=== block 1 ===
### Register map, names as in the netlist, block 1

(2 px per micron) Other sequential cells in the stronger gray, the rest of the logic in the fainter gray.
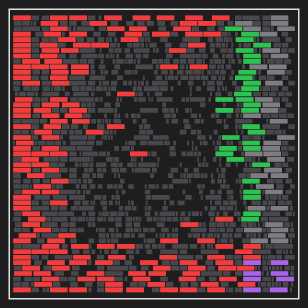
### Nets reached from selected ports, block 1

(2 px per micron)
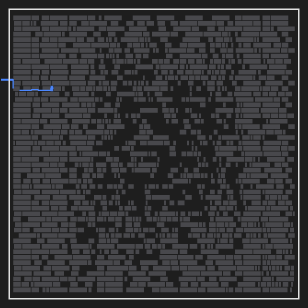
### Routed metal, one color a layer, block 1

(2 px per micron)
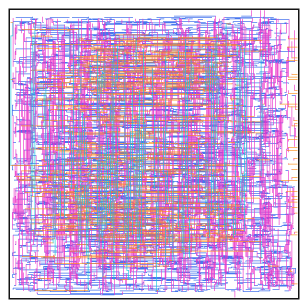
## src/rtl/totp_truncate.sv

```systemverilog
// ============================================================================
// Module   : totp_truncate
// Purpose  : Bit-serial RFC 4226 dynamic truncation of a 160-bit HMAC-SHA1
//            digest, optionally reduced mod 10^6 and converted to 6 BCD digits
//            (enabled by defining TOTP_BCD_EN).
// Revision : 1.0 - initial release
// ============================================================================
`default_nettype none

module totp_truncate (
    input  logic        clk,
    input  logic        rst_n,
    input  logic        start,
    input  logic        bit_valid,
    input  logic        bit_in,
    output logic        busy,
    output logic        done,
    output logic [31:0] code
);

    typedef enum logic [2:0] {
        S_IDLE    = 3'd0,
        S_LOAD    = 3'd1,
        S_EXTRACT = 3'd2,
        S_MOD     = 3'd3,
        S_CONV    = 3'd4,
        S_DONE    = 3'd5
    } state_t;

    localparam logic [7:0] C_LAST_BIT = 8'd159;

    state_t        r_state;
    logic [159:0]  r_shreg;
    logic [7:0]    r_cnt;
    logic [30:0]   r_rem;

    // Byte 19's low nibble picks the first of four big-endian bytes; bit 31 is dropped.
    logic [7:0]    w_base;
    logic [30:0]   w_v;

    assign w_base = 8'd158 - {1'b0, r_shreg[3:0], 3'b000};
    assign w_v    = r_shreg[w_base -: 31];

`ifdef TOTP_BCD_EN
    localparam logic [30:0] C_MODULUS = 31'd1_000_000;

    logic [23:0]   r_bcd;
    logic [30:0]   w_sub;
    logic [23:0]   w_adj;

    assign w_sub = C_MODULUS << r_cnt[3:0];

    generate
        for (genvar i = 0; i < 6; i++) begin : g_adj
            assign w_adj[4*i +: 4] = (r_bcd[4*i +: 4] >= 4'd5) ?
                                     (r_bcd[4*i +: 4] + 4'd3) : r_bcd[4*i +: 4];
        end
    endgenerate
`endif

    always_ff @(posedge clk or negedge rst_n) begin
        if (!rst_n) begin
            r_state <= S_IDLE;
            r_shreg <= '0;
            r_cnt   <= '0;
            r_rem   <= '0;
`ifdef TOTP_BCD_EN
            r_bcd   <= '0;
`endif
            busy    <= 1'b0;
            done    <= 1'b0;
            code    <= '0;
        end else if (start) begin
            r_state <= S_LOAD;
            r_cnt   <= '0;
            busy    <= 1'b1;
            done    <= 1'b0;
        end else begin
            case (r_state)
                S_LOAD: begin
                    if (bit_valid) begin
                        r_shreg <= {r_shreg[158:0], bit_in};
                        if (r_cnt == C_LAST_BIT) begin
                            r_state <= S_EXTRACT;
                        end else begin
                            r_cnt <= r_cnt + 8'd1;
                        end
                    end
                end
                S_EXTRACT: begin
                    r_rem <= w_v;
`ifdef TOTP_BCD_EN
                    r_cnt   <= 8'd11;
                    r_bcd   <= '0;
                    r_state <= S_MOD;
`else
                    r_state <= S_DONE;
`endif
                end
`ifdef TOTP_BCD_EN
                // Restoring reduction: subtract 10^6 * 2^k for k = 11 .. 0.
                S_MOD: begin
                    if (r_rem >= w_sub) begin
                        r_rem <= r_rem - w_sub;
                    end
                    if (r_cnt == 8'd0) begin
                        r_cnt   <= 8'd19;
                        r_state <= S_CONV;
                    end else begin
                        r_cnt <= r_cnt - 8'd1;
                    end
                end
                S_CONV: begin
                    r_bcd <= {w_adj[22:0], r_rem[19]};
                    r_rem <= {r_rem[29:0], 1'b0};
                    if (r_cnt == 8'd0) begin
                        r_state <= S_DONE;
                    end else begin
                        r_cnt <= r_cnt - 8'd1;
                    end
                end
`endif
                S_DONE: begin
                    if (!done) begin
                        done <= 1'b1;
                        busy <= 1'b0;
`ifdef TOTP_BCD_EN
                        code <= {8'h00, r_bcd};
`else
                        code <= {1'b0, r_rem};
`endif
                    end
                end
                S_IDLE: begin
                    r_state <= S_IDLE;
                end
                default: begin
                    r_state <= S_IDLE;
                end
            endcase
        end
    end

endmodule

`default_nettype wire

```

## config.mk

```make
export PLATFORM = sky130hd
export DESIGN_NAME = totp_truncate
export DESIGN_NICKNAME = d
export VERILOG_FILES = /design/src/rtl/totp_truncate.sv
export SDC_FILE = /design/constraint.sdc
export NUM_CORES = 1
export LEC_CHECK = 0
export CORE_UTILIZATION = 66
export CTS_CLUSTER_SIZE = 16
export DETAILED_ROUTE_END_ITERATION = 10
export GPL_TIMING_DRIVEN = 0
export PLACE_DENSITY_LB_ADDON = 0.12
export SLEW_MARGIN = 20
export SYNTH_ARGS = -nofsm -noshare
export SYNTH_HDL_FRONTEND = slang
export SYNTH_SLANG_ARGS = --single-unit
export TNS_END_PERCENT = 5
```

## constraint.sdc

```tcl
create_clock -name clk -period 4.36 [get_ports clk]
set_clock_uncertainty 0.15 [all_clocks]
set_input_delay 1.308 -clock clk [delete_from_list [all_inputs] [get_ports clk]]
set_output_delay 1.308 -clock clk [all_outputs]
set_load 0.02 [all_outputs]
```

==> results_dict.tcl <==
# flow metrics
set metrics [dict create \
    row_count 51 \
    gp_congestion 1.084 \
    sh_comb_area 0.4592 \
    top_cells_by_area "dfrtp_1 (44%), mux2_2 (18%), mux2i_1 (6.6%), mux4_2 (6.6%), nand2_1 (2.0%)" \
    cpMaxStageDelayCell "a221oi_1" \
    synth_top_cell_by_count "dfrtp_1" \
    boundaryPins 39 \
    die_width_microns 144.0 \
    vias 11140 \
    mi_logic_area_sq_um 6829 \
    layoutNonFillerInstCount 1462 \
    met3WireLength_mm 7.291 \
    crit_family "buffers and inverters" \
    dpl.hpwl_mm 36.44 \
    wl_met1_mm 18.33 \
    status "complete, no violations" \
    seq_share 0.3954 \
    tap_cells 265 \
    crit_path_end_kind "register" \
    place_ws_ns 0.2620 \
    flop_area_sq_um 5881 \
    yosys.area.top_type_share 0.4418 \
    drc 0 \
    edf_count 0 \
]
Notes on 'Register map, names as in the netlist' of block 1 above:
legend:
  purple:
    netlist_name: r_cnt
    sequential_cells: 8
    where: lower right
  green:
    netlist_name: r_rem
    sequential_cells: 31
  red:
    netlist_name: r_shreg
    sequential_cells: 160
    where: widely spread

Notes on 'Nets reached from selected ports' of block 1 above:
legend:
  blue:
    port: bit_in
    bits: 1
    direction: input
    edge: left
    end_cells: 1
    buffers: 1
    wire: 24.0 microns

Notes on 'Routed metal, one color a layer' of block 1 above:
legend:
  blue:
    layer: M1
    wire_length: 18,300 microns
  magenta:
    layer: M2
    wire_length: 20.7 mm
  cyan:
    layer: M4
    wire_length: 4,280 microns
  orange:
    layer: M3
    wire_length: 7,290 microns


=== block 2 ===
[src/rtl/memory_f1_pkg.sv]
// memory_f1_pkg: shared timing constants and FSM encoding for the F1 store tank controllers.
// Contents: DIGITS_DEF/WORDS_DEF defaults, CIRC circulation length, state_t FSM encoding.
package memory_f1_pkg;

    localparam int DIGITS_DEF = 18;
    localparam int WORDS_DEF  = 32;
    localparam int CIRC       = DIGITS_DEF * WORDS_DEF;

    typedef enum logic [1:0] {
        ST_IDLE,
        ST_WAIT,
        ST_XFER,
        ST_DONE
    } state_t;

endpackage

[src/rtl/memory_f1_up_1_ctl_if.sv]
// memory_f1_up_1_ctl_if: request/acknowledge bus between a requester and a tank controller.
// Signals: f1_req, f1_we, f1_long, f1_addr (requester to controller); f1_busy, f1_ack (controller to requester).
interface memory_f1_up_1_ctl_if;

    logic       f1_req;
    logic       f1_we;
    logic       f1_long;
    logic [4:0] f1_addr;
    logic       f1_busy;
    logic       f1_ack;

    modport master (
        output f1_req, f1_we, f1_long, f1_addr,
        input  f1_busy, f1_ack
    );

    modport slave (
        input  f1_req, f1_we, f1_long, f1_addr,
        output f1_busy, f1_ack
    );

endinterface

[src/rtl/memory_f1_timing.sv]
// memory_f1_timing: free-running digit/minor-cycle counter pair shared by every tank controller.
// Ports: clk, rst_n (async active-low); digit (0..DIGITS-1), minor (0..WORDS-1), carry (high on the last digit).
module memory_f1_timing
    import memory_f1_pkg::*;
#(
    parameter int DIGITS = DIGITS_DEF,
    parameter int WORDS  = WORDS_DEF
) (
    input  logic       clk,
    input  logic       rst_n,
    output logic [4:0] digit,
    output logic [4:0] minor,
    output logic       carry
);

    localparam logic [4:0] D_LAST = 5'(DIGITS - 1);
    localparam logic [4:0] W_LAST = 5'(WORDS - 1);

    assign carry = digit == D_LAST;

    always_ff @(posedge clk or negedge rst_n) begin
        if (!rst_n) begin
            digit <= '0;
            minor <= '0;
        end else begin
            digit <= carry ? '0 : digit + 5'd1;
            if (carry)
                minor <= minor == W_LAST ? '0 : minor + 5'd1;
        end
    end

endmodule

[src/rtl/memory_f1_up_1_ctl.sv]
// memory_f1_up_1_ctl: access controller for mercury tank 1 of the upper F1 store.
// Ports: f1_clk, f1_rst_n (async active-low); bus (slave: req/we/long/addr in, busy/ack out);
//        f1_up_t1_clr/in/out gating strobes to the delay line; f1_digit/f1_minor timing counters.
module memory_f1_up_1_ctl
    import memory_f1_pkg::*;
#(
    parameter int DIGITS = DIGITS_DEF,
    parameter int WORDS  = WORDS_DEF
) (
    input  logic                 f1_clk,
    input  logic                 f1_rst_n,
    memory_f1_up_1_ctl_if.slave  bus,
    output logic                 f1_up_t1_clr,
    output logic                 f1_up_t1_in,
    output logic                 f1_up_t1_out,
    output logic [4:0]           f1_digit,
    output logic [4:0]           f1_minor
);

    localparam logic [4:0] W_LAST     = 5'(WORDS - 1);
    localparam logic [5:0] SHORT_LAST = 6'(DIGITS - 1);
    localparam logic [5:0] LONG_LAST  = 6'(2 * DIGITS - 1);

    state_t     state;
    logic       we_q;
    logic       long_q;
    logic       ack;
    logic       carry;
    logic [4:0] slot;
    logic [4:0] slot_prev;
    logic [5:0] span;

    memory_f1_timing #(
        .DIGITS (DIGITS),
        .WORDS  (WORDS)
    ) u_timing (
        .clk   (f1_clk),
        .rst_n (f1_rst_n),
        .digit (f1_digit),
        .minor (f1_minor),
        .carry (carry)
    );

    // The transfer is launched on the edge leaving the last digit of the
    // preceding minor cycle, so the first XFER cycle shows (slot, 0).
    assign slot_prev   = slot == '0 ? W_LAST : slot - 5'd1;
    assign bus.f1_busy = state != ST_IDLE;
    assign bus.f1_ack  = ack;

    // Trigger is only examined in WAIT, so an acceptance edge that happens to
    // sit on the trigger point costs a full circulation.
    always_ff @(posedge f1_clk or negedge f1_rst_n) begin
        if (!f1_rst_n) begin
            state        <= ST_IDLE;
            we_q         <= 1'b0;
            long_q       <= 1'b0;
            slot         <= '0;
            span         <= '0;
            ack          <= 1'b0;
            f1_up_t1_clr <= 1'b0;
            f1_up_t1_in  <= 1'b0;
            f1_up_t1_out <= 1'b0;
        end else begin
            case (state)
                ST_IDLE: if (bus.f1_req) begin
                    state  <= ST_WAIT;
                    we_q   <= bus.f1_we;
                    long_q <= bus.f1_long;
                    slot   <= bus.f1_long ? {bus.f1_addr[4:1], 1'b0} : bus.f1_addr;
                end
                ST_WAIT: if (carry && f1_minor == slot_prev) begin
                    state        <= ST_XFER;
                    span         <= '0;
                    f1_up_t1_clr <= we_q;
                    f1_up_t1_in  <= we_q;
                    f1_up_t1_out <= !we_q;
                end
                ST_XFER: if (span == (long_q ? LONG_LAST : SHORT_LAST)) begin
                    state        <= ST_DONE;
                    ack          <= 1'b1;
                    f1_up_t1_clr <= 1'b0;
                    f1_up_t1_in  <= 1'b0;
                    f1_up_t1_out <= 1'b0;
                end else begin
                    span <= span + 6'd1;
                end
                ST_DONE: begin
                    state <= ST_IDLE;
                    ack   <= 1'b0;
                end
                default: state <= ST_IDLE;
            endcase
        end
    end

endmodule

[src/flat_wrapper.sv]
// flat-port wrapper written by rule: the top's interface ports become plain ports
module memory_f1_up_1_ctl_flat import memory_f1_pkg::*;
#(
    parameter int DIGITS = DIGITS_DEF,
    parameter int WORDS  = WORDS_DEF
)
  (f1_clk, f1_rst_n, f1_up_t1_clr, f1_up_t1_in, f1_up_t1_out, f1_digit, f1_minor, bus_f1_req, bus_f1_we, bus_f1_long, bus_f1_addr, bus_f1_busy, bus_f1_ack);
  memory_f1_up_1_ctl_if bus_i ();
  input  logic f1_clk;
  input  logic f1_rst_n;
  output logic f1_up_t1_clr;
  output logic f1_up_t1_in;
  output logic f1_up_t1_out;
  output logic [4:0] f1_digit;
  output logic [4:0] f1_minor;
  input wire logic [$bits(bus_i.f1_req)-1:0] bus_f1_req;
  input wire logic [$bits(bus_i.f1_we)-1:0] bus_f1_we;
  input wire logic [$bits(bus_i.f1_long)-1:0] bus_f1_long;
  input wire logic [$bits(bus_i.f1_addr)-1:0] bus_f1_addr;
  output wire logic [$bits(bus_i.f1_busy)-1:0] bus_f1_busy;
  output wire logic [$bits(bus_i.f1_ack)-1:0] bus_f1_ack;
  assign bus_i.f1_req = bus_f1_req;
  assign bus_i.f1_we = bus_f1_we;
  assign bus_i.f1_long = bus_f1_long;
  assign bus_i.f1_addr = bus_f1_addr;
  assign bus_f1_busy = bus_i.f1_busy;
  assign bus_f1_ack = bus_i.f1_ack;
  memory_f1_up_1_ctl #(.DIGITS(DIGITS), .WORDS(WORDS)) u_core (.f1_clk(f1_clk), .f1_rst_n(f1_rst_n), .bus(bus_i), .f1_up_t1_clr(f1_up_t1_clr), .f1_up_t1_in(f1_up_t1_in), .f1_up_t1_out(f1_up_t1_out), .f1_digit(f1_digit), .f1_minor(f1_minor));
endmodule
[config.mk]
export PLATFORM = sky130hd
export DESIGN_NAME = memory_f1_up_1_ctl_flat
export DESIGN_NICKNAME = d
export VERILOG_FILES = /design/src/rtl/memory_f1_pkg.sv /design/src/rtl/memory_f1_up_1_ctl_if.sv /design/src/rtl/memory_f1_timing.sv /design/src/rtl/memory_f1_up_1_ctl.sv /design/src/flat_wrapper.sv
export SDC_FILE = /design/constraint.sdc
export NUM_CORES = 1
export LEC_CHECK = 0
export CAP_MARGIN = 20
export CELL_PAD_IN_SITES_DETAIL_PLACEMENT = 1
export CELL_PAD_IN_SITES_GLOBAL_PLACEMENT = 1
export CORE_MARGIN = 5
export CORE_UTILIZATION = 33
export DETAILED_ROUTE_END_ITERATION = 16
export PLACE_DENSITY = 0.7
export SLEW_MARGIN = 15
export SYNTH_ARGS = -nofsm -noshare
export SYNTH_HDL_FRONTEND = slang
export SYNTH_SLANG_ARGS = --single-unit
export TNS_END_PERCENT = 10
[constraint.sdc]
create_clock -name f1_clk -period 5 [get_ports f1_clk]
set_input_delay 1 -clock f1_clk [delete_from_list [all_inputs] [get_ports f1_clk]]
set_output_delay 1 -clock f1_clk [all_outputs]
set_load 0.03 [all_outputs]
==> results_dict.tcl <==
# flow metrics
set metrics [dict create \
    tritoncts "built" \
    ys_sh_mux 0.05463 \
    track_usage 0.1315 \
    worst_slack_ns 2.210 \
    fp-utilization 0.3446 \
    common_cells "dfrtp_1 (28), nand2_1 (16), ha_1 (11), inv_1 (11), mux2_2 (8)" \
    reg2reg_from "u_core.slot[0]$_DFFE_PN0P_" \
    status "complete, no violations" \
    place_inst 245 \
    crit_path_cell_trace "inv_1, ha_1, inv_1, clkdlybuf4s50_1" \
    vdd_drop_max_uv 153.1 \
    p_leak_nw 0.9207 \
    grt.met3_usage 0.02578 \
    wl_met1_mm 1.665 \
    clockBufferDepth 2 \
    clockNetworkAreaShare 0.03521 \
    grt_max_degree 29 \
    setup_viol 0 \
    path_clk_slew_ns 0.09 \
    grt_pass1_wl_mm 6.706 \
    regMostFlops "u_core.span" \
    die_h_microns 80.69 \
    wl_mm 3.968 \
    dieArea_sq_um 6511 \
    clockPowerShare 0.183 \
    swShare 0.4095 \
]
### Routed metal, one color a layer, block 2

(4 px per micron)
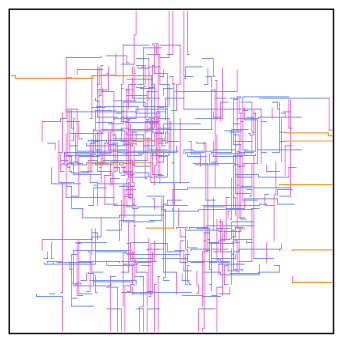
legend:
  orange:
    layer: M3
    wire_length: 133 microns
  magenta:
    layer: M2
    wire_length: 2,110 microns
  cyan:
    layer: M4
    wire_length: 55.1 microns
  blue:
    layer: M1
    wire_length: 1,670 microns

### Nets reached from selected ports, block 2

(4 px per micron)
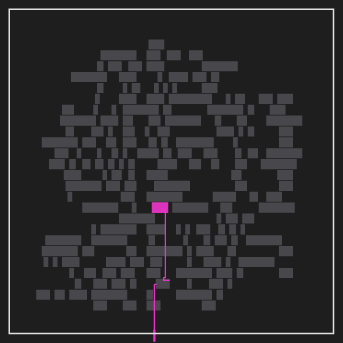
legend:
  magenta:
    port: bus_f1_we
    bits: 1
    direction: input
    edge: bottom
    end_cells: 1
    buffers: 1
    wire: 33.0 microns


=== block 3 ===
### config.mk
export PLATFORM = sky130hd
export DESIGN_NAME = keypad_scan_encoder
export DESIGN_NICKNAME = d
export VERILOG_FILES = /design/src/rtl/keypad_scan_encoder.sv
export SDC_FILE = /design/constraint.sdc
export NUM_CORES = 1
export LEC_CHECK = 0
export CAP_MARGIN = 40
export CORE_ASPECT_RATIO = 1.75
export CORE_MARGIN = 2
export CORE_UTILIZATION = 37
export CTS_BUF_LIST = sky130_fd_sc_hd__clkbuf_8 sky130_fd_sc_hd__clkbuf_16
export DETAILED_ROUTE_END_ITERATION = 10
export DONT_BUFFER_PORTS = 1
export SYNTH_ARGS = -nofsm -noshare
export SYNTH_HDL_FRONTEND = slang
export SYNTH_SLANG_ARGS = --single-unit
### constraint.sdc
create_clock -name clk -period 2.67 [get_ports clk]
set_clock_uncertainty 0.15 [all_clocks]
set_input_delay 0.267 -clock clk [delete_from_list [all_inputs] [get_ports clk]]
set_output_delay 0.267 -clock clk [all_outputs]
set_load 0.03 [all_outputs]
### src/rtl/keypad_scan_encoder.sv
// keypad_scan_encoder: scans a 4x4 active-low matrix keypad. The row returns
// are synchronised and debounced, and each accepted press becomes a
// single-cycle 4-bit code on keypad, or a clear pulse for '*'.
// Optional key-click beep output: define KEYPAD_BEEP_EN.
module keypad_scan_encoder #(
  parameter int SCAN_DIV     = 1000,
  parameter int DEBOUNCE_CYC = 20000,
  parameter int BEEP_CYC     = 5000
) (
  input  logic       clk,
  input  logic       rst,
  input  logic [3:0] row,
  output logic [3:0] col,
  output logic [3:0] keypad,
  output logic       clear,
  output logic       key_held,
  output logic       beep
);

  localparam int MAXA = (SCAN_DIV > DEBOUNCE_CYC) ? SCAN_DIV : DEBOUNCE_CYC;
  localparam int MAXP = (MAXA > BEEP_CYC) ? MAXA : BEEP_CYC;
  localparam int CW   = (MAXP > 2) ? $clog2(MAXP) : 1;

  typedef enum logic [2:0] {SCAN, DEBOUNCE, FIRE, HELD, RELEASE} state_t;
  typedef struct packed {
    logic [1:0] ridx;
    logic [3:0] rpat;
  } press_t;

  state_t        state;
  logic [CW-1:0] cnt;
  press_t        cap;
  logic [3:0]    row_s1, rs;
  logic [3:0]    low;
  logic          one_low;
  logic [1:0]    ridx_now, cidx;
  logic [3:0]    key_code;
  logic          is_star;
  logic [3:0]    col_nxt;

  // two-flop synchroniser on the asynchronous row returns
  always_ff @(posedge clk or negedge rst) begin
    if (!rst) begin
      row_s1 <= 4'hF;
      rs     <= 4'hF;
    end else begin
      row_s1 <= row;
      rs     <= row_s1;
    end
  end

  // single-low-row detection; two or more lows are treated as ghosting
  always_comb begin
    low      = ~rs;
    one_low  = (low != 4'h0) && ((low & (low - 4'h1)) == 4'h0);
    ridx_now = 2'd0;
    if      (low[0]) ridx_now = 2'd0;
    else if (low[1]) ridx_now = 2'd1;
    else if (low[2]) ridx_now = 2'd2;
    else if (low[3]) ridx_now = 2'd3;
  end

  // column index of the driven column and next column in rotation
  always_comb begin
    col_nxt = {col[2:0], col[3]};
    case (col)
      4'b1110: cidx = 2'd0;
      4'b1101: cidx = 2'd1;
      4'b1011: cidx = 2'd2;
      default: cidx = 2'd3;
    endcase
  end

  // row-major key map; '*' has no code and drives clear instead
  always_comb begin
    key_code = 4'h0;
    is_star  = 1'b0;
    case ({cap.ridx, cidx})
      4'b00_00: key_code = 4'h1;
      4'b00_01: key_code = 4'h2;
      4'b00_10: key_code = 4'h3;
      4'b00_11: key_code = 4'hB;
      4'b01_00: key_code = 4'h4;
      4'b01_01: key_code = 4'h5;
      4'b01_10: key_code = 4'h6;
      4'b01_11: key_code = 4'hC;
      4'b10_00: key_code = 4'h7;
      4'b10_01: key_code = 4'h8;
      4'b10_10: key_code = 4'h9;
      4'b10_11: key_code = 4'hD;
      4'b11_00: is_star  = 1'b1;
      4'b11_01: key_code = 4'hA;
      4'b11_10: key_code = 4'hF;
      default:  key_code = 4'hE;
    endcase
  end

  // scan / debounce / fire / hold / release sequencer with registered outputs
  always_ff @(posedge clk or negedge rst) begin
    if (!rst) begin
      state    <= SCAN;
      cnt      <= '0;
      cap      <= '0;
      col      <= 4'b1110;
      keypad   <= 4'h0;
      clear    <= 1'b0;
      key_held <= 1'b0;
    end else begin
      keypad <= 4'h0;
      clear  <= 1'b0;
      case (state)
        SCAN: begin
          if (cnt == CW'(SCAN_DIV - 1)) begin
            cnt <= '0;
            if (one_low) begin
              cap.ridx <= ridx_now;
              cap.rpat <= rs;
              state    <= DEBOUNCE;
            end else begin
              col <= col_nxt;
            end
          end else begin
            cnt <= cnt + CW'(1);
          end
        end
        DEBOUNCE: begin
          if (rs != cap.rpat) begin
            state <= SCAN;
            cnt   <= '0;
            col   <= col_nxt;
          end else if (cnt == CW'(DEBOUNCE_CYC - 1)) begin
            state    <= FIRE;
            cnt      <= '0;
            key_held <= 1'b1;
            if (is_star) clear  <= 1'b1;
            else         keypad <= key_code;
          end else begin
            cnt <= cnt + CW'(1);
          end
        end
        FIRE: state <= HELD;
        HELD: begin
          if (rs == 4'hF) begin
            state <= RELEASE;
            cnt   <= '0;
          end
        end
        RELEASE: begin
          if (rs != 4'hF) begin
            state <= HELD;
            cnt   <= '0;
          end else if (cnt == CW'(DEBOUNCE_CYC - 1)) begin
            state    <= SCAN;
            cnt      <= '0;
            key_held <= 1'b0;
            col      <= col_nxt;
          end else begin
            cnt <= cnt + CW'(1);
          end
        end
        default: begin
          state <= SCAN;
          cnt   <= '0;
        end
      endcase
    end
  end

`ifdef KEYPAD_BEEP_EN
  localparam int BW = (BEEP_CYC > 1) ? $clog2(BEEP_CYC) : 1;
  logic [BW-1:0] bcnt;

  // key-click pulse starting the cycle after FIRE; a new FIRE restarts it
  always_ff @(posedge clk or negedge rst) begin
    if (!rst) begin
      beep <= 1'b0;
      bcnt <= '0;
    end else if (state == FIRE) begin
      beep <= 1'b1;
      bcnt <= '0;
    end else if (beep) begin
      if (bcnt == BW'(BEEP_CYC - 1)) beep <= 1'b0;
      else                           bcnt <= bcnt + BW'(1);
    end
  end
`else
  assign beep = 1'b0;
`endif

endmodule
### Pin map, block 3

(3 px per micron) Pins as bars across the die edge, other pins in gray.
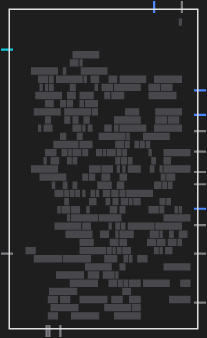
legend:
  blue:
    port: col
    pins: 4
    direction: output
    edge: 3 right, 1 top
  cyan:
    port: clk
    pins: 1
    direction: input
    edge: left

==> results_dict.tcl <==
# flow metrics
set metrics [dict create \
    antenna_cells 0 \
    max_stage_delay_ns 0.44 \
    top_cells_by_area "dfrtp_1 (35%), dfstp_2 (13%), mux2_2 (5.1%), xor2_1 (4.4%), nor2_1 (3.2%)" \
    clk-insertion-delay-late_ns 0.30 \
    use_met1 0.1448 \
    netlist_instances 210 \
    hold_ws_ns 0.2070 \
    layout_top_cells "dfrtp_1 (31), nor2_1 (19)" \
    tool_warnings 26 \
    drc 0 \
    total_power_mw 1.085 \
    clockNetworkAreaShare 0.03456 \
    grt.met3_usage 0.03069 \
    dieArea_sq_um 6605 \
    powerComb_mw 0.0380 \
    io_buffers 0 \
    cts_root_buf "clkbuf_8" \
    tightest_slew_ns 0.5925 \
    status "complete, no violations" \
    synthSimpleGateAreaFrac 0.2308 \
    fin_util 0.4097 \
    layout.nets 218 \
    critPathMaxFanout 4 \
    fin_crit_sh 0.8488 \
    edf_count 0 \
    crit_buf_inv 0 \
    syn_nets 217 \
    grt_pass1_wl_mm 7.251 \
    synth_flops 42 \
    p_leak_nw 1.026 \
    met3WireLength_microns 111 \
    layoutNonFillerInstCount 290 \
    finalSetupTns_ns 0 \
    cpMaxStageDelayCell "or4_4" \
    grt_busiest_layer "met2" \
    tap_cells 78 \
    crit_family "simple AND/OR/NAND/NOR gates" \
    h-tree-depth 2 \
    dpl.hpwl_mm 2.988 \
    swShare 0.2264 \
    area_growth_pct 8.584 \
    ys_sh_mux 0.05571 \
    synth_area_per_cell_sq_um 10.48 \
    p_int_mw 0.8395 \
]
### Routed metal, one color a layer, block 3

(4 px per micron)
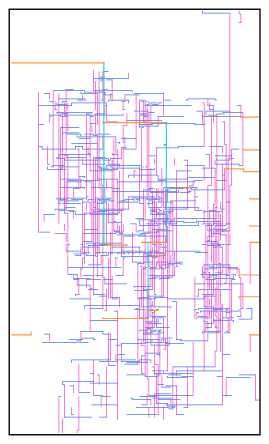
legend:
  magenta:
    layer: M2
    wire_length: 2,270 microns
  orange:
    layer: M3
    wire_length: 111 microns
  cyan:
    layer: M4
    wire_length: 94.5 microns
  blue:
    layer: M1
    wire_length: 1,760 microns


=== block 4 ===
### Routing congestion, block 4

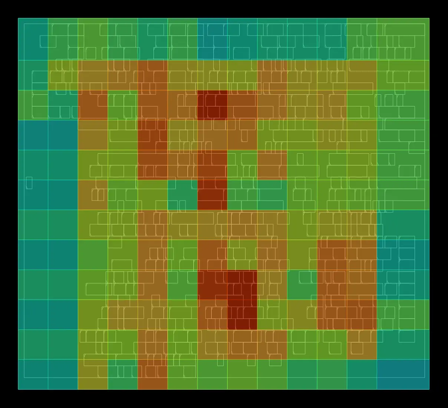
===== src/rtl/ant_table_arbiter.sv =====
// Arbitrates the N agent ports onto the single ant_routing_table lookup/update port.
// One transaction at a time: IDLE (arbitrate) -> ISSUE (drive table) -> RESP (ack + result).
module ant_table_arbiter #(
    parameter int N         = 5,
    parameter int M         = 5,
    parameter int DEST_W    = 6,
    parameter int UPD_BURST = 4
) (
    input  logic                         clk,
    input  logic                         reset,
    input  logic [0:N-1]                 i_req,
    input  logic [0:N-1]                 i_req_update,
    input  logic [0:N-1][DEST_W-1:0]     i_req_dest,
    output logic [0:N-1]                 o_ack,
    output logic [M-1:0]                 o_next_output,
    output logic                         o_busy,
    output logic                         o_tbl_update,
    output logic                         o_tbl_calculate_neighbor,
    output logic [DEST_W-1:0]            o_tbl_dest,
    output logic [0:N-1]                 o_tbl_parent,
    input  logic [M-1:0]                 i_tbl_next_output,
    output logic [1:0]                   o_dbg_state
);

    localparam int IDX_W = (N > 1) ? $clog2(N) : 1;
    localparam int CNT_W = $clog2(UPD_BURST + 1);

    typedef enum logic [1:0] {
        ST_IDLE  = 2'd0,
        ST_ISSUE = 2'd1,
        ST_RESP  = 2'd2
    } state_t;

    state_t             state, state_nxt;
    logic [IDX_W-1:0]   rr_ptr;
    logic [CNT_W-1:0]   upd_cnt;
    logic [IDX_W-1:0]   lat_idx;
    logic               lat_upd;
    logic [DEST_W-1:0]  lat_dest;
    logic [M-1:0]       resp_q;

    // Handshake: a port raises i_req with stable i_req_update/i_req_dest and
    // holds them until it sees its o_ack pulse; inputs are only sampled at an
    // IDLE edge, so anything the port does while we are busy is ignored.
    logic [0:N-1]       upd_req, calc_req, cand;
    logic               any_req, upd_pend, calc_pend, force_calc, grant_upd;
    logic               found;
    logic [IDX_W-1:0]   grant_idx, pos;
    logic [IDX_W:0]     sum;

    assign upd_req    = i_req & i_req_update;
    assign calc_req   = i_req & ~i_req_update;
    assign any_req    = |i_req;
    assign upd_pend   = |upd_req;
    assign calc_pend  = |calc_req;
    assign force_calc = (upd_cnt == CNT_W'(UPD_BURST)) && calc_pend;
    assign grant_upd  = upd_pend && !force_calc;
    assign cand       = grant_upd ? upd_req : calc_req;

    // Round-robin search within the winning class, starting at rr_ptr.
    always_comb begin
        found     = 1'b0;
        grant_idx = '0;
        sum       = '0;
        pos       = '0;
        for (int off = 0; off < N; off++) begin
            sum = {1'b0, rr_ptr} + (IDX_W+1)'(off);
            pos = (sum >= (IDX_W+1)'(N)) ? IDX_W'(sum - (IDX_W+1)'(N)) : IDX_W'(sum);
            if (!found && cand[pos]) begin
                found     = 1'b1;
                grant_idx = pos;
            end
        end
    end

    always_ff @(posedge clk or posedge reset) begin
        if (reset) begin
            state    <= ST_IDLE;
            rr_ptr   <= '0;
            upd_cnt  <= '0;
            lat_idx  <= '0;
            lat_upd  <= 1'b0;
            lat_dest <= '0;
            resp_q   <= '0;
        end else begin
            state <= state_nxt;
            if (state == ST_IDLE) begin
                if (any_req) begin
                    lat_idx  <= grant_idx;
                    lat_upd  <= grant_upd;
                    lat_dest <= i_req_dest[grant_idx];
                    rr_ptr   <= (int'(grant_idx) == N - 1) ? '0 : grant_idx + 1'b1;
                end
                // Burst counter only tracks updates that overtook a waiting calc.
                if (!calc_pend || !grant_upd)
                    upd_cnt <= '0;
                else if (upd_cnt != CNT_W'(UPD_BURST))
                    upd_cnt <= upd_cnt + 1'b1;
            end
            if (state == ST_ISSUE)
                resp_q <= lat_upd ? '0 : i_tbl_next_output;
        end
    end

    always_comb begin
        state_nxt                = state;
        o_ack                    = '0;
        o_next_output            = '0;
        o_busy                   = 1'b0;
        o_tbl_update             = 1'b0;
        o_tbl_calculate_neighbor = 1'b0;
        o_tbl_dest               = '0;
        o_tbl_parent             = '0;
        case (state)
            ST_IDLE: begin
                if (any_req) state_nxt = ST_ISSUE;
            end
            ST_ISSUE: begin
                state_nxt                = ST_RESP;
                o_busy                   = 1'b1;
                o_tbl_update             = lat_upd;
                o_tbl_calculate_neighbor = ~lat_upd;
                o_tbl_dest               = lat_dest;
                o_tbl_parent             = N'(lat_idx);
            end
            ST_RESP: begin
                state_nxt        = ST_IDLE;
                o_busy           = 1'b1;
                o_ack[lat_idx]   = 1'b1;
                o_next_output    = resp_q;
            end
            default: state_nxt = ST_IDLE;
        endcase
    end

    assign o_dbg_state = state;

endmodule


===== config.mk =====
export PLATFORM = sky130hd
export DESIGN_NAME = ant_table_arbiter
export DESIGN_NICKNAME = d
export VERILOG_FILES = /design/src/rtl/ant_table_arbiter.sv
export SDC_FILE = /design/constraint.sdc
export NUM_CORES = 1
export LEC_CHECK = 0
export CORE_ASPECT_RATIO = 0.9
export CORE_UTILIZATION = 35
export CTS_BUF_LIST = sky130_fd_sc_hd__clkbuf_4
export CTS_CLUSTER_DIAMETER = 30
export DETAILED_ROUTE_END_ITERATION = 8
export SLEW_MARGIN = 40
export SYNTH_ARGS = -nofsm -noshare
export SYNTH_HDL_FRONTEND = slang
export SYNTH_SLANG_ARGS = --single-unit
export TNS_END_PERCENT = 100

===== constraint.sdc =====
create_clock -name clk -period 3.9 [get_ports clk]
set_clock_uncertainty 0.05 [all_clocks]
set_input_delay 0.78 -clock clk [delete_from_list [all_inputs] [get_ports clk]]
set_output_delay 0.78 -clock clk [all_outputs]
set_load 0.05 [all_outputs]

==> results_dict.tcl <==
# flow metrics
set metrics [dict create \
    antenna_cells 0 \
    grt.met3_usage 0.02837 \
    wl_met1_mm 3.874 \
    max_stage_delay_ns 0.48 \
    dominant_cells "logic gates" \
    dpl.hpwl_mm 6.386 \
    hold_start "resp_q[4]$_DFFE_PP0N_" \
    crit_path_end_kind "register" \
    row_count 30 \
    critPathMaxFanout 16 \
    synth-xor-area-share 0.01934 \
    clock_buffers 3 \
    io_buffers 70 \
    clock_sinks 23 \
    top_logic_kind "simple AND/OR/NAND/NOR gates" \
    status "complete, no violations" \
    track_usage 0.1980 \
    use_met2 0.3322 \
    path_clk_slew_ns 0.13 \
    drt_first_iter_violations 164 \
    regMostFlops "lat_dest" \
    ant_nets 0 \
    reg2reg_from "rr_ptr[1]$_DFFE_PP0P_" \
    clk-insertion-delay-late_ns 0.32 \
    vias 2998 \
    ys_sh_adder 0.07182 \
    edf_count 0 \
    antenna_found_initial 0 \
    cts_made_buffers 3 \
    async_flop_share 1.000 \
    lay_top_count "clkdlybuf4s50_1" \
    post_cts_buffers 0 \
    r2r_end "lat_dest[2]$_DFFE_PP0P_" \
    flop_cell "dfrtp_1" \
    hold_depth 2 \
    ys_cells 364 \
    fillers 732 \
    hold_class "reg -> reg" \
    vias_per_cell 5.250 \
    mi_logic_area_sq_um 2053 \
    use_met1 0.2735 \
    tightest_slew_ns 0.7186 \
    cpMaxStageDelayCell "clkdlybuf4s50_1" \
    layout.nets 538 \
    h-tree-depth 1 \
    startpoint_type "input port" \
    cts_root_buf "clkbuf_4" \
    crit_buf_inv 4 \
    gp_congestion 0.9121 \
    hold_end "resp_q[4]$_DFFE_PP0N_" \
    dr.pass1.iters 4 \
    tool_warnings 35 \
    grt_max_degree 24 \
    coreArea_sq_um 7545 \
    layoutNonFillerInstCount 571 \
    place_inst 563 \
    finalHoldViolCount 0 \
    met3WireLength_microns 367 \
]
Notes on 'Routing congestion' of block 4 above:
busiest grt layer: met2
DR WL/cell: 14.49 microns
Finished Core Util: 0.5252


=== block 5 ===
### Register map, names as in the netlist, block 5

(1 px per micron) Other sequential cells in the stronger gray, the rest of the logic in the fainter gray.
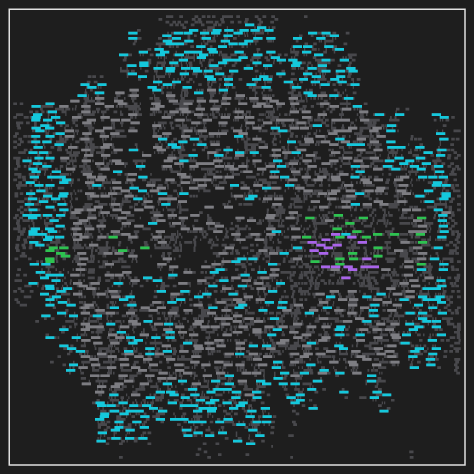
<file path="src/rtl/lakespec_config_loader_if.sv">
// ----------------------------------------------------------------------------
// lakespec_config_loader_if
// Config bus between a host/config master and lakespec_config_loader.
//
// Handshake: config_write and config_read are single-cycle strobes that are
// always accepted. There is no ready or backpressure. A write consumes
// config_config_addr/config_config_data on the rising edge where config_write
// is high. A read samples config_config_addr on the rising edge where
// config_read is high, and config_read_data carries the result from the
// following cycle until the next read. flush is the same pulse that lakespec
// sees. It only matters to the loader while a commit is pending.
//
// Signals (master view):
//   flush                   out  flush pulse shared with lakespec
//   config_config_addr      out  word address (32)
//   config_config_data      out  write data (WORD_WIDTH)
//   config_write            out  write strobe
//   config_read             out  read strobe
//   config_read_data        in   registered readback word
//   config_memory_size_550  in   active config vector
//   config_valid            in   an active config has been committed
//   config_err              in   sticky error flag
//   state_dbg               in   loader FSM state (IDLE=0, LOADING=1, PENDING=2)
// ----------------------------------------------------------------------------
interface lakespec_config_loader_if #(
    parameter int CONFIG_WIDTH = 550,
    parameter int WORD_WIDTH   = 32
);
    logic                    flush;
    logic [31:0]             config_config_addr;
    logic [WORD_WIDTH-1:0]   config_config_data;
    logic                    config_write;
    logic                    config_read;
    logic [WORD_WIDTH-1:0]   config_read_data;
    logic [CONFIG_WIDTH-1:0] config_memory_size_550;
    logic                    config_valid;
    logic                    config_err;
    logic [1:0]              state_dbg;

    modport master (
        output flush, config_config_addr, config_config_data, config_write, config_read,
        input  config_read_data, config_memory_size_550, config_valid, config_err, state_dbg
    );

    modport slave (
        input  flush, config_config_addr, config_config_data, config_write, config_read,
        output config_read_data, config_memory_size_550, config_valid, config_err, state_dbg
    );
endinterface

</file>
<file path="src/rtl/lakespec_config_loader.sv">
// ----------------------------------------------------------------------------
// lakespec_config_loader
// Assembles addressed 32-bit config writes into the lakespec static config
// vector. Writes land in a shadow copy. The active copy seen by lakespec only
// changes on a flush after the host has filled every word and armed the commit
// through the control word. lakespec therefore never sees a partial config.
//
// Ports:
//   clk  in  rising-edge clock
//   rst  in  asynchronous active-high reset
//   bus  lakespec_config_loader_if.slave (write/read bus, flush, active config,
//        valid/err status, FSM state debug)
//
// Address map: 0..NUM_WORDS-1 are shadow words, CTRL_ADDR is control/status,
// and any other address is an error on write and reads as 0.
// Control write: bit0 arms the commit, bit1 clears err.
// Status read: {pad, mask[NUM_WORDS-1:0], err, state[1:0], valid}.
// ----------------------------------------------------------------------------
module lakespec_config_loader #(
    parameter int          CONFIG_WIDTH = 550,
    parameter int          WORD_WIDTH   = 32,
    parameter logic [31:0] CTRL_ADDR    = 32'h0000_00FF
) (
    input  logic                      clk,
    input  logic                      rst,
    lakespec_config_loader_if.slave   bus
);
    localparam int NUM_WORDS = (CONFIG_WIDTH + WORD_WIDTH - 1) / WORD_WIDTH;
    localparam int IDX_W     = $clog2(NUM_WORDS);
    // Number of config bits that live in the final, partial word.
    localparam int LAST_BITS = CONFIG_WIDTH - (NUM_WORDS - 1) * WORD_WIDTH;

    typedef enum logic [1:0] {
        IDLE    = 2'd0,
        LOADING = 2'd1,
        PENDING = 2'd2
    } state_e;

    state_e                  state_q, state_d;
    logic [CONFIG_WIDTH-1:0] shadow_q, shadow_d;
    logic [CONFIG_WIDTH-1:0] active_q, active_d;
    logic [NUM_WORDS-1:0]    mask_q, mask_d;
    logic                    valid_q, valid_d;
    logic                    err_q, err_d;
    logic [WORD_WIDTH-1:0]   read_data_q, read_data_d;

    // Address decode
    logic             is_data, is_ctrl;
    logic [IDX_W-1:0] word_idx;
    logic             is_last_word;
    logic             data_wr, ctrl_wr, bad_wr;
    logic             mask_full;
    logic             commit;
    logic             err_set;

    assign is_data      = bus.config_config_addr < 32'(NUM_WORDS);
    assign is_ctrl      = bus.config_config_addr == CTRL_ADDR;
    assign word_idx     = bus.config_config_addr[IDX_W-1:0];
    assign is_last_word = word_idx == IDX_W'(NUM_WORDS - 1);
    assign data_wr      = bus.config_write && is_data;
    assign ctrl_wr      = bus.config_write && is_ctrl;
    assign bad_wr       = bus.config_write && !is_data && !is_ctrl;
    assign mask_full    = &mask_q;
    assign commit       = (state_q == PENDING) && bus.flush;

    // State register
    always_ff @(posedge clk or posedge rst) begin
        if (rst) begin
            state_q     <= IDLE;
            shadow_q    <= '0;
            active_q    <= '0;
            mask_q      <= '0;
            valid_q     <= 1'b0;
            err_q       <= 1'b0;
            read_data_q <= '0;
        end else begin
            state_q     <= state_d;
            shadow_q    <= shadow_d;
            active_q    <= active_d;
            mask_q      <= mask_d;
            valid_q     <= valid_d;
            err_q       <= err_d;
            read_data_q <= read_data_d;
        end
    end

    // Next-state logic
    always_comb begin
        state_d = state_q;
        case (state_q)
            IDLE:    if (data_wr) state_d = LOADING;
            LOADING: if (ctrl_wr && bus.config_config_data[0] && mask_full) state_d = PENDING;
            PENDING: if (bus.flush) state_d = IDLE;
            default: state_d = IDLE;
        endcase
    end

    // Datapath / output logic
    always_comb begin
        shadow_d    = shadow_q;
        active_d    = active_q;
        mask_d      = mask_q;
        valid_d     = valid_q;
        err_d       = err_q;
        read_data_d = read_data_q;
        err_set     = 1'b0;

        // The shadow is frozen once a commit is armed.
        if (data_wr && state_q != PENDING) begin
            if (is_last_word) begin
                shadow_d[CONFIG_WIDTH-1 -: LAST_BITS] = bus.config_config_data[LAST_BITS-1:0];
            end else begin
                shadow_d[int'(word_idx)*WORD_WIDTH +: WORD_WIDTH] = bus.config_config_data;
            end
            mask_d[word_idx] = 1'b1;
        end

        if (data_wr && state_q == PENDING) err_set = 1'b1;
        if (bad_wr) err_set = 1'b1;
        // Arming without a complete shadow is rejected. Arming while already
        // pending is harmless and ignored.
        if (ctrl_wr && bus.config_config_data[0] &&
            (state_q == IDLE || (state_q == LOADING && !mask_full))) err_set = 1'b1;

        if (err_set) err_d = 1'b1;
        // Clear wins over any set caused by the same control write.
        if (ctrl_wr && bus.config_config_data[1]) err_d = 1'b0;

        if (commit) begin
            active_d = shadow_q;
            valid_d  = 1'b1;
            mask_d   = '0;
        end

        // Reads see the register contents from before any same-cycle write.
        if (bus.config_read) begin
            if (is_data) begin
                if (is_last_word) begin
                    read_data_d = {{(WORD_WIDTH-LAST_BITS){1'b0}}, shadow_q[CONFIG_WIDTH-1 -: LAST_BITS]};
                end else begin
                    read_data_d = shadow_q[int'(word_idx)*WORD_WIDTH +: WORD_WIDTH];
                end
            end else if (is_ctrl) begin
                read_data_d = {{(WORD_WIDTH-NUM_WORDS-4){1'b0}}, mask_q, err_q, state_q, valid_q};
            end else begin
                read_data_d = '0;
            end
        end
    end

    assign bus.config_read_data       = read_data_q;
    assign bus.config_memory_size_550 = active_q;
    assign bus.config_valid           = valid_q;
    assign bus.config_err             = err_q;
    assign bus.state_dbg              = state_q;
endmodule

</file>
<file path="src/flat_wrapper.sv">
// flat-port wrapper written by rule: the top's interface ports become plain ports
module lakespec_config_loader_flat 
#(
    parameter int          CONFIG_WIDTH = 550,
    parameter int          WORD_WIDTH   = 32,
    parameter logic [31:0] CTRL_ADDR    = 32'h0000_00FF
)
  (clk, rst, bus_flush, bus_config_config_addr, bus_config_config_data, bus_config_write, bus_config_read, bus_config_read_data, bus_config_memory_size_550, bus_config_valid, bus_config_err, bus_state_dbg);
  lakespec_config_loader_if #(.CONFIG_WIDTH(CONFIG_WIDTH), .WORD_WIDTH(WORD_WIDTH)) bus_i ();
  input  logic clk;
  input  logic rst;
  input wire logic [$bits(bus_i.flush)-1:0] bus_flush;
  input wire logic [$bits(bus_i.config_config_addr)-1:0] bus_config_config_addr;
  input wire logic [$bits(bus_i.config_config_data)-1:0] bus_config_config_data;
  input wire logic [$bits(bus_i.config_write)-1:0] bus_config_write;
  input wire logic [$bits(bus_i.config_read)-1:0] bus_config_read;
  output wire logic [$bits(bus_i.config_read_data)-1:0] bus_config_read_data;
  output wire logic [$bits(bus_i.config_memory_size_550)-1:0] bus_config_memory_size_550;
  output wire logic [$bits(bus_i.config_valid)-1:0] bus_config_valid;
  output wire logic [$bits(bus_i.config_err)-1:0] bus_config_err;
  output wire logic [$bits(bus_i.state_dbg)-1:0] bus_state_dbg;
  assign bus_i.flush = bus_flush;
  assign bus_i.config_config_addr = bus_config_config_addr;
  assign bus_i.config_config_data = bus_config_config_data;
  assign bus_i.config_write = bus_config_write;
  assign bus_i.config_read = bus_config_read;
  assign bus_config_read_data = bus_i.config_read_data;
  assign bus_config_memory_size_550 = bus_i.config_memory_size_550;
  assign bus_config_valid = bus_i.config_valid;
  assign bus_config_err = bus_i.config_err;
  assign bus_state_dbg = bus_i.state_dbg;
  lakespec_config_loader #(.CONFIG_WIDTH(CONFIG_WIDTH), .WORD_WIDTH(WORD_WIDTH), .CTRL_ADDR(CTRL_ADDR)) u_core (.clk(clk), .rst(rst), .bus(bus_i));
endmodule
</file>
<file path="config.mk">
export PLATFORM = sky130hd
export DESIGN_NAME = lakespec_config_loader_flat
export DESIGN_NICKNAME = d
export VERILOG_FILES = /design/src/rtl/lakespec_config_loader_if.sv /design/src/rtl/lakespec_config_loader.sv /design/src/flat_wrapper.sv
export SDC_FILE = /design/constraint.sdc
export NUM_CORES = 2
export LEC_CHECK = 0
export CORE_MARGIN = 3
export CORE_UTILIZATION = 25
export DETAILED_ROUTE_END_ITERATION = 10
export PLACE_DENSITY = 0.44
export SYNTH_ARGS = -nofsm -noshare
export SYNTH_HDL_FRONTEND = slang
export SYNTH_SLANG_ARGS = --single-unit
</file>
<file path="constraint.sdc">
create_clock -name clk -period 52 [get_ports clk]
set_clock_uncertainty 0.1 [all_clocks]
set_input_delay 10.4 -clock clk [delete_from_list [all_inputs] [get_ports clk]]
set_output_delay 10.4 -clock clk [all_outputs]
set_load 0.02 [all_outputs]
</file>
==> results_dict.tcl <==
# flow metrics
set metrics [dict create \
    critPathMaxFanout 69 \
    wl_met1_mm 91.00 \
    synth_seq_share 0.5751 \
    dpl_cell_area_sq_um 59390 \
    common_cells "nand2_1 (1,762), dfrtp_1 (1,154), o21ai_0 (710), clkbuf_1 (343), mux2i_1 (181)" \
    timing.fmax_mhz 68.28 \
    antenna_cells 5 \
    coreArea_sq_um 198400 \
    r2r_slack_ns 47.55 \
    finalHoldViolCount 0 \
    pg_clk_mw 1.02 \
    top_cells_by_area "dfrtp_1 (58%), nand2_1 (13%), o21ai_0 (7.1%), mux2i_1 (3.6%), mux2_2 (3.0%)" \
    top_logic_kind "simple AND/OR/NAND/NOR gates" \
    worst_slack_ns 37.35 \
    tool_warnings 51 \
    boundaryPins 655 \
    clockNetworkAreaShare 0.07419 \
    finalSetupTns_ns 0 \
    p_switching_mw 0.5398 \
    dpl.hpwl_mm 168.2 \
    async_flop_share 1.000 \
    status "complete, no violations" \
    cts_hold_repair.buffers 0 \
    tritoncts "built" \
    edf_count 0 \
    swShare 0.2580 \
    clockPowerShare 0.487 \
    top_area_cell "dfrtp_1" \
    grt_max_degree 164 \
]
About 'Register map, names as in the netlist' of block 5:
legend:
  green:
    netlist_name: u_core.bus.config_read_data
    sequential_cells: 32
    where: a horizontal strip, middle
  purple:
    netlist_name: u_core.mask_q
    sequential_cells: 18
    where: middle right
  cyan:
    netlist_name: u_core.bus.config_memory_size_550
    sequential_cells: 550
    where: widely spread
not colored: 554


=== block 6 ===
===== config.mk =====
export PLATFORM = sky130hd
export DESIGN_NAME = if_id_elastic
export DESIGN_NICKNAME = d
export VERILOG_FILES = /design/src/rtl/if_id_elastic.sv
export SDC_FILE = /design/constraint.sdc
export NUM_CORES = 1
export LEC_CHECK = 0
export ABC_CLOCK_PERIOD_IN_PS = 6100
export CAP_MARGIN = 0
export CORE_MARGIN = 2
export CORE_UTILIZATION = 41
export CTS_CLUSTER_SIZE = 28
export DETAILED_ROUTE_END_ITERATION = 10
export GPL_ROUTABILITY_DRIVEN = 0
export PLACE_DENSITY = 0.67
export SLEW_MARGIN = 25
export SYNTH_ARGS = -nofsm -noshare
export SYNTH_HDL_FRONTEND = slang
export SYNTH_SLANG_ARGS = --single-unit

===== constraint.sdc =====
create_clock -name clk -period 6.1 [get_ports clk]
set_input_delay 0.61 -clock clk [delete_from_list [all_inputs] [get_ports clk]]
set_output_delay 0.61 -clock clk [all_outputs]
set_load 0.05 [all_outputs]

===== src/rtl/if_id_elastic.sv =====
// -----------------------------------------------------------------------------
// if_id_elastic
//
// Elastic IF/ID pipeline stage. Carries {instr, addr} pairs from fetch to
// decode with a valid/ready handshake on both sides. A head register drives
// the outputs and a skid register absorbs one extra entry, so upstream can
// keep running at full rate while downstream applies backpressure.
// hold freezes the stage and Flush squashes everything it holds.
//
// Ports:
//   clk        rising-edge clock
//   reset      asynchronous, active-high reset
//   in_valid   upstream offers {in_Instr, in_Addr}
//   in_ready   stage can take an entry (state is not FULL)
//   in_Instr   incoming instruction
//   in_Addr    incoming address (PC+4)
//   hold       stall: no accept, no consume
//   Flush      squash all held entries; takes priority over hold
//   out_valid  out_Instr/out_Addr carry a valid entry
//   out_ready  decode consumes the output entry
//   out_Instr  head instruction, BUBBLE_INSTR when empty
//   out_Addr   head address, 0 when empty
//   occupancy  number of entries held (0..2)
//
// Every output comes straight from a flop or from decoding the state
// register, so there is no combinational path from in_valid or out_ready to
// any output.
// -----------------------------------------------------------------------------
module if_id_elastic #(
    parameter int                   INSTR_W      = 32,
    parameter int                   ADDR_W       = 32,
    parameter logic [INSTR_W-1:0]   BUBBLE_INSTR = '0
) (
    input  logic                clk,
    input  logic                reset,
    input  logic                in_valid,
    output logic                in_ready,
    input  logic [INSTR_W-1:0]  in_Instr,
    input  logic [ADDR_W-1:0]   in_Addr,
    input  logic                hold,
    input  logic                Flush,
    output logic                out_valid,
    input  logic                out_ready,
    output logic [INSTR_W-1:0]  out_Instr,
    output logic [ADDR_W-1:0]   out_Addr,
    output logic [1:0]          occupancy
);

    // The state encoding is the occupancy count itself.
    typedef enum logic [1:0] {
        EMPTY = 2'd0,
        ONE   = 2'd1,
        FULL  = 2'd2
    } state_t;

    state_t               state_q, state_d;
    logic [INSTR_W-1:0]   head_instr_q, head_instr_d;
    logic [ADDR_W-1:0]    head_addr_q,  head_addr_d;
    logic [INSTR_W-1:0]   skid_instr_q, skid_instr_d;
    logic [ADDR_W-1:0]    skid_addr_q,  skid_addr_d;

    logic accept;
    logic consume;

    // Handshake flags decoded from state only.
    assign out_valid = (state_q != EMPTY);
    assign in_ready  = (state_q != FULL);
    assign occupancy = state_q;
    assign out_Instr = head_instr_q;
    assign out_Addr  = head_addr_q;

    assign accept  = in_valid  & in_ready  & ~hold & ~Flush;
    assign consume = out_valid & out_ready & ~hold & ~Flush;

    always_comb begin
        state_d      = state_q;
        head_instr_d = head_instr_q;
        head_addr_d  = head_addr_q;
        skid_instr_d = skid_instr_q;
        skid_addr_d  = skid_addr_q;

        if (Flush) begin
            // Skid contents are simply abandoned; they are unreachable once
            // the state says EMPTY.
            state_d      = EMPTY;
            head_instr_d = BUBBLE_INSTR;
            head_addr_d  = '0;
        end else begin
            unique case (state_q)
                EMPTY: begin
                    if (accept) begin
                        state_d      = ONE;
                        head_instr_d = in_Instr;
                        head_addr_d  = in_Addr;
                    end
                end
                ONE: begin
                    if (accept && consume) begin
                        head_instr_d = in_Instr;
                        head_addr_d  = in_Addr;
                    end else if (accept) begin
                        state_d      = FULL;
                        skid_instr_d = in_Instr;
                        skid_addr_d  = in_Addr;
                    end else if (consume) begin
                        // Head goes back to the bubble so the outputs read
                        // BUBBLE_INSTR/0 whenever the stage is empty.
                        state_d      = EMPTY;
                        head_instr_d = BUBBLE_INSTR;
                        head_addr_d  = '0;
                    end
                end
                FULL: begin
                    // in_ready is low here, so only a consume can happen;
                    // the older skid entry moves up before anything newer.
                    if (consume) begin
                        state_d      = ONE;
                        head_instr_d = skid_instr_q;
                        head_addr_d  = skid_addr_q;
                    end
                end
                default: begin
                    // Unreachable encoding: recover to a clean empty stage.
                    state_d      = EMPTY;
                    head_instr_d = BUBBLE_INSTR;
                    head_addr_d  = '0;
                end
            endcase
        end
    end

    always_ff @(posedge clk or posedge reset) begin
        if (reset) begin
            state_q      <= EMPTY;
            head_instr_q <= BUBBLE_INSTR;
            head_addr_q  <= '0;
            skid_instr_q <= '0;
            skid_addr_q  <= '0;
        end else begin
            state_q      <= state_d;
            head_instr_q <= head_instr_d;
            head_addr_q  <= head_addr_d;
            skid_instr_q <= skid_instr_d;
            skid_addr_q  <= skid_addr_d;
        end
    end

endmodule


==> results_dict.tcl <==
# flow metrics
set metrics [dict create \
    status "complete, no violations" \
    antenna_cells 0 \
    grt_pass1_wl_mm 24.34 \
    crit_path_end_kind "output pin" \
    edf_count 0 \
    grt_pass1_vias 4748 \
    wl_per_cell_microns 17.70 \
    powerComb_mw 0.428 \
    crit_type "reg -> out" \
    yosys_warnings 0 \
    row_count 44 \
    crit_path_cell_trace "buf_4, or2_2, clkdlybuf4s50_1" \
    comb_power_share 0.180 \
    hold_class "reg -> reg" \
    clockNetworkAreaShare 0.06671 \
    slew_headroom 0.4066 \
    common_cells "dfrtp_1 (130), nor2_1 (68), a21oi_1 (65), mux2_2 (64), mux2i_1 (64)" \
    drt_first_iter_violations 219 \
    ys_chip_area_sq_um 6168 \
    startpoint_type "register" \
    powerDensity_nw_per_um2 291.7 \
    cts_resized 0 \
    sequentialPowerShare 0.430 \
    power_leader "registers" \
    comb_cells 341 \
    grt.met3_usage 0.05694 \
    n_all_inverters 1 \
    crit_buf_inv 2 \
    path_clk_slew_ns 0.05 \
    area_growth_pct 32.58 \
    grt_busiest_layer "met2" \
    worstPathRequired_ns 5.49 \
    layoutNonFillerInstCount 831 \
    flop_cell "dfrtp_1" \
]
### Routed metal, one color a layer, block 6

(3 px per micron)
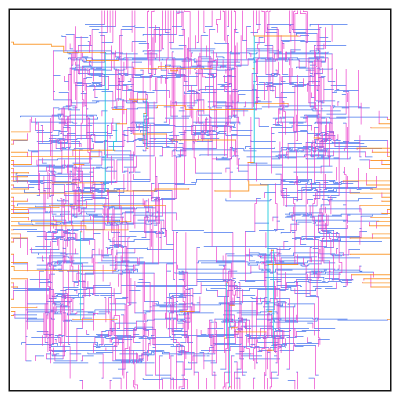
legend:
  magenta:
    layer: M2
    wire_length: 6,980 microns
  blue:
    layer: M1
    wire_length: 6,620 microns
  cyan:
    layer: M4
    wire_length: 274 microns
  orange:
    layer: M3
    wire_length: 839 microns

### Register map, names as in the netlist, block 6

(2 px per micron) Other sequential cells in the stronger gray, the rest of the logic in the fainter gray.
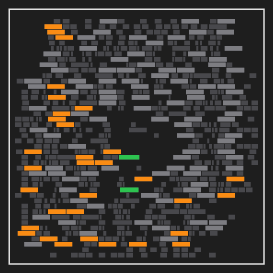
legend:
  orange:
    netlist_name: out_Addr
    sequential_cells: 32
  green:
    netlist_name: occupancy
    sequential_cells: 2


=== block 7 ===
### Pin map, block 7

(4 px per micron) Pins as bars across the die edge, other pins in gray.
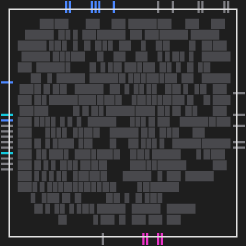
### Nets reached from selected ports, block 7

(6 px per micron)
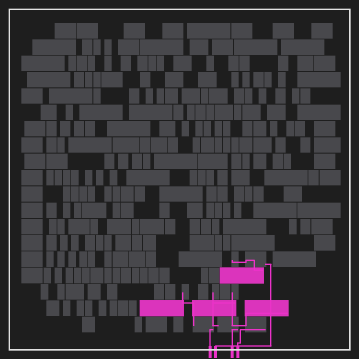
### Register map, names as in the netlist, block 7

(4 px per micron) Other sequential cells in the stronger gray, the rest of the logic in the fainter gray.
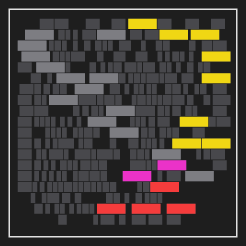
<file path="src/rtl/counter_pkg.sv">
// Shared definitions for the counter slot arbiter: FSM state encoding and
// the requester-index width helper.
package counter_pkg;

    typedef enum logic [1:0] {
        ST_IDLE = 2'd0,
        ST_RUN  = 2'd1,
        ST_DONE = 2'd2
    } arb_state_e;

    // Requester index width; never narrower than one bit.
    function automatic int id_width(input int num_req);
        return (num_req < 32'sd2) ? 32'sd1 : $clog2(num_req);
    endfunction

    localparam int DEFAULT_NUM_REQ = 32'sd4;
    localparam int DEFAULT_ID_W    = id_width(DEFAULT_NUM_REQ);

endpackage

</file>
<file path="src/rtl/slot_counter.sv">
// Elapsed-cycle counter for one arbitration slot. Clear wins over enable,
// and the value saturates at MAX_COUNT instead of wrapping.
module slot_counter #(
    parameter int CNT_W     = 8,
    parameter int MAX_COUNT = 255
) (
    input  logic             clk,
    input  logic             rst,
    input  logic             en,
    input  logic             clr,
    output logic [CNT_W-1:0] count
);

    localparam logic [CNT_W-1:0] MAX_C = CNT_W'(MAX_COUNT);
    localparam logic [CNT_W-1:0] ONE_C = CNT_W'(1);

    logic [CNT_W-1:0] count_r;

    // Count register: sync active-low reset, clear, saturating increment.
    always_ff @(posedge clk) begin
        if (!rst) begin
            count_r <= '0;
        end else if (clr) begin
            count_r <= '0;
        end else if (en && (count_r != MAX_C)) begin
            count_r <= count_r + ONE_C;
        end else begin
            count_r <= count_r;
        end
    end

    assign count = count_r;

endmodule

</file>
<file path="src/rtl/counter_slot_arbiter.sv">
// Round-robin slot arbiter: grants one requester a slot of up to
// min(slot_len, MAX_COUNT)+1 cycles, then a one-cycle DONE before re-arbitrating.
module counter_slot_arbiter
    import counter_pkg::*;
#(
    parameter int  NUM_REQ   = 4,
    parameter int  CNT_W     = 8,
    parameter int  MAX_COUNT = 255,
    localparam int ID_W      = id_width(NUM_REQ)
) (
    input  logic               clk,
    input  logic               rst,
    input  logic [NUM_REQ-1:0] req,
    input  logic [NUM_REQ-1:0] rel,
    input  logic [CNT_W-1:0]   slot_len,
    output logic [NUM_REQ-1:0] grant,
    output logic [ID_W-1:0]    grant_id,
    output logic               busy,
    output logic [CNT_W-1:0]   count,
    output logic               done
);

    localparam logic [CNT_W-1:0]   MAX_C   = CNT_W'(MAX_COUNT);
    localparam logic [ID_W-1:0]    LAST_ID = ID_W'(NUM_REQ - 1);
    localparam logic [ID_W-1:0]    ONE_ID  = ID_W'(1);
    localparam logic [NUM_REQ-1:0] ONE_HOT = NUM_REQ'(1);

    arb_state_e         state_r, state_nxt_s;
    logic [NUM_REQ-1:0] grant_r, grant_nxt_s;
    logic [ID_W-1:0]    grant_id_r, grant_id_nxt_s;
    logic [ID_W-1:0]    ptr_r, ptr_nxt_s;
    logic [CNT_W-1:0]   limit_r, limit_nxt_s;
    logic               busy_r, busy_nxt_s;
    logic               done_r, done_nxt_s;

    logic [ID_W-1:0]    winner_s;
    logic [ID_W-1:0]    idx_s;
    logic               found_s;
    logic [CNT_W-1:0]   len_clip_s;
    logic [CNT_W-1:0]   count_s;
    logic               term_s;
    logic               cnt_en_s;
    logic               cnt_clr_s;

    slot_counter #(
        .CNT_W    (CNT_W),
        .MAX_COUNT(MAX_COUNT)
    ) u_slot_counter (
        .clk  (clk),
        .rst  (rst),
        .en   (cnt_en_s),
        .clr  (cnt_clr_s),
        .count(count_s)
    );

    // Round-robin pick: first requester at or after ptr_r, wrapping around.
    always_comb begin
        winner_s = '0;
        found_s  = 1'b0;
        idx_s    = '0;
        for (int k = 0; k < NUM_REQ; k++) begin
            idx_s    = ID_W'((int'(ptr_r) + k) % NUM_REQ);
            winner_s = (!found_s && req[idx_s]) ? idx_s : winner_s;
            found_s  = found_s | req[idx_s];
        end
    end

    assign len_clip_s = (slot_len > MAX_C) ? MAX_C : slot_len;

    // Next-state and next-output logic; only the owner's req/rel bits matter in RUN.
    always_comb begin
        state_nxt_s    = state_r;
        grant_nxt_s    = grant_r;
        grant_id_nxt_s = grant_id_r;
        ptr_nxt_s      = ptr_r;
        limit_nxt_s    = limit_r;
        busy_nxt_s     = busy_r;
        done_nxt_s     = 1'b0;
        cnt_en_s       = 1'b0;
        cnt_clr_s      = 1'b1;
        term_s         = (count_s == limit_r) || rel[grant_id_r] || !req[grant_id_r];

        case (state_r)
            ST_IDLE: begin
                if (found_s) begin
                    state_nxt_s    = ST_RUN;
                    grant_nxt_s    = ONE_HOT << winner_s;
                    grant_id_nxt_s = winner_s;
                    limit_nxt_s    = len_clip_s;
                    busy_nxt_s     = 1'b1;
                end else begin
                    state_nxt_s = ST_IDLE;
                    grant_nxt_s = '0;
                    busy_nxt_s  = 1'b0;
                end
            end
            ST_RUN: begin
                // Count is frozen on the terminating edge so DONE shows the final value.
                cnt_clr_s = 1'b0;
                if (term_s) begin
                    state_nxt_s = ST_DONE;
                    grant_nxt_s = '0;
                    done_nxt_s  = 1'b1;
                end else begin
                    cnt_en_s = 1'b1;
                end
            end
            ST_DONE: begin
                state_nxt_s = ST_IDLE;
                busy_nxt_s  = 1'b0;
                ptr_nxt_s   = (grant_id_r == LAST_ID) ? '0 : (grant_id_r + ONE_ID);
            end
            default: begin
                state_nxt_s = ST_IDLE;
                grant_nxt_s = '0;
                busy_nxt_s  = 1'b0;
            end
        endcase
    end

    // State and registered outputs; reset aborts any slot without a done pulse.
    always_ff @(posedge clk) begin
        if (!rst) begin
            state_r    <= ST_IDLE;
            grant_r    <= '0;
            grant_id_r <= '0;
            ptr_r      <= '0;
            limit_r    <= '0;
            busy_r     <= 1'b0;
            done_r     <= 1'b0;
        end else begin
            state_r    <= state_nxt_s;
            grant_r    <= grant_nxt_s;
            grant_id_r <= grant_id_nxt_s;
            ptr_r      <= ptr_nxt_s;
            limit_r    <= limit_nxt_s;
            busy_r     <= busy_nxt_s;
            done_r     <= done_nxt_s;
        end
    end

    assign grant    = grant_r;
    assign grant_id = grant_id_r;
    assign busy     = busy_r;
    assign count    = count_s;
    assign done     = done_r;

endmodule

</file>
<file path="config.mk">
export PLATFORM = sky130hd
export DESIGN_NAME = counter_slot_arbiter
export DESIGN_NICKNAME = d
export VERILOG_FILES = /design/src/rtl/counter_pkg.sv /design/src/rtl/slot_counter.sv /design/src/rtl/counter_slot_arbiter.sv
export SDC_FILE = /design/constraint.sdc
export NUM_CORES = 1
export LEC_CHECK = 0
export ABC_AREA = 1
export CORE_UTILIZATION = 54
export CTS_CLUSTER_DIAMETER = 40
export DETAILED_ROUTE_END_ITERATION = 10
export PLACE_DENSITY = 0.84
export SETUP_SLACK_MARGIN = 0.4
export SLEW_MARGIN = 20
export SYNTH_ARGS = -nofsm -noshare
export SYNTH_HDL_FRONTEND = slang
export SYNTH_SLANG_ARGS = --single-unit
export TNS_END_PERCENT = 50
</file>
<file path="constraint.sdc">
create_clock -name clk -period 3.5 [get_ports clk]
set_clock_uncertainty 0.15 [all_clocks]
set_input_delay 0.7 -clock clk [delete_from_list [all_inputs] [get_ports clk]]
set_output_delay 0.7 -clock clk [all_outputs]
set_load 0.03 [all_outputs]
</file>
==> results_dict.tcl <==
# flow metrics
set metrics [dict create \
    status "complete, no violations" \
    final_layout_size_suffix_gt1_frac 0.07491 \
    slew_viol_final 0 \
    post_cts_buffers 0 \
    rsz0062_at_grt "no" \
    fin_crit_ns 2.471 \
    common_cells "nand2_1 (65), dfxtp_1 (28), a21oi_1 (23), nand3_1 (19), nor2_1 (19)" \
    ys_sh_adder 0.01560 \
    hold_depth 2 \
    fillers 258 \
    max_stage_delay_ns 0.74 \
    dieArea_sq_um 3192 \
    edf_count 0 \
    mi_logic_area_sq_um 915.9 \
    nFlopsAndLatches 28 \
    crit_path_end_kind "output pin" \
    place_ws_ns 0.8229 \
    layout_top_cells "nand2_1 (65), clkdlybuf4s50_1 (33), dfxtp_1 (28)" \
    use_met1 0.3027 \
    crit_family "buffers and inverters" \
]
Notes on 'Pin map' of block 7 above:
legend:
  cyan:
    port: grant_id
    pins: 2
    direction: output
    edge: left
  magenta:
    port: grant
    pins: 4
    direction: output
    edge: bottom
  blue:
    port: slot_len
    pins: 8
    direction: input
    edge: 6 top, 2 left

Notes on 'Nets reached from selected ports' of block 7 above:
legend:
  magenta:
    port: grant
    bits: 4
    direction: output
    edge: bottom
    end_cells: 4
    buffers: 4
    wire: 80.0 microns

Notes on 'Register map, names as in the netlist' of block 7 above:
legend:
  magenta:
    netlist_name: state_r
    sequential_cells: 2
  yellow:
    netlist_name: u_slot_counter.count
    sequential_cells: 8
  red:
    netlist_name: grant
    sequential_cells: 4
not colored: 14


=== block 8 ===
### Nets reached from selected ports, block 8

(1.5 px per micron)
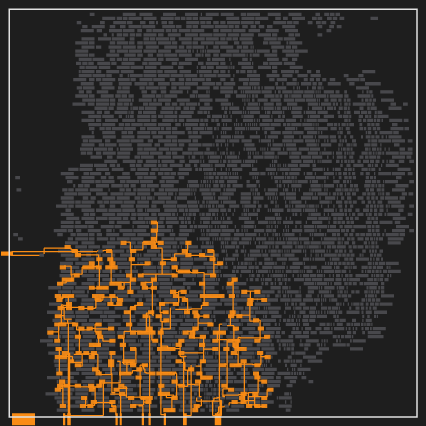
### Register map, names as in the netlist, block 8

(1 px per micron) Other sequential cells in the stronger gray, the rest of the logic in the fainter gray.
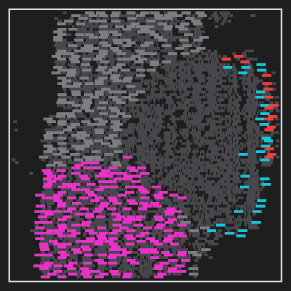
<file path="src/rtl/fir_stream_pkg.sv">
// Shared types, default widths and the output saturate/sign-extend helper for fir_stream_mac.
// Optional feature macro: FIR_STREAM_SATURATE_EN (clamp instead of wrap in ROUND).
package fir_stream_pkg;

  typedef enum logic [1:0] {
    IDLE  = 2'd0,
    MAC   = 2'd1,
    ROUND = 2'd2,
    OUT   = 2'd3
  } fir_state_e;

  localparam int DEF_NUM_TAPS  = 16;
  localparam int DEF_SAMPLE_W  = 16;
  localparam int DEF_COEF_W    = 16;
  localparam int DEF_ACC_W     = 40;
  localparam int DEF_COEF_FRAC = 15;

  // Reduces a scaled accumulator to a w-bit signed sample, sign-extended to 32 bits.
  function automatic logic [31:0] sat_sext(input logic signed [63:0] r, input int w);
    logic signed [63:0] v;
`ifdef FIR_STREAM_SATURATE_EN
    logic signed [63:0] hi;
    logic signed [63:0] lo;
    hi = (64'sd1 <<< (w - 1)) - 64'sd1;
    lo = -(64'sd1 <<< (w - 1));
    if (r > hi) v = hi;
    else if (r < lo) v = lo;
    else v = r;
`else
    v = (r <<< (64 - w)) >>> (64 - w);
`endif
    return v[31:0];
  endfunction

endpackage

</file>
<file path="src/rtl/fir_coef_bank.sv">
// NUM_TAPS x COEF_W coefficient register file: one write port, combinational read at the tap index.
module fir_coef_bank
  import fir_stream_pkg::*;
#(
  parameter int NUM_TAPS = DEF_NUM_TAPS,
  parameter int COEF_W   = DEF_COEF_W,
  parameter int IDX_W    = $clog2(NUM_TAPS)
) (
  input  logic                     clock,
  input  logic                     reset_n,
  input  logic                     wr_en,
  input  logic [IDX_W-1:0]         wr_addr,
  input  logic [COEF_W-1:0]        wr_data,
  input  logic [IDX_W-1:0]         rd_addr,
  output logic signed [COEF_W-1:0] rd_data
);

  logic signed [COEF_W-1:0] coef [NUM_TAPS];

  always_ff @(posedge clock or negedge reset_n) begin
    if (!reset_n) begin
      for (int k = 0; k < NUM_TAPS; k++) coef[k] <= '0;
    end else if (wr_en) begin
      coef[wr_addr] <= wr_data;
    end
  end

  assign rd_data = coef[rd_addr];

endmodule

</file>
<file path="src/rtl/fir_stream_mac.sv">
// Time-multiplexed single-MAC FIR: accepts one sample from a read-latency-1 FIFO, runs NUM_TAPS MACs,
// scales/reduces the sum and offers it on a ready-latency-0 stream. Macro: FIR_STREAM_SATURATE_EN.
module fir_stream_mac
  import fir_stream_pkg::*;
#(
  parameter int NUM_TAPS  = DEF_NUM_TAPS,
  parameter int SAMPLE_W  = DEF_SAMPLE_W,
  parameter int COEF_W    = DEF_COEF_W,
  parameter int ACC_W     = DEF_ACC_W,
  parameter int COEF_FRAC = DEF_COEF_FRAC
) (
  input  logic                        clock,
  input  logic                        reset_n,
  input  logic [31:0]                 sink_data,
  input  logic                        sink_valid,
  output logic                        sink_ready,
  output logic [31:0]                 src_data,
  output logic                        src_valid,
  input  logic                        src_ready,
  input  logic [$clog2(NUM_TAPS)-1:0] coef_address,
  input  logic                        coef_write,
  input  logic [31:0]                 coef_writedata,
  output logic                        coef_waitrequest
);

  localparam int IDX_W  = $clog2(NUM_TAPS);
  localparam int PROD_W = SAMPLE_W + COEF_W;

  fir_state_e               state, next_state;
  logic                     ready_q;
  logic                     started;
  logic [IDX_W-1:0]         idx;
  logic signed [ACC_W-1:0]  acc;
  logic signed [ACC_W-1:0]  acc_shr;
  logic signed [SAMPLE_W-1:0] x [NUM_TAPS];
  logic signed [COEF_W-1:0] coef_rd;
  logic signed [PROD_W-1:0] prod;
  logic                     last_tap;
  logic                     unused_bits;

  // Upstream FIFO: valid follows a ready pulse by one cycle, so ready pulses every other cycle
  // while idle. started keeps ready low during reset and for the first cycle after it.
  assign sink_ready       = started & (state == IDLE) & !ready_q;
  assign coef_waitrequest = (state != IDLE);
  assign last_tap         = (idx == IDX_W'(NUM_TAPS - 1));
  assign prod             = x[idx] * coef_rd;
  assign acc_shr          = acc >>> COEF_FRAC;
  assign unused_bits      = ^{sink_data[31:SAMPLE_W], coef_writedata[31:COEF_W]};

  fir_coef_bank #(
    .NUM_TAPS (NUM_TAPS),
    .COEF_W   (COEF_W),
    .IDX_W    (IDX_W)
  ) u_coef_bank (
    .clock   (clock),
    .reset_n (reset_n),
    .wr_en   (coef_write & !coef_waitrequest),
    .wr_addr (coef_address),
    .wr_data (coef_writedata[COEF_W-1:0]),
    .rd_addr (idx),
    .rd_data (coef_rd)
  );

  always_ff @(posedge clock or negedge reset_n) begin
    if (!reset_n) state <= IDLE;
    else          state <= next_state;
  end

  always_comb begin
    next_state = state;
    case (state)
      IDLE:    if (sink_valid) next_state = MAC;
      MAC:     if (last_tap)   next_state = ROUND;
      ROUND:                   next_state = OUT;
      OUT:     if (src_ready)  next_state = IDLE;
      default:                 next_state = IDLE;
    endcase
  end

  always_ff @(posedge clock or negedge reset_n) begin
    if (!reset_n) begin
      ready_q   <= 1'b0;
      started   <= 1'b0;
      idx       <= '0;
      acc       <= '0;
      src_data  <= '0;
      src_valid <= 1'b0;
      for (int k = 0; k < NUM_TAPS; k++) x[k] <= '0;
    end else begin
      ready_q <= sink_ready;
      started <= 1'b1;
      case (state)
        IDLE: begin
          if (sink_valid) begin
            x[0] <= sink_data[SAMPLE_W-1:0];
            for (int k = 1; k < NUM_TAPS; k++) x[k] <= x[k-1];
            acc <= '0;
            idx <= '0;
          end
        end
        MAC: begin
          acc <= acc + {{(ACC_W - PROD_W){prod[PROD_W-1]}}, prod};
          idx <= idx + IDX_W'(1);
        end
        ROUND: begin
          src_data  <= sat_sext({{(64 - ACC_W){acc_shr[ACC_W-1]}}, acc_shr}, SAMPLE_W);
          src_valid <= 1'b1;
        end
        OUT: begin
          if (src_ready) src_valid <= 1'b0;
        end
        default: ;
      endcase
    end
  end

endmodule
</file>
<file path="config.mk">
export PLATFORM = sky130hd
export DESIGN_NAME = fir_stream_mac
export DESIGN_NICKNAME = d
export VERILOG_FILES = /design/src/rtl/fir_stream_pkg.sv /design/src/rtl/fir_coef_bank.sv /design/src/rtl/fir_stream_mac.sv
export SDC_FILE = /design/constraint.sdc
export NUM_CORES = 2
export LEC_CHECK = 0
export CAP_MARGIN = 30
export CORE_UTILIZATION = 50
export DETAILED_ROUTE_END_ITERATION = 7
export GPL_TIMING_DRIVEN = 1
export HOLD_SLACK_MARGIN = 0.12
export MAX_ROUTING_LAYER = met4
export PLACE_DENSITY = 0.75
export REMOVE_ABC_BUFFERS = 1
export SETUP_SLACK_MARGIN = 0.15
export SKIP_LAST_GASP = 1
export SLEW_MARGIN = 20
export SYNTH_ARGS = -nofsm -noshare
export SYNTH_HDL_FRONTEND = slang
export SYNTH_SLANG_ARGS = --single-unit
</file>
<file path="constraint.sdc">
create_clock -name clock -period 8.95 [get_ports clock]
set_input_delay 0.895 -clock clock [delete_from_list [all_inputs] [get_ports clock]]
set_output_delay 0.895 -clock clock [all_outputs]
set_load 0.02 [all_outputs]
</file>
==> results_dict.tcl <==
# flow metrics
set metrics [dict create \
    status "finished with violations" \
    violations "setup timing" \
    layout.nets 3592 \
    cts_hold_repair.buffers 0 \
    top_layer_used "met4" \
    tightest_slew_ns 1.002 \
    startpoint_type "register" \
    slew_viol_final 0 \
    dpl_cell_area_sq_um 39320 \
    hold_ws_ns 0.3589 \
    yosys.area.top_type_share 0.3933 \
    fin_crit_ns 9.020 \
    worstPathRequired_ns 9.43 \
    die_h_microns 270.9 \
    fp-utilization 0.5055 \
    lay_top_count "dfrtp_1" \
    met2_length_mm 41.09 \
    synth_seq_share 0.3933 \
    met3WireLength_mm 3.688 \
    sh_comb_area 0.4811 \
    post_cts_buffers 22 \
    path_clk_slew_ns 0.06 \
    worst_slack_ns -0.06971 \
    grt_max_degree 225 \
    flop_cell "dfrtp_1" \
    setup_viol 1 \
    top_area_cell "dfrtp_1" \
    crit_path_end_kind "register" \
    tap_cells 950 \
    layout_top_cells "dfrtp_1 (565), mux2_2 (530), inv_1 (309)" \
    crit_top_cell "fa_1" \
    cap_violations 0 \
    dominant_cells "logic gates" \
    dr.pass1.iters 5 \
    nFlopsAndLatches 568 \
    vias 22970 \
    grt_pass1_wl_mm 134.2 \
    arrival_ns 9.50 \
    synth-xor-area-share 0.01406 \
    async_flop_share 1.000 \
    tritoncts "built" \
    yosys_warnings 0 \
    hold_class "in -> async" \
    boundaryPins 108 \
    reg2reg_from "idx[0]$_DFFE_PN0P_" \
    dieArea_sq_um 73360 \
    drt_first_iter_violations 1625 \
    crit_buf_inv 9 \
    ant_nets 0 \
]
Notes on 'Nets reached from selected ports' of block 8 above:
legend:
  orange:
    port: coef_writedata
    bits: 32
    direction: input
    edge: 30 bottom, 2 left
    end_cells: 256
    buffers: 16
    wire: 2,620 microns

Notes on 'Register map, names as in the netlist' of block 8 above:
legend:
  red:
    netlist_name: src_data
    sequential_cells: 16
  magenta:
    netlist_name: u_coef_bank.coef
    sequential_cells: 256
  cyan:
    netlist_name: acc
    sequential_cells: 31
not colored: 265


=== block 9 ===
<file path="src/rtl/hazard_ctrl.sv">
// Stall-side hazard controller: compares D-stage operand demand against E/M producer shadows.
// Optional MD_STALL_EN macro adds the mult/div busy counter and HI/LO stall term.
module hazard_ctrl #(
    parameter int MULT_CYCLES = 5,
    parameter int DIV_CYCLES  = 10
) (
    input  logic       clk,
    input  logic       reset,
    input  logic [4:0] A1_D,
    input  logic [4:0] A2_D,
    input  logic [1:0] Tuse_rs_D,
    input  logic [1:0] Tuse_rt_D,
    input  logic [4:0] A3_D,
    input  logic       RFWr_D,
    input  logic [1:0] Tnew_D,
    input  logic       MDStart_D,
    input  logic       MDDiv_D,
    input  logic       HILOUse_D,
    output logic       stall,
    output logic       md_busy,
    output logic [1:0] Tnew_E,
    output logic [1:0] Tnew_M
);

    logic [4:0] a3_e, a3_m;
    logic       rfwr_e, rfwr_m;
    logic [1:0] tnew_e, tnew_m;
    logic       haz_rs, haz_rt, haz_md;

    function automatic logic [1:0] tnew_sat_dec(input logic [1:0] t);
        return (t == 2'd0) ? 2'd0 : t - 2'd1;
    endfunction

    // Address match already implies a nonzero destination, so A3=0 producers never stall.
    assign haz_rs = (A1_D != 5'd0) &&
                    (((A1_D == a3_e) && rfwr_e && (tnew_e > Tuse_rs_D)) ||
                     ((A1_D == a3_m) && rfwr_m && (tnew_m > Tuse_rs_D)));
    assign haz_rt = (A2_D != 5'd0) &&
                    (((A2_D == a3_e) && rfwr_e && (tnew_e > Tuse_rt_D)) ||
                     ((A2_D == a3_m) && rfwr_m && (tnew_m > Tuse_rt_D)));

    assign stall  = haz_rs | haz_rt | haz_md;
    assign Tnew_E = tnew_e;
    assign Tnew_M = tnew_m;

    // E/M shadow stage boundary
    always_ff @(posedge clk) begin
        if (reset) begin
            a3_e   <= 5'd0;
            rfwr_e <= 1'b0;
            tnew_e <= 2'd0;
            a3_m   <= 5'd0;
            rfwr_m <= 1'b0;
            tnew_m <= 2'd0;
        end else begin
            if (stall) begin
                a3_e   <= 5'd0;
                rfwr_e <= 1'b0;
                tnew_e <= 2'd0;
            end else begin
                a3_e   <= A3_D;
                rfwr_e <= RFWr_D;
                tnew_e <= Tnew_D;
            end
            a3_m   <= a3_e;
            rfwr_m <= rfwr_e;
            tnew_m <= tnew_sat_dec(tnew_e);
        end
    end

`ifdef MD_STALL_EN
    localparam int MD_MAX = (MULT_CYCLES > DIV_CYCLES) ? MULT_CYCLES : DIV_CYCLES;
    localparam int MD_W   = $clog2(MD_MAX + 1);

    logic [MD_W-1:0] md_cnt;

    // A load only happens with md_busy=0, so load and decrement never collide.
    always_ff @(posedge clk) begin
        if (reset) begin
            md_cnt <= '0;
        end else if (MDStart_D && !stall) begin
            md_cnt <= MDDiv_D ? MD_W'(DIV_CYCLES) : MD_W'(MULT_CYCLES);
        end else if (md_cnt != '0) begin
            md_cnt <= md_cnt - MD_W'(1);
        end
    end

    assign md_busy = (md_cnt != '0);
    assign haz_md  = (HILOUse_D | MDStart_D) & md_busy;
`else
    localparam int unused_md_cycles = MULT_CYCLES + DIV_CYCLES;

    logic unused_md_inputs;
    assign unused_md_inputs = ^{MDStart_D, MDDiv_D, HILOUse_D};
    assign md_busy          = 1'b0;
    assign haz_md           = 1'b0;
`endif

endmodule

</file>
<file path="config.mk">
export PLATFORM = sky130hd
export DESIGN_NAME = hazard_ctrl
export DESIGN_NICKNAME = d
export VERILOG_FILES = /design/src/rtl/hazard_ctrl.sv
export SDC_FILE = /design/constraint.sdc
export NUM_CORES = 1
export LEC_CHECK = 0
export ABC_CLOCK_PERIOD_IN_PS = 1700
export CORE_MARGIN = 2
export CORE_UTILIZATION = 40
export DETAILED_ROUTE_END_ITERATION = 12
export PLACE_DENSITY = 0.84
export REMOVE_ABC_BUFFERS = 1
export SYNTH_ARGS = -nofsm -noshare
export SYNTH_HDL_FRONTEND = slang
export SYNTH_SLANG_ARGS = --single-unit
</file>
<file path="constraint.sdc">
create_clock -name clk -period 1.7 [get_ports clk]
set_input_delay 0.255 -clock clk [delete_from_list [all_inputs] [get_ports clk]]
set_output_delay 0.255 -clock clk [all_outputs]
set_load 0.01 [all_outputs]
</file>
### Routing congestion, block 9

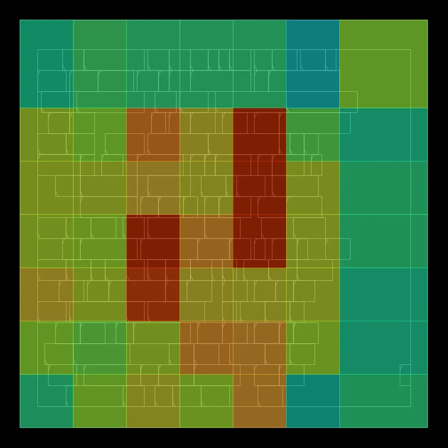
DR WL/cell: 15.47 microns
Finished Core Util: 0.6745
busiest grt layer: met2

==> results_dict.tcl <==
# flow metrics
set metrics [dict create \
    final_area_sq_um 1506 \
    ys_sh_adder 0.1183 \
    setup_viol 9 \
    flop_area_sq_um 327.8 \
    top_layer_used "met4" \
    use_met1 0.2535 \
    met3WireLength_microns 100 \
    violations "setup timing" \
    final_layout_size_suffix_gt1_frac 0.3103 \
    slew_viol_final 0 \
    cpMaxStageDelayCell "or4_4" \
    yosys_warnings 0 \
    worst_slack_ns -0.5589 \
    antenna_found_initial 0 \
    arrival_ns 2.00 \
    status "finished with violations" \
]

=== block 10 ===
## src/rtl/sync_fifo_pkg.sv

```systemverilog
// sync_fifo_pkg: shared defaults, clog2 and even-parity helpers for sync_fifo
package sync_fifo_pkg;
  localparam int DEF_DATASIZE  = 8;
  localparam int DEF_MEM_DEPTH = 16;
  localparam int DEF_ADDRSIZE  = 4;
  localparam int DEF_AF_THRESH = 12;
  localparam int DEF_AE_THRESH = 2;
  function automatic int clog2(input int v);
    int r;
    r = 0;
    while ((1 << r) < v) r = r + 1;
    return r;
  endfunction
  function automatic logic even_par(input logic [63:0] v);
    return ^v;
  endfunction
endpackage

```

## src/rtl/sync_fifo_ram.sv

```systemverilog
// sync_fifo_ram: 1-write/1-read synchronous array, registered read port, no reset
module sync_fifo_ram #(
  parameter int W     = 8,
  parameter int DEPTH = 16,
  parameter int AW    = 4
) (
  input  logic          clk_i,
  input  logic          we_i,
  input  logic [AW-1:0] waddr_i,
  input  logic [W-1:0]  wdata_i,
  input  logic          re_i,
  input  logic [AW-1:0] raddr_i,
  output logic [W-1:0]  rdata_o
);
  logic [W-1:0] mem_q [DEPTH];
  logic [W-1:0] rdata_q;
  assign rdata_o = rdata_q;
  // write port and registered read port; read data holds when not reading
  always_ff @(posedge clk_i) begin
    if (we_i) mem_q[waddr_i] <= wdata_i;
    if (re_i) rdata_q <= mem_q[raddr_i];
  end
endmodule

```

## src/rtl/sync_fifo.sv

```systemverilog
// sync_fifo: parametrised single-clock FIFO with registered flags; SYNC_FIFO_PARITY_EN adds parity and o_par_err
module sync_fifo import sync_fifo_pkg::*; #(
  parameter int DATASIZE  = DEF_DATASIZE,
  parameter int MEM_DEPTH = DEF_MEM_DEPTH,
  parameter int ADDRSIZE  = DEF_ADDRSIZE,
  parameter int AF_THRESH = DEF_AF_THRESH,
  parameter int AE_THRESH = DEF_AE_THRESH
) (
  input  logic                i_clk,
  input  logic                i_rst,
  input  logic                i_clr,
  input  logic                i_wr_en,
  input  logic [DATASIZE-1:0] i_wr_data,
  input  logic                i_rd_en,
  output logic [DATASIZE-1:0] o_rd_data,
  output logic                o_rd_valid,
  output logic                o_full,
  output logic                o_empty,
  output logic                o_afull,
  output logic                o_aempty,
  output logic [ADDRSIZE:0]   o_count,
  output logic                o_ovf,
  output logic                o_udf
`ifdef SYNC_FIFO_PARITY_EN
  ,output logic               o_par_err
`endif
);
  if (ADDRSIZE != clog2(MEM_DEPTH)) begin : g_bad_addrsize
    $error("sync_fifo: ADDRSIZE must equal clog2(MEM_DEPTH)");
  end
  typedef logic [ADDRSIZE-1:0] ptr_t;
  typedef logic [ADDRSIZE:0] cnt_t;
  localparam ptr_t LAST    = ptr_t'(MEM_DEPTH - 1);
  localparam cnt_t DEPTH_C = cnt_t'(MEM_DEPTH);
  localparam cnt_t AF_C    = cnt_t'(AF_THRESH);
  localparam cnt_t AE_C    = cnt_t'(AE_THRESH);
`ifdef SYNC_FIFO_PARITY_EN
  localparam int MW = DATASIZE + 1;
`else
  localparam int MW = DATASIZE;
`endif
  ptr_t wptr_q, wptr_d, rptr_q, rptr_d;
  cnt_t count_q, count_d;
  logic wr_acc, rd_acc, we, re;
  logic full_q, empty_q, afull_q, aempty_q, ovf_q, udf_q, rd_valid_q, rd_seen_q;
  logic [MW-1:0] wword, rword;
  // accept on registered flags; flush suppresses both ports
  always_comb begin
    wr_acc  = i_wr_en & ~full_q;
    rd_acc  = i_rd_en & ~empty_q;
    we      = wr_acc & ~i_clr;
    re      = rd_acc & ~i_clr;
    wptr_d  = i_clr ? '0 : we ? ((wptr_q == LAST) ? '0 : wptr_q + 1'b1) : wptr_q;
    rptr_d  = i_clr ? '0 : re ? ((rptr_q == LAST) ? '0 : rptr_q + 1'b1) : rptr_q;
    count_d = i_clr ? '0 : (we & ~re) ? count_q + 1'b1 : (re & ~we) ? count_q - 1'b1 : count_q;
  end
  // state and flags, all flags taken from the next count so they track o_count
  always_ff @(posedge i_clk or posedge i_rst) begin
    if (i_rst) begin
      wptr_q     <= '0;
      rptr_q     <= '0;
      count_q    <= '0;
      full_q     <= 1'b0;
      empty_q    <= 1'b1;
      afull_q    <= 1'b0;
      aempty_q   <= 1'b1;
      ovf_q      <= 1'b0;
      udf_q      <= 1'b0;
      rd_valid_q <= 1'b0;
      rd_seen_q  <= 1'b0;
    end else begin
      wptr_q     <= wptr_d;
      rptr_q     <= rptr_d;
      count_q    <= count_d;
      full_q     <= count_d == DEPTH_C;
      empty_q    <= count_d == '0;
      afull_q    <= count_d >= AF_C;
      aempty_q   <= count_d <= AE_C;
      ovf_q      <= ~i_clr & (ovf_q | (i_wr_en & full_q));
      udf_q      <= ~i_clr & (udf_q | (i_rd_en & empty_q));
      rd_valid_q <= re;
      rd_seen_q  <= rd_seen_q | re;
    end
  end
`ifdef SYNC_FIFO_PARITY_EN
  assign wword     = {even_par(64'(i_wr_data)), i_wr_data};
  assign o_par_err = rd_valid_q & (^rword);
`else
  assign wword = i_wr_data;
`endif
  sync_fifo_ram #(.W(MW), .DEPTH(MEM_DEPTH), .AW(ADDRSIZE)) u_ram (
    .clk_i  (i_clk),
    .we_i   (we),
    .waddr_i(wptr_q),
    .wdata_i(wword),
    .re_i   (re),
    .raddr_i(rptr_q),
    .rdata_o(rword)
  );
  // the unreset array output is masked to zero until the first pop
  assign o_rd_data  = rd_seen_q ? rword[DATASIZE-1:0] : '0;
  assign o_rd_valid = rd_valid_q;
  assign o_full     = full_q;
  assign o_empty    = empty_q;
  assign o_afull    = afull_q;
  assign o_aempty   = aempty_q;
  assign o_count    = count_q;
  assign o_ovf      = ovf_q;
  assign o_udf      = udf_q;
endmodule

```

## config.mk

```make
export PLATFORM = sky130hd
export DESIGN_NAME = sync_fifo
export DESIGN_NICKNAME = d
export VERILOG_FILES = /design/src/rtl/sync_fifo_pkg.sv /design/src/rtl/sync_fifo_ram.sv /design/src/rtl/sync_fifo.sv
export SDC_FILE = /design/constraint.sdc
export NUM_CORES = 1
export LEC_CHECK = 0
export CAP_MARGIN = 20
export CORE_MARGIN = 3
export CORE_UTILIZATION = 50
export CTS_CLUSTER_DIAMETER = 150
export DETAILED_ROUTE_END_ITERATION = 16
export PLACE_DENSITY = 0.68
export SLEW_MARGIN = 20
export SYNTH_ARGS = -nofsm -noshare
export SYNTH_HDL_FRONTEND = slang
export SYNTH_SLANG_ARGS = --single-unit
```

## constraint.sdc

```tcl
create_clock -name i_clk -period 2.3 [get_ports i_clk]
set_clock_uncertainty 0.1 [all_clocks]
set_input_delay 0.575 -clock i_clk [delete_from_list [all_inputs] [get_ports i_clk]]
set_output_delay 0.575 -clock i_clk [all_outputs]
set_load 0.01 [all_outputs]
```

### Pin map, block 10

(2 px per micron) Pins as bars across the die edge, other pins in gray.
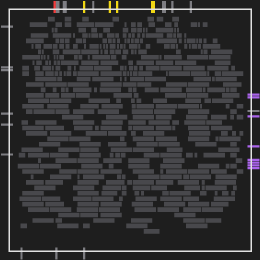
legend:
  red:
    port: o_ovf
    pins: 1
    direction: output
    edge: top
  yellow:
    port: o_count
    pins: 5
    direction: output
    edge: top
  purple:
    port: o_rd_data
    pins: 8
    direction: output
    edge: right

### Routed metal, one color a layer, block 10

(3 px per micron)
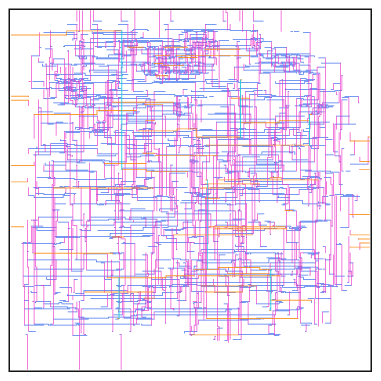
legend:
  blue:
    layer: M1
    wire_length: 5,420 microns
  orange:
    layer: M3
    wire_length: 835 microns
  cyan:
    layer: M4
    wire_length: 133 microns
  magenta:
    layer: M2
    wire_length: 5,830 microns

==> results_dict.tcl <==
# flow metrics
set metrics [dict create \
    worstPathRequired_ns 2.33 \
    swShare 0.2332 \
    post_cts_buffers 0 \
    top_layer_used "met4" \
    comb_cells 185 \
    tool_warnings 30 \
    flop_cell "edfxtp_1" \
    tightest_slew_ns 0.7564 \
    synth_cell_types 43 \
    die_width_microns 120.2 \
    layout_top_cells "edfxtp_1 (136), clkdlybuf4s50_1 (32), buf_4 (23)" \
    clockPowerShare 0.374 \
    status "complete, no violations" \
    hold_ws_ns 0.3915 \
    grt.met3_usage 0.05051 \
    synth-xor-area-share 0.004030 \
    r2r_slack_ns 0.09 \
    use_met2 0.2789 \
    rsz0062_at_grt "no" \
    critPathCapture "u_ram.rdata_o[4]$_DFFE_PP_" \
    p_leak_nw 2.689 \
    tap_cells 172 \
    ys_cells 367 \
    power_leader "registers" \
    seq_share 0.5831 \
    crit_path_end_kind "register" \
    row_count 41 \
    vias_per_cell 5.479 \
    synth_top_cell_by_count "edfxtp_1" \
    dpl.hpwl_mm 8.120 \
    largest_reg_flops 128 \
    met2_length_mm 5.825 \
    pg_clk_mw 2.60 \
    drt_first_iter_violations 272 \
    max_stage_delay_ns 0.63 \
    synthSimpleGateAreaFrac 0.07081 \
    ant_nets 0 \
    finalHoldViolCount 0 \
    r2r_end "u_ram.rdata_o[4]$_DFFE_PP_" \
    place_inst 590 \
    cpMaxStageDelayCell "mux4_1" \
    use_met1 0.2556 \
    ys_sh_aoi 0.04471 \
    timing.fmax_mhz 453.5 \
    layoutNonFillerInstCount 622 \
]

=== block 11 ===
### Routed metal, one color a layer, block 11

(4 px per micron)
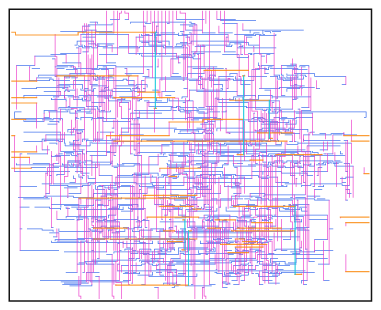
### Nets reached from selected ports, block 11

(4 px per micron)
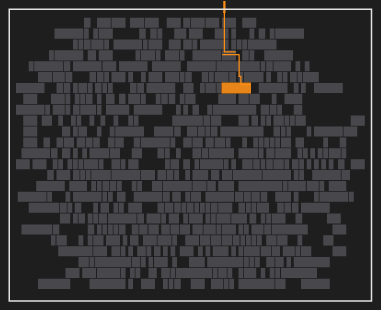
### Register map, names as in the netlist, block 11

(3 px per micron) Other sequential cells in the stronger gray, the rest of the logic in the fainter gray.
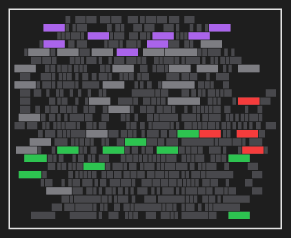
--- src/rtl/enemy_formation_ctrl.sv ---
// Formation march/bounce/descend controller with hit tracking and wave end.
// Define ENEMY_SPEEDUP_EN to shorten the move divider as enemies die.
module enemy_formation_ctrl #(
  parameter int NUM_ENEMIES = 8,
  parameter int INIT_X      = 100,
  parameter int INIT_Y      = 40,
  parameter int FORM_W      = 400,
  parameter int FORM_H      = 100,
  parameter int LEFT_LIMIT  = 10,
  parameter int RIGHT_LIMIT = 629,
  parameter int LAND_Y      = 440,
  parameter int DROP_PIXELS = 10,
  parameter int MOVE_DIV    = 4
) (
  input  logic                   frame_clk,
  input  logic                   Reset,
  input  logic                   start,
  input  logic [NUM_ENEMIES-1:0] hit_vec,
  output logic                   enemy_direction_X,
  output logic                   enemy_direction_Y,
  output logic                   enemy_move,
  output logic [9:0]             formation_x,
  output logic [9:0]             formation_y,
  output logic [NUM_ENEMIES-1:0] alive_mask,
  output logic                   delete_enemies,
  output logic                   wave_cleared,
  output logic                   invaders_landed
);

  typedef enum logic [2:0] {
    IDLE, MARCH, DESCEND, CLEARED, LANDED
  } state_t;

  localparam int DW = $clog2(MOVE_DIV + 1);
  localparam int PW = $clog2(DROP_PIXELS + 1);

  state_t                 state;
  logic [DW-1:0]          div_cnt;
  logic [DW-1:0]          div_last;
  logic [PW-1:0]          drop_cnt;
  logic [PW-1:0]          drop_nxt;
  logic [9:0]             nx;
  logic [9:0]             ny;
  logic [10:0]            right_edge;
  logic [10:0]            bottom_edge;
  logic [NUM_ENEMIES-1:0] mask_nxt;
  logic                   bounce;
  logic                   land_now;
  logic                   finished;
  logic                   reload;

  // Position after the step the sprites apply on this edge.
  always_comb begin
    nx = formation_x;
    ny = formation_y;
    if (enemy_move) begin
      if (enemy_direction_Y)
        ny = formation_y + 10'd1;
      else if (enemy_direction_X)
        nx = formation_x + 10'd1;
      else
        nx = formation_x - 10'd1;
    end
  end

  assign right_edge  = {1'b0, nx} + 11'(FORM_W - 1);
  assign bottom_edge = {1'b0, ny} + 11'(FORM_H - 1);
  assign land_now    = bottom_edge >= 11'(LAND_Y);
  assign bounce      = enemy_move && !enemy_direction_Y &&
                       (enemy_direction_X ?
                        right_edge == 11'(RIGHT_LIMIT) :
                        nx == 10'(LEFT_LIMIT));
  assign mask_nxt    = alive_mask & ~hit_vec;
  assign drop_nxt    = drop_cnt + PW'(1);
  assign finished    = (state == CLEARED) || (state == LANDED);
  assign reload      = Reset || (finished && start);

`ifdef ENEMY_SPEEDUP_EN
  localparam int CW   = $clog2(NUM_ENEMIES + 1);
  localparam int DIV2 = (MOVE_DIV / 2 > 1) ? MOVE_DIV / 2 : 1;
  localparam int DIV4 = (MOVE_DIV / 4 > 1) ? MOVE_DIV / 4 : 1;

  logic [CW-1:0] alive_cnt;

  always_comb begin
    alive_cnt = '0;
    for (int i = 0; i < NUM_ENEMIES; i++)
      alive_cnt = alive_cnt + CW'(alive_mask[i]);
  end

  always_comb begin
    div_last = DW'(MOVE_DIV - 1);
    unique case (1'b1)
      alive_cnt == CW'(1):
        div_last = '0;
      alive_cnt > CW'(1) &&
      alive_cnt <= CW'(NUM_ENEMIES / 4):
        div_last = DW'(DIV4 - 1);
      alive_cnt > CW'(1) &&
      alive_cnt > CW'(NUM_ENEMIES / 4) &&
      alive_cnt <= CW'(NUM_ENEMIES / 2):
        div_last = DW'(DIV2 - 1);
      default: ;
    endcase
  end
`else
  assign div_last = DW'(MOVE_DIV - 1);
`endif

  always_ff @(posedge frame_clk) begin
    if (reload) begin
      state             <= Reset ? IDLE : MARCH;
      formation_x       <= 10'(INIT_X);
      formation_y       <= 10'(INIT_Y);
      alive_mask        <= '1;
      enemy_direction_X <= 1'b1;
      enemy_direction_Y <= 1'b0;
      enemy_move        <= 1'b0;
      delete_enemies    <= 1'b0;
      wave_cleared      <= 1'b0;
      invaders_landed   <= 1'b0;
      div_cnt           <= '0;
      drop_cnt          <= '0;
    end else begin
      unique case (state)
        IDLE: begin
          enemy_move <= 1'b0;
          if (start) begin
            state   <= MARCH;
            div_cnt <= '0;
          end
        end
        MARCH, DESCEND: begin
          formation_x <= nx;
          formation_y <= ny;
          alive_mask  <= mask_nxt;
          // >= lets a shorter divider take effect without waiting a lap
          if (div_cnt >= div_last) begin
            div_cnt    <= '0;
            enemy_move <= 1'b1;
          end else begin
            div_cnt    <= div_cnt + DW'(1);
            enemy_move <= 1'b0;
          end
          if (mask_nxt == '0) begin
            state          <= CLEARED;
            wave_cleared   <= 1'b1;
            delete_enemies <= 1'b1;
            enemy_move     <= 1'b0;
          end else if (land_now) begin
            state           <= LANDED;
            invaders_landed <= 1'b1;
            delete_enemies  <= 1'b1;
            enemy_move      <= 1'b0;
          end else if (state == MARCH && bounce) begin
            state             <= DESCEND;
            enemy_direction_Y <= 1'b1;
            drop_cnt          <= '0;
          end else if (state == DESCEND && enemy_move) begin
            drop_cnt <= drop_nxt;
            if (drop_nxt == PW'(DROP_PIXELS)) begin
              state             <= MARCH;
              enemy_direction_Y <= 1'b0;
              enemy_direction_X <= ~enemy_direction_X;
            end
          end
        end
        CLEARED, LANDED: ;
        default: state <= IDLE;
      endcase
    end
  end

endmodule

--- config.mk ---
export PLATFORM = sky130hd
export DESIGN_NAME = enemy_formation_ctrl
export DESIGN_NICKNAME = d
export VERILOG_FILES = /design/src/rtl/enemy_formation_ctrl.sv
export SDC_FILE = /design/constraint.sdc
export NUM_CORES = 1
export LEC_CHECK = 0
export ABC_AREA = 1
export CORE_ASPECT_RATIO = 0.8
export CORE_UTILIZATION = 46
export DETAILED_ROUTE_END_ITERATION = 10
export PLACE_DENSITY = 0.74
export SYNTH_ARGS = -nofsm -noshare
export SYNTH_HDL_FRONTEND = slang
export SYNTH_SLANG_ARGS = --single-unit
--- constraint.sdc ---
create_clock -name frame_clk -period 2.4 [get_ports frame_clk]
set_input_delay 0.48 -clock frame_clk [delete_from_list [all_inputs] [get_ports frame_clk]]
set_output_delay 0.48 -clock frame_clk [all_outputs]
set_load 0.03 [all_outputs]
==> results_dict.tcl <==
# flow metrics
set metrics [dict create \
    buffers 75 \
    worst_slack_ns -0.002766 \
    gp_congestion 0.8756 \
    setup_viol 3 \
    yosys.area.top_type_share 0.2868 \
    grt_pass1_vias 2627 \
    seq_share 0.2271 \
    swShare 0.4458 \
    violations "setup timing" \
    fillers 468 \
    status "finished with violations" \
    cap_violations 0 \
    yosys_warnings 0 \
    hold_end "wave_cleared$_SDFFE_PP0P_" \
    synthSimpleGateAreaFrac 0.3419 \
    top_cells_by_area "dfxtp_1 (29%), nand2_1 (16%), inv_1 (9.6%), ha_1 (5.7%), nand3_1 (5.4%)" \
    final_area_sq_um 4039 \
    lay_top_count "nand2_1" \
    hold_class "reg -> reg" \
    clockPowerShare 0.160 \
]
Notes on 'Routed metal, one color a layer' of block 11 above:
legend:
  blue:
    layer: M1
    wire_length: 3,910 microns
  cyan:
    layer: M4
    wire_length: 86.4 microns
  orange:
    layer: M3
    wire_length: 494 microns
  magenta:
    layer: M2
    wire_length: 3,610 microns

Notes on 'Nets reached from selected ports' of block 11 above:
legend:
  orange:
    port: wave_cleared
    bits: 1
    direction: output
    edge: top
    end_cells: 1
    buffers: 1
    wire: 27.6 microns

Notes on 'Register map, names as in the netlist' of block 11 above:
legend:
  red:
    netlist_name: drop_cnt
    sequential_cells: 4
    where: middle right
  green:
    netlist_name: formation_x
    sequential_cells: 10
  purple:
    netlist_name: alive_mask
    sequential_cells: 8
not colored: 22


=== block 12 ===
**config.mk**
```make
export PLATFORM = sky130hd
export DESIGN_NAME = pot_scan_ctrl
export DESIGN_NICKNAME = d
export VERILOG_FILES = /design/src/rtl/pot_scan_ctrl.sv
export SDC_FILE = /design/constraint.sdc
export NUM_CORES = 1
export LEC_CHECK = 0
export ABC_AREA = 1
export ABC_CLOCK_PERIOD_IN_PS = 1600
export CORE_MARGIN = 3
export CORE_UTILIZATION = 49
export CTS_CLUSTER_SIZE = 28
export DETAILED_ROUTE_END_ITERATION = 8
export GPL_TIMING_DRIVEN = 0
export PLACE_DENSITY = 0.81
export SLEW_MARGIN = 40
export SYNTH_ARGS = -nofsm -noshare
export SYNTH_HDL_FRONTEND = slang
export SYNTH_SLANG_ARGS = --single-unit
```
**constraint.sdc**
```tcl
create_clock -name clk -period 1.6 [get_ports clk]
set_clock_uncertainty 0.05 [all_clocks]
set_input_delay 0.32 -clock clk [delete_from_list [all_inputs] [get_ports clk]]
set_output_delay 0.32 -clock clk [all_outputs]
set_load 0.02 [all_outputs]
```
**src/rtl/pot_scan_ctrl.sv**
```systemverilog
// -----------------------------------------------------------------------------
// pot_scan_ctrl
//   Round-robin scheduler for the shared ADC128S A2D. For each of the six slide
//   pots (LP, B1, B2, B3, HP, VOLUME) it issues a 16-bit command frame and a
//   16-bit read frame through the SPI master. It then latches the 12-bit result
//   into that pot's register. After every read it waits SCAN_GAP idle clocks
//   before starting the next channel.
//
//   Optional feature macro: POT_SMOOTH_EN
//     When defined, each read after a channel's first sample loads
//     (old + new) >> 1 instead of the raw sample.
//
// Parameters
//   SCAN_GAP    idle clocks between one read and the next command (1..65535)
//
// Ports
//   clk         system clock
//   RST_n       asynchronous active-low reset
//   spi_done    SPI master transaction-complete pulse
//   spi_resp    SPI receive word, valid with spi_done
//   spi_strt    one-cycle transaction start request (registered)
//   spi_cmd     word to transmit, held from spi_strt until spi_done
//   LP_gain, B1_gain, B2_gain, B3_gain, HP_gain, VOLUME
//               latest 12-bit pot values
//   scan_valid  sticky flag, set once all six channels have been read
// -----------------------------------------------------------------------------
module pot_scan_ctrl #(
  parameter int SCAN_GAP = 1024
) (
  input  logic        clk,
  input  logic        RST_n,
  input  logic        spi_done,
  input  logic [15:0] spi_resp,
  output logic        spi_strt,
  output logic [15:0] spi_cmd,
  output logic [11:0] LP_gain,
  output logic [11:0] B1_gain,
  output logic [11:0] B2_gain,
  output logic [11:0] B3_gain,
  output logic [11:0] HP_gain,
  output logic [11:0] VOLUME,
  output logic        scan_valid
);

  localparam logic [15:0] GAP_LEN  = 16'(SCAN_GAP);
  localparam logic [2:0]  LAST_IDX = 3'd5;

  typedef enum logic [2:0] {
    ST_GAP      = 3'd0,
    ST_CMD      = 3'd1,
    ST_WAIT_CMD = 3'd2,
    ST_SETTLE   = 3'd3,
    ST_RD       = 3'd4,
    ST_WAIT_RD  = 3'd5
  } state_t;

  state_t      state_r;
  state_t      nxt_state_s;
  logic [15:0] gap_cnt_r;
  logic [2:0]  idx_r;
  logic        cap_s;
  logic        strt_nxt_s;
  logic [11:0] new_val_s;
  logic [11:0] gain_r [0:5];
  logic        spi_strt_r;
  logic [15:0] spi_cmd_r;
  logic        scan_valid_r;
  logic        unused_resp_hi_s;

`ifdef POT_SMOOTH_EN
  logic [5:0]  seen_r;
`endif

  // Scan index to ADC channel number.
  function automatic logic [2:0] adc_chnl(input logic [2:0] idx);
    case (idx)
      3'd0:    adc_chnl = 3'd1;
      3'd1:    adc_chnl = 3'd0;
      3'd2:    adc_chnl = 3'd4;
      3'd3:    adc_chnl = 3'd2;
      3'd4:    adc_chnl = 3'd3;
      3'd5:    adc_chnl = 3'd7;
      default: adc_chnl = 3'd1;
    endcase
  endfunction

  // ADC128S control word; the same word is sent on the read frame.
  function automatic logic [15:0] cmd_word(input logic [2:0] chnl);
    cmd_word = {2'b00, chnl, 11'h000};
  endfunction

  // Two-sample average, summed at 13 bits so the carry is not lost.
  function automatic logic [11:0] smooth(input logic [11:0] old_v, input logic [11:0] new_v);
    logic [12:0] sum;
    sum    = {1'b0, old_v} + {1'b0, new_v};
    smooth = sum[12:1];
  endfunction

  // Upper response nibble carries no data.
  assign unused_resp_hi_s = ^spi_resp[15:12];

  // Next-state decode and capture strobe.
  always_comb begin
    nxt_state_s = state_r;
    cap_s       = 1'b0;
    case (state_r)
      ST_GAP: begin
        if (gap_cnt_r == GAP_LEN) begin
          nxt_state_s = ST_CMD;
        end else begin
          nxt_state_s = ST_GAP;
        end
      end
      ST_CMD:      nxt_state_s = ST_WAIT_CMD;
      ST_WAIT_CMD: begin
        if (spi_done) begin
          nxt_state_s = ST_SETTLE;
        end else begin
          nxt_state_s = ST_WAIT_CMD;
        end
      end
      ST_SETTLE:   nxt_state_s = ST_RD;
      ST_RD:       nxt_state_s = ST_WAIT_RD;
      ST_WAIT_RD: begin
        if (spi_done) begin
          nxt_state_s = ST_GAP;
          cap_s       = 1'b1;
        end else begin
          nxt_state_s = ST_WAIT_RD;
        end
      end
      default:     nxt_state_s = ST_GAP;
    endcase
  end

  // spi_strt is registered, so it is launched from the next-state decode to
  // line up with the CMD and RD states.
  assign strt_nxt_s = (nxt_state_s == ST_CMD) || (nxt_state_s == ST_RD);

  // Value to load into the current channel register.
  always_comb begin
    new_val_s = spi_resp[11:0];
`ifdef POT_SMOOTH_EN
    if (seen_r[idx_r]) begin
      new_val_s = smooth(gain_r[idx_r], spi_resp[11:0]);
    end else begin
      new_val_s = spi_resp[11:0];
    end
`endif
  end

  // State register.
  always_ff @(posedge clk or negedge RST_n) begin
    if (!RST_n) begin
      state_r <= ST_GAP;
    end else begin
      state_r <= nxt_state_s;
    end
  end

  // Gap counter. Out of reset it starts at 0, so the release cycle itself is
  // part of the first gap and the first strt lands SCAN_GAP+1 clocks out.
  // After a read it restarts at 1, so the gap between channels is exactly
  // SCAN_GAP. This gives a period of SCAN_GAP + 3 + 2*T_spi.
  always_ff @(posedge clk or negedge RST_n) begin
    if (!RST_n) begin
      gap_cnt_r <= 16'd0;
    end else if (cap_s) begin
      gap_cnt_r <= 16'd1;
    end else if ((state_r == ST_GAP) && (nxt_state_s == ST_GAP)) begin
      gap_cnt_r <= gap_cnt_r + 16'd1;
    end else begin
      gap_cnt_r <= 16'd0;
    end
  end

  // Channel index, advanced when a read result is captured.
  always_ff @(posedge clk or negedge RST_n) begin
    if (!RST_n) begin
      idx_r <= 3'd0;
    end else if (cap_s) begin
      idx_r <= (idx_r == LAST_IDX) ? 3'd0 : idx_r + 3'd1;
    end else begin
      idx_r <= idx_r;
    end
  end

  // SPI request and command word, held until the next request.
  always_ff @(posedge clk or negedge RST_n) begin
    if (!RST_n) begin
      spi_strt_r <= 1'b0;
      spi_cmd_r  <= 16'h0000;
    end else begin
      spi_strt_r <= strt_nxt_s;
      if (strt_nxt_s) begin
        spi_cmd_r <= cmd_word(adc_chnl(idx_r));
      end else begin
        spi_cmd_r <= spi_cmd_r;
      end
    end
  end

  // Channel result registers; only the addressed one loads.
  always_ff @(posedge clk or negedge RST_n) begin
    if (!RST_n) begin
      for (int i = 0; i < 6; i++) begin
        gain_r[i] <= 12'h000;
      end
    end else if (cap_s) begin
      gain_r[idx_r] <= new_val_s;
    end else begin
      for (int i = 0; i < 6; i++) begin
        gain_r[i] <= gain_r[i];
      end
    end
  end

  // Sticky scan-complete flag, set by the first VOLUME write.
  always_ff @(posedge clk or negedge RST_n) begin
    if (!RST_n) begin
      scan_valid_r <= 1'b0;
    end else if (cap_s && (idx_r == LAST_IDX)) begin
      scan_valid_r <= 1'b1;
    end else begin
      scan_valid_r <= scan_valid_r;
    end
  end

`ifdef POT_SMOOTH_EN
  // Per-channel flag: first sample after reset loads raw.
  always_ff @(posedge clk or negedge RST_n) begin
    if (!RST_n) begin
      seen_r <= 6'b000000;
    end else if (cap_s) begin
      seen_r[idx_r] <= 1'b1;
    end else begin
      seen_r <= seen_r;
    end
  end
`endif

  assign spi_strt   = spi_strt_r;
  assign spi_cmd    = spi_cmd_r;
  assign LP_gain    = gain_r[0];
  assign B1_gain    = gain_r[1];
  assign B2_gain    = gain_r[2];
  assign B3_gain    = gain_r[3];
  assign HP_gain    = gain_r[4];
  assign VOLUME     = gain_r[5];
  assign scan_valid = scan_valid_r;

endmodule

```
### Pin map, block 12

(3 px per micron) Pins as bars across the die edge, other pins in gray.
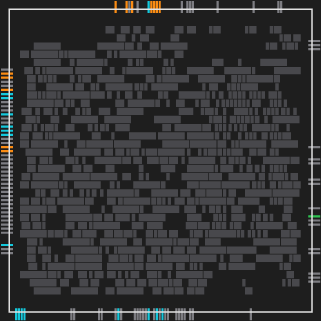
legend:
  green:
    port: spi_strt
    pins: 1
    direction: output
    edge: right
  cyan:
    port: spi_resp
    pins: 16
    direction: input
    edge: 8 bottom, 7 left, 1 top
  orange:
    port: B2_gain
    pins: 12
    direction: output
    edge: 7 top, 5 left

### Routed metal, one color a layer, block 12

(4 px per micron)
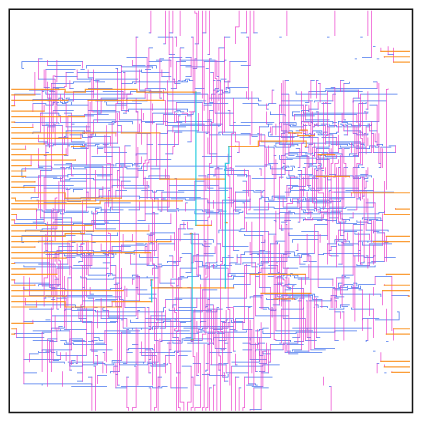
legend:
  cyan:
    layer: M4
    wire_length: 102 microns
  orange:
    layer: M3
    wire_length: 845 microns
  blue:
    layer: M1
    wire_length: 4,290 microns
  magenta:
    layer: M2
    wire_length: 5,160 microns

==> results_dict.tcl <==
# flow metrics
set metrics [dict create \
    fin_crit_ns 1.541 \
    sh_comb_area 0.2888 \
    flop_area_sq_um 2479 \
    crit_type "reg -> reg" \
    top_layer_used "met4" \
    ys_sh_mux 0 \
    post_cts_buffers 0 \
    grt-ovfl-total 0 \
    clock_sinks 99 \
    status "complete, no violations" \
    mappedNetlistArea_sq_um 4369 \
    synth_flops 99 \
    tool_warnings 34 \
    ff2ff_path_depth 9 \
    worstPathRequired_ns 1.80 \
    met3WireLength_microns 845 \
    drt_first_iter_violations 154 \
    area_growth_pct 30.87 \
    crit_path_end_kind "register" \
    use_met1 0.2635 \
    setup_viol 0 \
    clockPowerShare 0.228 \
    arrival_ns 1.74 \
    clockNetworkAreaShare 0.03392 \
    synth_area_per_cell_sq_um 9.688 \
    yosys.area.top_type_share 0.5670 \
    grt_pass1_wl_mm 16.96 \
    dpl_cell_area_sq_um 5489 \
    crit_buf_inv 3 \
    powerDensity_nw_per_um2 1194 \
    gp_congestion 0.8402 \
    critPathMaxFanout 10 \
    boundaryPins 109 \
    total_power_mw 6.829 \
    synthSimpleGateAreaFrac 0.1976 \
    layoutNonFillerInstCount 684 \
    wl_per_cell_microns 15.20 \
    slew_viol_final 0 \
    layout.nets 599 \
    fin_util 0.6788 \
    dieArea_sq_um 10090 \
]

=== block 13 ===
### config.mk
export PLATFORM = sky130hd
export DESIGN_NAME = buf_result_collector
export DESIGN_NICKNAME = d
export VERILOG_FILES = /design/src/rtl/buf_result_collector.sv
export SDC_FILE = /design/constraint.sdc
export NUM_CORES = 1
export LEC_CHECK = 0
export ABC_CLOCK_PERIOD_IN_PS = 6200
export CORE_AREA = 2 2 130 132
export CTS_CLUSTER_DIAMETER = 60
export DETAILED_ROUTE_END_ITERATION = 16
export DIE_AREA = 0 0 132 134
export PLACE_DENSITY = 0.81
export SYNTH_ARGS = -nofsm -noshare
export SYNTH_HDL_FRONTEND = slang
export SYNTH_SLANG_ARGS = --single-unit
### constraint.sdc
create_clock -name Clk -period 6.2 [get_ports Clk]
set_input_delay 0.93 -clock Clk [delete_from_list [all_inputs] [get_ports Clk]]
set_output_delay 0.93 -clock Clk [all_outputs]
set_load 0.005 [all_outputs]
### src/rtl/buf_result_collector.sv
// Polls per-core result mailboxes round-robin, captures each posted (SAD, position)
// pair once per round and reports the minimum-SAD winner with a one-cycle done pulse.
module buf_result_collector #(
    parameter int NUM_CORES      = 4,
    parameter int TIMEOUT_CYCLES = 1024,
    localparam int IDXW          = (NUM_CORES > 1) ? $clog2(NUM_CORES) : 1
) (
    input  logic                    Clk,
    input  logic                    Reset,
    input  logic                    start,
    input  logic [32*NUM_CORES-1:0] buf_val_1_bus,
    input  logic [32*NUM_CORES-1:0] buf_val_2_bus,
    input  logic [NUM_CORES-1:0]    buf_flag_bus,
    output logic [NUM_CORES-1:0]    ack,
    output logic                    busy,
    output logic                    done,
    output logic                    timed_out,
    output logic                    best_valid,
    output logic [31:0]             best_sad,
    output logic [31:0]             best_pos,
    output logic [IDXW-1:0]         best_core
);

    localparam int TW = $clog2(TIMEOUT_CYCLES + 1);
    localparam logic [TW-1:0] TIMER_LAST = TW'(TIMEOUT_CYCLES - 1);
    localparam logic [IDXW-1:0] PTR_LAST = IDXW'(NUM_CORES - 1);

    typedef enum logic [1:0] {IDLE, COLLECT, DONE} state_t;

    state_t              state;
    logic [IDXW-1:0]     ptr;
    logic [NUM_CORES-1:0] seen;
    logic [TW-1:0]       timer;

    logic                 capture;
    logic                 better;
    logic [31:0]          cur_sad;
    logic [31:0]          cur_pos;
    logic [NUM_CORES-1:0] ptr_onehot;
    logic [NUM_CORES-1:0] seen_next;
    logic [IDXW-1:0]      ptr_next;

    function automatic logic [TW-1:0] sat_inc(input logic [TW-1:0] t);
        return (t == TIMER_LAST) ? t : t + TW'(1);
    endfunction

    // Candidate examined this cycle and whether it beats the current best
    always_comb begin
        ptr_onehot = NUM_CORES'(1) << ptr;
        cur_sad    = buf_val_1_bus[32*int'(ptr) +: 32];
        cur_pos    = buf_val_2_bus[32*int'(ptr) +: 32];
        capture    = buf_flag_bus[ptr] && !seen[ptr];
        better     = !best_valid || (cur_sad < best_sad) ||
                     ((cur_sad == best_sad) && (ptr < best_core));
        seen_next  = capture ? (seen | ptr_onehot) : seen;
        ptr_next   = (ptr == PTR_LAST) ? '0 : ptr + IDXW'(1);
    end

    always_ff @(posedge Clk or posedge Reset) begin
        if (Reset) begin
            state      <= IDLE;
            ptr        <= '0;
            seen       <= '0;
            timer      <= '0;
            ack        <= '0;
            busy       <= 1'b0;
            done       <= 1'b0;
            timed_out  <= 1'b0;
            best_valid <= 1'b0;
            best_sad   <= 32'hFFFF_FFFF;
            best_pos   <= '0;
            best_core  <= '0;
        end else begin
            case (state)
                IDLE: begin
                    ack  <= '0;
                    done <= 1'b0;
                    if (start) begin
                        state      <= COLLECT;
                        busy       <= 1'b1;
                        seen       <= '0;
                        ptr        <= '0;
                        timer      <= '0;
                        timed_out  <= 1'b0;
                        best_valid <= 1'b0;
                        best_sad   <= 32'hFFFF_FFFF;
                        best_pos   <= '0;
                        best_core  <= '0;
                    end
                end
                COLLECT: begin
                    ack   <= capture ? ptr_onehot : '0;
                    ptr   <= ptr_next;
                    timer <= sat_inc(timer);
                    seen  <= seen_next;
                    if (capture) begin
                        best_valid <= 1'b1;
                        if (better) begin
                            best_sad  <= cur_sad;
                            best_pos  <= cur_pos;
                            best_core <= ptr;
                        end
                    end
                    // Full coverage takes priority over a simultaneous timeout
                    if (&seen_next) begin
                        state     <= DONE;
                        busy      <= 1'b0;
                        done      <= 1'b1;
                        timed_out <= 1'b0;
                    end else if (timer == TIMER_LAST) begin
                        state     <= DONE;
                        busy      <= 1'b0;
                        done      <= 1'b1;
                        timed_out <= 1'b1;
                    end
                end
                DONE: begin
                    ack   <= '0;
                    done  <= 1'b0;
                    state <= IDLE;
                end
                default: begin
                    state <= IDLE;
                    busy  <= 1'b0;
                    done  <= 1'b0;
                    ack   <= '0;
                end
            endcase
        end
    end

endmodule

### Pin map, block 13

(2 px per micron) Pins as bars across the die edge, other pins in gray.
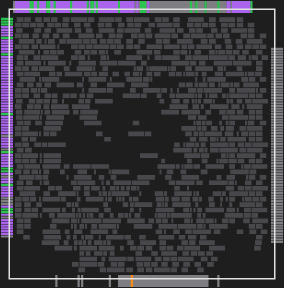
legend:
  green:
    port: best_pos
    pins: 32
    direction: output
    edge: 20 top, 12 left
  orange:
    port: best_valid
    pins: 1
    direction: output
    edge: bottom
  purple:
    port: buf_val_2_bus
    pins: 128
    direction: input
    edge: 67 top, 61 left

==> results_dict.tcl <==
# flow metrics
set metrics [dict create \
    hold_class "reg -> reg" \
    crit_path_end_kind "register" \
    synth_top_cell_by_count "inv_1" \
    fin_util 0.6130 \
    n_all_inverters 70 \
    ff2ff_path_depth 9 \
    status "complete, no violations" \
    dominant_cells "buffers" \
    layout_top_cells "clkdlybuf4s50_1 (336), inv_1 (68), mux4_2 (65)" \
    clock_sinks 93 \
    clk-insertion-delay-late_ns 0.35 \
    cpMaxStageDelayCell "dfrtp_4" \
    tritoncts "built" \
    critPathMaxFanout 45 \
    antenna_found_initial 1 \
    post_cts_buffers 0 \
    crit_family "flip-flops" \
    sh_comb_area 0.3357 \
    pg_clk_mw 0.574 \
    powerDensity_nw_per_um2 427.8 \
    clock_skew_ns 0.008504 \
    top_layer_used "met5" \
    vias 5563 \
    startpoint_type "register" \
    hold_end "best_pos[1]$_DFFE_PP0P_" \
    mappedNetlistArea_sq_um 6132 \
    crit_buf_inv 1 \
]
### Routing congestion, block 13

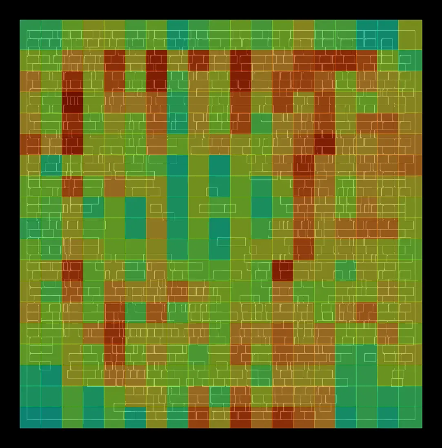
busiest grt layer: met2
total global-route track usage: 0.2345
met3 Track Usage GR: 0.06349
met2 usage: 0.4181
DR WL/cell: 19.88 microns


=== block 14 ===
### Routing congestion, block 14

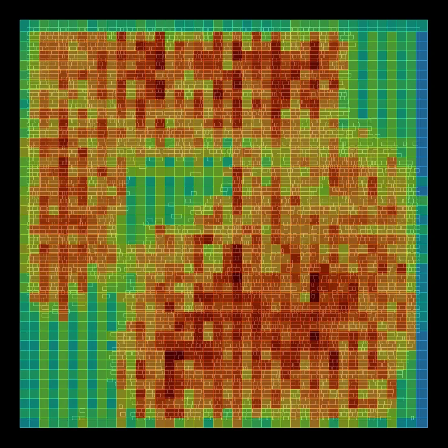
[src/rtl/store_buffer.sv]
// Store buffer between EX/MEM and the data RAM port.
// Committed stores enter a circular FIFO and drain in order over a req/ack handshake.
// Loads get zero-latency store-to-load forwarding or a conflict flag for the hazard unit.
// Optional feature: define STORE_BUFFER_COALESCE_EN to merge a store into the youngest entry
// when both target the same doubleword.
module store_buffer #(
    parameter int unsigned DEPTH  = 4,
    parameter int unsigned ADDR_W = 64,
    parameter int unsigned DATA_W = 64
) (
    input  logic                      clk,
    input  logic                      rst_n,
    // Store enqueue from EX/MEM
    input  logic                      st_valid_i,
    output logic                      st_ready_o,
    input  logic [ADDR_W-1:0]         st_addr_i,
    input  logic [DATA_W-1:0]         st_data_i,
    input  logic [DATA_W/8-1:0]       st_mask_i,
    // Load lookup
    input  logic                      ld_req_i,
    input  logic [ADDR_W-1:0]         ld_addr_i,
    input  logic [DATA_W/8-1:0]       ld_mask_i,
    output logic                      ld_hit_o,
    output logic [DATA_W-1:0]         ld_data_o,
    output logic                      ld_conflict_o,
    // RAM drain port
    output logic                      ram_req_o,
    output logic                      ram_we_o,
    output logic [ADDR_W-1:0]         ram_addr_o,
    output logic [DATA_W-1:0]         ram_data_o,
    output logic [DATA_W/8-1:0]       ram_mask_o,
    input  logic                      ram_ack_i,
    // Status
    output logic                      empty_o,
    output logic [$clog2(DEPTH):0]    count_o
);

    localparam int unsigned MASK_W = DATA_W / 8;
    localparam int unsigned PTR_W  = $clog2(DEPTH);
    localparam int unsigned CNT_W  = PTR_W + 1;
    localparam int unsigned TAG_W  = ADDR_W - 3;
    localparam logic [CNT_W-1:0] FULL_CNT = CNT_W'(DEPTH);

    // Entry storage: doubleword tag, lane-aligned data, byte enables
    logic [TAG_W-1:0]  tag_q  [DEPTH];
    logic [DATA_W-1:0] data_q [DEPTH];
    logic [MASK_W-1:0] mask_q [DEPTH];

    logic [PTR_W-1:0] head_q, head_d;
    logic [PTR_W-1:0] tail_q, tail_d;
    logic [CNT_W-1:0] count_q, count_d;

    logic             full;
    logic             not_empty;
    logic             merge_ok;
    logic             enq_alloc;
    logic             enq_merge;
    logic             pop;
    logic [TAG_W-1:0] st_tag;
    logic [TAG_W-1:0] ld_tag;

    // Byte offsets are irrelevant: everything works on doubleword granularity
    logic unused_addr_lsbs;
    assign unused_addr_lsbs = ^{st_addr_i[2:0], ld_addr_i[2:0]};

    assign st_tag = st_addr_i[ADDR_W-1:3];
    assign ld_tag = ld_addr_i[ADDR_W-1:3];

    assign full      = (count_q == FULL_CNT);
    assign not_empty = (count_q != '0);

`ifdef STORE_BUFFER_COALESCE_EN
    logic [PTR_W-1:0]  young_idx;
    logic [DATA_W-1:0] st_bytes;

    assign young_idx = tail_q - PTR_W'(1);

    // Expand the store byte mask into a bit mask for the merge
    always_comb begin
        st_bytes = '0;
        for (int b = 0; b < int'(MASK_W); b++) begin
            st_bytes[b*8 +: 8] = {8{st_mask_i[b]}};
        end
    end

    // Needing two entries keeps the head, which the RAM may be sampling, untouched
    assign merge_ok = (count_q >= CNT_W'(2)) && (tag_q[young_idx] == st_tag);
`else
    assign merge_ok = 1'b0;
`endif

    // A merge needs no free slot, so it is accepted even when full
    assign st_ready_o = !full || merge_ok;
    assign enq_merge  = st_valid_i && merge_ok;
    assign enq_alloc  = st_valid_i && !merge_ok && !full;
    assign pop        = not_empty && ram_ack_i;

    // Next-state pointers and occupancy
    always_comb begin
        head_d  = head_q;
        tail_d  = tail_q;
        count_d = count_q;
        if (enq_alloc) begin
            tail_d = tail_q + PTR_W'(1);
        end
        if (pop) begin
            head_d = head_q + PTR_W'(1);
        end
        case ({enq_alloc, pop})
            2'b10:   count_d = count_q + CNT_W'(1);
            2'b01:   count_d = count_q - CNT_W'(1);
            default: count_d = count_q;
        endcase
    end

    // Pointer and count registers
    always_ff @(posedge clk or negedge rst_n) begin
        if (!rst_n) begin
            head_q  <= '0;
            tail_q  <= '0;
            count_q <= '0;
        end else begin
            head_q  <= head_d;
            tail_q  <= tail_d;
            count_q <= count_d;
        end
    end

    // Entry writes: allocate at tail, or merge into the youngest entry
    always_ff @(posedge clk or negedge rst_n) begin
        if (!rst_n) begin
            for (int i = 0; i < int'(DEPTH); i++) begin
                tag_q[i]  <= '0;
                data_q[i] <= '0;
                mask_q[i] <= '0;
            end
        end else if (enq_alloc) begin
            tag_q[tail_q]  <= st_tag;
            data_q[tail_q] <= st_data_i;
            mask_q[tail_q] <= st_mask_i;
`ifdef STORE_BUFFER_COALESCE_EN
        end else if (enq_merge) begin
            data_q[young_idx] <= (data_q[young_idx] & ~st_bytes) | (st_data_i & st_bytes);
            mask_q[young_idx] <= mask_q[young_idx] | st_mask_i;
`endif
        end
    end

    // Drain port presents the head entry; zeroed while idle so stale slots never leak out
    always_comb begin
        ram_req_o  = not_empty;
        ram_we_o   = not_empty;
        ram_addr_o = '0;
        ram_data_o = '0;
        ram_mask_o = '0;
        if (not_empty) begin
            ram_addr_o = {tag_q[head_q], 3'b000};
            ram_data_o = data_q[head_q];
            ram_mask_o = mask_q[head_q];
        end
    end

    // Forwarding lookup: youngest to oldest, first overlapping same-doubleword entry decides
    always_comb begin
        logic             decided;
        logic [PTR_W-1:0] idx;
        logic [MASK_W-1:0] overlap;
        ld_hit_o      = 1'b0;
        ld_conflict_o = 1'b0;
        ld_data_o     = '0;
        decided       = 1'b0;
        idx           = '0;
        overlap       = '0;
        if (ld_req_i) begin
            for (int k = 0; k < int'(DEPTH); k++) begin
                idx     = tail_q - PTR_W'(k + 1);
                overlap = mask_q[idx] & ld_mask_i;
                if (!decided && (k < int'(count_q)) && (tag_q[idx] == ld_tag) &&
                    (overlap != '0)) begin
                    decided = 1'b1;
                    if (overlap == ld_mask_i) begin
                        ld_hit_o  = 1'b1;
                        ld_data_o = data_q[idx];
                    end else begin
                        ld_conflict_o = 1'b1;
                    end
                end
            end
        end
    end

    assign empty_o = !not_empty;
    assign count_o = count_q;

`ifndef SYNTHESIS
    // Occupancy bound and head stability while the RAM has not yet accepted it
    always_ff @(posedge clk) begin
        if (rst_n) begin
            assert (count_q <= FULL_CNT)
                else $error("store_buffer: count exceeds depth");
        end
    end

    head_stable_a: assert property (@(posedge clk) disable iff (!rst_n)
        (ram_req_o && !ram_ack_i) |=>
            ($stable(ram_addr_o) && $stable(ram_data_o) && $stable(ram_mask_o)));
`endif

endmodule
[config.mk]
export PLATFORM = sky130hd
export DESIGN_NAME = store_buffer
export DESIGN_NICKNAME = d
export VERILOG_FILES = /design/src/rtl/store_buffer.sv
export SDC_FILE = /design/constraint.sdc
export NUM_CORES = 1
export LEC_CHECK = 0
export ABC_AREA = 0
export CAP_MARGIN = 15
export CORE_MARGIN = 5
export CORE_UTILIZATION = 55
export CTS_BUF_LIST = sky130_fd_sc_hd__clkbuf_8
export CTS_CLUSTER_DIAMETER = 30
export DETAILED_ROUTE_END_ITERATION = 8
export PLACE_DENSITY = 0.84
export REMOVE_ABC_BUFFERS = 1
export SYNTH_ARGS = -nofsm -noshare
export SYNTH_HDL_FRONTEND = slang
export SYNTH_SLANG_ARGS = --single-unit
[constraint.sdc]
create_clock -name clk -period 8.7 [get_ports clk]
set_input_delay 2.175 -clock clk [delete_from_list [all_inputs] [get_ports clk]]
set_output_delay 2.175 -clock clk [all_outputs]
set_load 0.02 [all_outputs]
==> results_dict.tcl <==
# flow metrics
set metrics [dict create \
    synth_flops 539 \
    synth_area_per_cell_sq_um 13.35 \
    cp_num_cells 14 \
    top_area_cell "dfrtp_1" \
    vdd_drop_max_uv 462.6 \
    io_buffers 412 \
    place_inst 4528 \
    clockBufferDepth 3 \
    p_int_mw 15.37 \
    clockPowerShare 0.133 \
    swShare 0.4265 \
    nFlopsAndLatches 539 \
    vias_per_cell 7.196 \
    startpoint_type "input port" \
    critPathMaxFanout 13 \
    clock_skew_ns 0.02311 \
    status "complete, no violations" \
    dpl_cell_area_sq_um 48610 \
    timing.fmax_mhz 116.5 \
    edf_count 0 \
    arrival_ns 6.41 \
    hold_end "data_q[98]$_DFFE_PN0P_" \
    hold_ws_ns 0.5926 \
    p_seq_mw 5.98 \
]
Notes on 'Routing congestion' of block 14 above:
total global-route track usage: 0.3368
met2 usage: 0.5067


=== block 15 ===
### Routing congestion, block 15

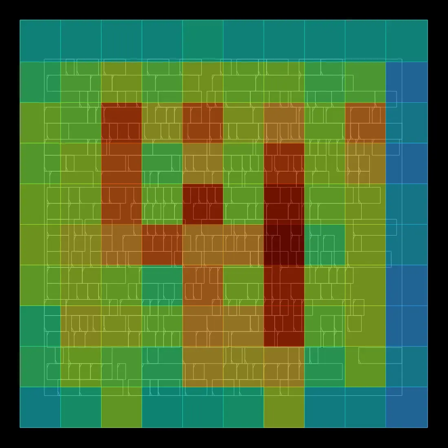
<file path="src/rtl/note_sequencer.sv">
// Song ROM walker feeding note_player: fetches {note, duration, weight} entries and
// holds each for its duration in beats. note_done is registered (high the cycle after the expiring beat).
module note_sequencer #(
  parameter int SONG_BITS = 2,
  parameter int IDX_BITS  = 5,
  parameter int DUR_BITS  = 6
) (
  input  logic                          clk,
  input  logic                          reset,
  input  logic                          play_enable,
  input  logic                          restart,
  input  logic [SONG_BITS-1:0]          song_sel,
  input  logic                          beat,
  output logic [SONG_BITS+IDX_BITS-1:0] rom_addr,
  input  logic [13:0]                   rom_data,
  output logic [5:0]                    note_to_load,
  output logic [1:0]                    weight,
  output logic                          load_new_note,
  output logic                          note_done,
  output logic                          song_done
);

  typedef enum logic [2:0] {
    S_IDLE,
    S_FETCH,
    S_WAIT,
    S_LOAD,
    S_HOLD,
    S_DONE
  } state_t;

  state_t state, next_state;

  logic [SONG_BITS-1:0] song_q, song_next;
  logic [IDX_BITS-1:0]  idx, idx_next;
  logic [DUR_BITS-1:0]  beat_cnt, dur_q, cnt_inc, rom_dur;
  logic [5:0]           rom_note;
  logic                 counted, hold_expire, last_idx;

  assign rom_note    = rom_data[13:8];
  assign rom_dur     = rom_data[2 +: DUR_BITS];
  assign counted     = (state == S_HOLD) && beat && play_enable;
  assign cnt_inc     = beat_cnt + DUR_BITS'(1);
  assign hold_expire = counted && (cnt_inc == dur_q);
  assign last_idx    = (idx == '1);

  always_comb begin
    next_state = state;
    song_next  = song_q;
    idx_next   = idx;
    if (restart) begin
      next_state = S_FETCH;
      song_next  = song_sel;
      idx_next   = '0;
    end else begin
      case (state)
        S_IDLE:  next_state = S_IDLE;
        S_FETCH: next_state = S_WAIT;
        S_WAIT:  next_state = S_LOAD;
        S_LOAD:  next_state = (dur_q == '0) ? S_DONE : S_HOLD;
        S_HOLD: begin
          if (hold_expire) begin
            if (last_idx) begin
              next_state = S_DONE;
            end else begin
              next_state = S_FETCH;
              idx_next   = idx + IDX_BITS'(1);
            end
          end
        end
        S_DONE:  next_state = S_DONE;
        default: next_state = S_IDLE;
      endcase
    end
  end

  always_ff @(posedge clk) begin
    if (!reset) begin
      state         <= S_IDLE;
      song_q        <= '0;
      idx           <= '0;
      beat_cnt      <= '0;
      dur_q         <= '0;
      rom_addr      <= '0;
      note_to_load  <= '0;
      weight        <= '0;
      load_new_note <= 1'b0;
      note_done     <= 1'b0;
      song_done     <= 1'b0;
    end else begin
      state         <= next_state;
      song_q        <= song_next;
      idx           <= idx_next;
      load_new_note <= 1'b0;
      note_done     <= hold_expire && !restart;
      song_done     <= (next_state == S_DONE);

      if (next_state == S_FETCH)
        rom_addr <= {song_next, idx_next};

      if (restart || hold_expire)
        beat_cnt <= '0;
      else if (counted)
        beat_cnt <= cnt_inc;

      // The load pulse is registered off the WAIT-cycle ROM word so it lands in the LOAD cycle.
      if (state == S_WAIT && !restart) begin
        dur_q <= rom_dur;
        if (rom_note != '0 && rom_dur != '0) begin
          load_new_note <= 1'b1;
          note_to_load  <= rom_note;
          weight        <= rom_data[1:0];
        end
      end
    end
  end

endmodule

</file>
<file path="config.mk">
export PLATFORM = sky130hd
export DESIGN_NAME = note_sequencer
export DESIGN_NICKNAME = d
export VERILOG_FILES = /design/src/rtl/note_sequencer.sv
export SDC_FILE = /design/constraint.sdc
export NUM_CORES = 1
export LEC_CHECK = 0
export ABC_AREA = 1
export CAP_MARGIN = 25
export CORE_MARGIN = 4
export CORE_UTILIZATION = 50
export DETAILED_ROUTE_END_ITERATION = 8
export PLACE_DENSITY = 0.78
export SYNTH_ARGS = -nofsm -noshare
export SYNTH_HDL_FRONTEND = slang
export SYNTH_SLANG_ARGS = --single-unit
</file>
<file path="constraint.sdc">
create_clock -name clk -period 2.15 [get_ports clk]
set_clock_uncertainty 0.1 [all_clocks]
set_input_delay 0.5375 -clock clk [delete_from_list [all_inputs] [get_ports clk]]
set_output_delay 0.5375 -clock clk [all_outputs]
set_load 0.03 [all_outputs]
</file>
==> results_dict.tcl <==
# flow metrics
set metrics [dict create \
    flop_cell "dfxtp_1" \
    r2r_slack_ns 0.16 \
    ys_cells 262 \
    wl_mm 4.247 \
    boundaryPins 39 \
    cpMaxStageDelayCell "dfxtp_1" \
    crit_path_cell_trace "ha_4, xnor2_1, nand2_1, nor2_2, nand3_2, nor2_4, nand3_2, nand2_1, nand2_1, nand2_2, buf_12, nand3_1, nand2_1, nor2_1" \
    finalSetupTns_ns 0 \
    mappedNetlistArea_sq_um 1873 \
    crit_path_end_kind "register" \
    rsz0062_at_grt "no" \
    clockNetworkAreaShare 0.03514 \
    yosys.area.top_type_share 0.4275 \
    vias 1849 \
    p_leak_nw 1.029 \
    synth_flops 40 \
    regMostFlops "rom_addr" \
    wl_per_cell_microns 11.70 \
    buffers 54 \
    vias_per_cell 5.094 \
    place_ws_ns -0.2352 \
    grt_max_degree 23 \
    synth_area_per_cell_sq_um 7.149 \
    top_cells_by_area "dfxtp_1 (43%), nand2_1 (8.2%), a21oi_1 (7.2%), inv_1 (7.2%), nor2_1 (6.2%)" \
    hold_depth 2 \
    row_count 21 \
    critPathMaxFanout 6 \
    status "complete, no violations" \
    crit_family "simple AND/OR/NAND/NOR gates" \
    p_seq_mw 0.774 \
    dpl_cell_area_sq_um 2391 \
    gp_congestion 0.8560 \
    ff2ff_path_depth 14 \
    common_cells "nand2_1 (41), dfxtp_1 (40), inv_1 (36), nor2_1 (31), a21oi_1 (27)" \
    dpl.hpwl_mm 3.191 \
    ant_nets 0 \
    tool_warnings 26 \
    startpoint_type "register" \
    fin_crit_sh 0.9257 \
    hold_class "reg -> reg" \
    n_all_inverters 39 \
    cts_made_buffers 5 \
    setup_viol 0 \
    timing.fmax_mhz 502.4 \
    powerDensity_nw_per_um2 578.2 \
    path_clk_slew_ns 0.07 \
    arrival_ns 2.07 \
    flop_area_sq_um 802.0 \
    total_power_mw 1.482 \
    worst_slack_ns 0.1597 \
    post_cts_buffers 0 \
    antenna_cells 0 \
    startpoint "beat_cnt[0]$_SDFFE_PP0P_" \
    dominant_cells "logic gates" \
    grt_pass1_wl_mm 6.996 \
    drt_first_iter_violations 127 \
    slew_viol_final 0 \
    async_flop_share 0 \
    synth_cell_types 29 \
    seq_share 0.3128 \
    tightest_slew_ns 0.4364 \
    syn_nets 285 \
    cts_hold_repair.buffers 0 \
    grt-ovfl-total 0 \
]
## Picture notes: 'Routing congestion' of block 15
met3 Track Usage GR: 0.05507
met2 usage: 0.2956
met1 Use GR: 0.2154
total global-route track usage: 0.1770


=== block 16 ===
==> config.mk <==
export PLATFORM = sky130hd
export DESIGN_NAME = alu_cmd_driver
export DESIGN_NICKNAME = d
export VERILOG_FILES = /design/src/rtl/alu_pkg.sv /design/src/rtl/alu_cmd_fifo.sv /design/src/rtl/alu_cmd_driver.sv
export SDC_FILE = /design/constraint.sdc
export NUM_CORES = 1
export LEC_CHECK = 0
export CAP_MARGIN = 20
export CORE_ASPECT_RATIO = 1.25
export CORE_MARGIN = 2
export CORE_UTILIZATION = 49
export DETAILED_ROUTE_END_ITERATION = 10
export PLACE_DENSITY = 0.77
export SLEW_MARGIN = 30
export SYNTH_ARGS = -nofsm -noshare
export SYNTH_HDL_FRONTEND = slang
export SYNTH_SLANG_ARGS = --single-unit
==> constraint.sdc <==
create_clock -name clk -period 1.65 [get_ports clk]
set_input_delay 0.33 -clock clk [delete_from_list [all_inputs] [get_ports clk]]
set_output_delay 0.33 -clock clk [all_outputs]
set_load 0.03 [all_outputs]
==> src/rtl/alu_pkg.sv <==
// Shared types and constants for the ALU command driver slice.
package alu_pkg;

    localparam int unsigned OPW = 3;
    localparam int unsigned DW  = 4;
    localparam int unsigned RW  = 5;

    localparam logic [OPW-1:0] OP_PASS = 3'b000;
    localparam logic [OPW-1:0] OP_ADD  = 3'b001;
    localparam logic [OPW-1:0] OP_SUB  = 3'b010;
    localparam logic [OPW-1:0] OP_DIV  = 3'b011;
    localparam logic [OPW-1:0] OP_MOD3 = 3'b100;
    localparam logic [OPW-1:0] OP_SHL  = 3'b101;
    localparam logic [OPW-1:0] OP_SHR  = 3'b110;
    localparam logic [OPW-1:0] OP_GT   = 3'b111;

    typedef enum logic [1:0] {
        StIdle,
        StWait,
        StResp
    } state_e;

    typedef struct packed {
        logic [OPW-1:0] op;
        logic [DW-1:0]  a;
        logic [DW-1:0]  b;
    } cmd_t;

    // True for a divide whose divisor is zero.
    function automatic logic is_div0(input cmd_t c);
        return (c.op == OP_DIV) && (c.b == '0);
    endfunction

endpackage

==> src/rtl/alu_cmd_fifo.sv <==
// Synchronous command FIFO; pointers carry an extra wrap bit to tell full from empty.
module alu_cmd_fifo
    import alu_pkg::*;
#(
    parameter int unsigned DEPTH = 4
) (
    input  logic clk,
    input  logic rst_n,
    input  logic push,
    input  cmd_t wdata,
    input  logic pop,
    output cmd_t rdata,
    output logic full,
    output logic empty
);

    localparam int unsigned AW = $clog2(DEPTH);

    logic [AW:0]   wptr_q;
    logic [AW:0]   rptr_q;
    cmd_t          mem_q [DEPTH];
    logic          do_push;
    logic          do_pop;

    assign do_push = push && !full;
    assign do_pop  = pop && !empty;

    assign empty = (wptr_q == rptr_q);
    assign full  = (wptr_q[AW] != rptr_q[AW]) && (wptr_q[AW-1:0] == rptr_q[AW-1:0]);
    assign rdata = mem_q[rptr_q[AW-1:0]];

    // Pointer update; reset empties the queue.
    always_ff @(posedge clk or negedge rst_n) begin
        if (!rst_n) begin
            wptr_q <= '0;
            rptr_q <= '0;
        end else begin
            if (do_push) wptr_q <= wptr_q + 1'b1;
            if (do_pop)  rptr_q <= rptr_q + 1'b1;
        end
    end

    // Storage write; contents are meaningless while empty so no reset is needed.
    always_ff @(posedge clk) begin
        if (do_push) mem_q[wptr_q[AW-1:0]] <= wdata;
    end

endmodule

==> src/rtl/alu_cmd_driver.sv <==
// Sequencer feeding a combinational ALU: queues commands, issues one at a time,
// waits ALU_LAT extra cycles and returns the captured result on a response channel.
// Build option: define DIV0_TRAP_EN to answer divide-by-zero locally with rsp_err=1.
module alu_cmd_driver
    import alu_pkg::*;
#(
    parameter int unsigned DEPTH   = 4,
    parameter int unsigned ALU_LAT = 0
) (
    input  logic           clk,
    input  logic           rst_n,
    input  logic           cmd_valid,
    output logic           cmd_ready,
    input  logic [OPW-1:0] cmd_op,
    input  logic [DW-1:0]  cmd_a,
    input  logic [DW-1:0]  cmd_b,
    output logic [DW-1:0]  alu_a,
    output logic [DW-1:0]  alu_b,
    output logic [OPW-1:0] alu_select,
    input  logic [RW-1:0]  alu_result,
    output logic           rsp_valid,
    input  logic           rsp_ready,
    output logic [RW-1:0]  rsp_result,
    output logic [OPW-1:0] rsp_op,
    output logic           rsp_err,
    output logic           busy
);

    cmd_t           head;
    cmd_t           wcmd;
    logic           full;
    logic           empty;
    logic           pop;
    logic           trap;
    logic           slot_free;

    state_e         state_q, state_d;
    logic [3:0]     cnt_q, cnt_d;
    logic [DW-1:0]  alu_a_q, alu_a_d;
    logic [DW-1:0]  alu_b_q, alu_b_d;
    logic [OPW-1:0] alu_sel_q, alu_sel_d;
    logic [OPW-1:0] op_q, op_d;
    logic           rsp_valid_q, rsp_valid_d;
    logic [RW-1:0]  rsp_result_q, rsp_result_d;
    logic [OPW-1:0] rsp_op_q, rsp_op_d;
    logic           rsp_err_q, rsp_err_d;

    assign wcmd      = '{op: cmd_op, a: cmd_a, b: cmd_b};
    assign cmd_ready = !full;

    alu_cmd_fifo #(
        .DEPTH (DEPTH)
    ) u_fifo (
        .clk   (clk),
        .rst_n (rst_n),
        .push  (cmd_valid),
        .wdata (wcmd),
        .pop   (pop),
        .rdata (head),
        .full  (full),
        .empty (empty)
    );

`ifdef DIV0_TRAP_EN
    assign trap = is_div0(head);
`else
    assign trap = 1'b0;
`endif

    // The response register is free if empty or being taken this cycle; a finished
    // command waits in StWait until it is, so one command can be in flight behind a
    // stalled response.
    assign slot_free = !rsp_valid_q || rsp_ready;

    // State register.
    always_ff @(posedge clk or negedge rst_n) begin
        if (!rst_n) state_q <= StIdle;
        else        state_q <= state_d;
    end

    // Next-state logic.
    always_comb begin
        state_d = state_q;
        unique case (state_q)
            StIdle: begin
                if (!empty) begin
                    if (!trap)         state_d = StWait;
                    else if (slot_free) state_d = StResp;
                end
            end
            StWait: begin
                if ((cnt_q == 4'd0) && slot_free) state_d = StResp;
            end
            StResp:  state_d = StIdle;
            default: state_d = StIdle;
        endcase
    end

    // Datapath next values and FIFO pop, decoded from the current state.
    always_comb begin
        pop          = 1'b0;
        cnt_d        = cnt_q;
        alu_a_d      = alu_a_q;
        alu_b_d      = alu_b_q;
        alu_sel_d    = alu_sel_q;
        op_d         = op_q;
        rsp_valid_d  = rsp_valid_q;
        rsp_result_d = rsp_result_q;
        rsp_op_d     = rsp_op_q;
        rsp_err_d    = rsp_err_q;
        if (rsp_valid_q && rsp_ready) rsp_valid_d = 1'b0;
        unique case (state_q)
            StIdle: begin
                if (!empty) begin
                    if (!trap) begin
                        pop       = 1'b1;
                        alu_a_d   = head.a;
                        alu_b_d   = head.b;
                        alu_sel_d = head.op;
                        op_d      = head.op;
                        cnt_d     = 4'(ALU_LAT);
                    end else if (slot_free) begin
                        // Trapped divide: never reaches the ALU, alu_* keep old values.
                        pop          = 1'b1;
                        rsp_valid_d  = 1'b1;
                        rsp_result_d = '0;
                        rsp_op_d     = head.op;
                        rsp_err_d    = 1'b1;
                    end
                end
            end
            StWait: begin
                if (cnt_q != 4'd0) begin
                    cnt_d = cnt_q - 4'd1;
                end else if (slot_free) begin
                    rsp_valid_d  = 1'b1;
                    rsp_result_d = alu_result;
                    rsp_op_d     = op_q;
                    rsp_err_d    = 1'b0;
                end
            end
            default: ;
        endcase
    end

    // Datapath and response registers.
    always_ff @(posedge clk or negedge rst_n) begin
        if (!rst_n) begin
            cnt_q        <= '0;
            alu_a_q      <= '0;
            alu_b_q      <= '0;
            alu_sel_q    <= '0;
            op_q         <= '0;
            rsp_valid_q  <= 1'b0;
            rsp_result_q <= '0;
            rsp_op_q     <= '0;
            rsp_err_q    <= 1'b0;
        end else begin
            cnt_q        <= cnt_d;
            alu_a_q      <= alu_a_d;
            alu_b_q      <= alu_b_d;
            alu_sel_q    <= alu_sel_d;
            op_q         <= op_d;
            rsp_valid_q  <= rsp_valid_d;
            rsp_result_q <= rsp_result_d;
            rsp_op_q     <= rsp_op_d;
            rsp_err_q    <= rsp_err_d;
        end
    end

    assign alu_a      = alu_a_q;
    assign alu_b      = alu_b_q;
    assign alu_select = alu_sel_q;
    assign rsp_valid  = rsp_valid_q;
    assign rsp_result = rsp_result_q;
    assign rsp_op     = rsp_op_q;
    assign rsp_err    = rsp_err_q;
    assign busy       = (state_q != StIdle) || !empty;

endmodule

==> results_dict.tcl <==
# flow metrics
set metrics [dict create \
    status "finished with violations" \
    worstPathRequired_ns 1.32 \
    top_layer_used "met4" \
    violations "setup timing" \
    setup_viol 9 \
    wl_met1_mm 2.298 \
    worst_slack_ns -0.04694 \
    syn_nets 196 \
    wl_mm 5.380 \
    edf_count 44 \
    clk-insertion-delay-late_ns 0.34 \
    r2r_end "alu_b[2]$_DFFE_PN0P_" \
    clock_sinks 76 \
    top_cells_by_area "edfxtp_1 (42%), dfrtp_1 (26%), mux4_2 (8.0%), mux2_4 (4.3%), mux2_2 (4.3%)" \
    final_layout_size_suffix_gt1_frac 0.3659 \
    cpMaxStageDelayCell "dfrtp_2" \
    tap_cells 85 \
    crit_path_cell_trace "xnor2_2, buf_4, nand4_1, buf_6" \
]
### Register map, names as in the netlist, block 16

(3 px per micron) Other sequential cells in the stronger gray, the rest of the logic in the fainter gray.
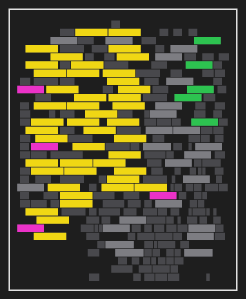
legend:
  yellow:
    netlist_name: u_fifo.mem_q
    sequential_cells: 44
  magenta:
    netlist_name: alu_b
    sequential_cells: 4
  green:
    netlist_name: rsp_result
    sequential_cells: 5

### Routed metal, one color a layer, block 16

(4 px per micron)
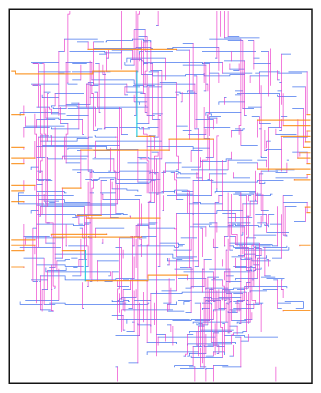
legend:
  cyan:
    layer: M4
    wire_length: 23.8 microns
  orange:
    layer: M3
    wire_length: 300 microns
  blue:
    layer: M1
    wire_length: 2,300 microns
  magenta:
    layer: M2
    wire_length: 2,760 microns


=== block 17 ===
### Pin map, block 17

(2 px per micron) Pins as bars across the die edge, other pins in gray.
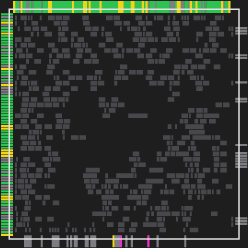
### Nets reached from selected ports, block 17

(3 px per micron)
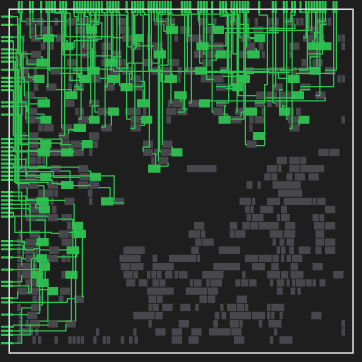
### src/rtl/fifo_wr_arbiter.sv
// fifo_wr_arbiter: round-robin, packet-locking arbiter sharing one fifo write port.
// Optional feature: define FIFO_ARB_STATS_EN for per-requester saturating beat counters.
module fifo_wr_arbiter #(
  parameter int  N_REQ     = 4,
  parameter int  WIDTH     = 32,
  parameter int  MAX_BURST = 8,
  localparam int SRC_W     = $clog2(N_REQ)
) (
  input  logic                   clk,
  input  logic                   rst,
  input  logic [N_REQ-1:0]       req_valid,
  input  logic [N_REQ*WIDTH-1:0] req_data,
  input  logic [N_REQ-1:0]       req_last,
  output logic [N_REQ-1:0]       req_ready,
  input  logic                   fifo_full,
  output logic                   fifo_wen,
  output logic [SRC_W+WIDTH:0]   fifo_wdata,
  output logic                   busy,
  output logic [SRC_W-1:0]       owner,
  output logic [N_REQ*16-1:0]    stat_beats
);

  localparam int               CNT_W    = $clog2(MAX_BURST + 1);
  localparam logic [0:0]       ST_IDLE  = 1'b0;
  localparam logic [0:0]       ST_LOCK  = 1'b1;
  localparam logic [SRC_W:0]   N_REQ_X  = (SRC_W + 1)'(N_REQ);
  localparam logic [SRC_W-1:0] LAST_IDX = SRC_W'(N_REQ - 1);
  localparam logic [CNT_W-1:0] CNT_ONE  = CNT_W'(1);
  localparam logic [CNT_W-1:0] CNT_LAST = CNT_W'(MAX_BURST - 1);

  logic [0:0]       state_q, state_d;
  logic [SRC_W-1:0] rr_ptr_q, rr_ptr_d;
  logic [SRC_W-1:0] owner_q, owner_d;
  logic [CNT_W-1:0] beat_cnt_q, beat_cnt_d;

  logic [WIDTH-1:0] data_arr [N_REQ];
  logic [N_REQ-1:0] grant_idle;
  logic [N_REQ-1:0] grant;
  logic [SRC_W-1:0] win_idle;
  logic [SRC_W-1:0] winner;
  logic [SRC_W-1:0] scan_idx;
  logic [SRC_W:0]   scan_sum;
  logic             scan_blocked;
  logic             w_last;

  function automatic logic [SRC_W-1:0] next_idx(input logic [SRC_W-1:0] idx);
    if (idx == LAST_IDX) return '0;
    return idx + SRC_W'(1);
  endfunction

  for (genvar gi = 0; gi < N_REQ; gi++) begin : g_unpack
    assign data_arr[gi] = req_data[gi*WIDTH +: WIDTH];
  end

  // Grant in IDLE only looks at requesters scanned before w, so a requester's
  // ready never depends on its own valid.
  always_comb begin
    grant_idle   = '0;
    win_idle     = rr_ptr_q;
    scan_blocked = 1'b0;
    scan_sum     = '0;
    scan_idx     = '0;
    for (int i = 0; i < N_REQ; i++) begin
      scan_sum = {1'b0, rr_ptr_q} + (SRC_W + 1)'(i);
      if (scan_sum >= N_REQ_X) scan_sum = scan_sum - N_REQ_X;
      scan_idx = scan_sum[SRC_W-1:0];
      grant_idle[scan_idx] = ~scan_blocked;
      if (req_valid[scan_idx] && !scan_blocked) win_idle = scan_idx;
      scan_blocked = scan_blocked | req_valid[scan_idx];
    end
  end

  always_comb begin
    grant  = '0;
    winner = win_idle;
    if (state_q == ST_LOCK) begin
      grant[owner_q] = 1'b1;
      winner         = owner_q;
    end else begin
      grant = grant_idle;
    end
  end

  assign req_ready  = (rst || fifo_full) ? '0 : grant;
  assign fifo_wen   = |(req_valid & req_ready);
  assign w_last     = req_last[winner];
  assign fifo_wdata = {winner, w_last, data_arr[winner]};
  assign busy       = (state_q == ST_LOCK);
  assign owner      = owner_q;

  always_comb begin
    state_d    = state_q;
    rr_ptr_d   = rr_ptr_q;
    owner_d    = owner_q;
    beat_cnt_d = beat_cnt_q;
    if (fifo_wen) begin
      if (state_q == ST_IDLE) begin
        owner_d = winner;
        if (w_last || MAX_BURST == 1) begin
          rr_ptr_d = next_idx(winner);
        end else begin
          state_d    = ST_LOCK;
          beat_cnt_d = CNT_ONE;
        end
      end else if (w_last || beat_cnt_q == CNT_LAST) begin
        // Forced release leaves the beat's last bit as the requester drove it.
        state_d    = ST_IDLE;
        rr_ptr_d   = next_idx(owner_q);
        beat_cnt_d = '0;
      end else begin
        beat_cnt_d = beat_cnt_q + CNT_ONE;
      end
    end
  end

  always_ff @(posedge clk) begin
    if (rst) begin
      state_q    <= ST_IDLE;
      rr_ptr_q   <= '0;
      owner_q    <= '0;
      beat_cnt_q <= '0;
    end else begin
      state_q    <= state_d;
      rr_ptr_q   <= rr_ptr_d;
      owner_q    <= owner_d;
      beat_cnt_q <= beat_cnt_d;
    end
  end

`ifdef FIFO_ARB_STATS_EN
  for (genvar gi = 0; gi < N_REQ; gi++) begin : g_stats
    logic [15:0] beats_q, beats_d;

    always_comb begin
      beats_d = beats_q;
      if (req_valid[gi] && req_ready[gi] && beats_q != 16'hFFFF) beats_d = beats_q + 16'd1;
    end

    always_ff @(posedge clk) begin
      if (rst) beats_q <= '0;
      else     beats_q <= beats_d;
    end

    assign stat_beats[gi*16 +: 16] = beats_q;
  end
`else
  assign stat_beats = '0;
`endif

endmodule

### config.mk
export PLATFORM = sky130hd
export DESIGN_NAME = fifo_wr_arbiter
export DESIGN_NICKNAME = d
export VERILOG_FILES = /design/src/rtl/fifo_wr_arbiter.sv
export SDC_FILE = /design/constraint.sdc
export NUM_CORES = 1
export LEC_CHECK = 0
export ABC_AREA = 0
export CAP_MARGIN = 30
export CELL_PAD_IN_SITES_DETAIL_PLACEMENT = 0
export CELL_PAD_IN_SITES_GLOBAL_PLACEMENT = 1
export CORE_MARGIN = 2
export CORE_UTILIZATION = 23
export DETAILED_ROUTE_END_ITERATION = 12
export PLACE_DENSITY_LB_ADDON = 0.12
export SYNTH_ARGS = -nofsm -noshare
export SYNTH_HDL_FRONTEND = slang
export SYNTH_SLANG_ARGS = --single-unit
### constraint.sdc
create_clock -name clk -period 18.65 [get_ports clk]
set_clock_uncertainty 0.15 [all_clocks]
set_input_delay 5.595 -clock clk [delete_from_list [all_inputs] [get_ports clk]]
set_output_delay 5.595 -clock clk [all_outputs]
set_load 0.01 [all_outputs]
==> results_dict.tcl <==
# flow metrics
set metrics [dict create \
    mappedNetlistArea_sq_um 2788 \
    die_width_microns 114.1 \
    flop_area_sq_um 180.2 \
    dominant_cells "logic gates" \
    synth_flops 9 \
    fin_crit_ns 14.89 \
    drc 0 \
    top_logic_kind "multiplexers" \
    ys_sh_adder 0.05835 \
    critPathCapture "fifo_wdata[32]" \
    crit_path_end_kind "output pin" \
    crit_family "buffers and inverters" \
    post_cts_buffers 0 \
    place_inst 664 \
    setup_viol 0 \
    crit_top_cell "clkdlybuf4s50_1" \
    powerComb_mw 0.708 \
    lay_top_count "clkdlybuf4s50_1" \
    io_buffers 181 \
    grt-ovfl-total 0 \
    vdd_drop_max_uv 86.86 \
    clock_sinks 9 \
    grt_pass1_wl_mm 14.83 \
    dr.pass1.iters 4 \
    reg2reg_from "rr_ptr_q[0]$_SDFFE_PP0P_" \
    cts_root_buf "clkbuf_16" \
    slew_viol_final 0 \
    cts_made_buffers 3 \
    grt.met3_usage 0.02912 \
    synth_cell_types 55 \
    cap_violations 0 \
    mi_logic_area_sq_um 2197 \
    hold_depth 1 \
    netlist_instances 362 \
    p_switching_mw 0.3650 \
    h-tree-depth 1 \
    comb_power_share 0.900 \
    status "complete, no violations" \
    hold_ws_ns 0.3499 \
    hold_end "beat_cnt_q[1]$_SDFFE_PP0P_" \
    fin_util 0.3801 \
    grt_pass1_vias 2824 \
    wl_met1_mm 3.821 \
    common_cells "buf_4 (65), nor2_1 (43), mux2i_1 (40), a21oi_1 (38), mux2_2 (32)" \
    sh_comb_area 0.4852 \
    place_ws_ns 3.494 \
    edf_count 0 \
    comb_cells 315 \
    async_flop_share 0 \
    synth_area_per_cell_sq_um 7.701 \
    coreArea_sq_um 11910 \
    clk-insertion-delay-late_ns 0.24 \
    r2r_slack_ns 14.06 \
    fp-utilization 0.2340 \
    worstPathRequired_ns 12.90 \
    area_growth_pct 62.43 \
    dieArea_sq_um 13020 \
    synth_top_cell_by_count "buf_4" \
    finalSetupTns_ns 0 \
    slew_headroom 0.5147 \
    p_seq_mw 0.0400 \
    synthSimpleGateAreaFrac 0.1481 \
    ys_sh_aoi 0.1786 \
    tool_warnings 36 \
    path_clk_slew_ns 0.04 \
    top_cells_by_area "buf_4 (18%), mux2i_1 (14%), mux2_2 (13%), a21oi_1 (6.8%), dfxtp_1 (6.5%)" \
    final_layout_size_suffix_gt1_frac 0.09004 \
    layout_top_cells "clkdlybuf4s50_1 (181), conb_1 (64), nor2_1 (43)" \
    flop_cell "dfxtp_1" \
    powerDensity_nw_per_um2 173.7 \
]
## Picture notes: 'Pin map' of block 17
legend:
  green:
    port: req_data
    pins: 128
    direction: input
    edge: 80 top, 48 left
  magenta:
    port: owner
    pins: 2
    direction: output
    edge: bottom
  yellow:
    port: fifo_wdata
    pins: 35
    direction: output
    edge: 22 top, 12 left, 1 bottom
all pins by edge: 118 top, 82 left, 28 bottom, 18 right

## Picture notes: 'Nets reached from selected ports' of block 17
legend:
  green:
    port: req_data
    bits: 128
    direction: input
    edge: 80 top, 48 left
    end_cells: 64
    buffers: 128
    wire: 3,860 microns


=== block 18 ===
### Pin map, block 18

(3 px per micron) Pins as bars across the die edge, other pins in gray.
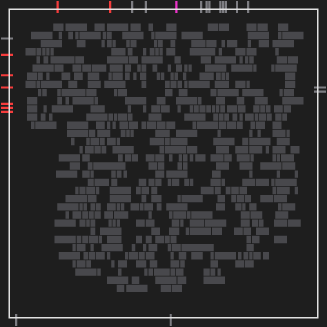
### Register map, names as in the netlist, block 18

(3 px per micron) Other sequential cells in the stronger gray, the rest of the logic in the fainter gray.
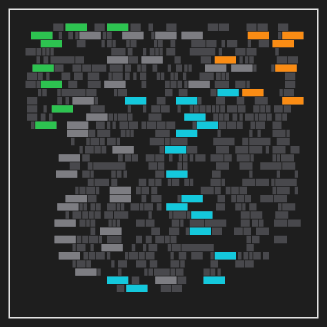
--- config.mk ---
export PLATFORM = sky130hd
export DESIGN_NAME = uart_tx_serializer
export DESIGN_NICKNAME = d
export VERILOG_FILES = /design/src/rtl/uart_tx_serializer.sv
export SDC_FILE = /design/constraint.sdc
export NUM_CORES = 1
export LEC_CHECK = 0
export CORE_MARGIN = 4
export CORE_UTILIZATION = 44
export DETAILED_ROUTE_END_ITERATION = 7
export SETUP_SLACK_MARGIN = 0.4
export SLEW_MARGIN = 10
export SYNTH_ARGS = -nofsm -noshare
export SYNTH_HDL_FRONTEND = slang
export SYNTH_SLANG_ARGS = --single-unit
--- constraint.sdc ---
create_clock -name Clk -period 7.6 [get_ports Clk]
set_input_delay 0.76 -clock Clk [delete_from_list [all_inputs] [get_ports Clk]]
set_output_delay 0.76 -clock Clk [all_outputs]
set_load 0.03 [all_outputs]
--- src/rtl/uart_tx_serializer.sv ---
// uart_tx_serializer: shifts out one UART frame (start, 8 data LSB first, optional parity, 1-2 stop) per accepted start.
// Config is shadowed at frame accept so mid-frame config writes only affect the next frame.
module uart_tx_serializer #(
  parameter int BASE_DIV = 434,
  parameter int CNT_W    = 16
) (
  input  logic       Clk,
  input  logic       Rst,
  input  logic       cfg_we,
  input  logic [7:0] cfg_data,
  input  logic       start,
  input  logic [7:0] tx_data,
  output logic       tx,
  output logic       busy,
  output logic       done,
  output logic       baud_tick
);
  typedef enum logic [2:0] {IDLE, START, DATA, PARITY, STOP1, STOP2} state_t;
  state_t           state_q, state_d;
  logic [6:0]       cfg_q, cfg_d;
  logic [7:0]       data_q, data_d;
  logic [CNT_W-1:0] div_q, div_d, cnt_q, cnt_d;
  logic [2:0]       idx_q, idx_d;
  logic             pen_q, pen_d, podd_q, podd_d, stop2_q, stop2_d;
  logic             tx_q, tx_d, done_q, done_d, tick_q, tick_d;
  logic             unused_cfg;
  assign unused_cfg = cfg_data[7];
  assign tx         = tx_q;
  assign busy       = state_q != IDLE;
  assign done       = done_q;
  assign baud_tick  = tick_q;
  always_comb begin
    state_d = state_q;
    data_d  = data_q;
    div_d   = div_q;
    pen_d   = pen_q;
    podd_d  = podd_q;
    stop2_d = stop2_q;
    idx_d   = idx_q;
    tx_d    = tx_q;
    done_d  = 1'b0;
    cfg_d   = cfg_we ? cfg_data[6:0] : cfg_q;
    cnt_d   = (state_q == IDLE || tick_q) ? '0 : cnt_q + CNT_W'(1);
    if (state_q == IDLE && start) begin
      state_d = START;
      data_d  = tx_data;
      div_d   = CNT_W'(BASE_DIV) * (CNT_W'(cfg_q[3:0]) + CNT_W'(1));
      pen_d   = cfg_q[4];
      podd_d  = cfg_q[5];
      stop2_d = cfg_q[6];
      tx_d    = 1'b0;
    end else if (tick_q) begin
      case (state_q)
        START: begin
          state_d = DATA;
          tx_d    = data_q[0];
        end
        DATA: begin
          idx_d   = idx_q + 3'd1;
          state_d = idx_q != 3'd7 ? DATA : pen_q ? PARITY : STOP1;
          tx_d    = idx_q != 3'd7 ? data_q[idx_d] : pen_q ? (^data_q ^ podd_q) : 1'b1;
        end
        PARITY: begin
          state_d = STOP1;
          tx_d    = 1'b1;
        end
        STOP1: begin
          state_d = stop2_q ? STOP2 : IDLE;
          done_d  = !stop2_q;
        end
        default: begin
          state_d = IDLE;
          done_d  = 1'b1;
        end
      endcase
    end
    // tick is registered: it rises in the last cycle of each bit period
    tick_d = state_d != IDLE && cnt_d == div_d - CNT_W'(1);
  end
  always_ff @(posedge Clk) begin
    if (Rst) begin
      state_q <= IDLE;
      cfg_q   <= '0;
      data_q  <= '0;
      div_q   <= '0;
      cnt_q   <= '0;
      idx_q   <= '0;
      pen_q   <= 1'b0;
      podd_q  <= 1'b0;
      stop2_q <= 1'b0;
      tx_q    <= 1'b1;
      done_q  <= 1'b0;
      tick_q  <= 1'b0;
    end else begin
      state_q <= state_d;
      cfg_q   <= cfg_d;
      data_q  <= data_d;
      div_q   <= div_d;
      cnt_q   <= cnt_d;
      idx_q   <= idx_d;
      pen_q   <= pen_d;
      podd_q  <= podd_d;
      stop2_q <= stop2_d;
      tx_q    <= tx_d;
      done_q  <= done_d;
      tick_q  <= tick_d;
    end
  end
endmodule

==> results_dict.tcl <==
# flow metrics
set metrics [dict create \
    status "complete, no violations" \
    synth_flops 59 \
    p_seq_mw 0.338 \
    met2_length_mm 3.666 \
    vdd_drop_max_uv 77.17 \
    p_switching_mw 0.2802 \
    rsz0062_at_grt "no" \
    grt_max_degree 51 \
    slew_headroom 0.3801 \
    layoutNonFillerInstCount 595 \
    dieArea_sq_um 10470 \
    io_buffers 22 \
    mappedNetlistArea_sq_um 3915 \
    boundaryPins 24 \
    n_all_inverters 24 \
    top_logic_kind "simple AND/OR/NAND/NOR gates" \
    row_count 34 \
    dr.pass1.iters 4 \
    clock_buffers 11 \
    tightest_slew_ns 0.9299 \
    sequentialPowerShare 0.368 \
    worstPathRequired_ns 7.84 \
    netlist_instances 471 \
    r2r_slack_ns 2.37 \
    final_layout_size_suffix_gt1_frac 0.06366 \
    final_area_sq_um 4408 \
    synthSimpleGateAreaFrac 0.2269 \
    edf_count 0 \
    grt_pass1_wl_mm 13.69 \
]
About 'Pin map' of block 18:
legend:
  magenta:
    port: busy
    pins: 1
    direction: output
    edge: top
  red:
    port: tx_data
    pins: 8
    direction: input
    edge: 6 left, 2 top
all pins by edge: 13 top, 7 left, 2 bottom, 2 right

About 'Register map, names as in the netlist' of block 18:
legend:
  orange:
    netlist_name: cfg_q
    sequential_cells: 7
    where: upper right
  cyan:
    netlist_name: div_q
    sequential_cells: 16
  green:
    netlist_name: data_q
    sequential_cells: 8
    where: upper left


=== block 19 ===
[config.mk]
export PLATFORM = sky130hd
export DESIGN_NAME = alu_mc_flat
export DESIGN_NICKNAME = d
export VERILOG_FILES = /design/src/rtl/alu_mc_if.sv /design/src/rtl/alu_mc.sv /design/src/flat_wrapper.sv
export SDC_FILE = /design/constraint.sdc
export NUM_CORES = 1
export LEC_CHECK = 0
export ABC_CLOCK_PERIOD_IN_PS = 4100
export CAP_MARGIN = 0
export CELL_PAD_IN_SITES_DETAIL_PLACEMENT = 0
export CELL_PAD_IN_SITES_GLOBAL_PLACEMENT = 1
export CORE_MARGIN = 1.5
export CORE_UTILIZATION = 42
export CTS_CLUSTER_DIAMETER = 80
export DETAILED_ROUTE_END_ITERATION = 12
export PLACE_DENSITY_LB_ADDON = 0.08
export SLEW_MARGIN = 25
export SYNTH_ARGS = -nofsm -noshare
export SYNTH_HDL_FRONTEND = slang
export SYNTH_SLANG_ARGS = --single-unit
export TNS_END_PERCENT = 50
[constraint.sdc]
create_clock -name clk -period 4.1 [get_ports clk]
set_input_delay 0.615 -clock clk [delete_from_list [all_inputs] [get_ports clk]]
set_output_delay 0.615 -clock clk [all_outputs]
set_load 0.01 [all_outputs]
[src/rtl/alu_mc_if.sv]
// Opcode package and the issue/writeback handshake interface for alu_mc.
// Master drives operands and out_ready; slave (the ALU) drives results and in_ready.
package alu_mc_pkg;
    localparam logic [4:0] ALUOP_ADD = 5'd0;
    localparam logic [4:0] ALUOP_SUB = 5'd1;
    localparam logic [4:0] ALUOP_AND = 5'd2;
    localparam logic [4:0] ALUOP_OR  = 5'd3;
    localparam logic [4:0] ALUOP_XOR = 5'd4;
    localparam logic [4:0] ALUOP_NOR = 5'd5;
    localparam logic [4:0] ALUOP_SLT = 5'd6;
    localparam logic [4:0] ALUOP_SLL = 5'd7;
    localparam logic [4:0] ALUOP_SRL = 5'd8;
    localparam logic [4:0] ALUOP_SRA = 5'd9;
    localparam logic [4:0] ALUOP_BEQ = 5'd10;
    localparam logic [4:0] ALUOP_BNE = 5'd11;
    localparam logic [4:0] ALUOP_LUI = 5'd12;
    localparam logic [4:0] ALUOP_MOV = 5'd13;
    localparam logic [4:0] ALUOP_MUL = 5'd14;
    localparam logic [4:0] ALUOP_DIV = 5'd15;
endpackage

interface alu_mc_if #(
    parameter int N  = 32,
    parameter int SW = $clog2(N)
);
    logic          in_valid;
    logic          in_ready;
    logic [4:0]    aluop;
    logic [N-1:0]  s;
    logic [N-1:0]  t;
    logic [SW-1:0] shamt;
    logic          out_valid;
    logic          out_ready;
    logic [N-1:0]  out;
    logic [N-1:0]  hi;
    logic          zero;
    logic          overflow;

    modport master (
        output in_valid, aluop, s, t, shamt, out_ready,
        input  in_ready, out_valid, out, hi, zero, overflow
    );

    modport slave (
        input  in_valid, aluop, s, t, shamt, out_ready,
        output in_ready, out_valid, out, hi, zero, overflow
    );
endinterface

[src/rtl/alu_mc.sv]
// Multi-cycle ALU with valid/ready on both sides. Define ALU_MULDIV_EN to build the
// iterative shift-add multiplier / restoring divider; otherwise MUL/DIV trap in one cycle.
module alu_mc
    import alu_mc_pkg::*;
#(
    parameter int N  = 32,
    parameter int SW = $clog2(N)
) (
    input  logic    clk,
    input  logic    reset,
    alu_mc_if.slave bus
);

`ifdef ALU_MULDIV_EN
    typedef enum logic [1:0] {IDLE = 2'd0, BUSY = 2'd1, DONE = 2'd2} state_t;
`else
    typedef enum logic [1:0] {IDLE = 2'd0, DONE = 2'd2} state_t;
`endif

    state_t       state_reg, state_next;
    logic [N-1:0] out_reg, out_next;
    logic [N-1:0] hi_reg, hi_next;
    logic         zero_reg, zero_next;
    logic         ovf_reg, ovf_next;

    logic [SW-1:0] sh;
    logic [N-1:0]  sum, diff;
    logic [N-1:0]  simple_out, simple_hi;
    logic          simple_zero, simple_ovf;

    assign sh = bus.shamt;

`ifdef ALU_MULDIV_EN
    localparam int CW = $clog2(N + 1);
    localparam logic [N-1:0] MIN_VAL = {1'b1, {(N-1){1'b0}}};

    logic [CW-1:0] cnt_reg, cnt_next;
    logic          is_div_reg, is_div_next;
    logic          neg_q_reg, neg_q_next;
    logic          neg_r_reg, neg_r_next;
    logic [N-1:0]  acc_reg, acc_next;
    logic [N-1:0]  q_reg, q_next;
    logic [N-1:0]  m_reg, m_next;

    logic          start_busy;
    logic [N-1:0]  s_mag, t_mag;
    logic [N:0]    mul_add, div_trial;
    logic [N-1:0]  acc_step, q_step;
    logic [2*N-1:0] prod_mag, prod_fix;
    logic [N-1:0]  quo_fix, rem_fix;
`endif

    // Single-cycle result, computed straight from the operands on the accept cycle.
    always_comb begin
        sum         = bus.s + bus.t;
        diff        = bus.s - bus.t;
        simple_out  = '0;
        simple_hi   = '0;
        simple_zero = 1'b0;
        simple_ovf  = 1'b0;
`ifdef ALU_MULDIV_EN
        start_busy  = 1'b0;
`endif
        case (bus.aluop)
            ALUOP_SLL: simple_out = bus.s << sh;
            ALUOP_SRL: simple_out = bus.s >> sh;
            ALUOP_SRA: simple_out = $signed(bus.s) >>> sh;
            ALUOP_ADD: begin
                simple_out = sum;
                simple_ovf = (bus.s[N-1] == bus.t[N-1]) && (sum[N-1] != bus.s[N-1]);
            end
            ALUOP_SUB: begin
                simple_out = diff;
                simple_ovf = (bus.s[N-1] != bus.t[N-1]) && (diff[N-1] != bus.s[N-1]);
            end
            ALUOP_AND: simple_out = bus.s & bus.t;
            ALUOP_OR:  simple_out = bus.s | bus.t;
            ALUOP_XOR: simple_out = bus.s ^ bus.t;
            ALUOP_NOR: simple_out = ~(bus.s | bus.t);
            ALUOP_SLT: simple_out = {{(N-1){1'b0}}, ($signed(bus.s) < $signed(bus.t))};
            ALUOP_BEQ: simple_zero = (bus.s == bus.t);
            ALUOP_BNE: simple_zero = (bus.s != bus.t);
            ALUOP_LUI: simple_out = {bus.t[N/2-1:0], {(N/2){1'b0}}};
            ALUOP_MOV: simple_out = bus.s;
`ifdef ALU_MULDIV_EN
            ALUOP_MUL: start_busy = 1'b1;
            ALUOP_DIV: begin
                if (bus.t == '0) begin
                    simple_hi  = bus.s;
                    simple_ovf = 1'b1;
                end else if ((bus.s == MIN_VAL) && (bus.t == '1)) begin
                    simple_out = MIN_VAL;
                    simple_ovf = 1'b1;
                end else begin
                    start_busy = 1'b1;
                end
            end
`else
            ALUOP_MUL: simple_ovf = 1'b1;
            ALUOP_DIV: simple_ovf = 1'b1;
`endif
            default: ;
        endcase
    end

`ifdef ALU_MULDIV_EN
    // Both iterations work on magnitudes; signs are reapplied on the final step.
    always_comb begin
        s_mag     = bus.s[N-1] ? -bus.s : bus.s;
        t_mag     = bus.t[N-1] ? -bus.t : bus.t;
        mul_add   = {1'b0, acc_reg} + (q_reg[0] ? {1'b0, m_reg} : {(N+1){1'b0}});
        div_trial = {acc_reg, q_reg[N-1]} - {1'b0, m_reg};
        if (is_div_reg) begin
            if (!div_trial[N]) begin
                acc_step = div_trial[N-1:0];
                q_step   = {q_reg[N-2:0], 1'b1};
            end else begin
                acc_step = {acc_reg[N-2:0], q_reg[N-1]};
                q_step   = {q_reg[N-2:0], 1'b0};
            end
        end else begin
            acc_step = mul_add[N:1];
            q_step   = {mul_add[0], q_reg[N-1:1]};
        end
        prod_mag = {acc_step, q_step};
        prod_fix = neg_q_reg ? -prod_mag : prod_mag;
        quo_fix  = neg_q_reg ? -q_step : q_step;
        rem_fix  = neg_r_reg ? -acc_step : acc_step;
    end
`endif

    always_comb begin
        state_next  = state_reg;
        out_next    = out_reg;
        hi_next     = hi_reg;
        zero_next   = zero_reg;
        ovf_next    = ovf_reg;
`ifdef ALU_MULDIV_EN
        cnt_next    = cnt_reg;
        is_div_next = is_div_reg;
        neg_q_next  = neg_q_reg;
        neg_r_next  = neg_r_reg;
        acc_next    = acc_reg;
        q_next      = q_reg;
        m_next      = m_reg;
`endif
        case (state_reg)
            IDLE: begin
                if (bus.in_valid) begin
`ifdef ALU_MULDIV_EN
                    if (start_busy) begin
                        state_next  = BUSY;
                        cnt_next    = CW'(N);
                        is_div_next = (bus.aluop == ALUOP_DIV);
                        neg_q_next  = bus.s[N-1] ^ bus.t[N-1];
                        neg_r_next  = bus.s[N-1];
                        acc_next    = '0;
                        q_next      = (bus.aluop == ALUOP_DIV) ? s_mag : t_mag;
                        m_next      = (bus.aluop == ALUOP_DIV) ? t_mag : s_mag;
                    end else
`endif
                    begin
                        state_next = DONE;
                        out_next   = simple_out;
                        hi_next    = simple_hi;
                        zero_next  = simple_zero;
                        ovf_next   = simple_ovf;
                    end
                end
            end
`ifdef ALU_MULDIV_EN
            BUSY: begin
                cnt_next = cnt_reg - 1'b1;
                acc_next = acc_step;
                q_next   = q_step;
                if (cnt_reg == CW'(1)) begin
                    state_next = DONE;
                    zero_next  = 1'b0;
                    if (is_div_reg) begin
                        out_next = quo_fix;
                        hi_next  = rem_fix;
                        ovf_next = 1'b0;
                    end else begin
                        out_next = prod_fix[N-1:0];
                        hi_next  = prod_fix[2*N-1:N];
                        ovf_next = (prod_fix[2*N-1:N] != {N{prod_fix[N-1]}});
                    end
                end
            end
`endif
            DONE: begin
                if (bus.out_ready) state_next = IDLE;
            end
            default: state_next = IDLE;
        endcase
    end

    always_ff @(posedge clk) begin
        if (reset) begin
            state_reg  <= IDLE;
            out_reg    <= '0;
            hi_reg     <= '0;
            zero_reg   <= 1'b0;
            ovf_reg    <= 1'b0;
`ifdef ALU_MULDIV_EN
            cnt_reg    <= '0;
            is_div_reg <= 1'b0;
            neg_q_reg  <= 1'b0;
            neg_r_reg  <= 1'b0;
            acc_reg    <= '0;
            q_reg      <= '0;
            m_reg      <= '0;
`endif
        end else begin
            state_reg  <= state_next;
            out_reg    <= out_next;
            hi_reg     <= hi_next;
            zero_reg   <= zero_next;
            ovf_reg    <= ovf_next;
`ifdef ALU_MULDIV_EN
            cnt_reg    <= cnt_next;
            is_div_reg <= is_div_next;
            neg_q_reg  <= neg_q_next;
            neg_r_reg  <= neg_r_next;
            acc_reg    <= acc_next;
            q_reg      <= q_next;
            m_reg      <= m_next;
`endif
        end
    end

    assign bus.in_ready  = (state_reg == IDLE);
    assign bus.out_valid = (state_reg == DONE);
    assign bus.out       = out_reg;
    assign bus.hi        = hi_reg;
    assign bus.zero      = zero_reg;
    assign bus.overflow  = ovf_reg;

endmodule

[src/flat_wrapper.sv]
// flat-port wrapper written by rule: the top's interface ports become plain ports
module alu_mc_flat import alu_mc_pkg::*;
#(
    parameter int N  = 32,
    parameter int SW = $clog2(N)
)
  (clk, reset, bus_in_valid, bus_aluop, bus_s, bus_t, bus_shamt, bus_out_ready, bus_in_ready, bus_out_valid, bus_out, bus_hi, bus_zero, bus_overflow);
  alu_mc_if #(.N(N), .SW(SW)) bus_i ();
  input  logic clk;
  input  logic reset;
  input wire logic [$bits(bus_i.in_valid)-1:0] bus_in_valid;
  input wire logic [$bits(bus_i.aluop)-1:0] bus_aluop;
  input wire logic [$bits(bus_i.s)-1:0] bus_s;
  input wire logic [$bits(bus_i.t)-1:0] bus_t;
  input wire logic [$bits(bus_i.shamt)-1:0] bus_shamt;
  input wire logic [$bits(bus_i.out_ready)-1:0] bus_out_ready;
  output wire logic [$bits(bus_i.in_ready)-1:0] bus_in_ready;
  output wire logic [$bits(bus_i.out_valid)-1:0] bus_out_valid;
  output wire logic [$bits(bus_i.out)-1:0] bus_out;
  output wire logic [$bits(bus_i.hi)-1:0] bus_hi;
  output wire logic [$bits(bus_i.zero)-1:0] bus_zero;
  output wire logic [$bits(bus_i.overflow)-1:0] bus_overflow;
  assign bus_i.in_valid = bus_in_valid;
  assign bus_i.aluop = bus_aluop;
  assign bus_i.s = bus_s;
  assign bus_i.t = bus_t;
  assign bus_i.shamt = bus_shamt;
  assign bus_i.out_ready = bus_out_ready;
  assign bus_in_ready = bus_i.in_ready;
  assign bus_out_valid = bus_i.out_valid;
  assign bus_out = bus_i.out;
  assign bus_hi = bus_i.hi;
  assign bus_zero = bus_i.zero;
  assign bus_overflow = bus_i.overflow;
  alu_mc #(.N(N), .SW(SW)) u_core (.clk(clk), .reset(reset), .bus(bus_i));
endmodule
### Pin map, block 19

(1.5 px per micron) Pins as bars across the die edge, other pins in gray.
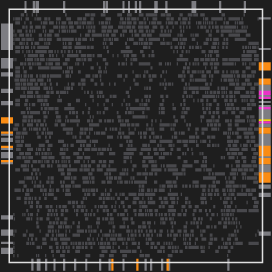
legend:
  orange:
    port: bus_out
    pins: 32
    direction: output
    edge: 23 right, 6 left, 3 bottom
  yellow:
    port: bus_zero
    pins: 1
    direction: output
    edge: right
  magenta:
    port: bus_aluop
    pins: 5
    direction: input
    edge: right
all pins by edge: 61 right, 47 left, 19 bottom, 19 top

==> results_dict.tcl <==
# flow metrics
set metrics [dict create \
    status "complete, no violations" \
    use_met1 0.5908 \
    lay_top_count "nand2_1" \
    worstPathRequired_ns 4.25 \
    coreArea_sq_um 26800 \
    power_leader "combinational logic" \
    drc 0 \
    crit_family "AND-OR/OR-AND gates" \
    common_cells "nand2_1 (175), a21oi_1 (173), nor2_1 (169), o21ai_0 (105), ha_1 (103)" \
    startpoint "bus_t[11]" \
    crit_buf_inv 3 \
    sh_comb_area 0.6956 \
    hold_start "u_core.bus.out[1]$_SDFFE_PP0P_" \
    cpMaxStageDelayCell "clkdlybuf4s50_1" \
    top_layer_used "met4" \
    hold_depth 2 \
    track_usage 0.4469 \
    setup_viol 0 \
    hold_class "reg -> reg" \
    ys_sh_mux 0.1387 \
    layout.nets 2018 \
    boundaryPins 146 \
    path_clk_slew_ns 0.06 \
    tightest_slew_ns 1.140 \
    crit_top_cell "a21oi_1" \
    edf_count 0 \
    vdd_drop_max_uv 123.0 \
    place_ws_ns -0.1196 \
    top_cells_by_area "ha_1 (11%), a21oi_1 (7.6%), mux2i_1 (6.8%), dfxtp_1 (6.1%), nand2_1 (5.8%)" \
    synth-xor-area-share 0.01536 \
    area_growth_pct 20.62 \
]
### Nets reached from selected ports, block 19

(2 px per micron)
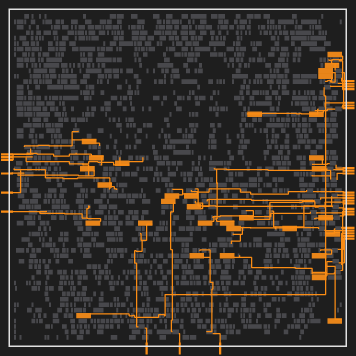
legend:
  orange:
    port: bus_out
    bits: 32
    direction: output
    edge: 23 right, 6 left, 3 bottom
    end_cells: 32
    buffers: 32
    wire: 1,900 microns


=== block 20 ===
==> src/rtl/mem_arb_pkg.sv <==
// ============================================================================
// mem_arb_pkg : shared widths and port-index type for the memory bus arbiter
// Revision    : 1.0
// ============================================================================
`default_nettype none

package mem_arb_pkg;
    localparam int ADDR_W         = 17;
    localparam int DATA_W         = 32;
    localparam int BE_W           = 4;
    localparam int DEFAULT_NPORTS = 4;
    localparam int PORT_IDX_W     = $clog2(DEFAULT_NPORTS);

    typedef logic [PORT_IDX_W-1:0] port_idx_t;
endpackage

`default_nettype wire

==> src/rtl/rr_picker.sv <==
// ============================================================================
// rr_picker : round-robin one-hot pick over I/O ports 1..NPORTS-1, from ptr+1
// Revision  : 1.0
// ============================================================================
`default_nettype none

module rr_picker #(
    parameter int NPORTS = 4,
    parameter int IDX_W  = 2
) (
    input  logic [NPORTS-1:0] mask,
    input  logic [IDX_W-1:0]  ptr,
    output logic [NPORTS-1:0] pick,
    output logic              valid
);
    localparam int TW = IDX_W + 1;
    localparam logic [TW-1:0] LAST = TW'(NPORTS - 1);

    logic [TW-1:0] tgt;

    always_comb begin
        pick  = '0;
        valid = 1'b0;
        tgt   = '0;
        for (int k = 1; k < NPORTS; k++) begin
            // Candidate ptr+k wraps from NPORTS-1 back to 1, never visiting port 0
            tgt = {1'b0, ptr} + TW'(k);
            if (tgt > LAST)
                tgt = tgt - LAST;
            for (int i = 1; i < NPORTS; i++) begin
                if (!valid && mask[i] && (tgt == TW'(i))) begin
                    pick[i] = 1'b1;
                    valid   = 1'b1;
                end
            end
        end
    end
endmodule

`default_nettype wire

==> src/rtl/mem_bus_arbiter.sv <==
// ============================================================================
// mem_bus_arbiter : CPU-priority memory arbiter with I/O starvation override
//                   Optional locked sequences with MEM_ARB_LOCK_EN defined.
// Revision        : 1.0
// ============================================================================
`default_nettype none

module mem_bus_arbiter
    import mem_arb_pkg::*;
#(
    parameter int NPORTS   = DEFAULT_NPORTS,
    parameter int MAX_WAIT = 8,
    parameter int LOCK_MAX = 4
) (
    input  logic                     clock,
    input  logic                     reset,
    input  logic [NPORTS-1:0]        req,
`ifdef MEM_ARB_LOCK_EN
    input  logic [NPORTS-1:0]        lock,
`endif
    input  logic [NPORTS*BE_W-1:0]   port_wr_en,
    input  logic [NPORTS*ADDR_W-1:0] port_addr,
    input  logic [NPORTS*DATA_W-1:0] port_wdata,
    output logic [NPORTS-1:0]        gnt,
    output logic [BE_W-1:0]          mem_wr_en,
    output logic [ADDR_W-1:0]        mem_addr,
    output logic [DATA_W-1:0]        mem_wdata,
    output logic                     busy
);
    localparam int IDX_W  = (NPORTS > 1) ? $clog2(NPORTS) : 1;
    localparam int WAIT_W = $clog2(MAX_WAIT + 1);
    localparam logic [WAIT_W-1:0] WAIT_SAT = WAIT_W'(MAX_WAIT);

    if (NPORTS < 2 || MAX_WAIT < 1 || LOCK_MAX < 1) begin : g_param_check
        $error("mem_bus_arbiter: NPORTS>=2, MAX_WAIT>=1, LOCK_MAX>=1 required");
    end

    logic [NPORTS-1:0] next_gnt, starved, io_req, st_pick, io_pick;
    logic              st_valid, io_valid, hold_lock;
    logic [IDX_W-1:0]  rr_ptr, next_idx;

    assign io_req     = {req[NPORTS-1:1], 1'b0};
    assign starved[0] = 1'b0;
    assign busy       = |gnt;

    for (genvar i = 1; i < NPORTS; i++) begin : g_wait
        logic [WAIT_W-1:0] wait_cnt;
        always_ff @(posedge clock or posedge reset) begin
            if (reset)
                wait_cnt <= '0;
            else if (!req[i] || gnt[i] || next_gnt[i])
                wait_cnt <= '0;
            else if (wait_cnt != WAIT_SAT)
                wait_cnt <= wait_cnt + 1'b1;
        end
        assign starved[i] = (wait_cnt == WAIT_SAT);
    end

    rr_picker #(.NPORTS(NPORTS), .IDX_W(IDX_W)) u_pick_starved (
        .mask (starved),
        .ptr  (rr_ptr),
        .pick (st_pick),
        .valid(st_valid)
    );

    rr_picker #(.NPORTS(NPORTS), .IDX_W(IDX_W)) u_pick_io (
        .mask (io_req),
        .ptr  (rr_ptr),
        .pick (io_pick),
        .valid(io_valid)
    );

    always_comb begin
        next_gnt = '0;
        if (hold_lock)
            next_gnt = gnt;
        else if (st_valid)
            next_gnt = st_pick;
        else if (req[0])
            next_gnt[0] = 1'b1;
        else if (io_valid)
            next_gnt = io_pick;
    end

    always_comb begin
        next_idx = '0;
        for (int i = 0; i < NPORTS; i++)
            if (next_gnt[i]) next_idx = IDX_W'(i);
    end

    always_ff @(posedge clock or posedge reset) begin
        if (reset) begin
            gnt    <= '0;
            rr_ptr <= IDX_W'(NPORTS - 1);
        end else begin
            gnt <= next_gnt;
            if (|next_gnt[NPORTS-1:1])
                rr_ptr <= next_idx;
        end
    end

`ifdef MEM_ARB_LOCK_EN
    localparam int LCNT_W = $clog2(LOCK_MAX + 1);
    localparam logic [LCNT_W-1:0] LOCK_LIMIT = LCNT_W'(LOCK_MAX);

    logic [LCNT_W-1:0] lock_cnt;
    logic [IDX_W-1:0]  gnt_idx, blk_idx;
    logic              blk_valid, owner_locked;

    always_comb begin
        gnt_idx = '0;
        for (int i = 0; i < NPORTS; i++)
            if (gnt[i]) gnt_idx = IDX_W'(i);
    end

    // A port that exhausted its lock budget stays unlockable until someone else is served
    assign owner_locked = (|(gnt & req & lock)) && !(blk_valid && (blk_idx == gnt_idx));
    assign hold_lock    = owner_locked && (lock_cnt < LOCK_LIMIT);

    always_ff @(posedge clock or posedge reset) begin
        if (reset) begin
            lock_cnt  <= '0;
            blk_valid <= 1'b0;
            blk_idx   <= '0;
        end else begin
            if (hold_lock)
                lock_cnt <= lock_cnt + 1'b1;
            else if (|next_gnt)
                lock_cnt <= LCNT_W'(1);
            else
                lock_cnt <= '0;

            if (owner_locked && !hold_lock) begin
                blk_valid <= 1'b1;
                blk_idx   <= gnt_idx;
            end else if (blk_valid && busy && (gnt_idx != blk_idx)) begin
                blk_valid <= 1'b0;
            end
        end
    end
`else
    assign hold_lock = 1'b0;
`endif

    always_comb begin
        mem_wr_en = '0;
        mem_addr  = '0;
        mem_wdata = '0;
        for (int i = 0; i < NPORTS; i++) begin
            if (gnt[i]) begin
                mem_wr_en |= port_wr_en[i*BE_W +: BE_W];
                mem_addr  |= port_addr[i*ADDR_W +: ADDR_W];
                mem_wdata |= port_wdata[i*DATA_W +: DATA_W];
            end
        end
    end
endmodule

`default_nettype wire

==> config.mk <==
export PLATFORM = sky130hd
export DESIGN_NAME = mem_bus_arbiter
export DESIGN_NICKNAME = d
export VERILOG_FILES = /design/src/rtl/mem_arb_pkg.sv /design/src/rtl/rr_picker.sv /design/src/rtl/mem_bus_arbiter.sv
export SDC_FILE = /design/constraint.sdc
export NUM_CORES = 1
export LEC_CHECK = 0
export CAP_MARGIN = 10
export CORE_AREA = 2 2 107 109
export DETAILED_ROUTE_END_ITERATION = 12
export DIE_AREA = 0 0 109 111
export GPL_TIMING_DRIVEN = 0
export PLACE_DENSITY_LB_ADDON = 0.05
export SETUP_SLACK_MARGIN = 0.5
export SYNTH_ARGS = -nofsm -noshare
export SYNTH_HDL_FRONTEND = slang
export SYNTH_SLANG_ARGS = --single-unit
==> constraint.sdc <==
create_clock -name clock -period 4.1 [get_ports clock]
set_input_delay 0.41 -clock clock [delete_from_list [all_inputs] [get_ports clock]]
set_output_delay 0.41 -clock clock [all_outputs]
set_load 0.05 [all_outputs]
### Routing congestion, block 20

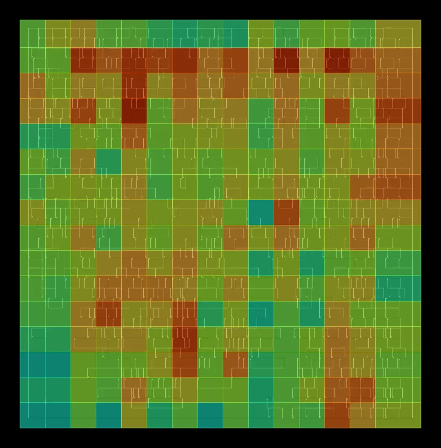
met2 usage: 0.4000
met3 Track Usage GR: 0.07466
Finished Core Util: 0.4915

### Routed metal, one color a layer, block 20

(3 px per micron)
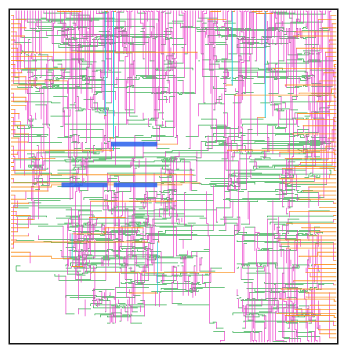
legend:
  cyan:
    layer: M4
    wire_length: 165 microns
  magenta:
    layer: M2
    wire_length: 7,020 microns
  green:
    layer: M1
    wire_length: 5,820 microns
  orange:
    layer: M3
    wire_length: 1,490 microns
  blue:
    layer: M5
    wire_length: 40.5 microns

==> results_dict.tcl <==
# flow metrics
set metrics [dict create \
    cts_resized 0 \
    layout.nets 832 \
    clk-insertion-delay-late_ns 0.25 \
    flop_area_sq_um 452.9 \
    met3WireLength_mm 1.492 \
    layout_top_cells "clkdlybuf4s50_1 (275), a22oi_1 (106), nand2_1 (62)" \
    startpoint_type "register" \
    dominant_cells "buffers" \
    drt_first_iter_violations 192 \
    crit_path_end_kind "output pin" \
    cap_violations 0 \
    crit_buf_inv 3 \
    h-tree-depth 1 \
    finalHoldViolCount 0 \
    fillers 1098 \
    cts_hold_repair.buffers 0 \
    final_area_sq_um 5444 \
    hold_start "g_wait[1].wait_cnt[1]$_DFFE_PP0P_" \
    setup_viol 0 \
    p_int_mw 1.282 \
    ys_sh_adder 0.05184 \
    die_width_microns 109 \
    fin_crit_sh 0.7580 \
    hold_depth 2 \
    cts_made_buffers 3 \
    total_power_mw 2.892 \
    status "complete, no violations" \
    synth_cell_types 49 \
    mappedNetlistArea_sq_um 2414 \
    reg_top3 "g_wait.wait_cnt x12, gnt x4, rr_ptr x2" \
    buffer_area_frac 0.5295 \
    max_stage_delay_ns 0.80 \
    top_logic_kind "AND-OR/OR-AND gates" \
    dpl.hpwl_mm 12.19 \
]
### Nets reached from selected ports, block 20

(3 px per micron)
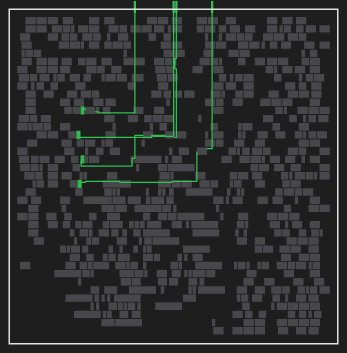
legend:
  green:
    port: mem_wr_en
    bits: 4
    direction: output
    edge: top
    end_cells: 4
    buffers: 4
    wire: 301 microns


=== block 21 ===
### Pin map, block 21

(2 px per micron) Pins as bars across the die edge, other pins in gray.
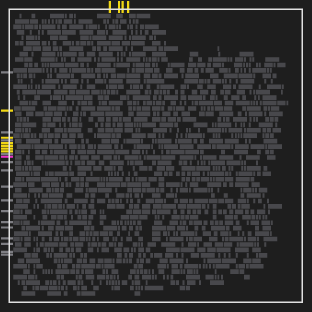
File: src/rtl/trig_taylor_accel.sv
`default_nettype none
// +----------------------------------------------------------------------------+
// | trig_taylor_accel                                                          |
// | Iterative fixed-point cos/sin evaluator using a truncated Taylor series.   |
// | Rev 1.0 - initial release                                                  |
// +----------------------------------------------------------------------------+
module trig_taylor_accel #(
  parameter int W     = 10,
  parameter int TERMS = 4
) (
  input  logic         clk,
  input  logic         rst,
  input  logic         i_start,
  input  logic         i_mode,
  input  logic [W-1:0] i_x,
  output logic [W-1:0] o_result,
  output logic         o_ready,
  output logic         o_busy
);

  typedef enum logic [1:0] {
    S_IDLE = 2'd0,
    S_SQR  = 2'd1,
    S_CALC = 2'd2,
    S_DONE = 2'd3
  } state_t;

  // floor(2^W / n!) with n = 2k (cos) or 2k+1 (sin)
  function automatic logic [W:0] coef_f(input logic is_sin, input int k);
    logic [63:0] f;
    logic [63:0] q;
    int          n;
    f = 64'd1;
    n = 2 * k + (is_sin ? 1 : 0);
    for (int i = 2; i <= n; i++) f = f * 64'(i);
    q = (64'd1 << W) / f;
    return (W+1)'(q);
  endfunction

  localparam logic [W:0] c_cos_coef [0:7] = '{
    coef_f(1'b0, 0), coef_f(1'b0, 1), coef_f(1'b0, 2), coef_f(1'b0, 3),
    coef_f(1'b0, 4), coef_f(1'b0, 5), coef_f(1'b0, 6), coef_f(1'b0, 7)
  };
  localparam logic [W:0] c_sin_coef [0:7] = '{
    coef_f(1'b1, 0), coef_f(1'b1, 1), coef_f(1'b1, 2), coef_f(1'b1, 3),
    coef_f(1'b1, 4), coef_f(1'b1, 5), coef_f(1'b1, 6), coef_f(1'b1, 7)
  };
  localparam logic [W:0] c_one    = {1'b1, {W{1'b0}}};
  localparam logic [2:0] c_last_k = 3'(TERMS - 1);

  state_t         r_state;
  state_t         w_state_nxt;
  logic [W-1:0]   r_x;
  logic           r_mode;
  logic [W-1:0]   r_x2;
  logic [W:0]     r_term;
  logic [W+2:0]   r_acc;
  logic [2:0]     r_k;
  logic [W-1:0]   r_result;
  logic           r_ready;

  logic [2*W-1:0] w_sq;
  logic [W-1:0]   w_x2_nxt;
  logic [W:0]     w_coef;
  logic [2*W+1:0] w_prod_c;
  logic [2*W+1:0] w_prod_t;
  logic [W+2:0]   w_p;
  logic [W:0]     w_term_nxt;
  logic [W-1:0]   w_sat;

  assign w_sq       = {{W{1'b0}}, r_x} * {{W{1'b0}}, r_x};
  assign w_x2_nxt   = W'(w_sq >> W);
  assign w_coef     = r_mode ? c_sin_coef[r_k] : c_cos_coef[r_k];
  assign w_prod_c   = {{(W+1){1'b0}}, r_term} * {{(W+1){1'b0}}, w_coef};
  assign w_prod_t   = {{(W+1){1'b0}}, r_term} * {{(W+2){1'b0}}, r_x2};
  assign w_p        = (W+3)'(w_prod_c >> W);
  assign w_term_nxt = (W+1)'(w_prod_t >> W);

  // Accumulator is two's complement; clamp to the representable [0, 2^W-1]
  always_comb begin
    w_sat = r_acc[W-1:0];
    if (r_acc[W+2])
      w_sat = '0;
    else if (|r_acc[W+1:W])
      w_sat = '1;
  end

  always_comb begin
    w_state_nxt = r_state;
    case (r_state)
      S_IDLE:  if (i_start) w_state_nxt = S_SQR;
      S_SQR:   w_state_nxt = S_CALC;
      S_CALC:  if (r_k == c_last_k) w_state_nxt = S_DONE;
      S_DONE:  w_state_nxt = S_IDLE;
      default: w_state_nxt = S_IDLE;
    endcase
  end

  always_ff @(posedge clk) begin
    if (!rst)
      r_state <= S_IDLE;
    else
      r_state <= w_state_nxt;
  end

  always_ff @(posedge clk) begin
    if (!rst) begin
      r_x      <= '0;
      r_mode   <= 1'b0;
      r_x2     <= '0;
      r_term   <= '0;
      r_acc    <= '0;
      r_k      <= '0;
      r_result <= '0;
      r_ready  <= 1'b0;
    end else begin
      case (r_state)
        S_IDLE: begin
          if (i_start) begin
            r_x     <= i_x;
            r_mode  <= i_mode;
            r_ready <= 1'b0;
          end
        end
        S_SQR: begin
          r_x2   <= w_x2_nxt;
          r_term <= r_mode ? {1'b0, r_x} : c_one;
          r_acc  <= '0;
          r_k    <= '0;
        end
        S_CALC: begin
          r_acc  <= r_k[0] ? (r_acc - w_p) : (r_acc + w_p);
          r_term <= w_term_nxt;
          r_k    <= r_k + 3'd1;
        end
        S_DONE: begin
          r_result <= w_sat;
          r_ready  <= 1'b1;
        end
        default: ;
      endcase
    end
  end

  assign o_result = r_result;
  assign o_ready  = r_ready;
  assign o_busy   = (r_state != S_IDLE);

endmodule
`default_nettype wire

File: config.mk
export PLATFORM = sky130hd
export DESIGN_NAME = trig_taylor_accel
export DESIGN_NICKNAME = d
export VERILOG_FILES = /design/src/rtl/trig_taylor_accel.sv
export SDC_FILE = /design/constraint.sdc
export NUM_CORES = 1
export LEC_CHECK = 0
export CORE_UTILIZATION = 58
export DETAILED_ROUTE_END_ITERATION = 8
export GPL_ROUTABILITY_DRIVEN = 0
export PLACE_DENSITY = 0.76
export SETUP_SLACK_MARGIN = 0.5
export SKIP_CTS_REPAIR_TIMING = 1
export SLEW_MARGIN = 25
export SYNTH_ARGS = -nofsm -noshare
export SYNTH_HDL_FRONTEND = slang
export SYNTH_SLANG_ARGS = --single-unit
File: constraint.sdc
create_clock -name clk -period 13.7 [get_ports clk]
set_input_delay 2.74 -clock clk [delete_from_list [all_inputs] [get_ports clk]]
set_output_delay 2.74 -clock clk [all_outputs]
set_load 0.01 [all_outputs]
==> results_dict.tcl <==
# flow metrics
set metrics [dict create \
    lay_top_count "inv_1" \
    ys_sh_aoi 0.09931 \
    grt_pass1_wl_mm 44.82 \
    r2r_slack_ns 5.19 \
    tap_cells 270 \
    path_clk_slew_ns 0.06 \
    sequentialPowerShare 0.228 \
    crit_buf_inv 5 \
    crit_type "reg -> reg" \
    layout.nets 1767 \
    top_logic_kind "adder cells" \
    startpoint "r_k[0]$_SDFFE_PN0P_" \
    nFlopsAndLatches 61 \
    setup_viol 0 \
    cts_root_buf "clkbuf_16" \
    swShare 0.4736 \
    vias 9204 \
    ys_sh_mux 0.01846 \
    synth-xor-area-share 0.03724 \
    flop_cell "dfxtp_1" \
    top_cells_by_area "fa_1 (25%), ha_1 (21%), dfxtp_1 (10%), inv_1 (7.6%), and2_1 (7.4%)" \
    synth_area_per_cell_sq_um 8.476 \
    synthSimpleGateAreaFrac 0.1855 \
    buffer_area_frac 0.02498 \
    layout_top_cells "inv_1 (244), ha_1 (203), fa_1 (150)" \
    edf_count 0 \
    cp_num_cells 30 \
    largest_reg_flops 13 \
    pg_clk_mw 0.231 \
    dpl.hpwl_mm 20.03 \
    wl_met1_mm 11.92 \
    max_stage_delay_ns 0.56 \
    clockNetworkAreaShare 0.02351 \
    rsz0062_at_grt "no" \
    p_leak_nw 6.784 \
    track_usage 0.2552 \
    grt_pass1_vias 9593 \
    finalHoldViolCount 0 \
    cpMaxStageDelayCell "a21oi_1" \
    use_met2 0.4335 \
    ys_cells 1415 \
    timing.fmax_mhz 117.5 \
    vias_per_cell 5.495 \
    cap_violations 0 \
    status "complete, no violations" \
    async_flop_share 0 \
    h-tree-depth 3 \
    final_layout_size_suffix_gt1_frac 0.02776 \
    clk-insertion-delay-late_ns 0.34 \
    comb_cells 1049 \
    die_width_microns 145.8 \
    use_met1 0.3570 \
    place_ws_ns 5.268 \
    top_layer_used "met4" \
    dr.pass1.iters 5 \
    drc 0 \
    drt_first_iter_violations 393 \
    r2r_end "r_acc[12]$_SDFFE_PN0P_" \
    crit_family "adder cells" \
    met2_length_mm 12.30 \
    ant_nets 0 \
    hold_end "r_acc[2]$_SDFFE_PN0P_" \
]
Notes on 'Pin map' of block 21 above:
legend:
  magenta:
    port: o_busy
    pins: 1
    direction: output
    edge: left
  yellow:
    port: i_x
    pins: 10
    direction: input
    edge: 6 left, 4 top
all pins by edge: 22 left, 4 top


=== block 22 ===
### Register map, names as in the netlist, block 22

(4 px per micron) Other cells in gray.
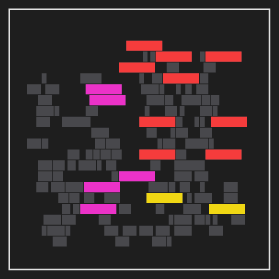
==> src/rtl/parking_pkg.sv <==
// Shared types and default sizing for the car-park entry gate.
package parking_pkg;

    typedef enum logic [1:0] {
        ST_CLOSED  = 2'b00,
        ST_OPENING = 2'b01,
        ST_OPEN    = 2'b11,
        ST_CLOSING = 2'b10
    } gate_state_t;

    localparam int DEF_CAPACITY     = 16;
    localparam int DEF_MOTOR_CYCLES = 50;
    localparam int DEF_OPEN_TIMEOUT = 500;

endpackage

==> src/rtl/parking_gate_controller_if.sv <==
// Entry-gate signal bundle: detector pulses and button in, motor and indicators out.
interface parking_gate_controller_if #(
    parameter int CNT_W = $clog2(parking_pkg::DEF_CAPACITY + 1)
);
    logic             req_entrada;
    logic             entrada;
    logic             salida;
    logic             alarma_clr;
    logic             motor_up;
    logic             motor_down;
    logic             barrera_abierta;
    logic             lleno;
    logic             alarma;
    logic [CNT_W-1:0] ocupacion;
    logic [CNT_W-1:0] libres;

    modport master (
        output req_entrada, entrada, salida, alarma_clr,
        input  motor_up, motor_down, barrera_abierta, lleno, alarma, ocupacion, libres
    );

    modport slave (
        input  req_entrada, entrada, salida, alarma_clr,
        output motor_up, motor_down, barrera_abierta, lleno, alarma, ocupacion, libres
    );
endinterface

==> src/rtl/parking_gate_controller_occupancy_counter.sv <==
// Saturating car count with full/free indicators and a saturation flag.
// Count updates one cycle after inc/dec; no backpressure, pulses are always accepted.
module occupancy_counter #(
    parameter int CAPACITY = parking_pkg::DEF_CAPACITY,
    parameter int CNT_W    = $clog2(CAPACITY + 1)
) (
    input  logic             clk,
    input  logic             reset,
    input  logic             inc,
    input  logic             dec,
    output logic [CNT_W-1:0] count,
    output logic             lleno,
    output logic [CNT_W-1:0] libres,
    output logic             sat_err
);
    localparam logic [CNT_W-1:0] CAP_V = CNT_W'(CAPACITY);

    logic empty;

    assign lleno  = (count == CAP_V);
    assign empty  = (count == '0);
    assign libres = CAP_V - count;

    // Simultaneous inc and dec cancel out, so they can never saturate.
    assign sat_err = (inc && !dec && lleno) || (dec && !inc && empty);

    always_ff @(posedge clk or negedge reset) begin
        if (!reset) begin
            count <= '0;
        end else if (inc && !dec && !lleno) begin
            count <= count + CNT_W'(1);
        end else if (dec && !inc && !empty) begin
            count <= count - CNT_W'(1);
        end
    end

endmodule

==> src/rtl/parking_gate_controller.sv <==
// Entry barrier sequencer plus occupancy count; optional sticky alarm under PARK_ALARM_EN.
// One cycle from request/entry pulse to motor command; no backpressure, inputs always sampled.
module parking_gate_controller
    import parking_pkg::*;
#(
    parameter int CAPACITY     = DEF_CAPACITY,
    parameter int CNT_W        = $clog2(CAPACITY + 1),
    parameter int MOTOR_CYCLES = DEF_MOTOR_CYCLES,
    parameter int OPEN_TIMEOUT = DEF_OPEN_TIMEOUT
) (
    input logic                      clk,
    input logic                      reset,
    parking_gate_controller_if.slave bus
);
    localparam int TMR_MAX = (MOTOR_CYCLES > OPEN_TIMEOUT) ? MOTOR_CYCLES : OPEN_TIMEOUT;
    localparam int TMR_W   = $clog2(TMR_MAX + 1);
    localparam logic [TMR_W-1:0] MOTOR_LAST = TMR_W'(MOTOR_CYCLES - 1);
    localparam logic [TMR_W-1:0] OPEN_LAST  = TMR_W'(OPEN_TIMEOUT - 1);

    gate_state_t      state, state_nxt;
    logic [TMR_W-1:0] timer, timer_nxt;
    logic [CNT_W-1:0] count;
    logic [CNT_W-1:0] libres;
    logic             lleno;
    logic             sat_err;

    occupancy_counter #(
        .CAPACITY (CAPACITY),
        .CNT_W    (CNT_W)
    ) u_occupancy (
        .clk     (clk),
        .reset   (reset),
        .inc     (bus.entrada),
        .dec     (bus.salida),
        .count   (count),
        .lleno   (lleno),
        .libres  (libres),
        .sat_err (sat_err)
    );

    always_ff @(posedge clk or negedge reset) begin
        if (!reset) begin
            state <= ST_CLOSED;
            timer <= '0;
        end else begin
            state <= state_nxt;
            timer <= timer_nxt;
        end
    end

    // One shared timer: every state change restarts it from zero.
    always_comb begin
        state_nxt = state;
        timer_nxt = timer + TMR_W'(1);
        case (state)
            ST_CLOSED: begin
                timer_nxt = '0;
                if (bus.req_entrada && !lleno) begin
                    state_nxt = ST_OPENING;
                end
            end
            ST_OPENING: begin
                if (timer == MOTOR_LAST) begin
                    state_nxt = ST_OPEN;
                    timer_nxt = '0;
                end
            end
            ST_OPEN: begin
                if (bus.entrada || (timer == OPEN_LAST)) begin
                    state_nxt = ST_CLOSING;
                    timer_nxt = '0;
                end
            end
            ST_CLOSING: begin
                if (timer == MOTOR_LAST) begin
                    state_nxt = ST_CLOSED;
                    timer_nxt = '0;
                end
            end
            default: begin
                state_nxt = ST_CLOSED;
                timer_nxt = '0;
            end
        endcase
    end

    assign bus.motor_up        = (state == ST_OPENING);
    assign bus.motor_down      = (state == ST_CLOSING);
    assign bus.barrera_abierta = (state == ST_OPEN);
    assign bus.lleno           = lleno;
    assign bus.ocupacion       = count;
    assign bus.libres          = libres;

`ifdef PARK_ALARM_EN
    logic alarma_q;
    logic alarm_set;

    // Any car passing without an open barrier, or a count that cannot move.
    assign alarm_set = (bus.entrada && (state != ST_OPEN)) || sat_err;

    always_ff @(posedge clk or negedge reset) begin
        if (!reset) begin
            alarma_q <= 1'b0;
        end else if (alarm_set) begin
            alarma_q <= 1'b1;
        end else if (bus.alarma_clr) begin
            alarma_q <= 1'b0;
        end
    end

    assign bus.alarma = alarma_q;
`else
    logic alarm_unused;
    assign alarm_unused = bus.alarma_clr ^ sat_err;
    assign bus.alarma   = 1'b0;
`endif

endmodule
==> src/flat_wrapper.sv <==
// flat-port wrapper written by rule: the top's interface ports become plain ports
module parking_gate_controller_flat import parking_pkg::*;
#(
    parameter int CAPACITY     = DEF_CAPACITY,
    parameter int CNT_W        = $clog2(CAPACITY + 1),
    parameter int MOTOR_CYCLES = DEF_MOTOR_CYCLES,
    parameter int OPEN_TIMEOUT = DEF_OPEN_TIMEOUT
)
  (clk, reset, bus_req_entrada, bus_entrada, bus_salida, bus_alarma_clr, bus_motor_up, bus_motor_down, bus_barrera_abierta, bus_lleno, bus_alarma, bus_ocupacion, bus_libres);
  parking_gate_controller_if #(.CNT_W(CNT_W)) bus_i ();
  input logic clk;
  input logic reset;
  input wire logic [$bits(bus_i.req_entrada)-1:0] bus_req_entrada;
  input wire logic [$bits(bus_i.entrada)-1:0] bus_entrada;
  input wire logic [$bits(bus_i.salida)-1:0] bus_salida;
  input wire logic [$bits(bus_i.alarma_clr)-1:0] bus_alarma_clr;
  output wire logic [$bits(bus_i.motor_up)-1:0] bus_motor_up;
  output wire logic [$bits(bus_i.motor_down)-1:0] bus_motor_down;
  output wire logic [$bits(bus_i.barrera_abierta)-1:0] bus_barrera_abierta;
  output wire logic [$bits(bus_i.lleno)-1:0] bus_lleno;
  output wire logic [$bits(bus_i.alarma)-1:0] bus_alarma;
  output wire logic [$bits(bus_i.ocupacion)-1:0] bus_ocupacion;
  output wire logic [$bits(bus_i.libres)-1:0] bus_libres;
  assign bus_i.req_entrada = bus_req_entrada;
  assign bus_i.entrada = bus_entrada;
  assign bus_i.salida = bus_salida;
  assign bus_i.alarma_clr = bus_alarma_clr;
  assign bus_motor_up = bus_i.motor_up;
  assign bus_motor_down = bus_i.motor_down;
  assign bus_barrera_abierta = bus_i.barrera_abierta;
  assign bus_lleno = bus_i.lleno;
  assign bus_alarma = bus_i.alarma;
  assign bus_ocupacion = bus_i.ocupacion;
  assign bus_libres = bus_i.libres;
  parking_gate_controller #(.CAPACITY(CAPACITY), .CNT_W(CNT_W), .MOTOR_CYCLES(MOTOR_CYCLES), .OPEN_TIMEOUT(OPEN_TIMEOUT)) u_core (.clk(clk), .reset(reset), .bus(bus_i));
endmodule
==> config.mk <==
export PLATFORM = sky130hd
export DESIGN_NAME = parking_gate_controller_flat
export DESIGN_NICKNAME = d
export VERILOG_FILES = /design/src/rtl/parking_pkg.sv /design/src/rtl/parking_gate_controller_if.sv /design/src/rtl/parking_gate_controller_occupancy_counter.sv /design/src/rtl/parking_gate_controller.sv /design/src/flat_wrapper.sv
export SDC_FILE = /design/constraint.sdc
export NUM_CORES = 1
export LEC_CHECK = 0
export ABC_AREA = 0
export CAP_MARGIN = 20
export CORE_MARGIN = 4
export CORE_UTILIZATION = 35
export DETAILED_ROUTE_END_ITERATION = 10
export PLACE_DENSITY_LB_ADDON = 0.12
export RECOVER_POWER = 50
export SETUP_SLACK_MARGIN = 0.3
export SYNTH_ARGS = -nofsm -noshare
export SYNTH_HDL_FRONTEND = slang
export SYNTH_HIERARCHICAL = 1
export SYNTH_SLANG_ARGS = --single-unit
==> constraint.sdc <==
create_clock -name clk -period 8.25 [get_ports clk]
set_input_delay 2.475 -clock clk [delete_from_list [all_inputs] [get_ports clk]]
set_output_delay 2.475 -clock clk [all_outputs]
set_load 0.02 [all_outputs]
==> results_dict.tcl <==
# flow metrics
set metrics [dict create \
    p_switching_mw 0.2219 \
    top_layer_used "met4" \
    grt_max_degree 17 \
    crit_buf_inv 3 \
    grt_busiest_layer "met2" \
    regMostFlops "u_core/timer" \
    use_met2 0.1869 \
    dpl_cell_area_sq_um 1324 \
    cap_violations 0 \
    layout_top_cells "clkdlybuf4s50_1 (16), dfrtp_1 (16), nor2_1 (14)" \
    buffer_area_frac 0.1330 \
    dpl.hpwl_mm 1.629 \
    cpMaxStageDelayCell "clkdlybuf4s50_1" \
    startpoint "u_core/u_occupancy/count[0]$_DFFE_PN0P_" \
    power_leader "combinational logic" \
    powerComb_mw 0.323 \
    clockNetworkAreaShare 0.02678 \
    reg2reg_from "u_core/u_occupancy/count[0]$_DFFE_PN0P_" \
    grt_pass1_vias 855 \
    netlist_instances 109 \
    buffers 18 \
    hold_class "reg -> reg" \
    sequentialPowerShare 0.263 \
    status "complete, no violations" \
    synth_area_per_cell_sq_um 10.32 \
    drc 0 \
    arrival_ns 2.25 \
    vias 827 \
    finalSetupTns_ns 0 \
    layout.nets 147 \
    vdd_drop_max_uv 201.1 \
    slew_headroom 0.5132 \
    hold_end "u_core/timer[0]$_DFF_PN0_" \
    cts_resized 0 \
    mi_logic_area_sq_um 653.1 \
    area_growth_pct 20.47 \
    hold_start "u_core/timer[0]$_DFF_PN0_" \
    drt_first_iter_violations 73 \
    fin_crit_sh 0.5733 \
    mappedNetlistArea_sq_um 1125 \
    total_power_mw 0.5089 \
    gp_congestion 0.7713 \
    p_int_mw 0.2870 \
    cts_hold_repair.buffers 0 \
    setup_viol 0 \
    yosys_warnings 6 \
    hold_depth 1 \
    crit_type "reg -> out" \
    comb_power_share 0.635 \
    die_h_microns 64.69 \
    met3WireLength_microns 75 \
    die_width_microns 64.69 \
    seq_share 0.2955 \
    row_count 20 \
    boundaryPins 21 \
    place_ws_ns 3.312 \
    pg_clk_mw 0.0517 \
    clock_sinks 16 \
    critPathCapture "bus_libres[4]" \
    critPathMaxFanout 7 \
    syn_nets 129 \
    finalHoldViolCount 0 \
    tool_warnings 33 \
    coreArea_sq_um 3053 \
]
## Picture notes: 'Register map, names as in the netlist' of block 22
legend:
  magenta:
    netlist_name: u_core/u_occupancy/count
    sequential_cells: 5
  red:
    netlist_name: u_core/timer
    sequential_cells: 9
  yellow:
    netlist_name: u_core/state
    sequential_cells: 2


=== block 23 ===
### Nets reached from selected ports, block 23

(2 px per micron)
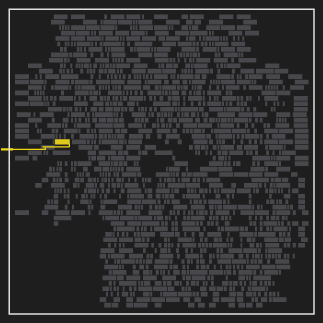
### Pin map, block 23

(2 px per micron) Pins as bars across the die edge, other pins in gray.
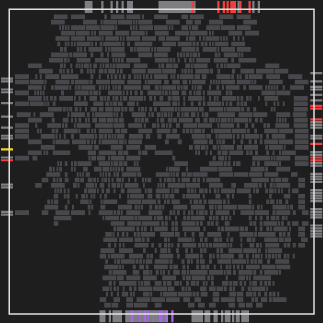
<file path="src/rtl/tpu_host_driver_if.sv">
// tpu_host_driver_if: host request/result bus plus TPU pin bundle for the host driver
interface tpu_host_driver_if;
  logic        start;
  logic [31:0] weights;
  logic [31:0] inputs;
  logic        busy;
  logic        result_valid;
  logic        timeout;
  logic [15:0] c00;
  logic [15:0] c01;
  logic [15:0] c10;
  logic [15:0] c11;
  logic [7:0]  tpu_data;
  logic        tpu_instr;
  logic [7:0]  tpu_out;
  logic        tpu_done;
  modport master (
    input  start, weights, inputs, tpu_out, tpu_done,
    output busy, result_valid, timeout, c00, c01, c10, c11, tpu_data, tpu_instr
  );
  modport slave (
    output start, weights, inputs, tpu_out, tpu_done,
    input  busy, result_valid, timeout, c00, c01, c10, c11, tpu_data, tpu_instr
  );
endinterface

</file>
<file path="src/rtl/tpu_host_driver.sv">
// tpu_host_driver: serialises 2x2 weights/inputs onto TPU pins and collects the four 16-bit results
module tpu_host_driver #(
  parameter int TIMEOUT_CYCLES = 64
) (
  input logic              clk,
  input logic              rst_n,
  tpu_host_driver_if.master io_bus
);
  localparam int CW = $clog2(TIMEOUT_CYCLES + 1);
  typedef enum logic [2:0] {IDLE, LOAD, WAIT_DONE, CAPTURE, RESP} state_t;
  state_t        r_state;
  logic [63:0]   r_shadow;
  logic [63:0]   r_buf;
  logic [63:0]   r_c;
  logic [3:0]    r_k;
  logic [2:0]    r_slot;
  logic [CW-1:0] r_cnt;
  logic          r_busy;
  logic          r_valid;
  logic          r_timeout;
  logic [7:0]    r_data;
  logic          r_instr;
  logic [7:0]    w_byte;
  logic          w_tmo;
  assign w_byte = r_shadow[{r_k[2:0], 3'b000} +: 8];
  assign w_tmo  = (r_cnt == CW'(TIMEOUT_CYCLES));
  assign io_bus.busy         = r_busy;
  assign io_bus.result_valid = r_valid;
  assign io_bus.timeout      = r_timeout;
  assign io_bus.c00          = r_c[15:0];
  assign io_bus.c01          = r_c[31:16];
  assign io_bus.c10          = r_c[47:32];
  assign io_bus.c11          = r_c[63:48];
  assign io_bus.tpu_data     = r_data;
  assign io_bus.tpu_instr    = r_instr;
  // Transaction FSM; byte 0 goes out on the start edge so busy/instr/w00 appear together,
  // and busy clears on the IDLE edge after RESP so result_valid is seen while still busy
  always_ff @(posedge clk) begin
    if (!rst_n) begin
      r_state   <= IDLE;
      r_shadow  <= '0;
      r_buf     <= '0;
      r_c       <= '0;
      r_k       <= '0;
      r_slot    <= '0;
      r_cnt     <= '0;
      r_busy    <= 1'b0;
      r_valid   <= 1'b0;
      r_timeout <= 1'b0;
      r_data    <= '0;
      r_instr   <= 1'b0;
    end else begin
      r_valid   <= 1'b0;
      r_timeout <= 1'b0;
      case (r_state)
        IDLE: begin
          r_busy <= io_bus.start;
          if (io_bus.start) begin
            r_shadow <= {io_bus.inputs, io_bus.weights};
            r_k      <= 4'd1;
            r_data   <= io_bus.weights[7:0];
            r_instr  <= 1'b1;
            r_state  <= LOAD;
          end
        end
        LOAD: begin
          if (r_k == 4'd8) begin
            r_instr <= 1'b0;
            r_data  <= '0;
            r_cnt   <= '0;
            r_state <= WAIT_DONE;
          end else begin
            r_data <= w_byte;
            r_k    <= r_k + 4'd1;
          end
        end
        WAIT_DONE: begin
          if (io_bus.tpu_done) begin
            r_buf[7:0] <= io_bus.tpu_out;
            r_slot     <= 3'd1;
            r_cnt      <= '0;
            r_state    <= CAPTURE;
          end else if (w_tmo) begin
            r_timeout <= 1'b1;
            r_busy    <= 1'b0;
            r_state   <= IDLE;
          end else begin
            r_cnt <= r_cnt + 1'b1;
          end
        end
        CAPTURE: begin
          if (io_bus.tpu_done) begin
            r_buf[{r_slot, 3'b000} +: 8] <= io_bus.tpu_out;
            r_slot <= r_slot + 3'd1;
            r_cnt  <= '0;
            if (r_slot == 3'd7) r_state <= RESP;
          end else if (w_tmo) begin
            r_timeout <= 1'b1;
            r_busy    <= 1'b0;
            r_state   <= IDLE;
          end else begin
            r_cnt <= r_cnt + 1'b1;
          end
        end
        RESP: begin
          r_c     <= r_buf;
          r_valid <= 1'b1;
          r_state <= IDLE;
        end
        default: r_state <= IDLE;
      endcase
    end
  end
endmodule

</file>
<file path="src/flat_wrapper.sv">
// flat-port wrapper written by rule: the top's interface ports become plain ports
module tpu_host_driver_flat 
#(
  parameter int TIMEOUT_CYCLES = 64
)
  (clk, rst_n, io_bus_start, io_bus_weights, io_bus_inputs, io_bus_tpu_out, io_bus_tpu_done, io_bus_busy, io_bus_result_valid, io_bus_timeout, io_bus_c00, io_bus_c01, io_bus_c10, io_bus_c11, io_bus_tpu_data, io_bus_tpu_instr);
  tpu_host_driver_if io_bus_i ();
  input logic clk;
  input logic rst_n;
  input wire logic [$bits(io_bus_i.start)-1:0] io_bus_start;
  input wire logic [$bits(io_bus_i.weights)-1:0] io_bus_weights;
  input wire logic [$bits(io_bus_i.inputs)-1:0] io_bus_inputs;
  input wire logic [$bits(io_bus_i.tpu_out)-1:0] io_bus_tpu_out;
  input wire logic [$bits(io_bus_i.tpu_done)-1:0] io_bus_tpu_done;
  output wire logic [$bits(io_bus_i.busy)-1:0] io_bus_busy;
  output wire logic [$bits(io_bus_i.result_valid)-1:0] io_bus_result_valid;
  output wire logic [$bits(io_bus_i.timeout)-1:0] io_bus_timeout;
  output wire logic [$bits(io_bus_i.c00)-1:0] io_bus_c00;
  output wire logic [$bits(io_bus_i.c01)-1:0] io_bus_c01;
  output wire logic [$bits(io_bus_i.c10)-1:0] io_bus_c10;
  output wire logic [$bits(io_bus_i.c11)-1:0] io_bus_c11;
  output wire logic [$bits(io_bus_i.tpu_data)-1:0] io_bus_tpu_data;
  output wire logic [$bits(io_bus_i.tpu_instr)-1:0] io_bus_tpu_instr;
  assign io_bus_i.start = io_bus_start;
  assign io_bus_i.weights = io_bus_weights;
  assign io_bus_i.inputs = io_bus_inputs;
  assign io_bus_i.tpu_out = io_bus_tpu_out;
  assign io_bus_i.tpu_done = io_bus_tpu_done;
  assign io_bus_busy = io_bus_i.busy;
  assign io_bus_result_valid = io_bus_i.result_valid;
  assign io_bus_timeout = io_bus_i.timeout;
  assign io_bus_c00 = io_bus_i.c00;
  assign io_bus_c01 = io_bus_i.c01;
  assign io_bus_c10 = io_bus_i.c10;
  assign io_bus_c11 = io_bus_i.c11;
  assign io_bus_tpu_data = io_bus_i.tpu_data;
  assign io_bus_tpu_instr = io_bus_i.tpu_instr;
  tpu_host_driver #(.TIMEOUT_CYCLES(TIMEOUT_CYCLES)) u_core (.clk(clk), .rst_n(rst_n), .io_bus(io_bus_i));
endmodule
</file>
<file path="config.mk">
export PLATFORM = sky130hd
export DESIGN_NAME = tpu_host_driver_flat
export DESIGN_NICKNAME = d
export VERILOG_FILES = /design/src/rtl/tpu_host_driver_if.sv /design/src/rtl/tpu_host_driver.sv /design/src/flat_wrapper.sv
export SDC_FILE = /design/constraint.sdc
export NUM_CORES = 1
export LEC_CHECK = 0
export ABC_AREA = 1
export CAP_MARGIN = 20
export CORE_MARGIN = 2
export CORE_UTILIZATION = 40
export CTS_BUF_LIST = sky130_fd_sc_hd__clkbuf_16
export CTS_CLUSTER_SIZE = 10
export DETAILED_ROUTE_END_ITERATION = 6
export PLACE_DENSITY = 0.72
export SLEW_MARGIN = 5
export SYNTH_ARGS = -nofsm -noshare
export SYNTH_HDL_FRONTEND = slang
export SYNTH_SLANG_ARGS = --single-unit
</file>
<file path="constraint.sdc">
create_clock -name clk -period 1.7 [get_ports clk]
set_input_delay 0.51 -clock clk [delete_from_list [all_inputs] [get_ports clk]]
set_output_delay 0.51 -clock clk [all_outputs]
set_load 0.1 [all_outputs]
</file>
==> results_dict.tcl <==
# flow metrics
set metrics [dict create \
    dominant_cells "registers" \
    p_seq_mw 6.16 \
    ys_cells 1169 \
    crit_buf_inv 2 \
    startpoint_type "register" \
    sequentialPowerShare 0.389 \
    power_leader "registers" \
    n_all_inverters 87 \
    crit_top_cell "ha_4" \
    critPathCapture "u_core.r_buf[60]$_SDFFE_PN0P_" \
    violations "setup timing" \
    mappedNetlistArea_sq_um 8716 \
    top_area_cell "dfxtp_1" \
    timing.fmax_mhz 584.3 \
    dpl_cell_area_sq_um 11780 \
    comb_power_share 0.315 \
    r2r_end "u_core.r_buf[60]$_SDFFE_PN0P_" \
    area_growth_pct 46.67 \
    wl_met1_mm 11.60 \
    cap_violations 0 \
    crit_path_end_kind "register" \
    setup_viol 1 \
    worst_slack_ns -0.01154 \
    die_h_microns 151.6 \
    crit_type "reg -> reg" \
    coreArea_sq_um 21620 \
    gp_congestion 0.9141 \
    wl_per_cell_microns 15.37 \
    final_area_sq_um 12780 \
    synth_flops 221 \
    status "finished with violations" \
    clock_sinks 221 \
    vdd_drop_max_uv 688.9 \
    synth_seq_share 0.5076 \
]
About 'Nets reached from selected ports' of block 23:
legend:
  yellow:
    port: io_bus_result_valid
    bits: 1
    direction: output
    edge: left
    end_cells: 1
    buffers: 1
    wire: 33.1 microns

About 'Pin map' of block 23:
legend:
  yellow:
    port: io_bus_result_valid
    pins: 1
    direction: output
    edge: left
  purple:
    port: io_bus_tpu_data
    pins: 8
    direction: output
    edge: bottom
  red:
    port: io_bus_c10
    pins: 16
    direction: output
    edge: 9 top, 6 right, 1 left



==> gallery <==
Register map, names as in the netlist.
Plate I
(2 px per micron) Other sequential cells in the stronger gray, the rest of the logic in the fainter gray.
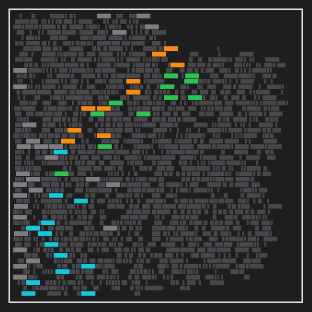
Plate II
(3 px per micron) Other sequential cells in the stronger gray, the rest of the logic in the fainter gray.
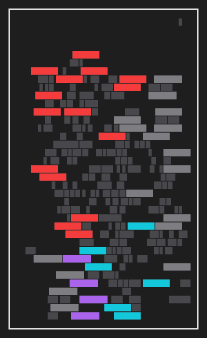
Plate III
(4 px per micron) Other sequential cells in the stronger gray, the rest of the logic in the fainter gray.
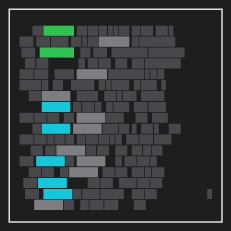
Plate IV
(3 px per micron) Other sequential cells in the stronger gray, the rest of the logic in the fainter gray.
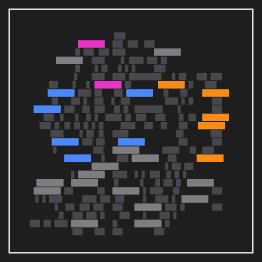
Plate V
(2 px per micron) Other sequential cells in the stronger gray, the rest of the logic in the fainter gray.
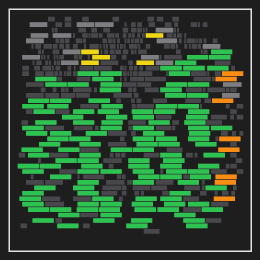
Plate VI
(2 px per micron) Other sequential cells in the stronger gray, the rest of the logic in the fainter gray.
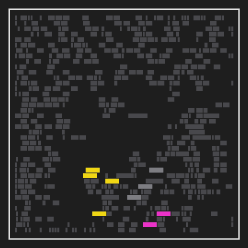
- Plate I = block 21
- Plate IV = block 2
- Plate VI = block 17
- Plate II = block 3
- Plate III = block 9
- Plate V = block 10
- most cells: Plate I
- fewest cells: Plate III


==> gallery <==
Routing congestion.
panel A
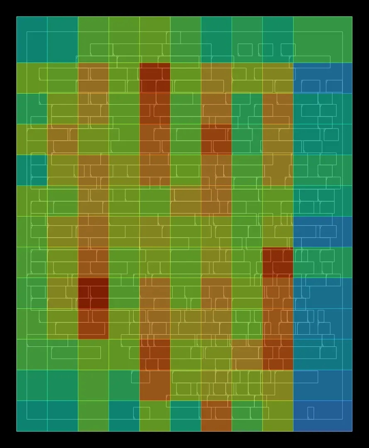
panel B
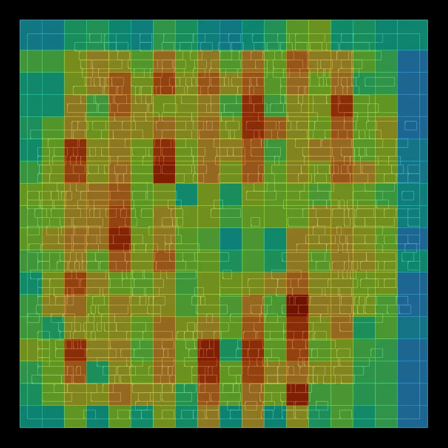
panel C
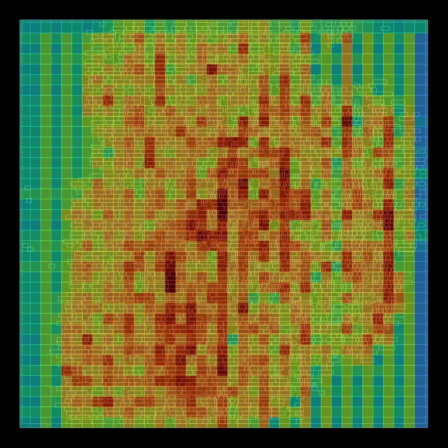
panel D
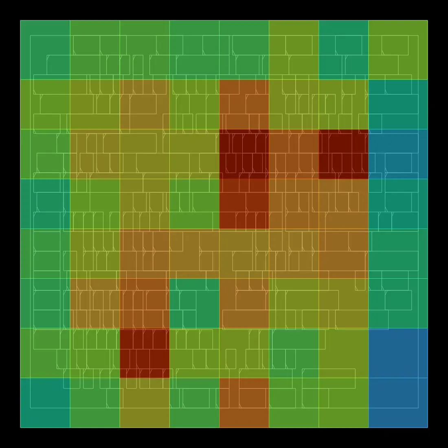
panel E
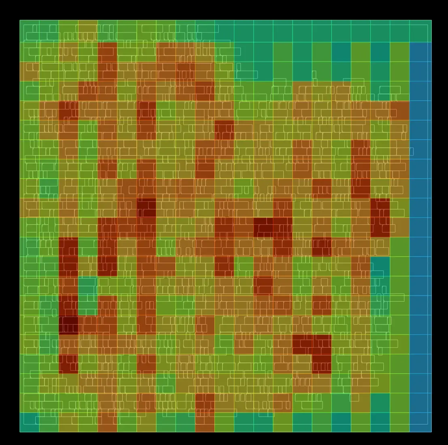
panel F
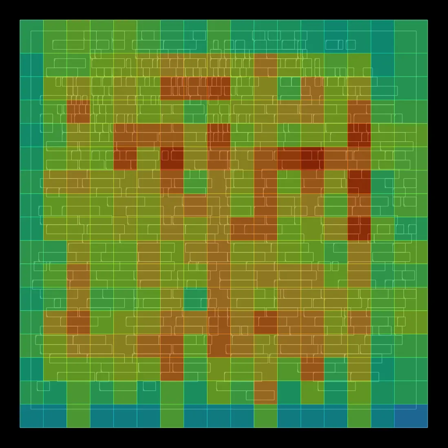
- block 21 = panel E
- block 16 = panel A
- block 7 = panel D
- block 10 = panel F
- block 6 = panel B
- block 8 = panel C
The one with the least wire per cell is panel D.

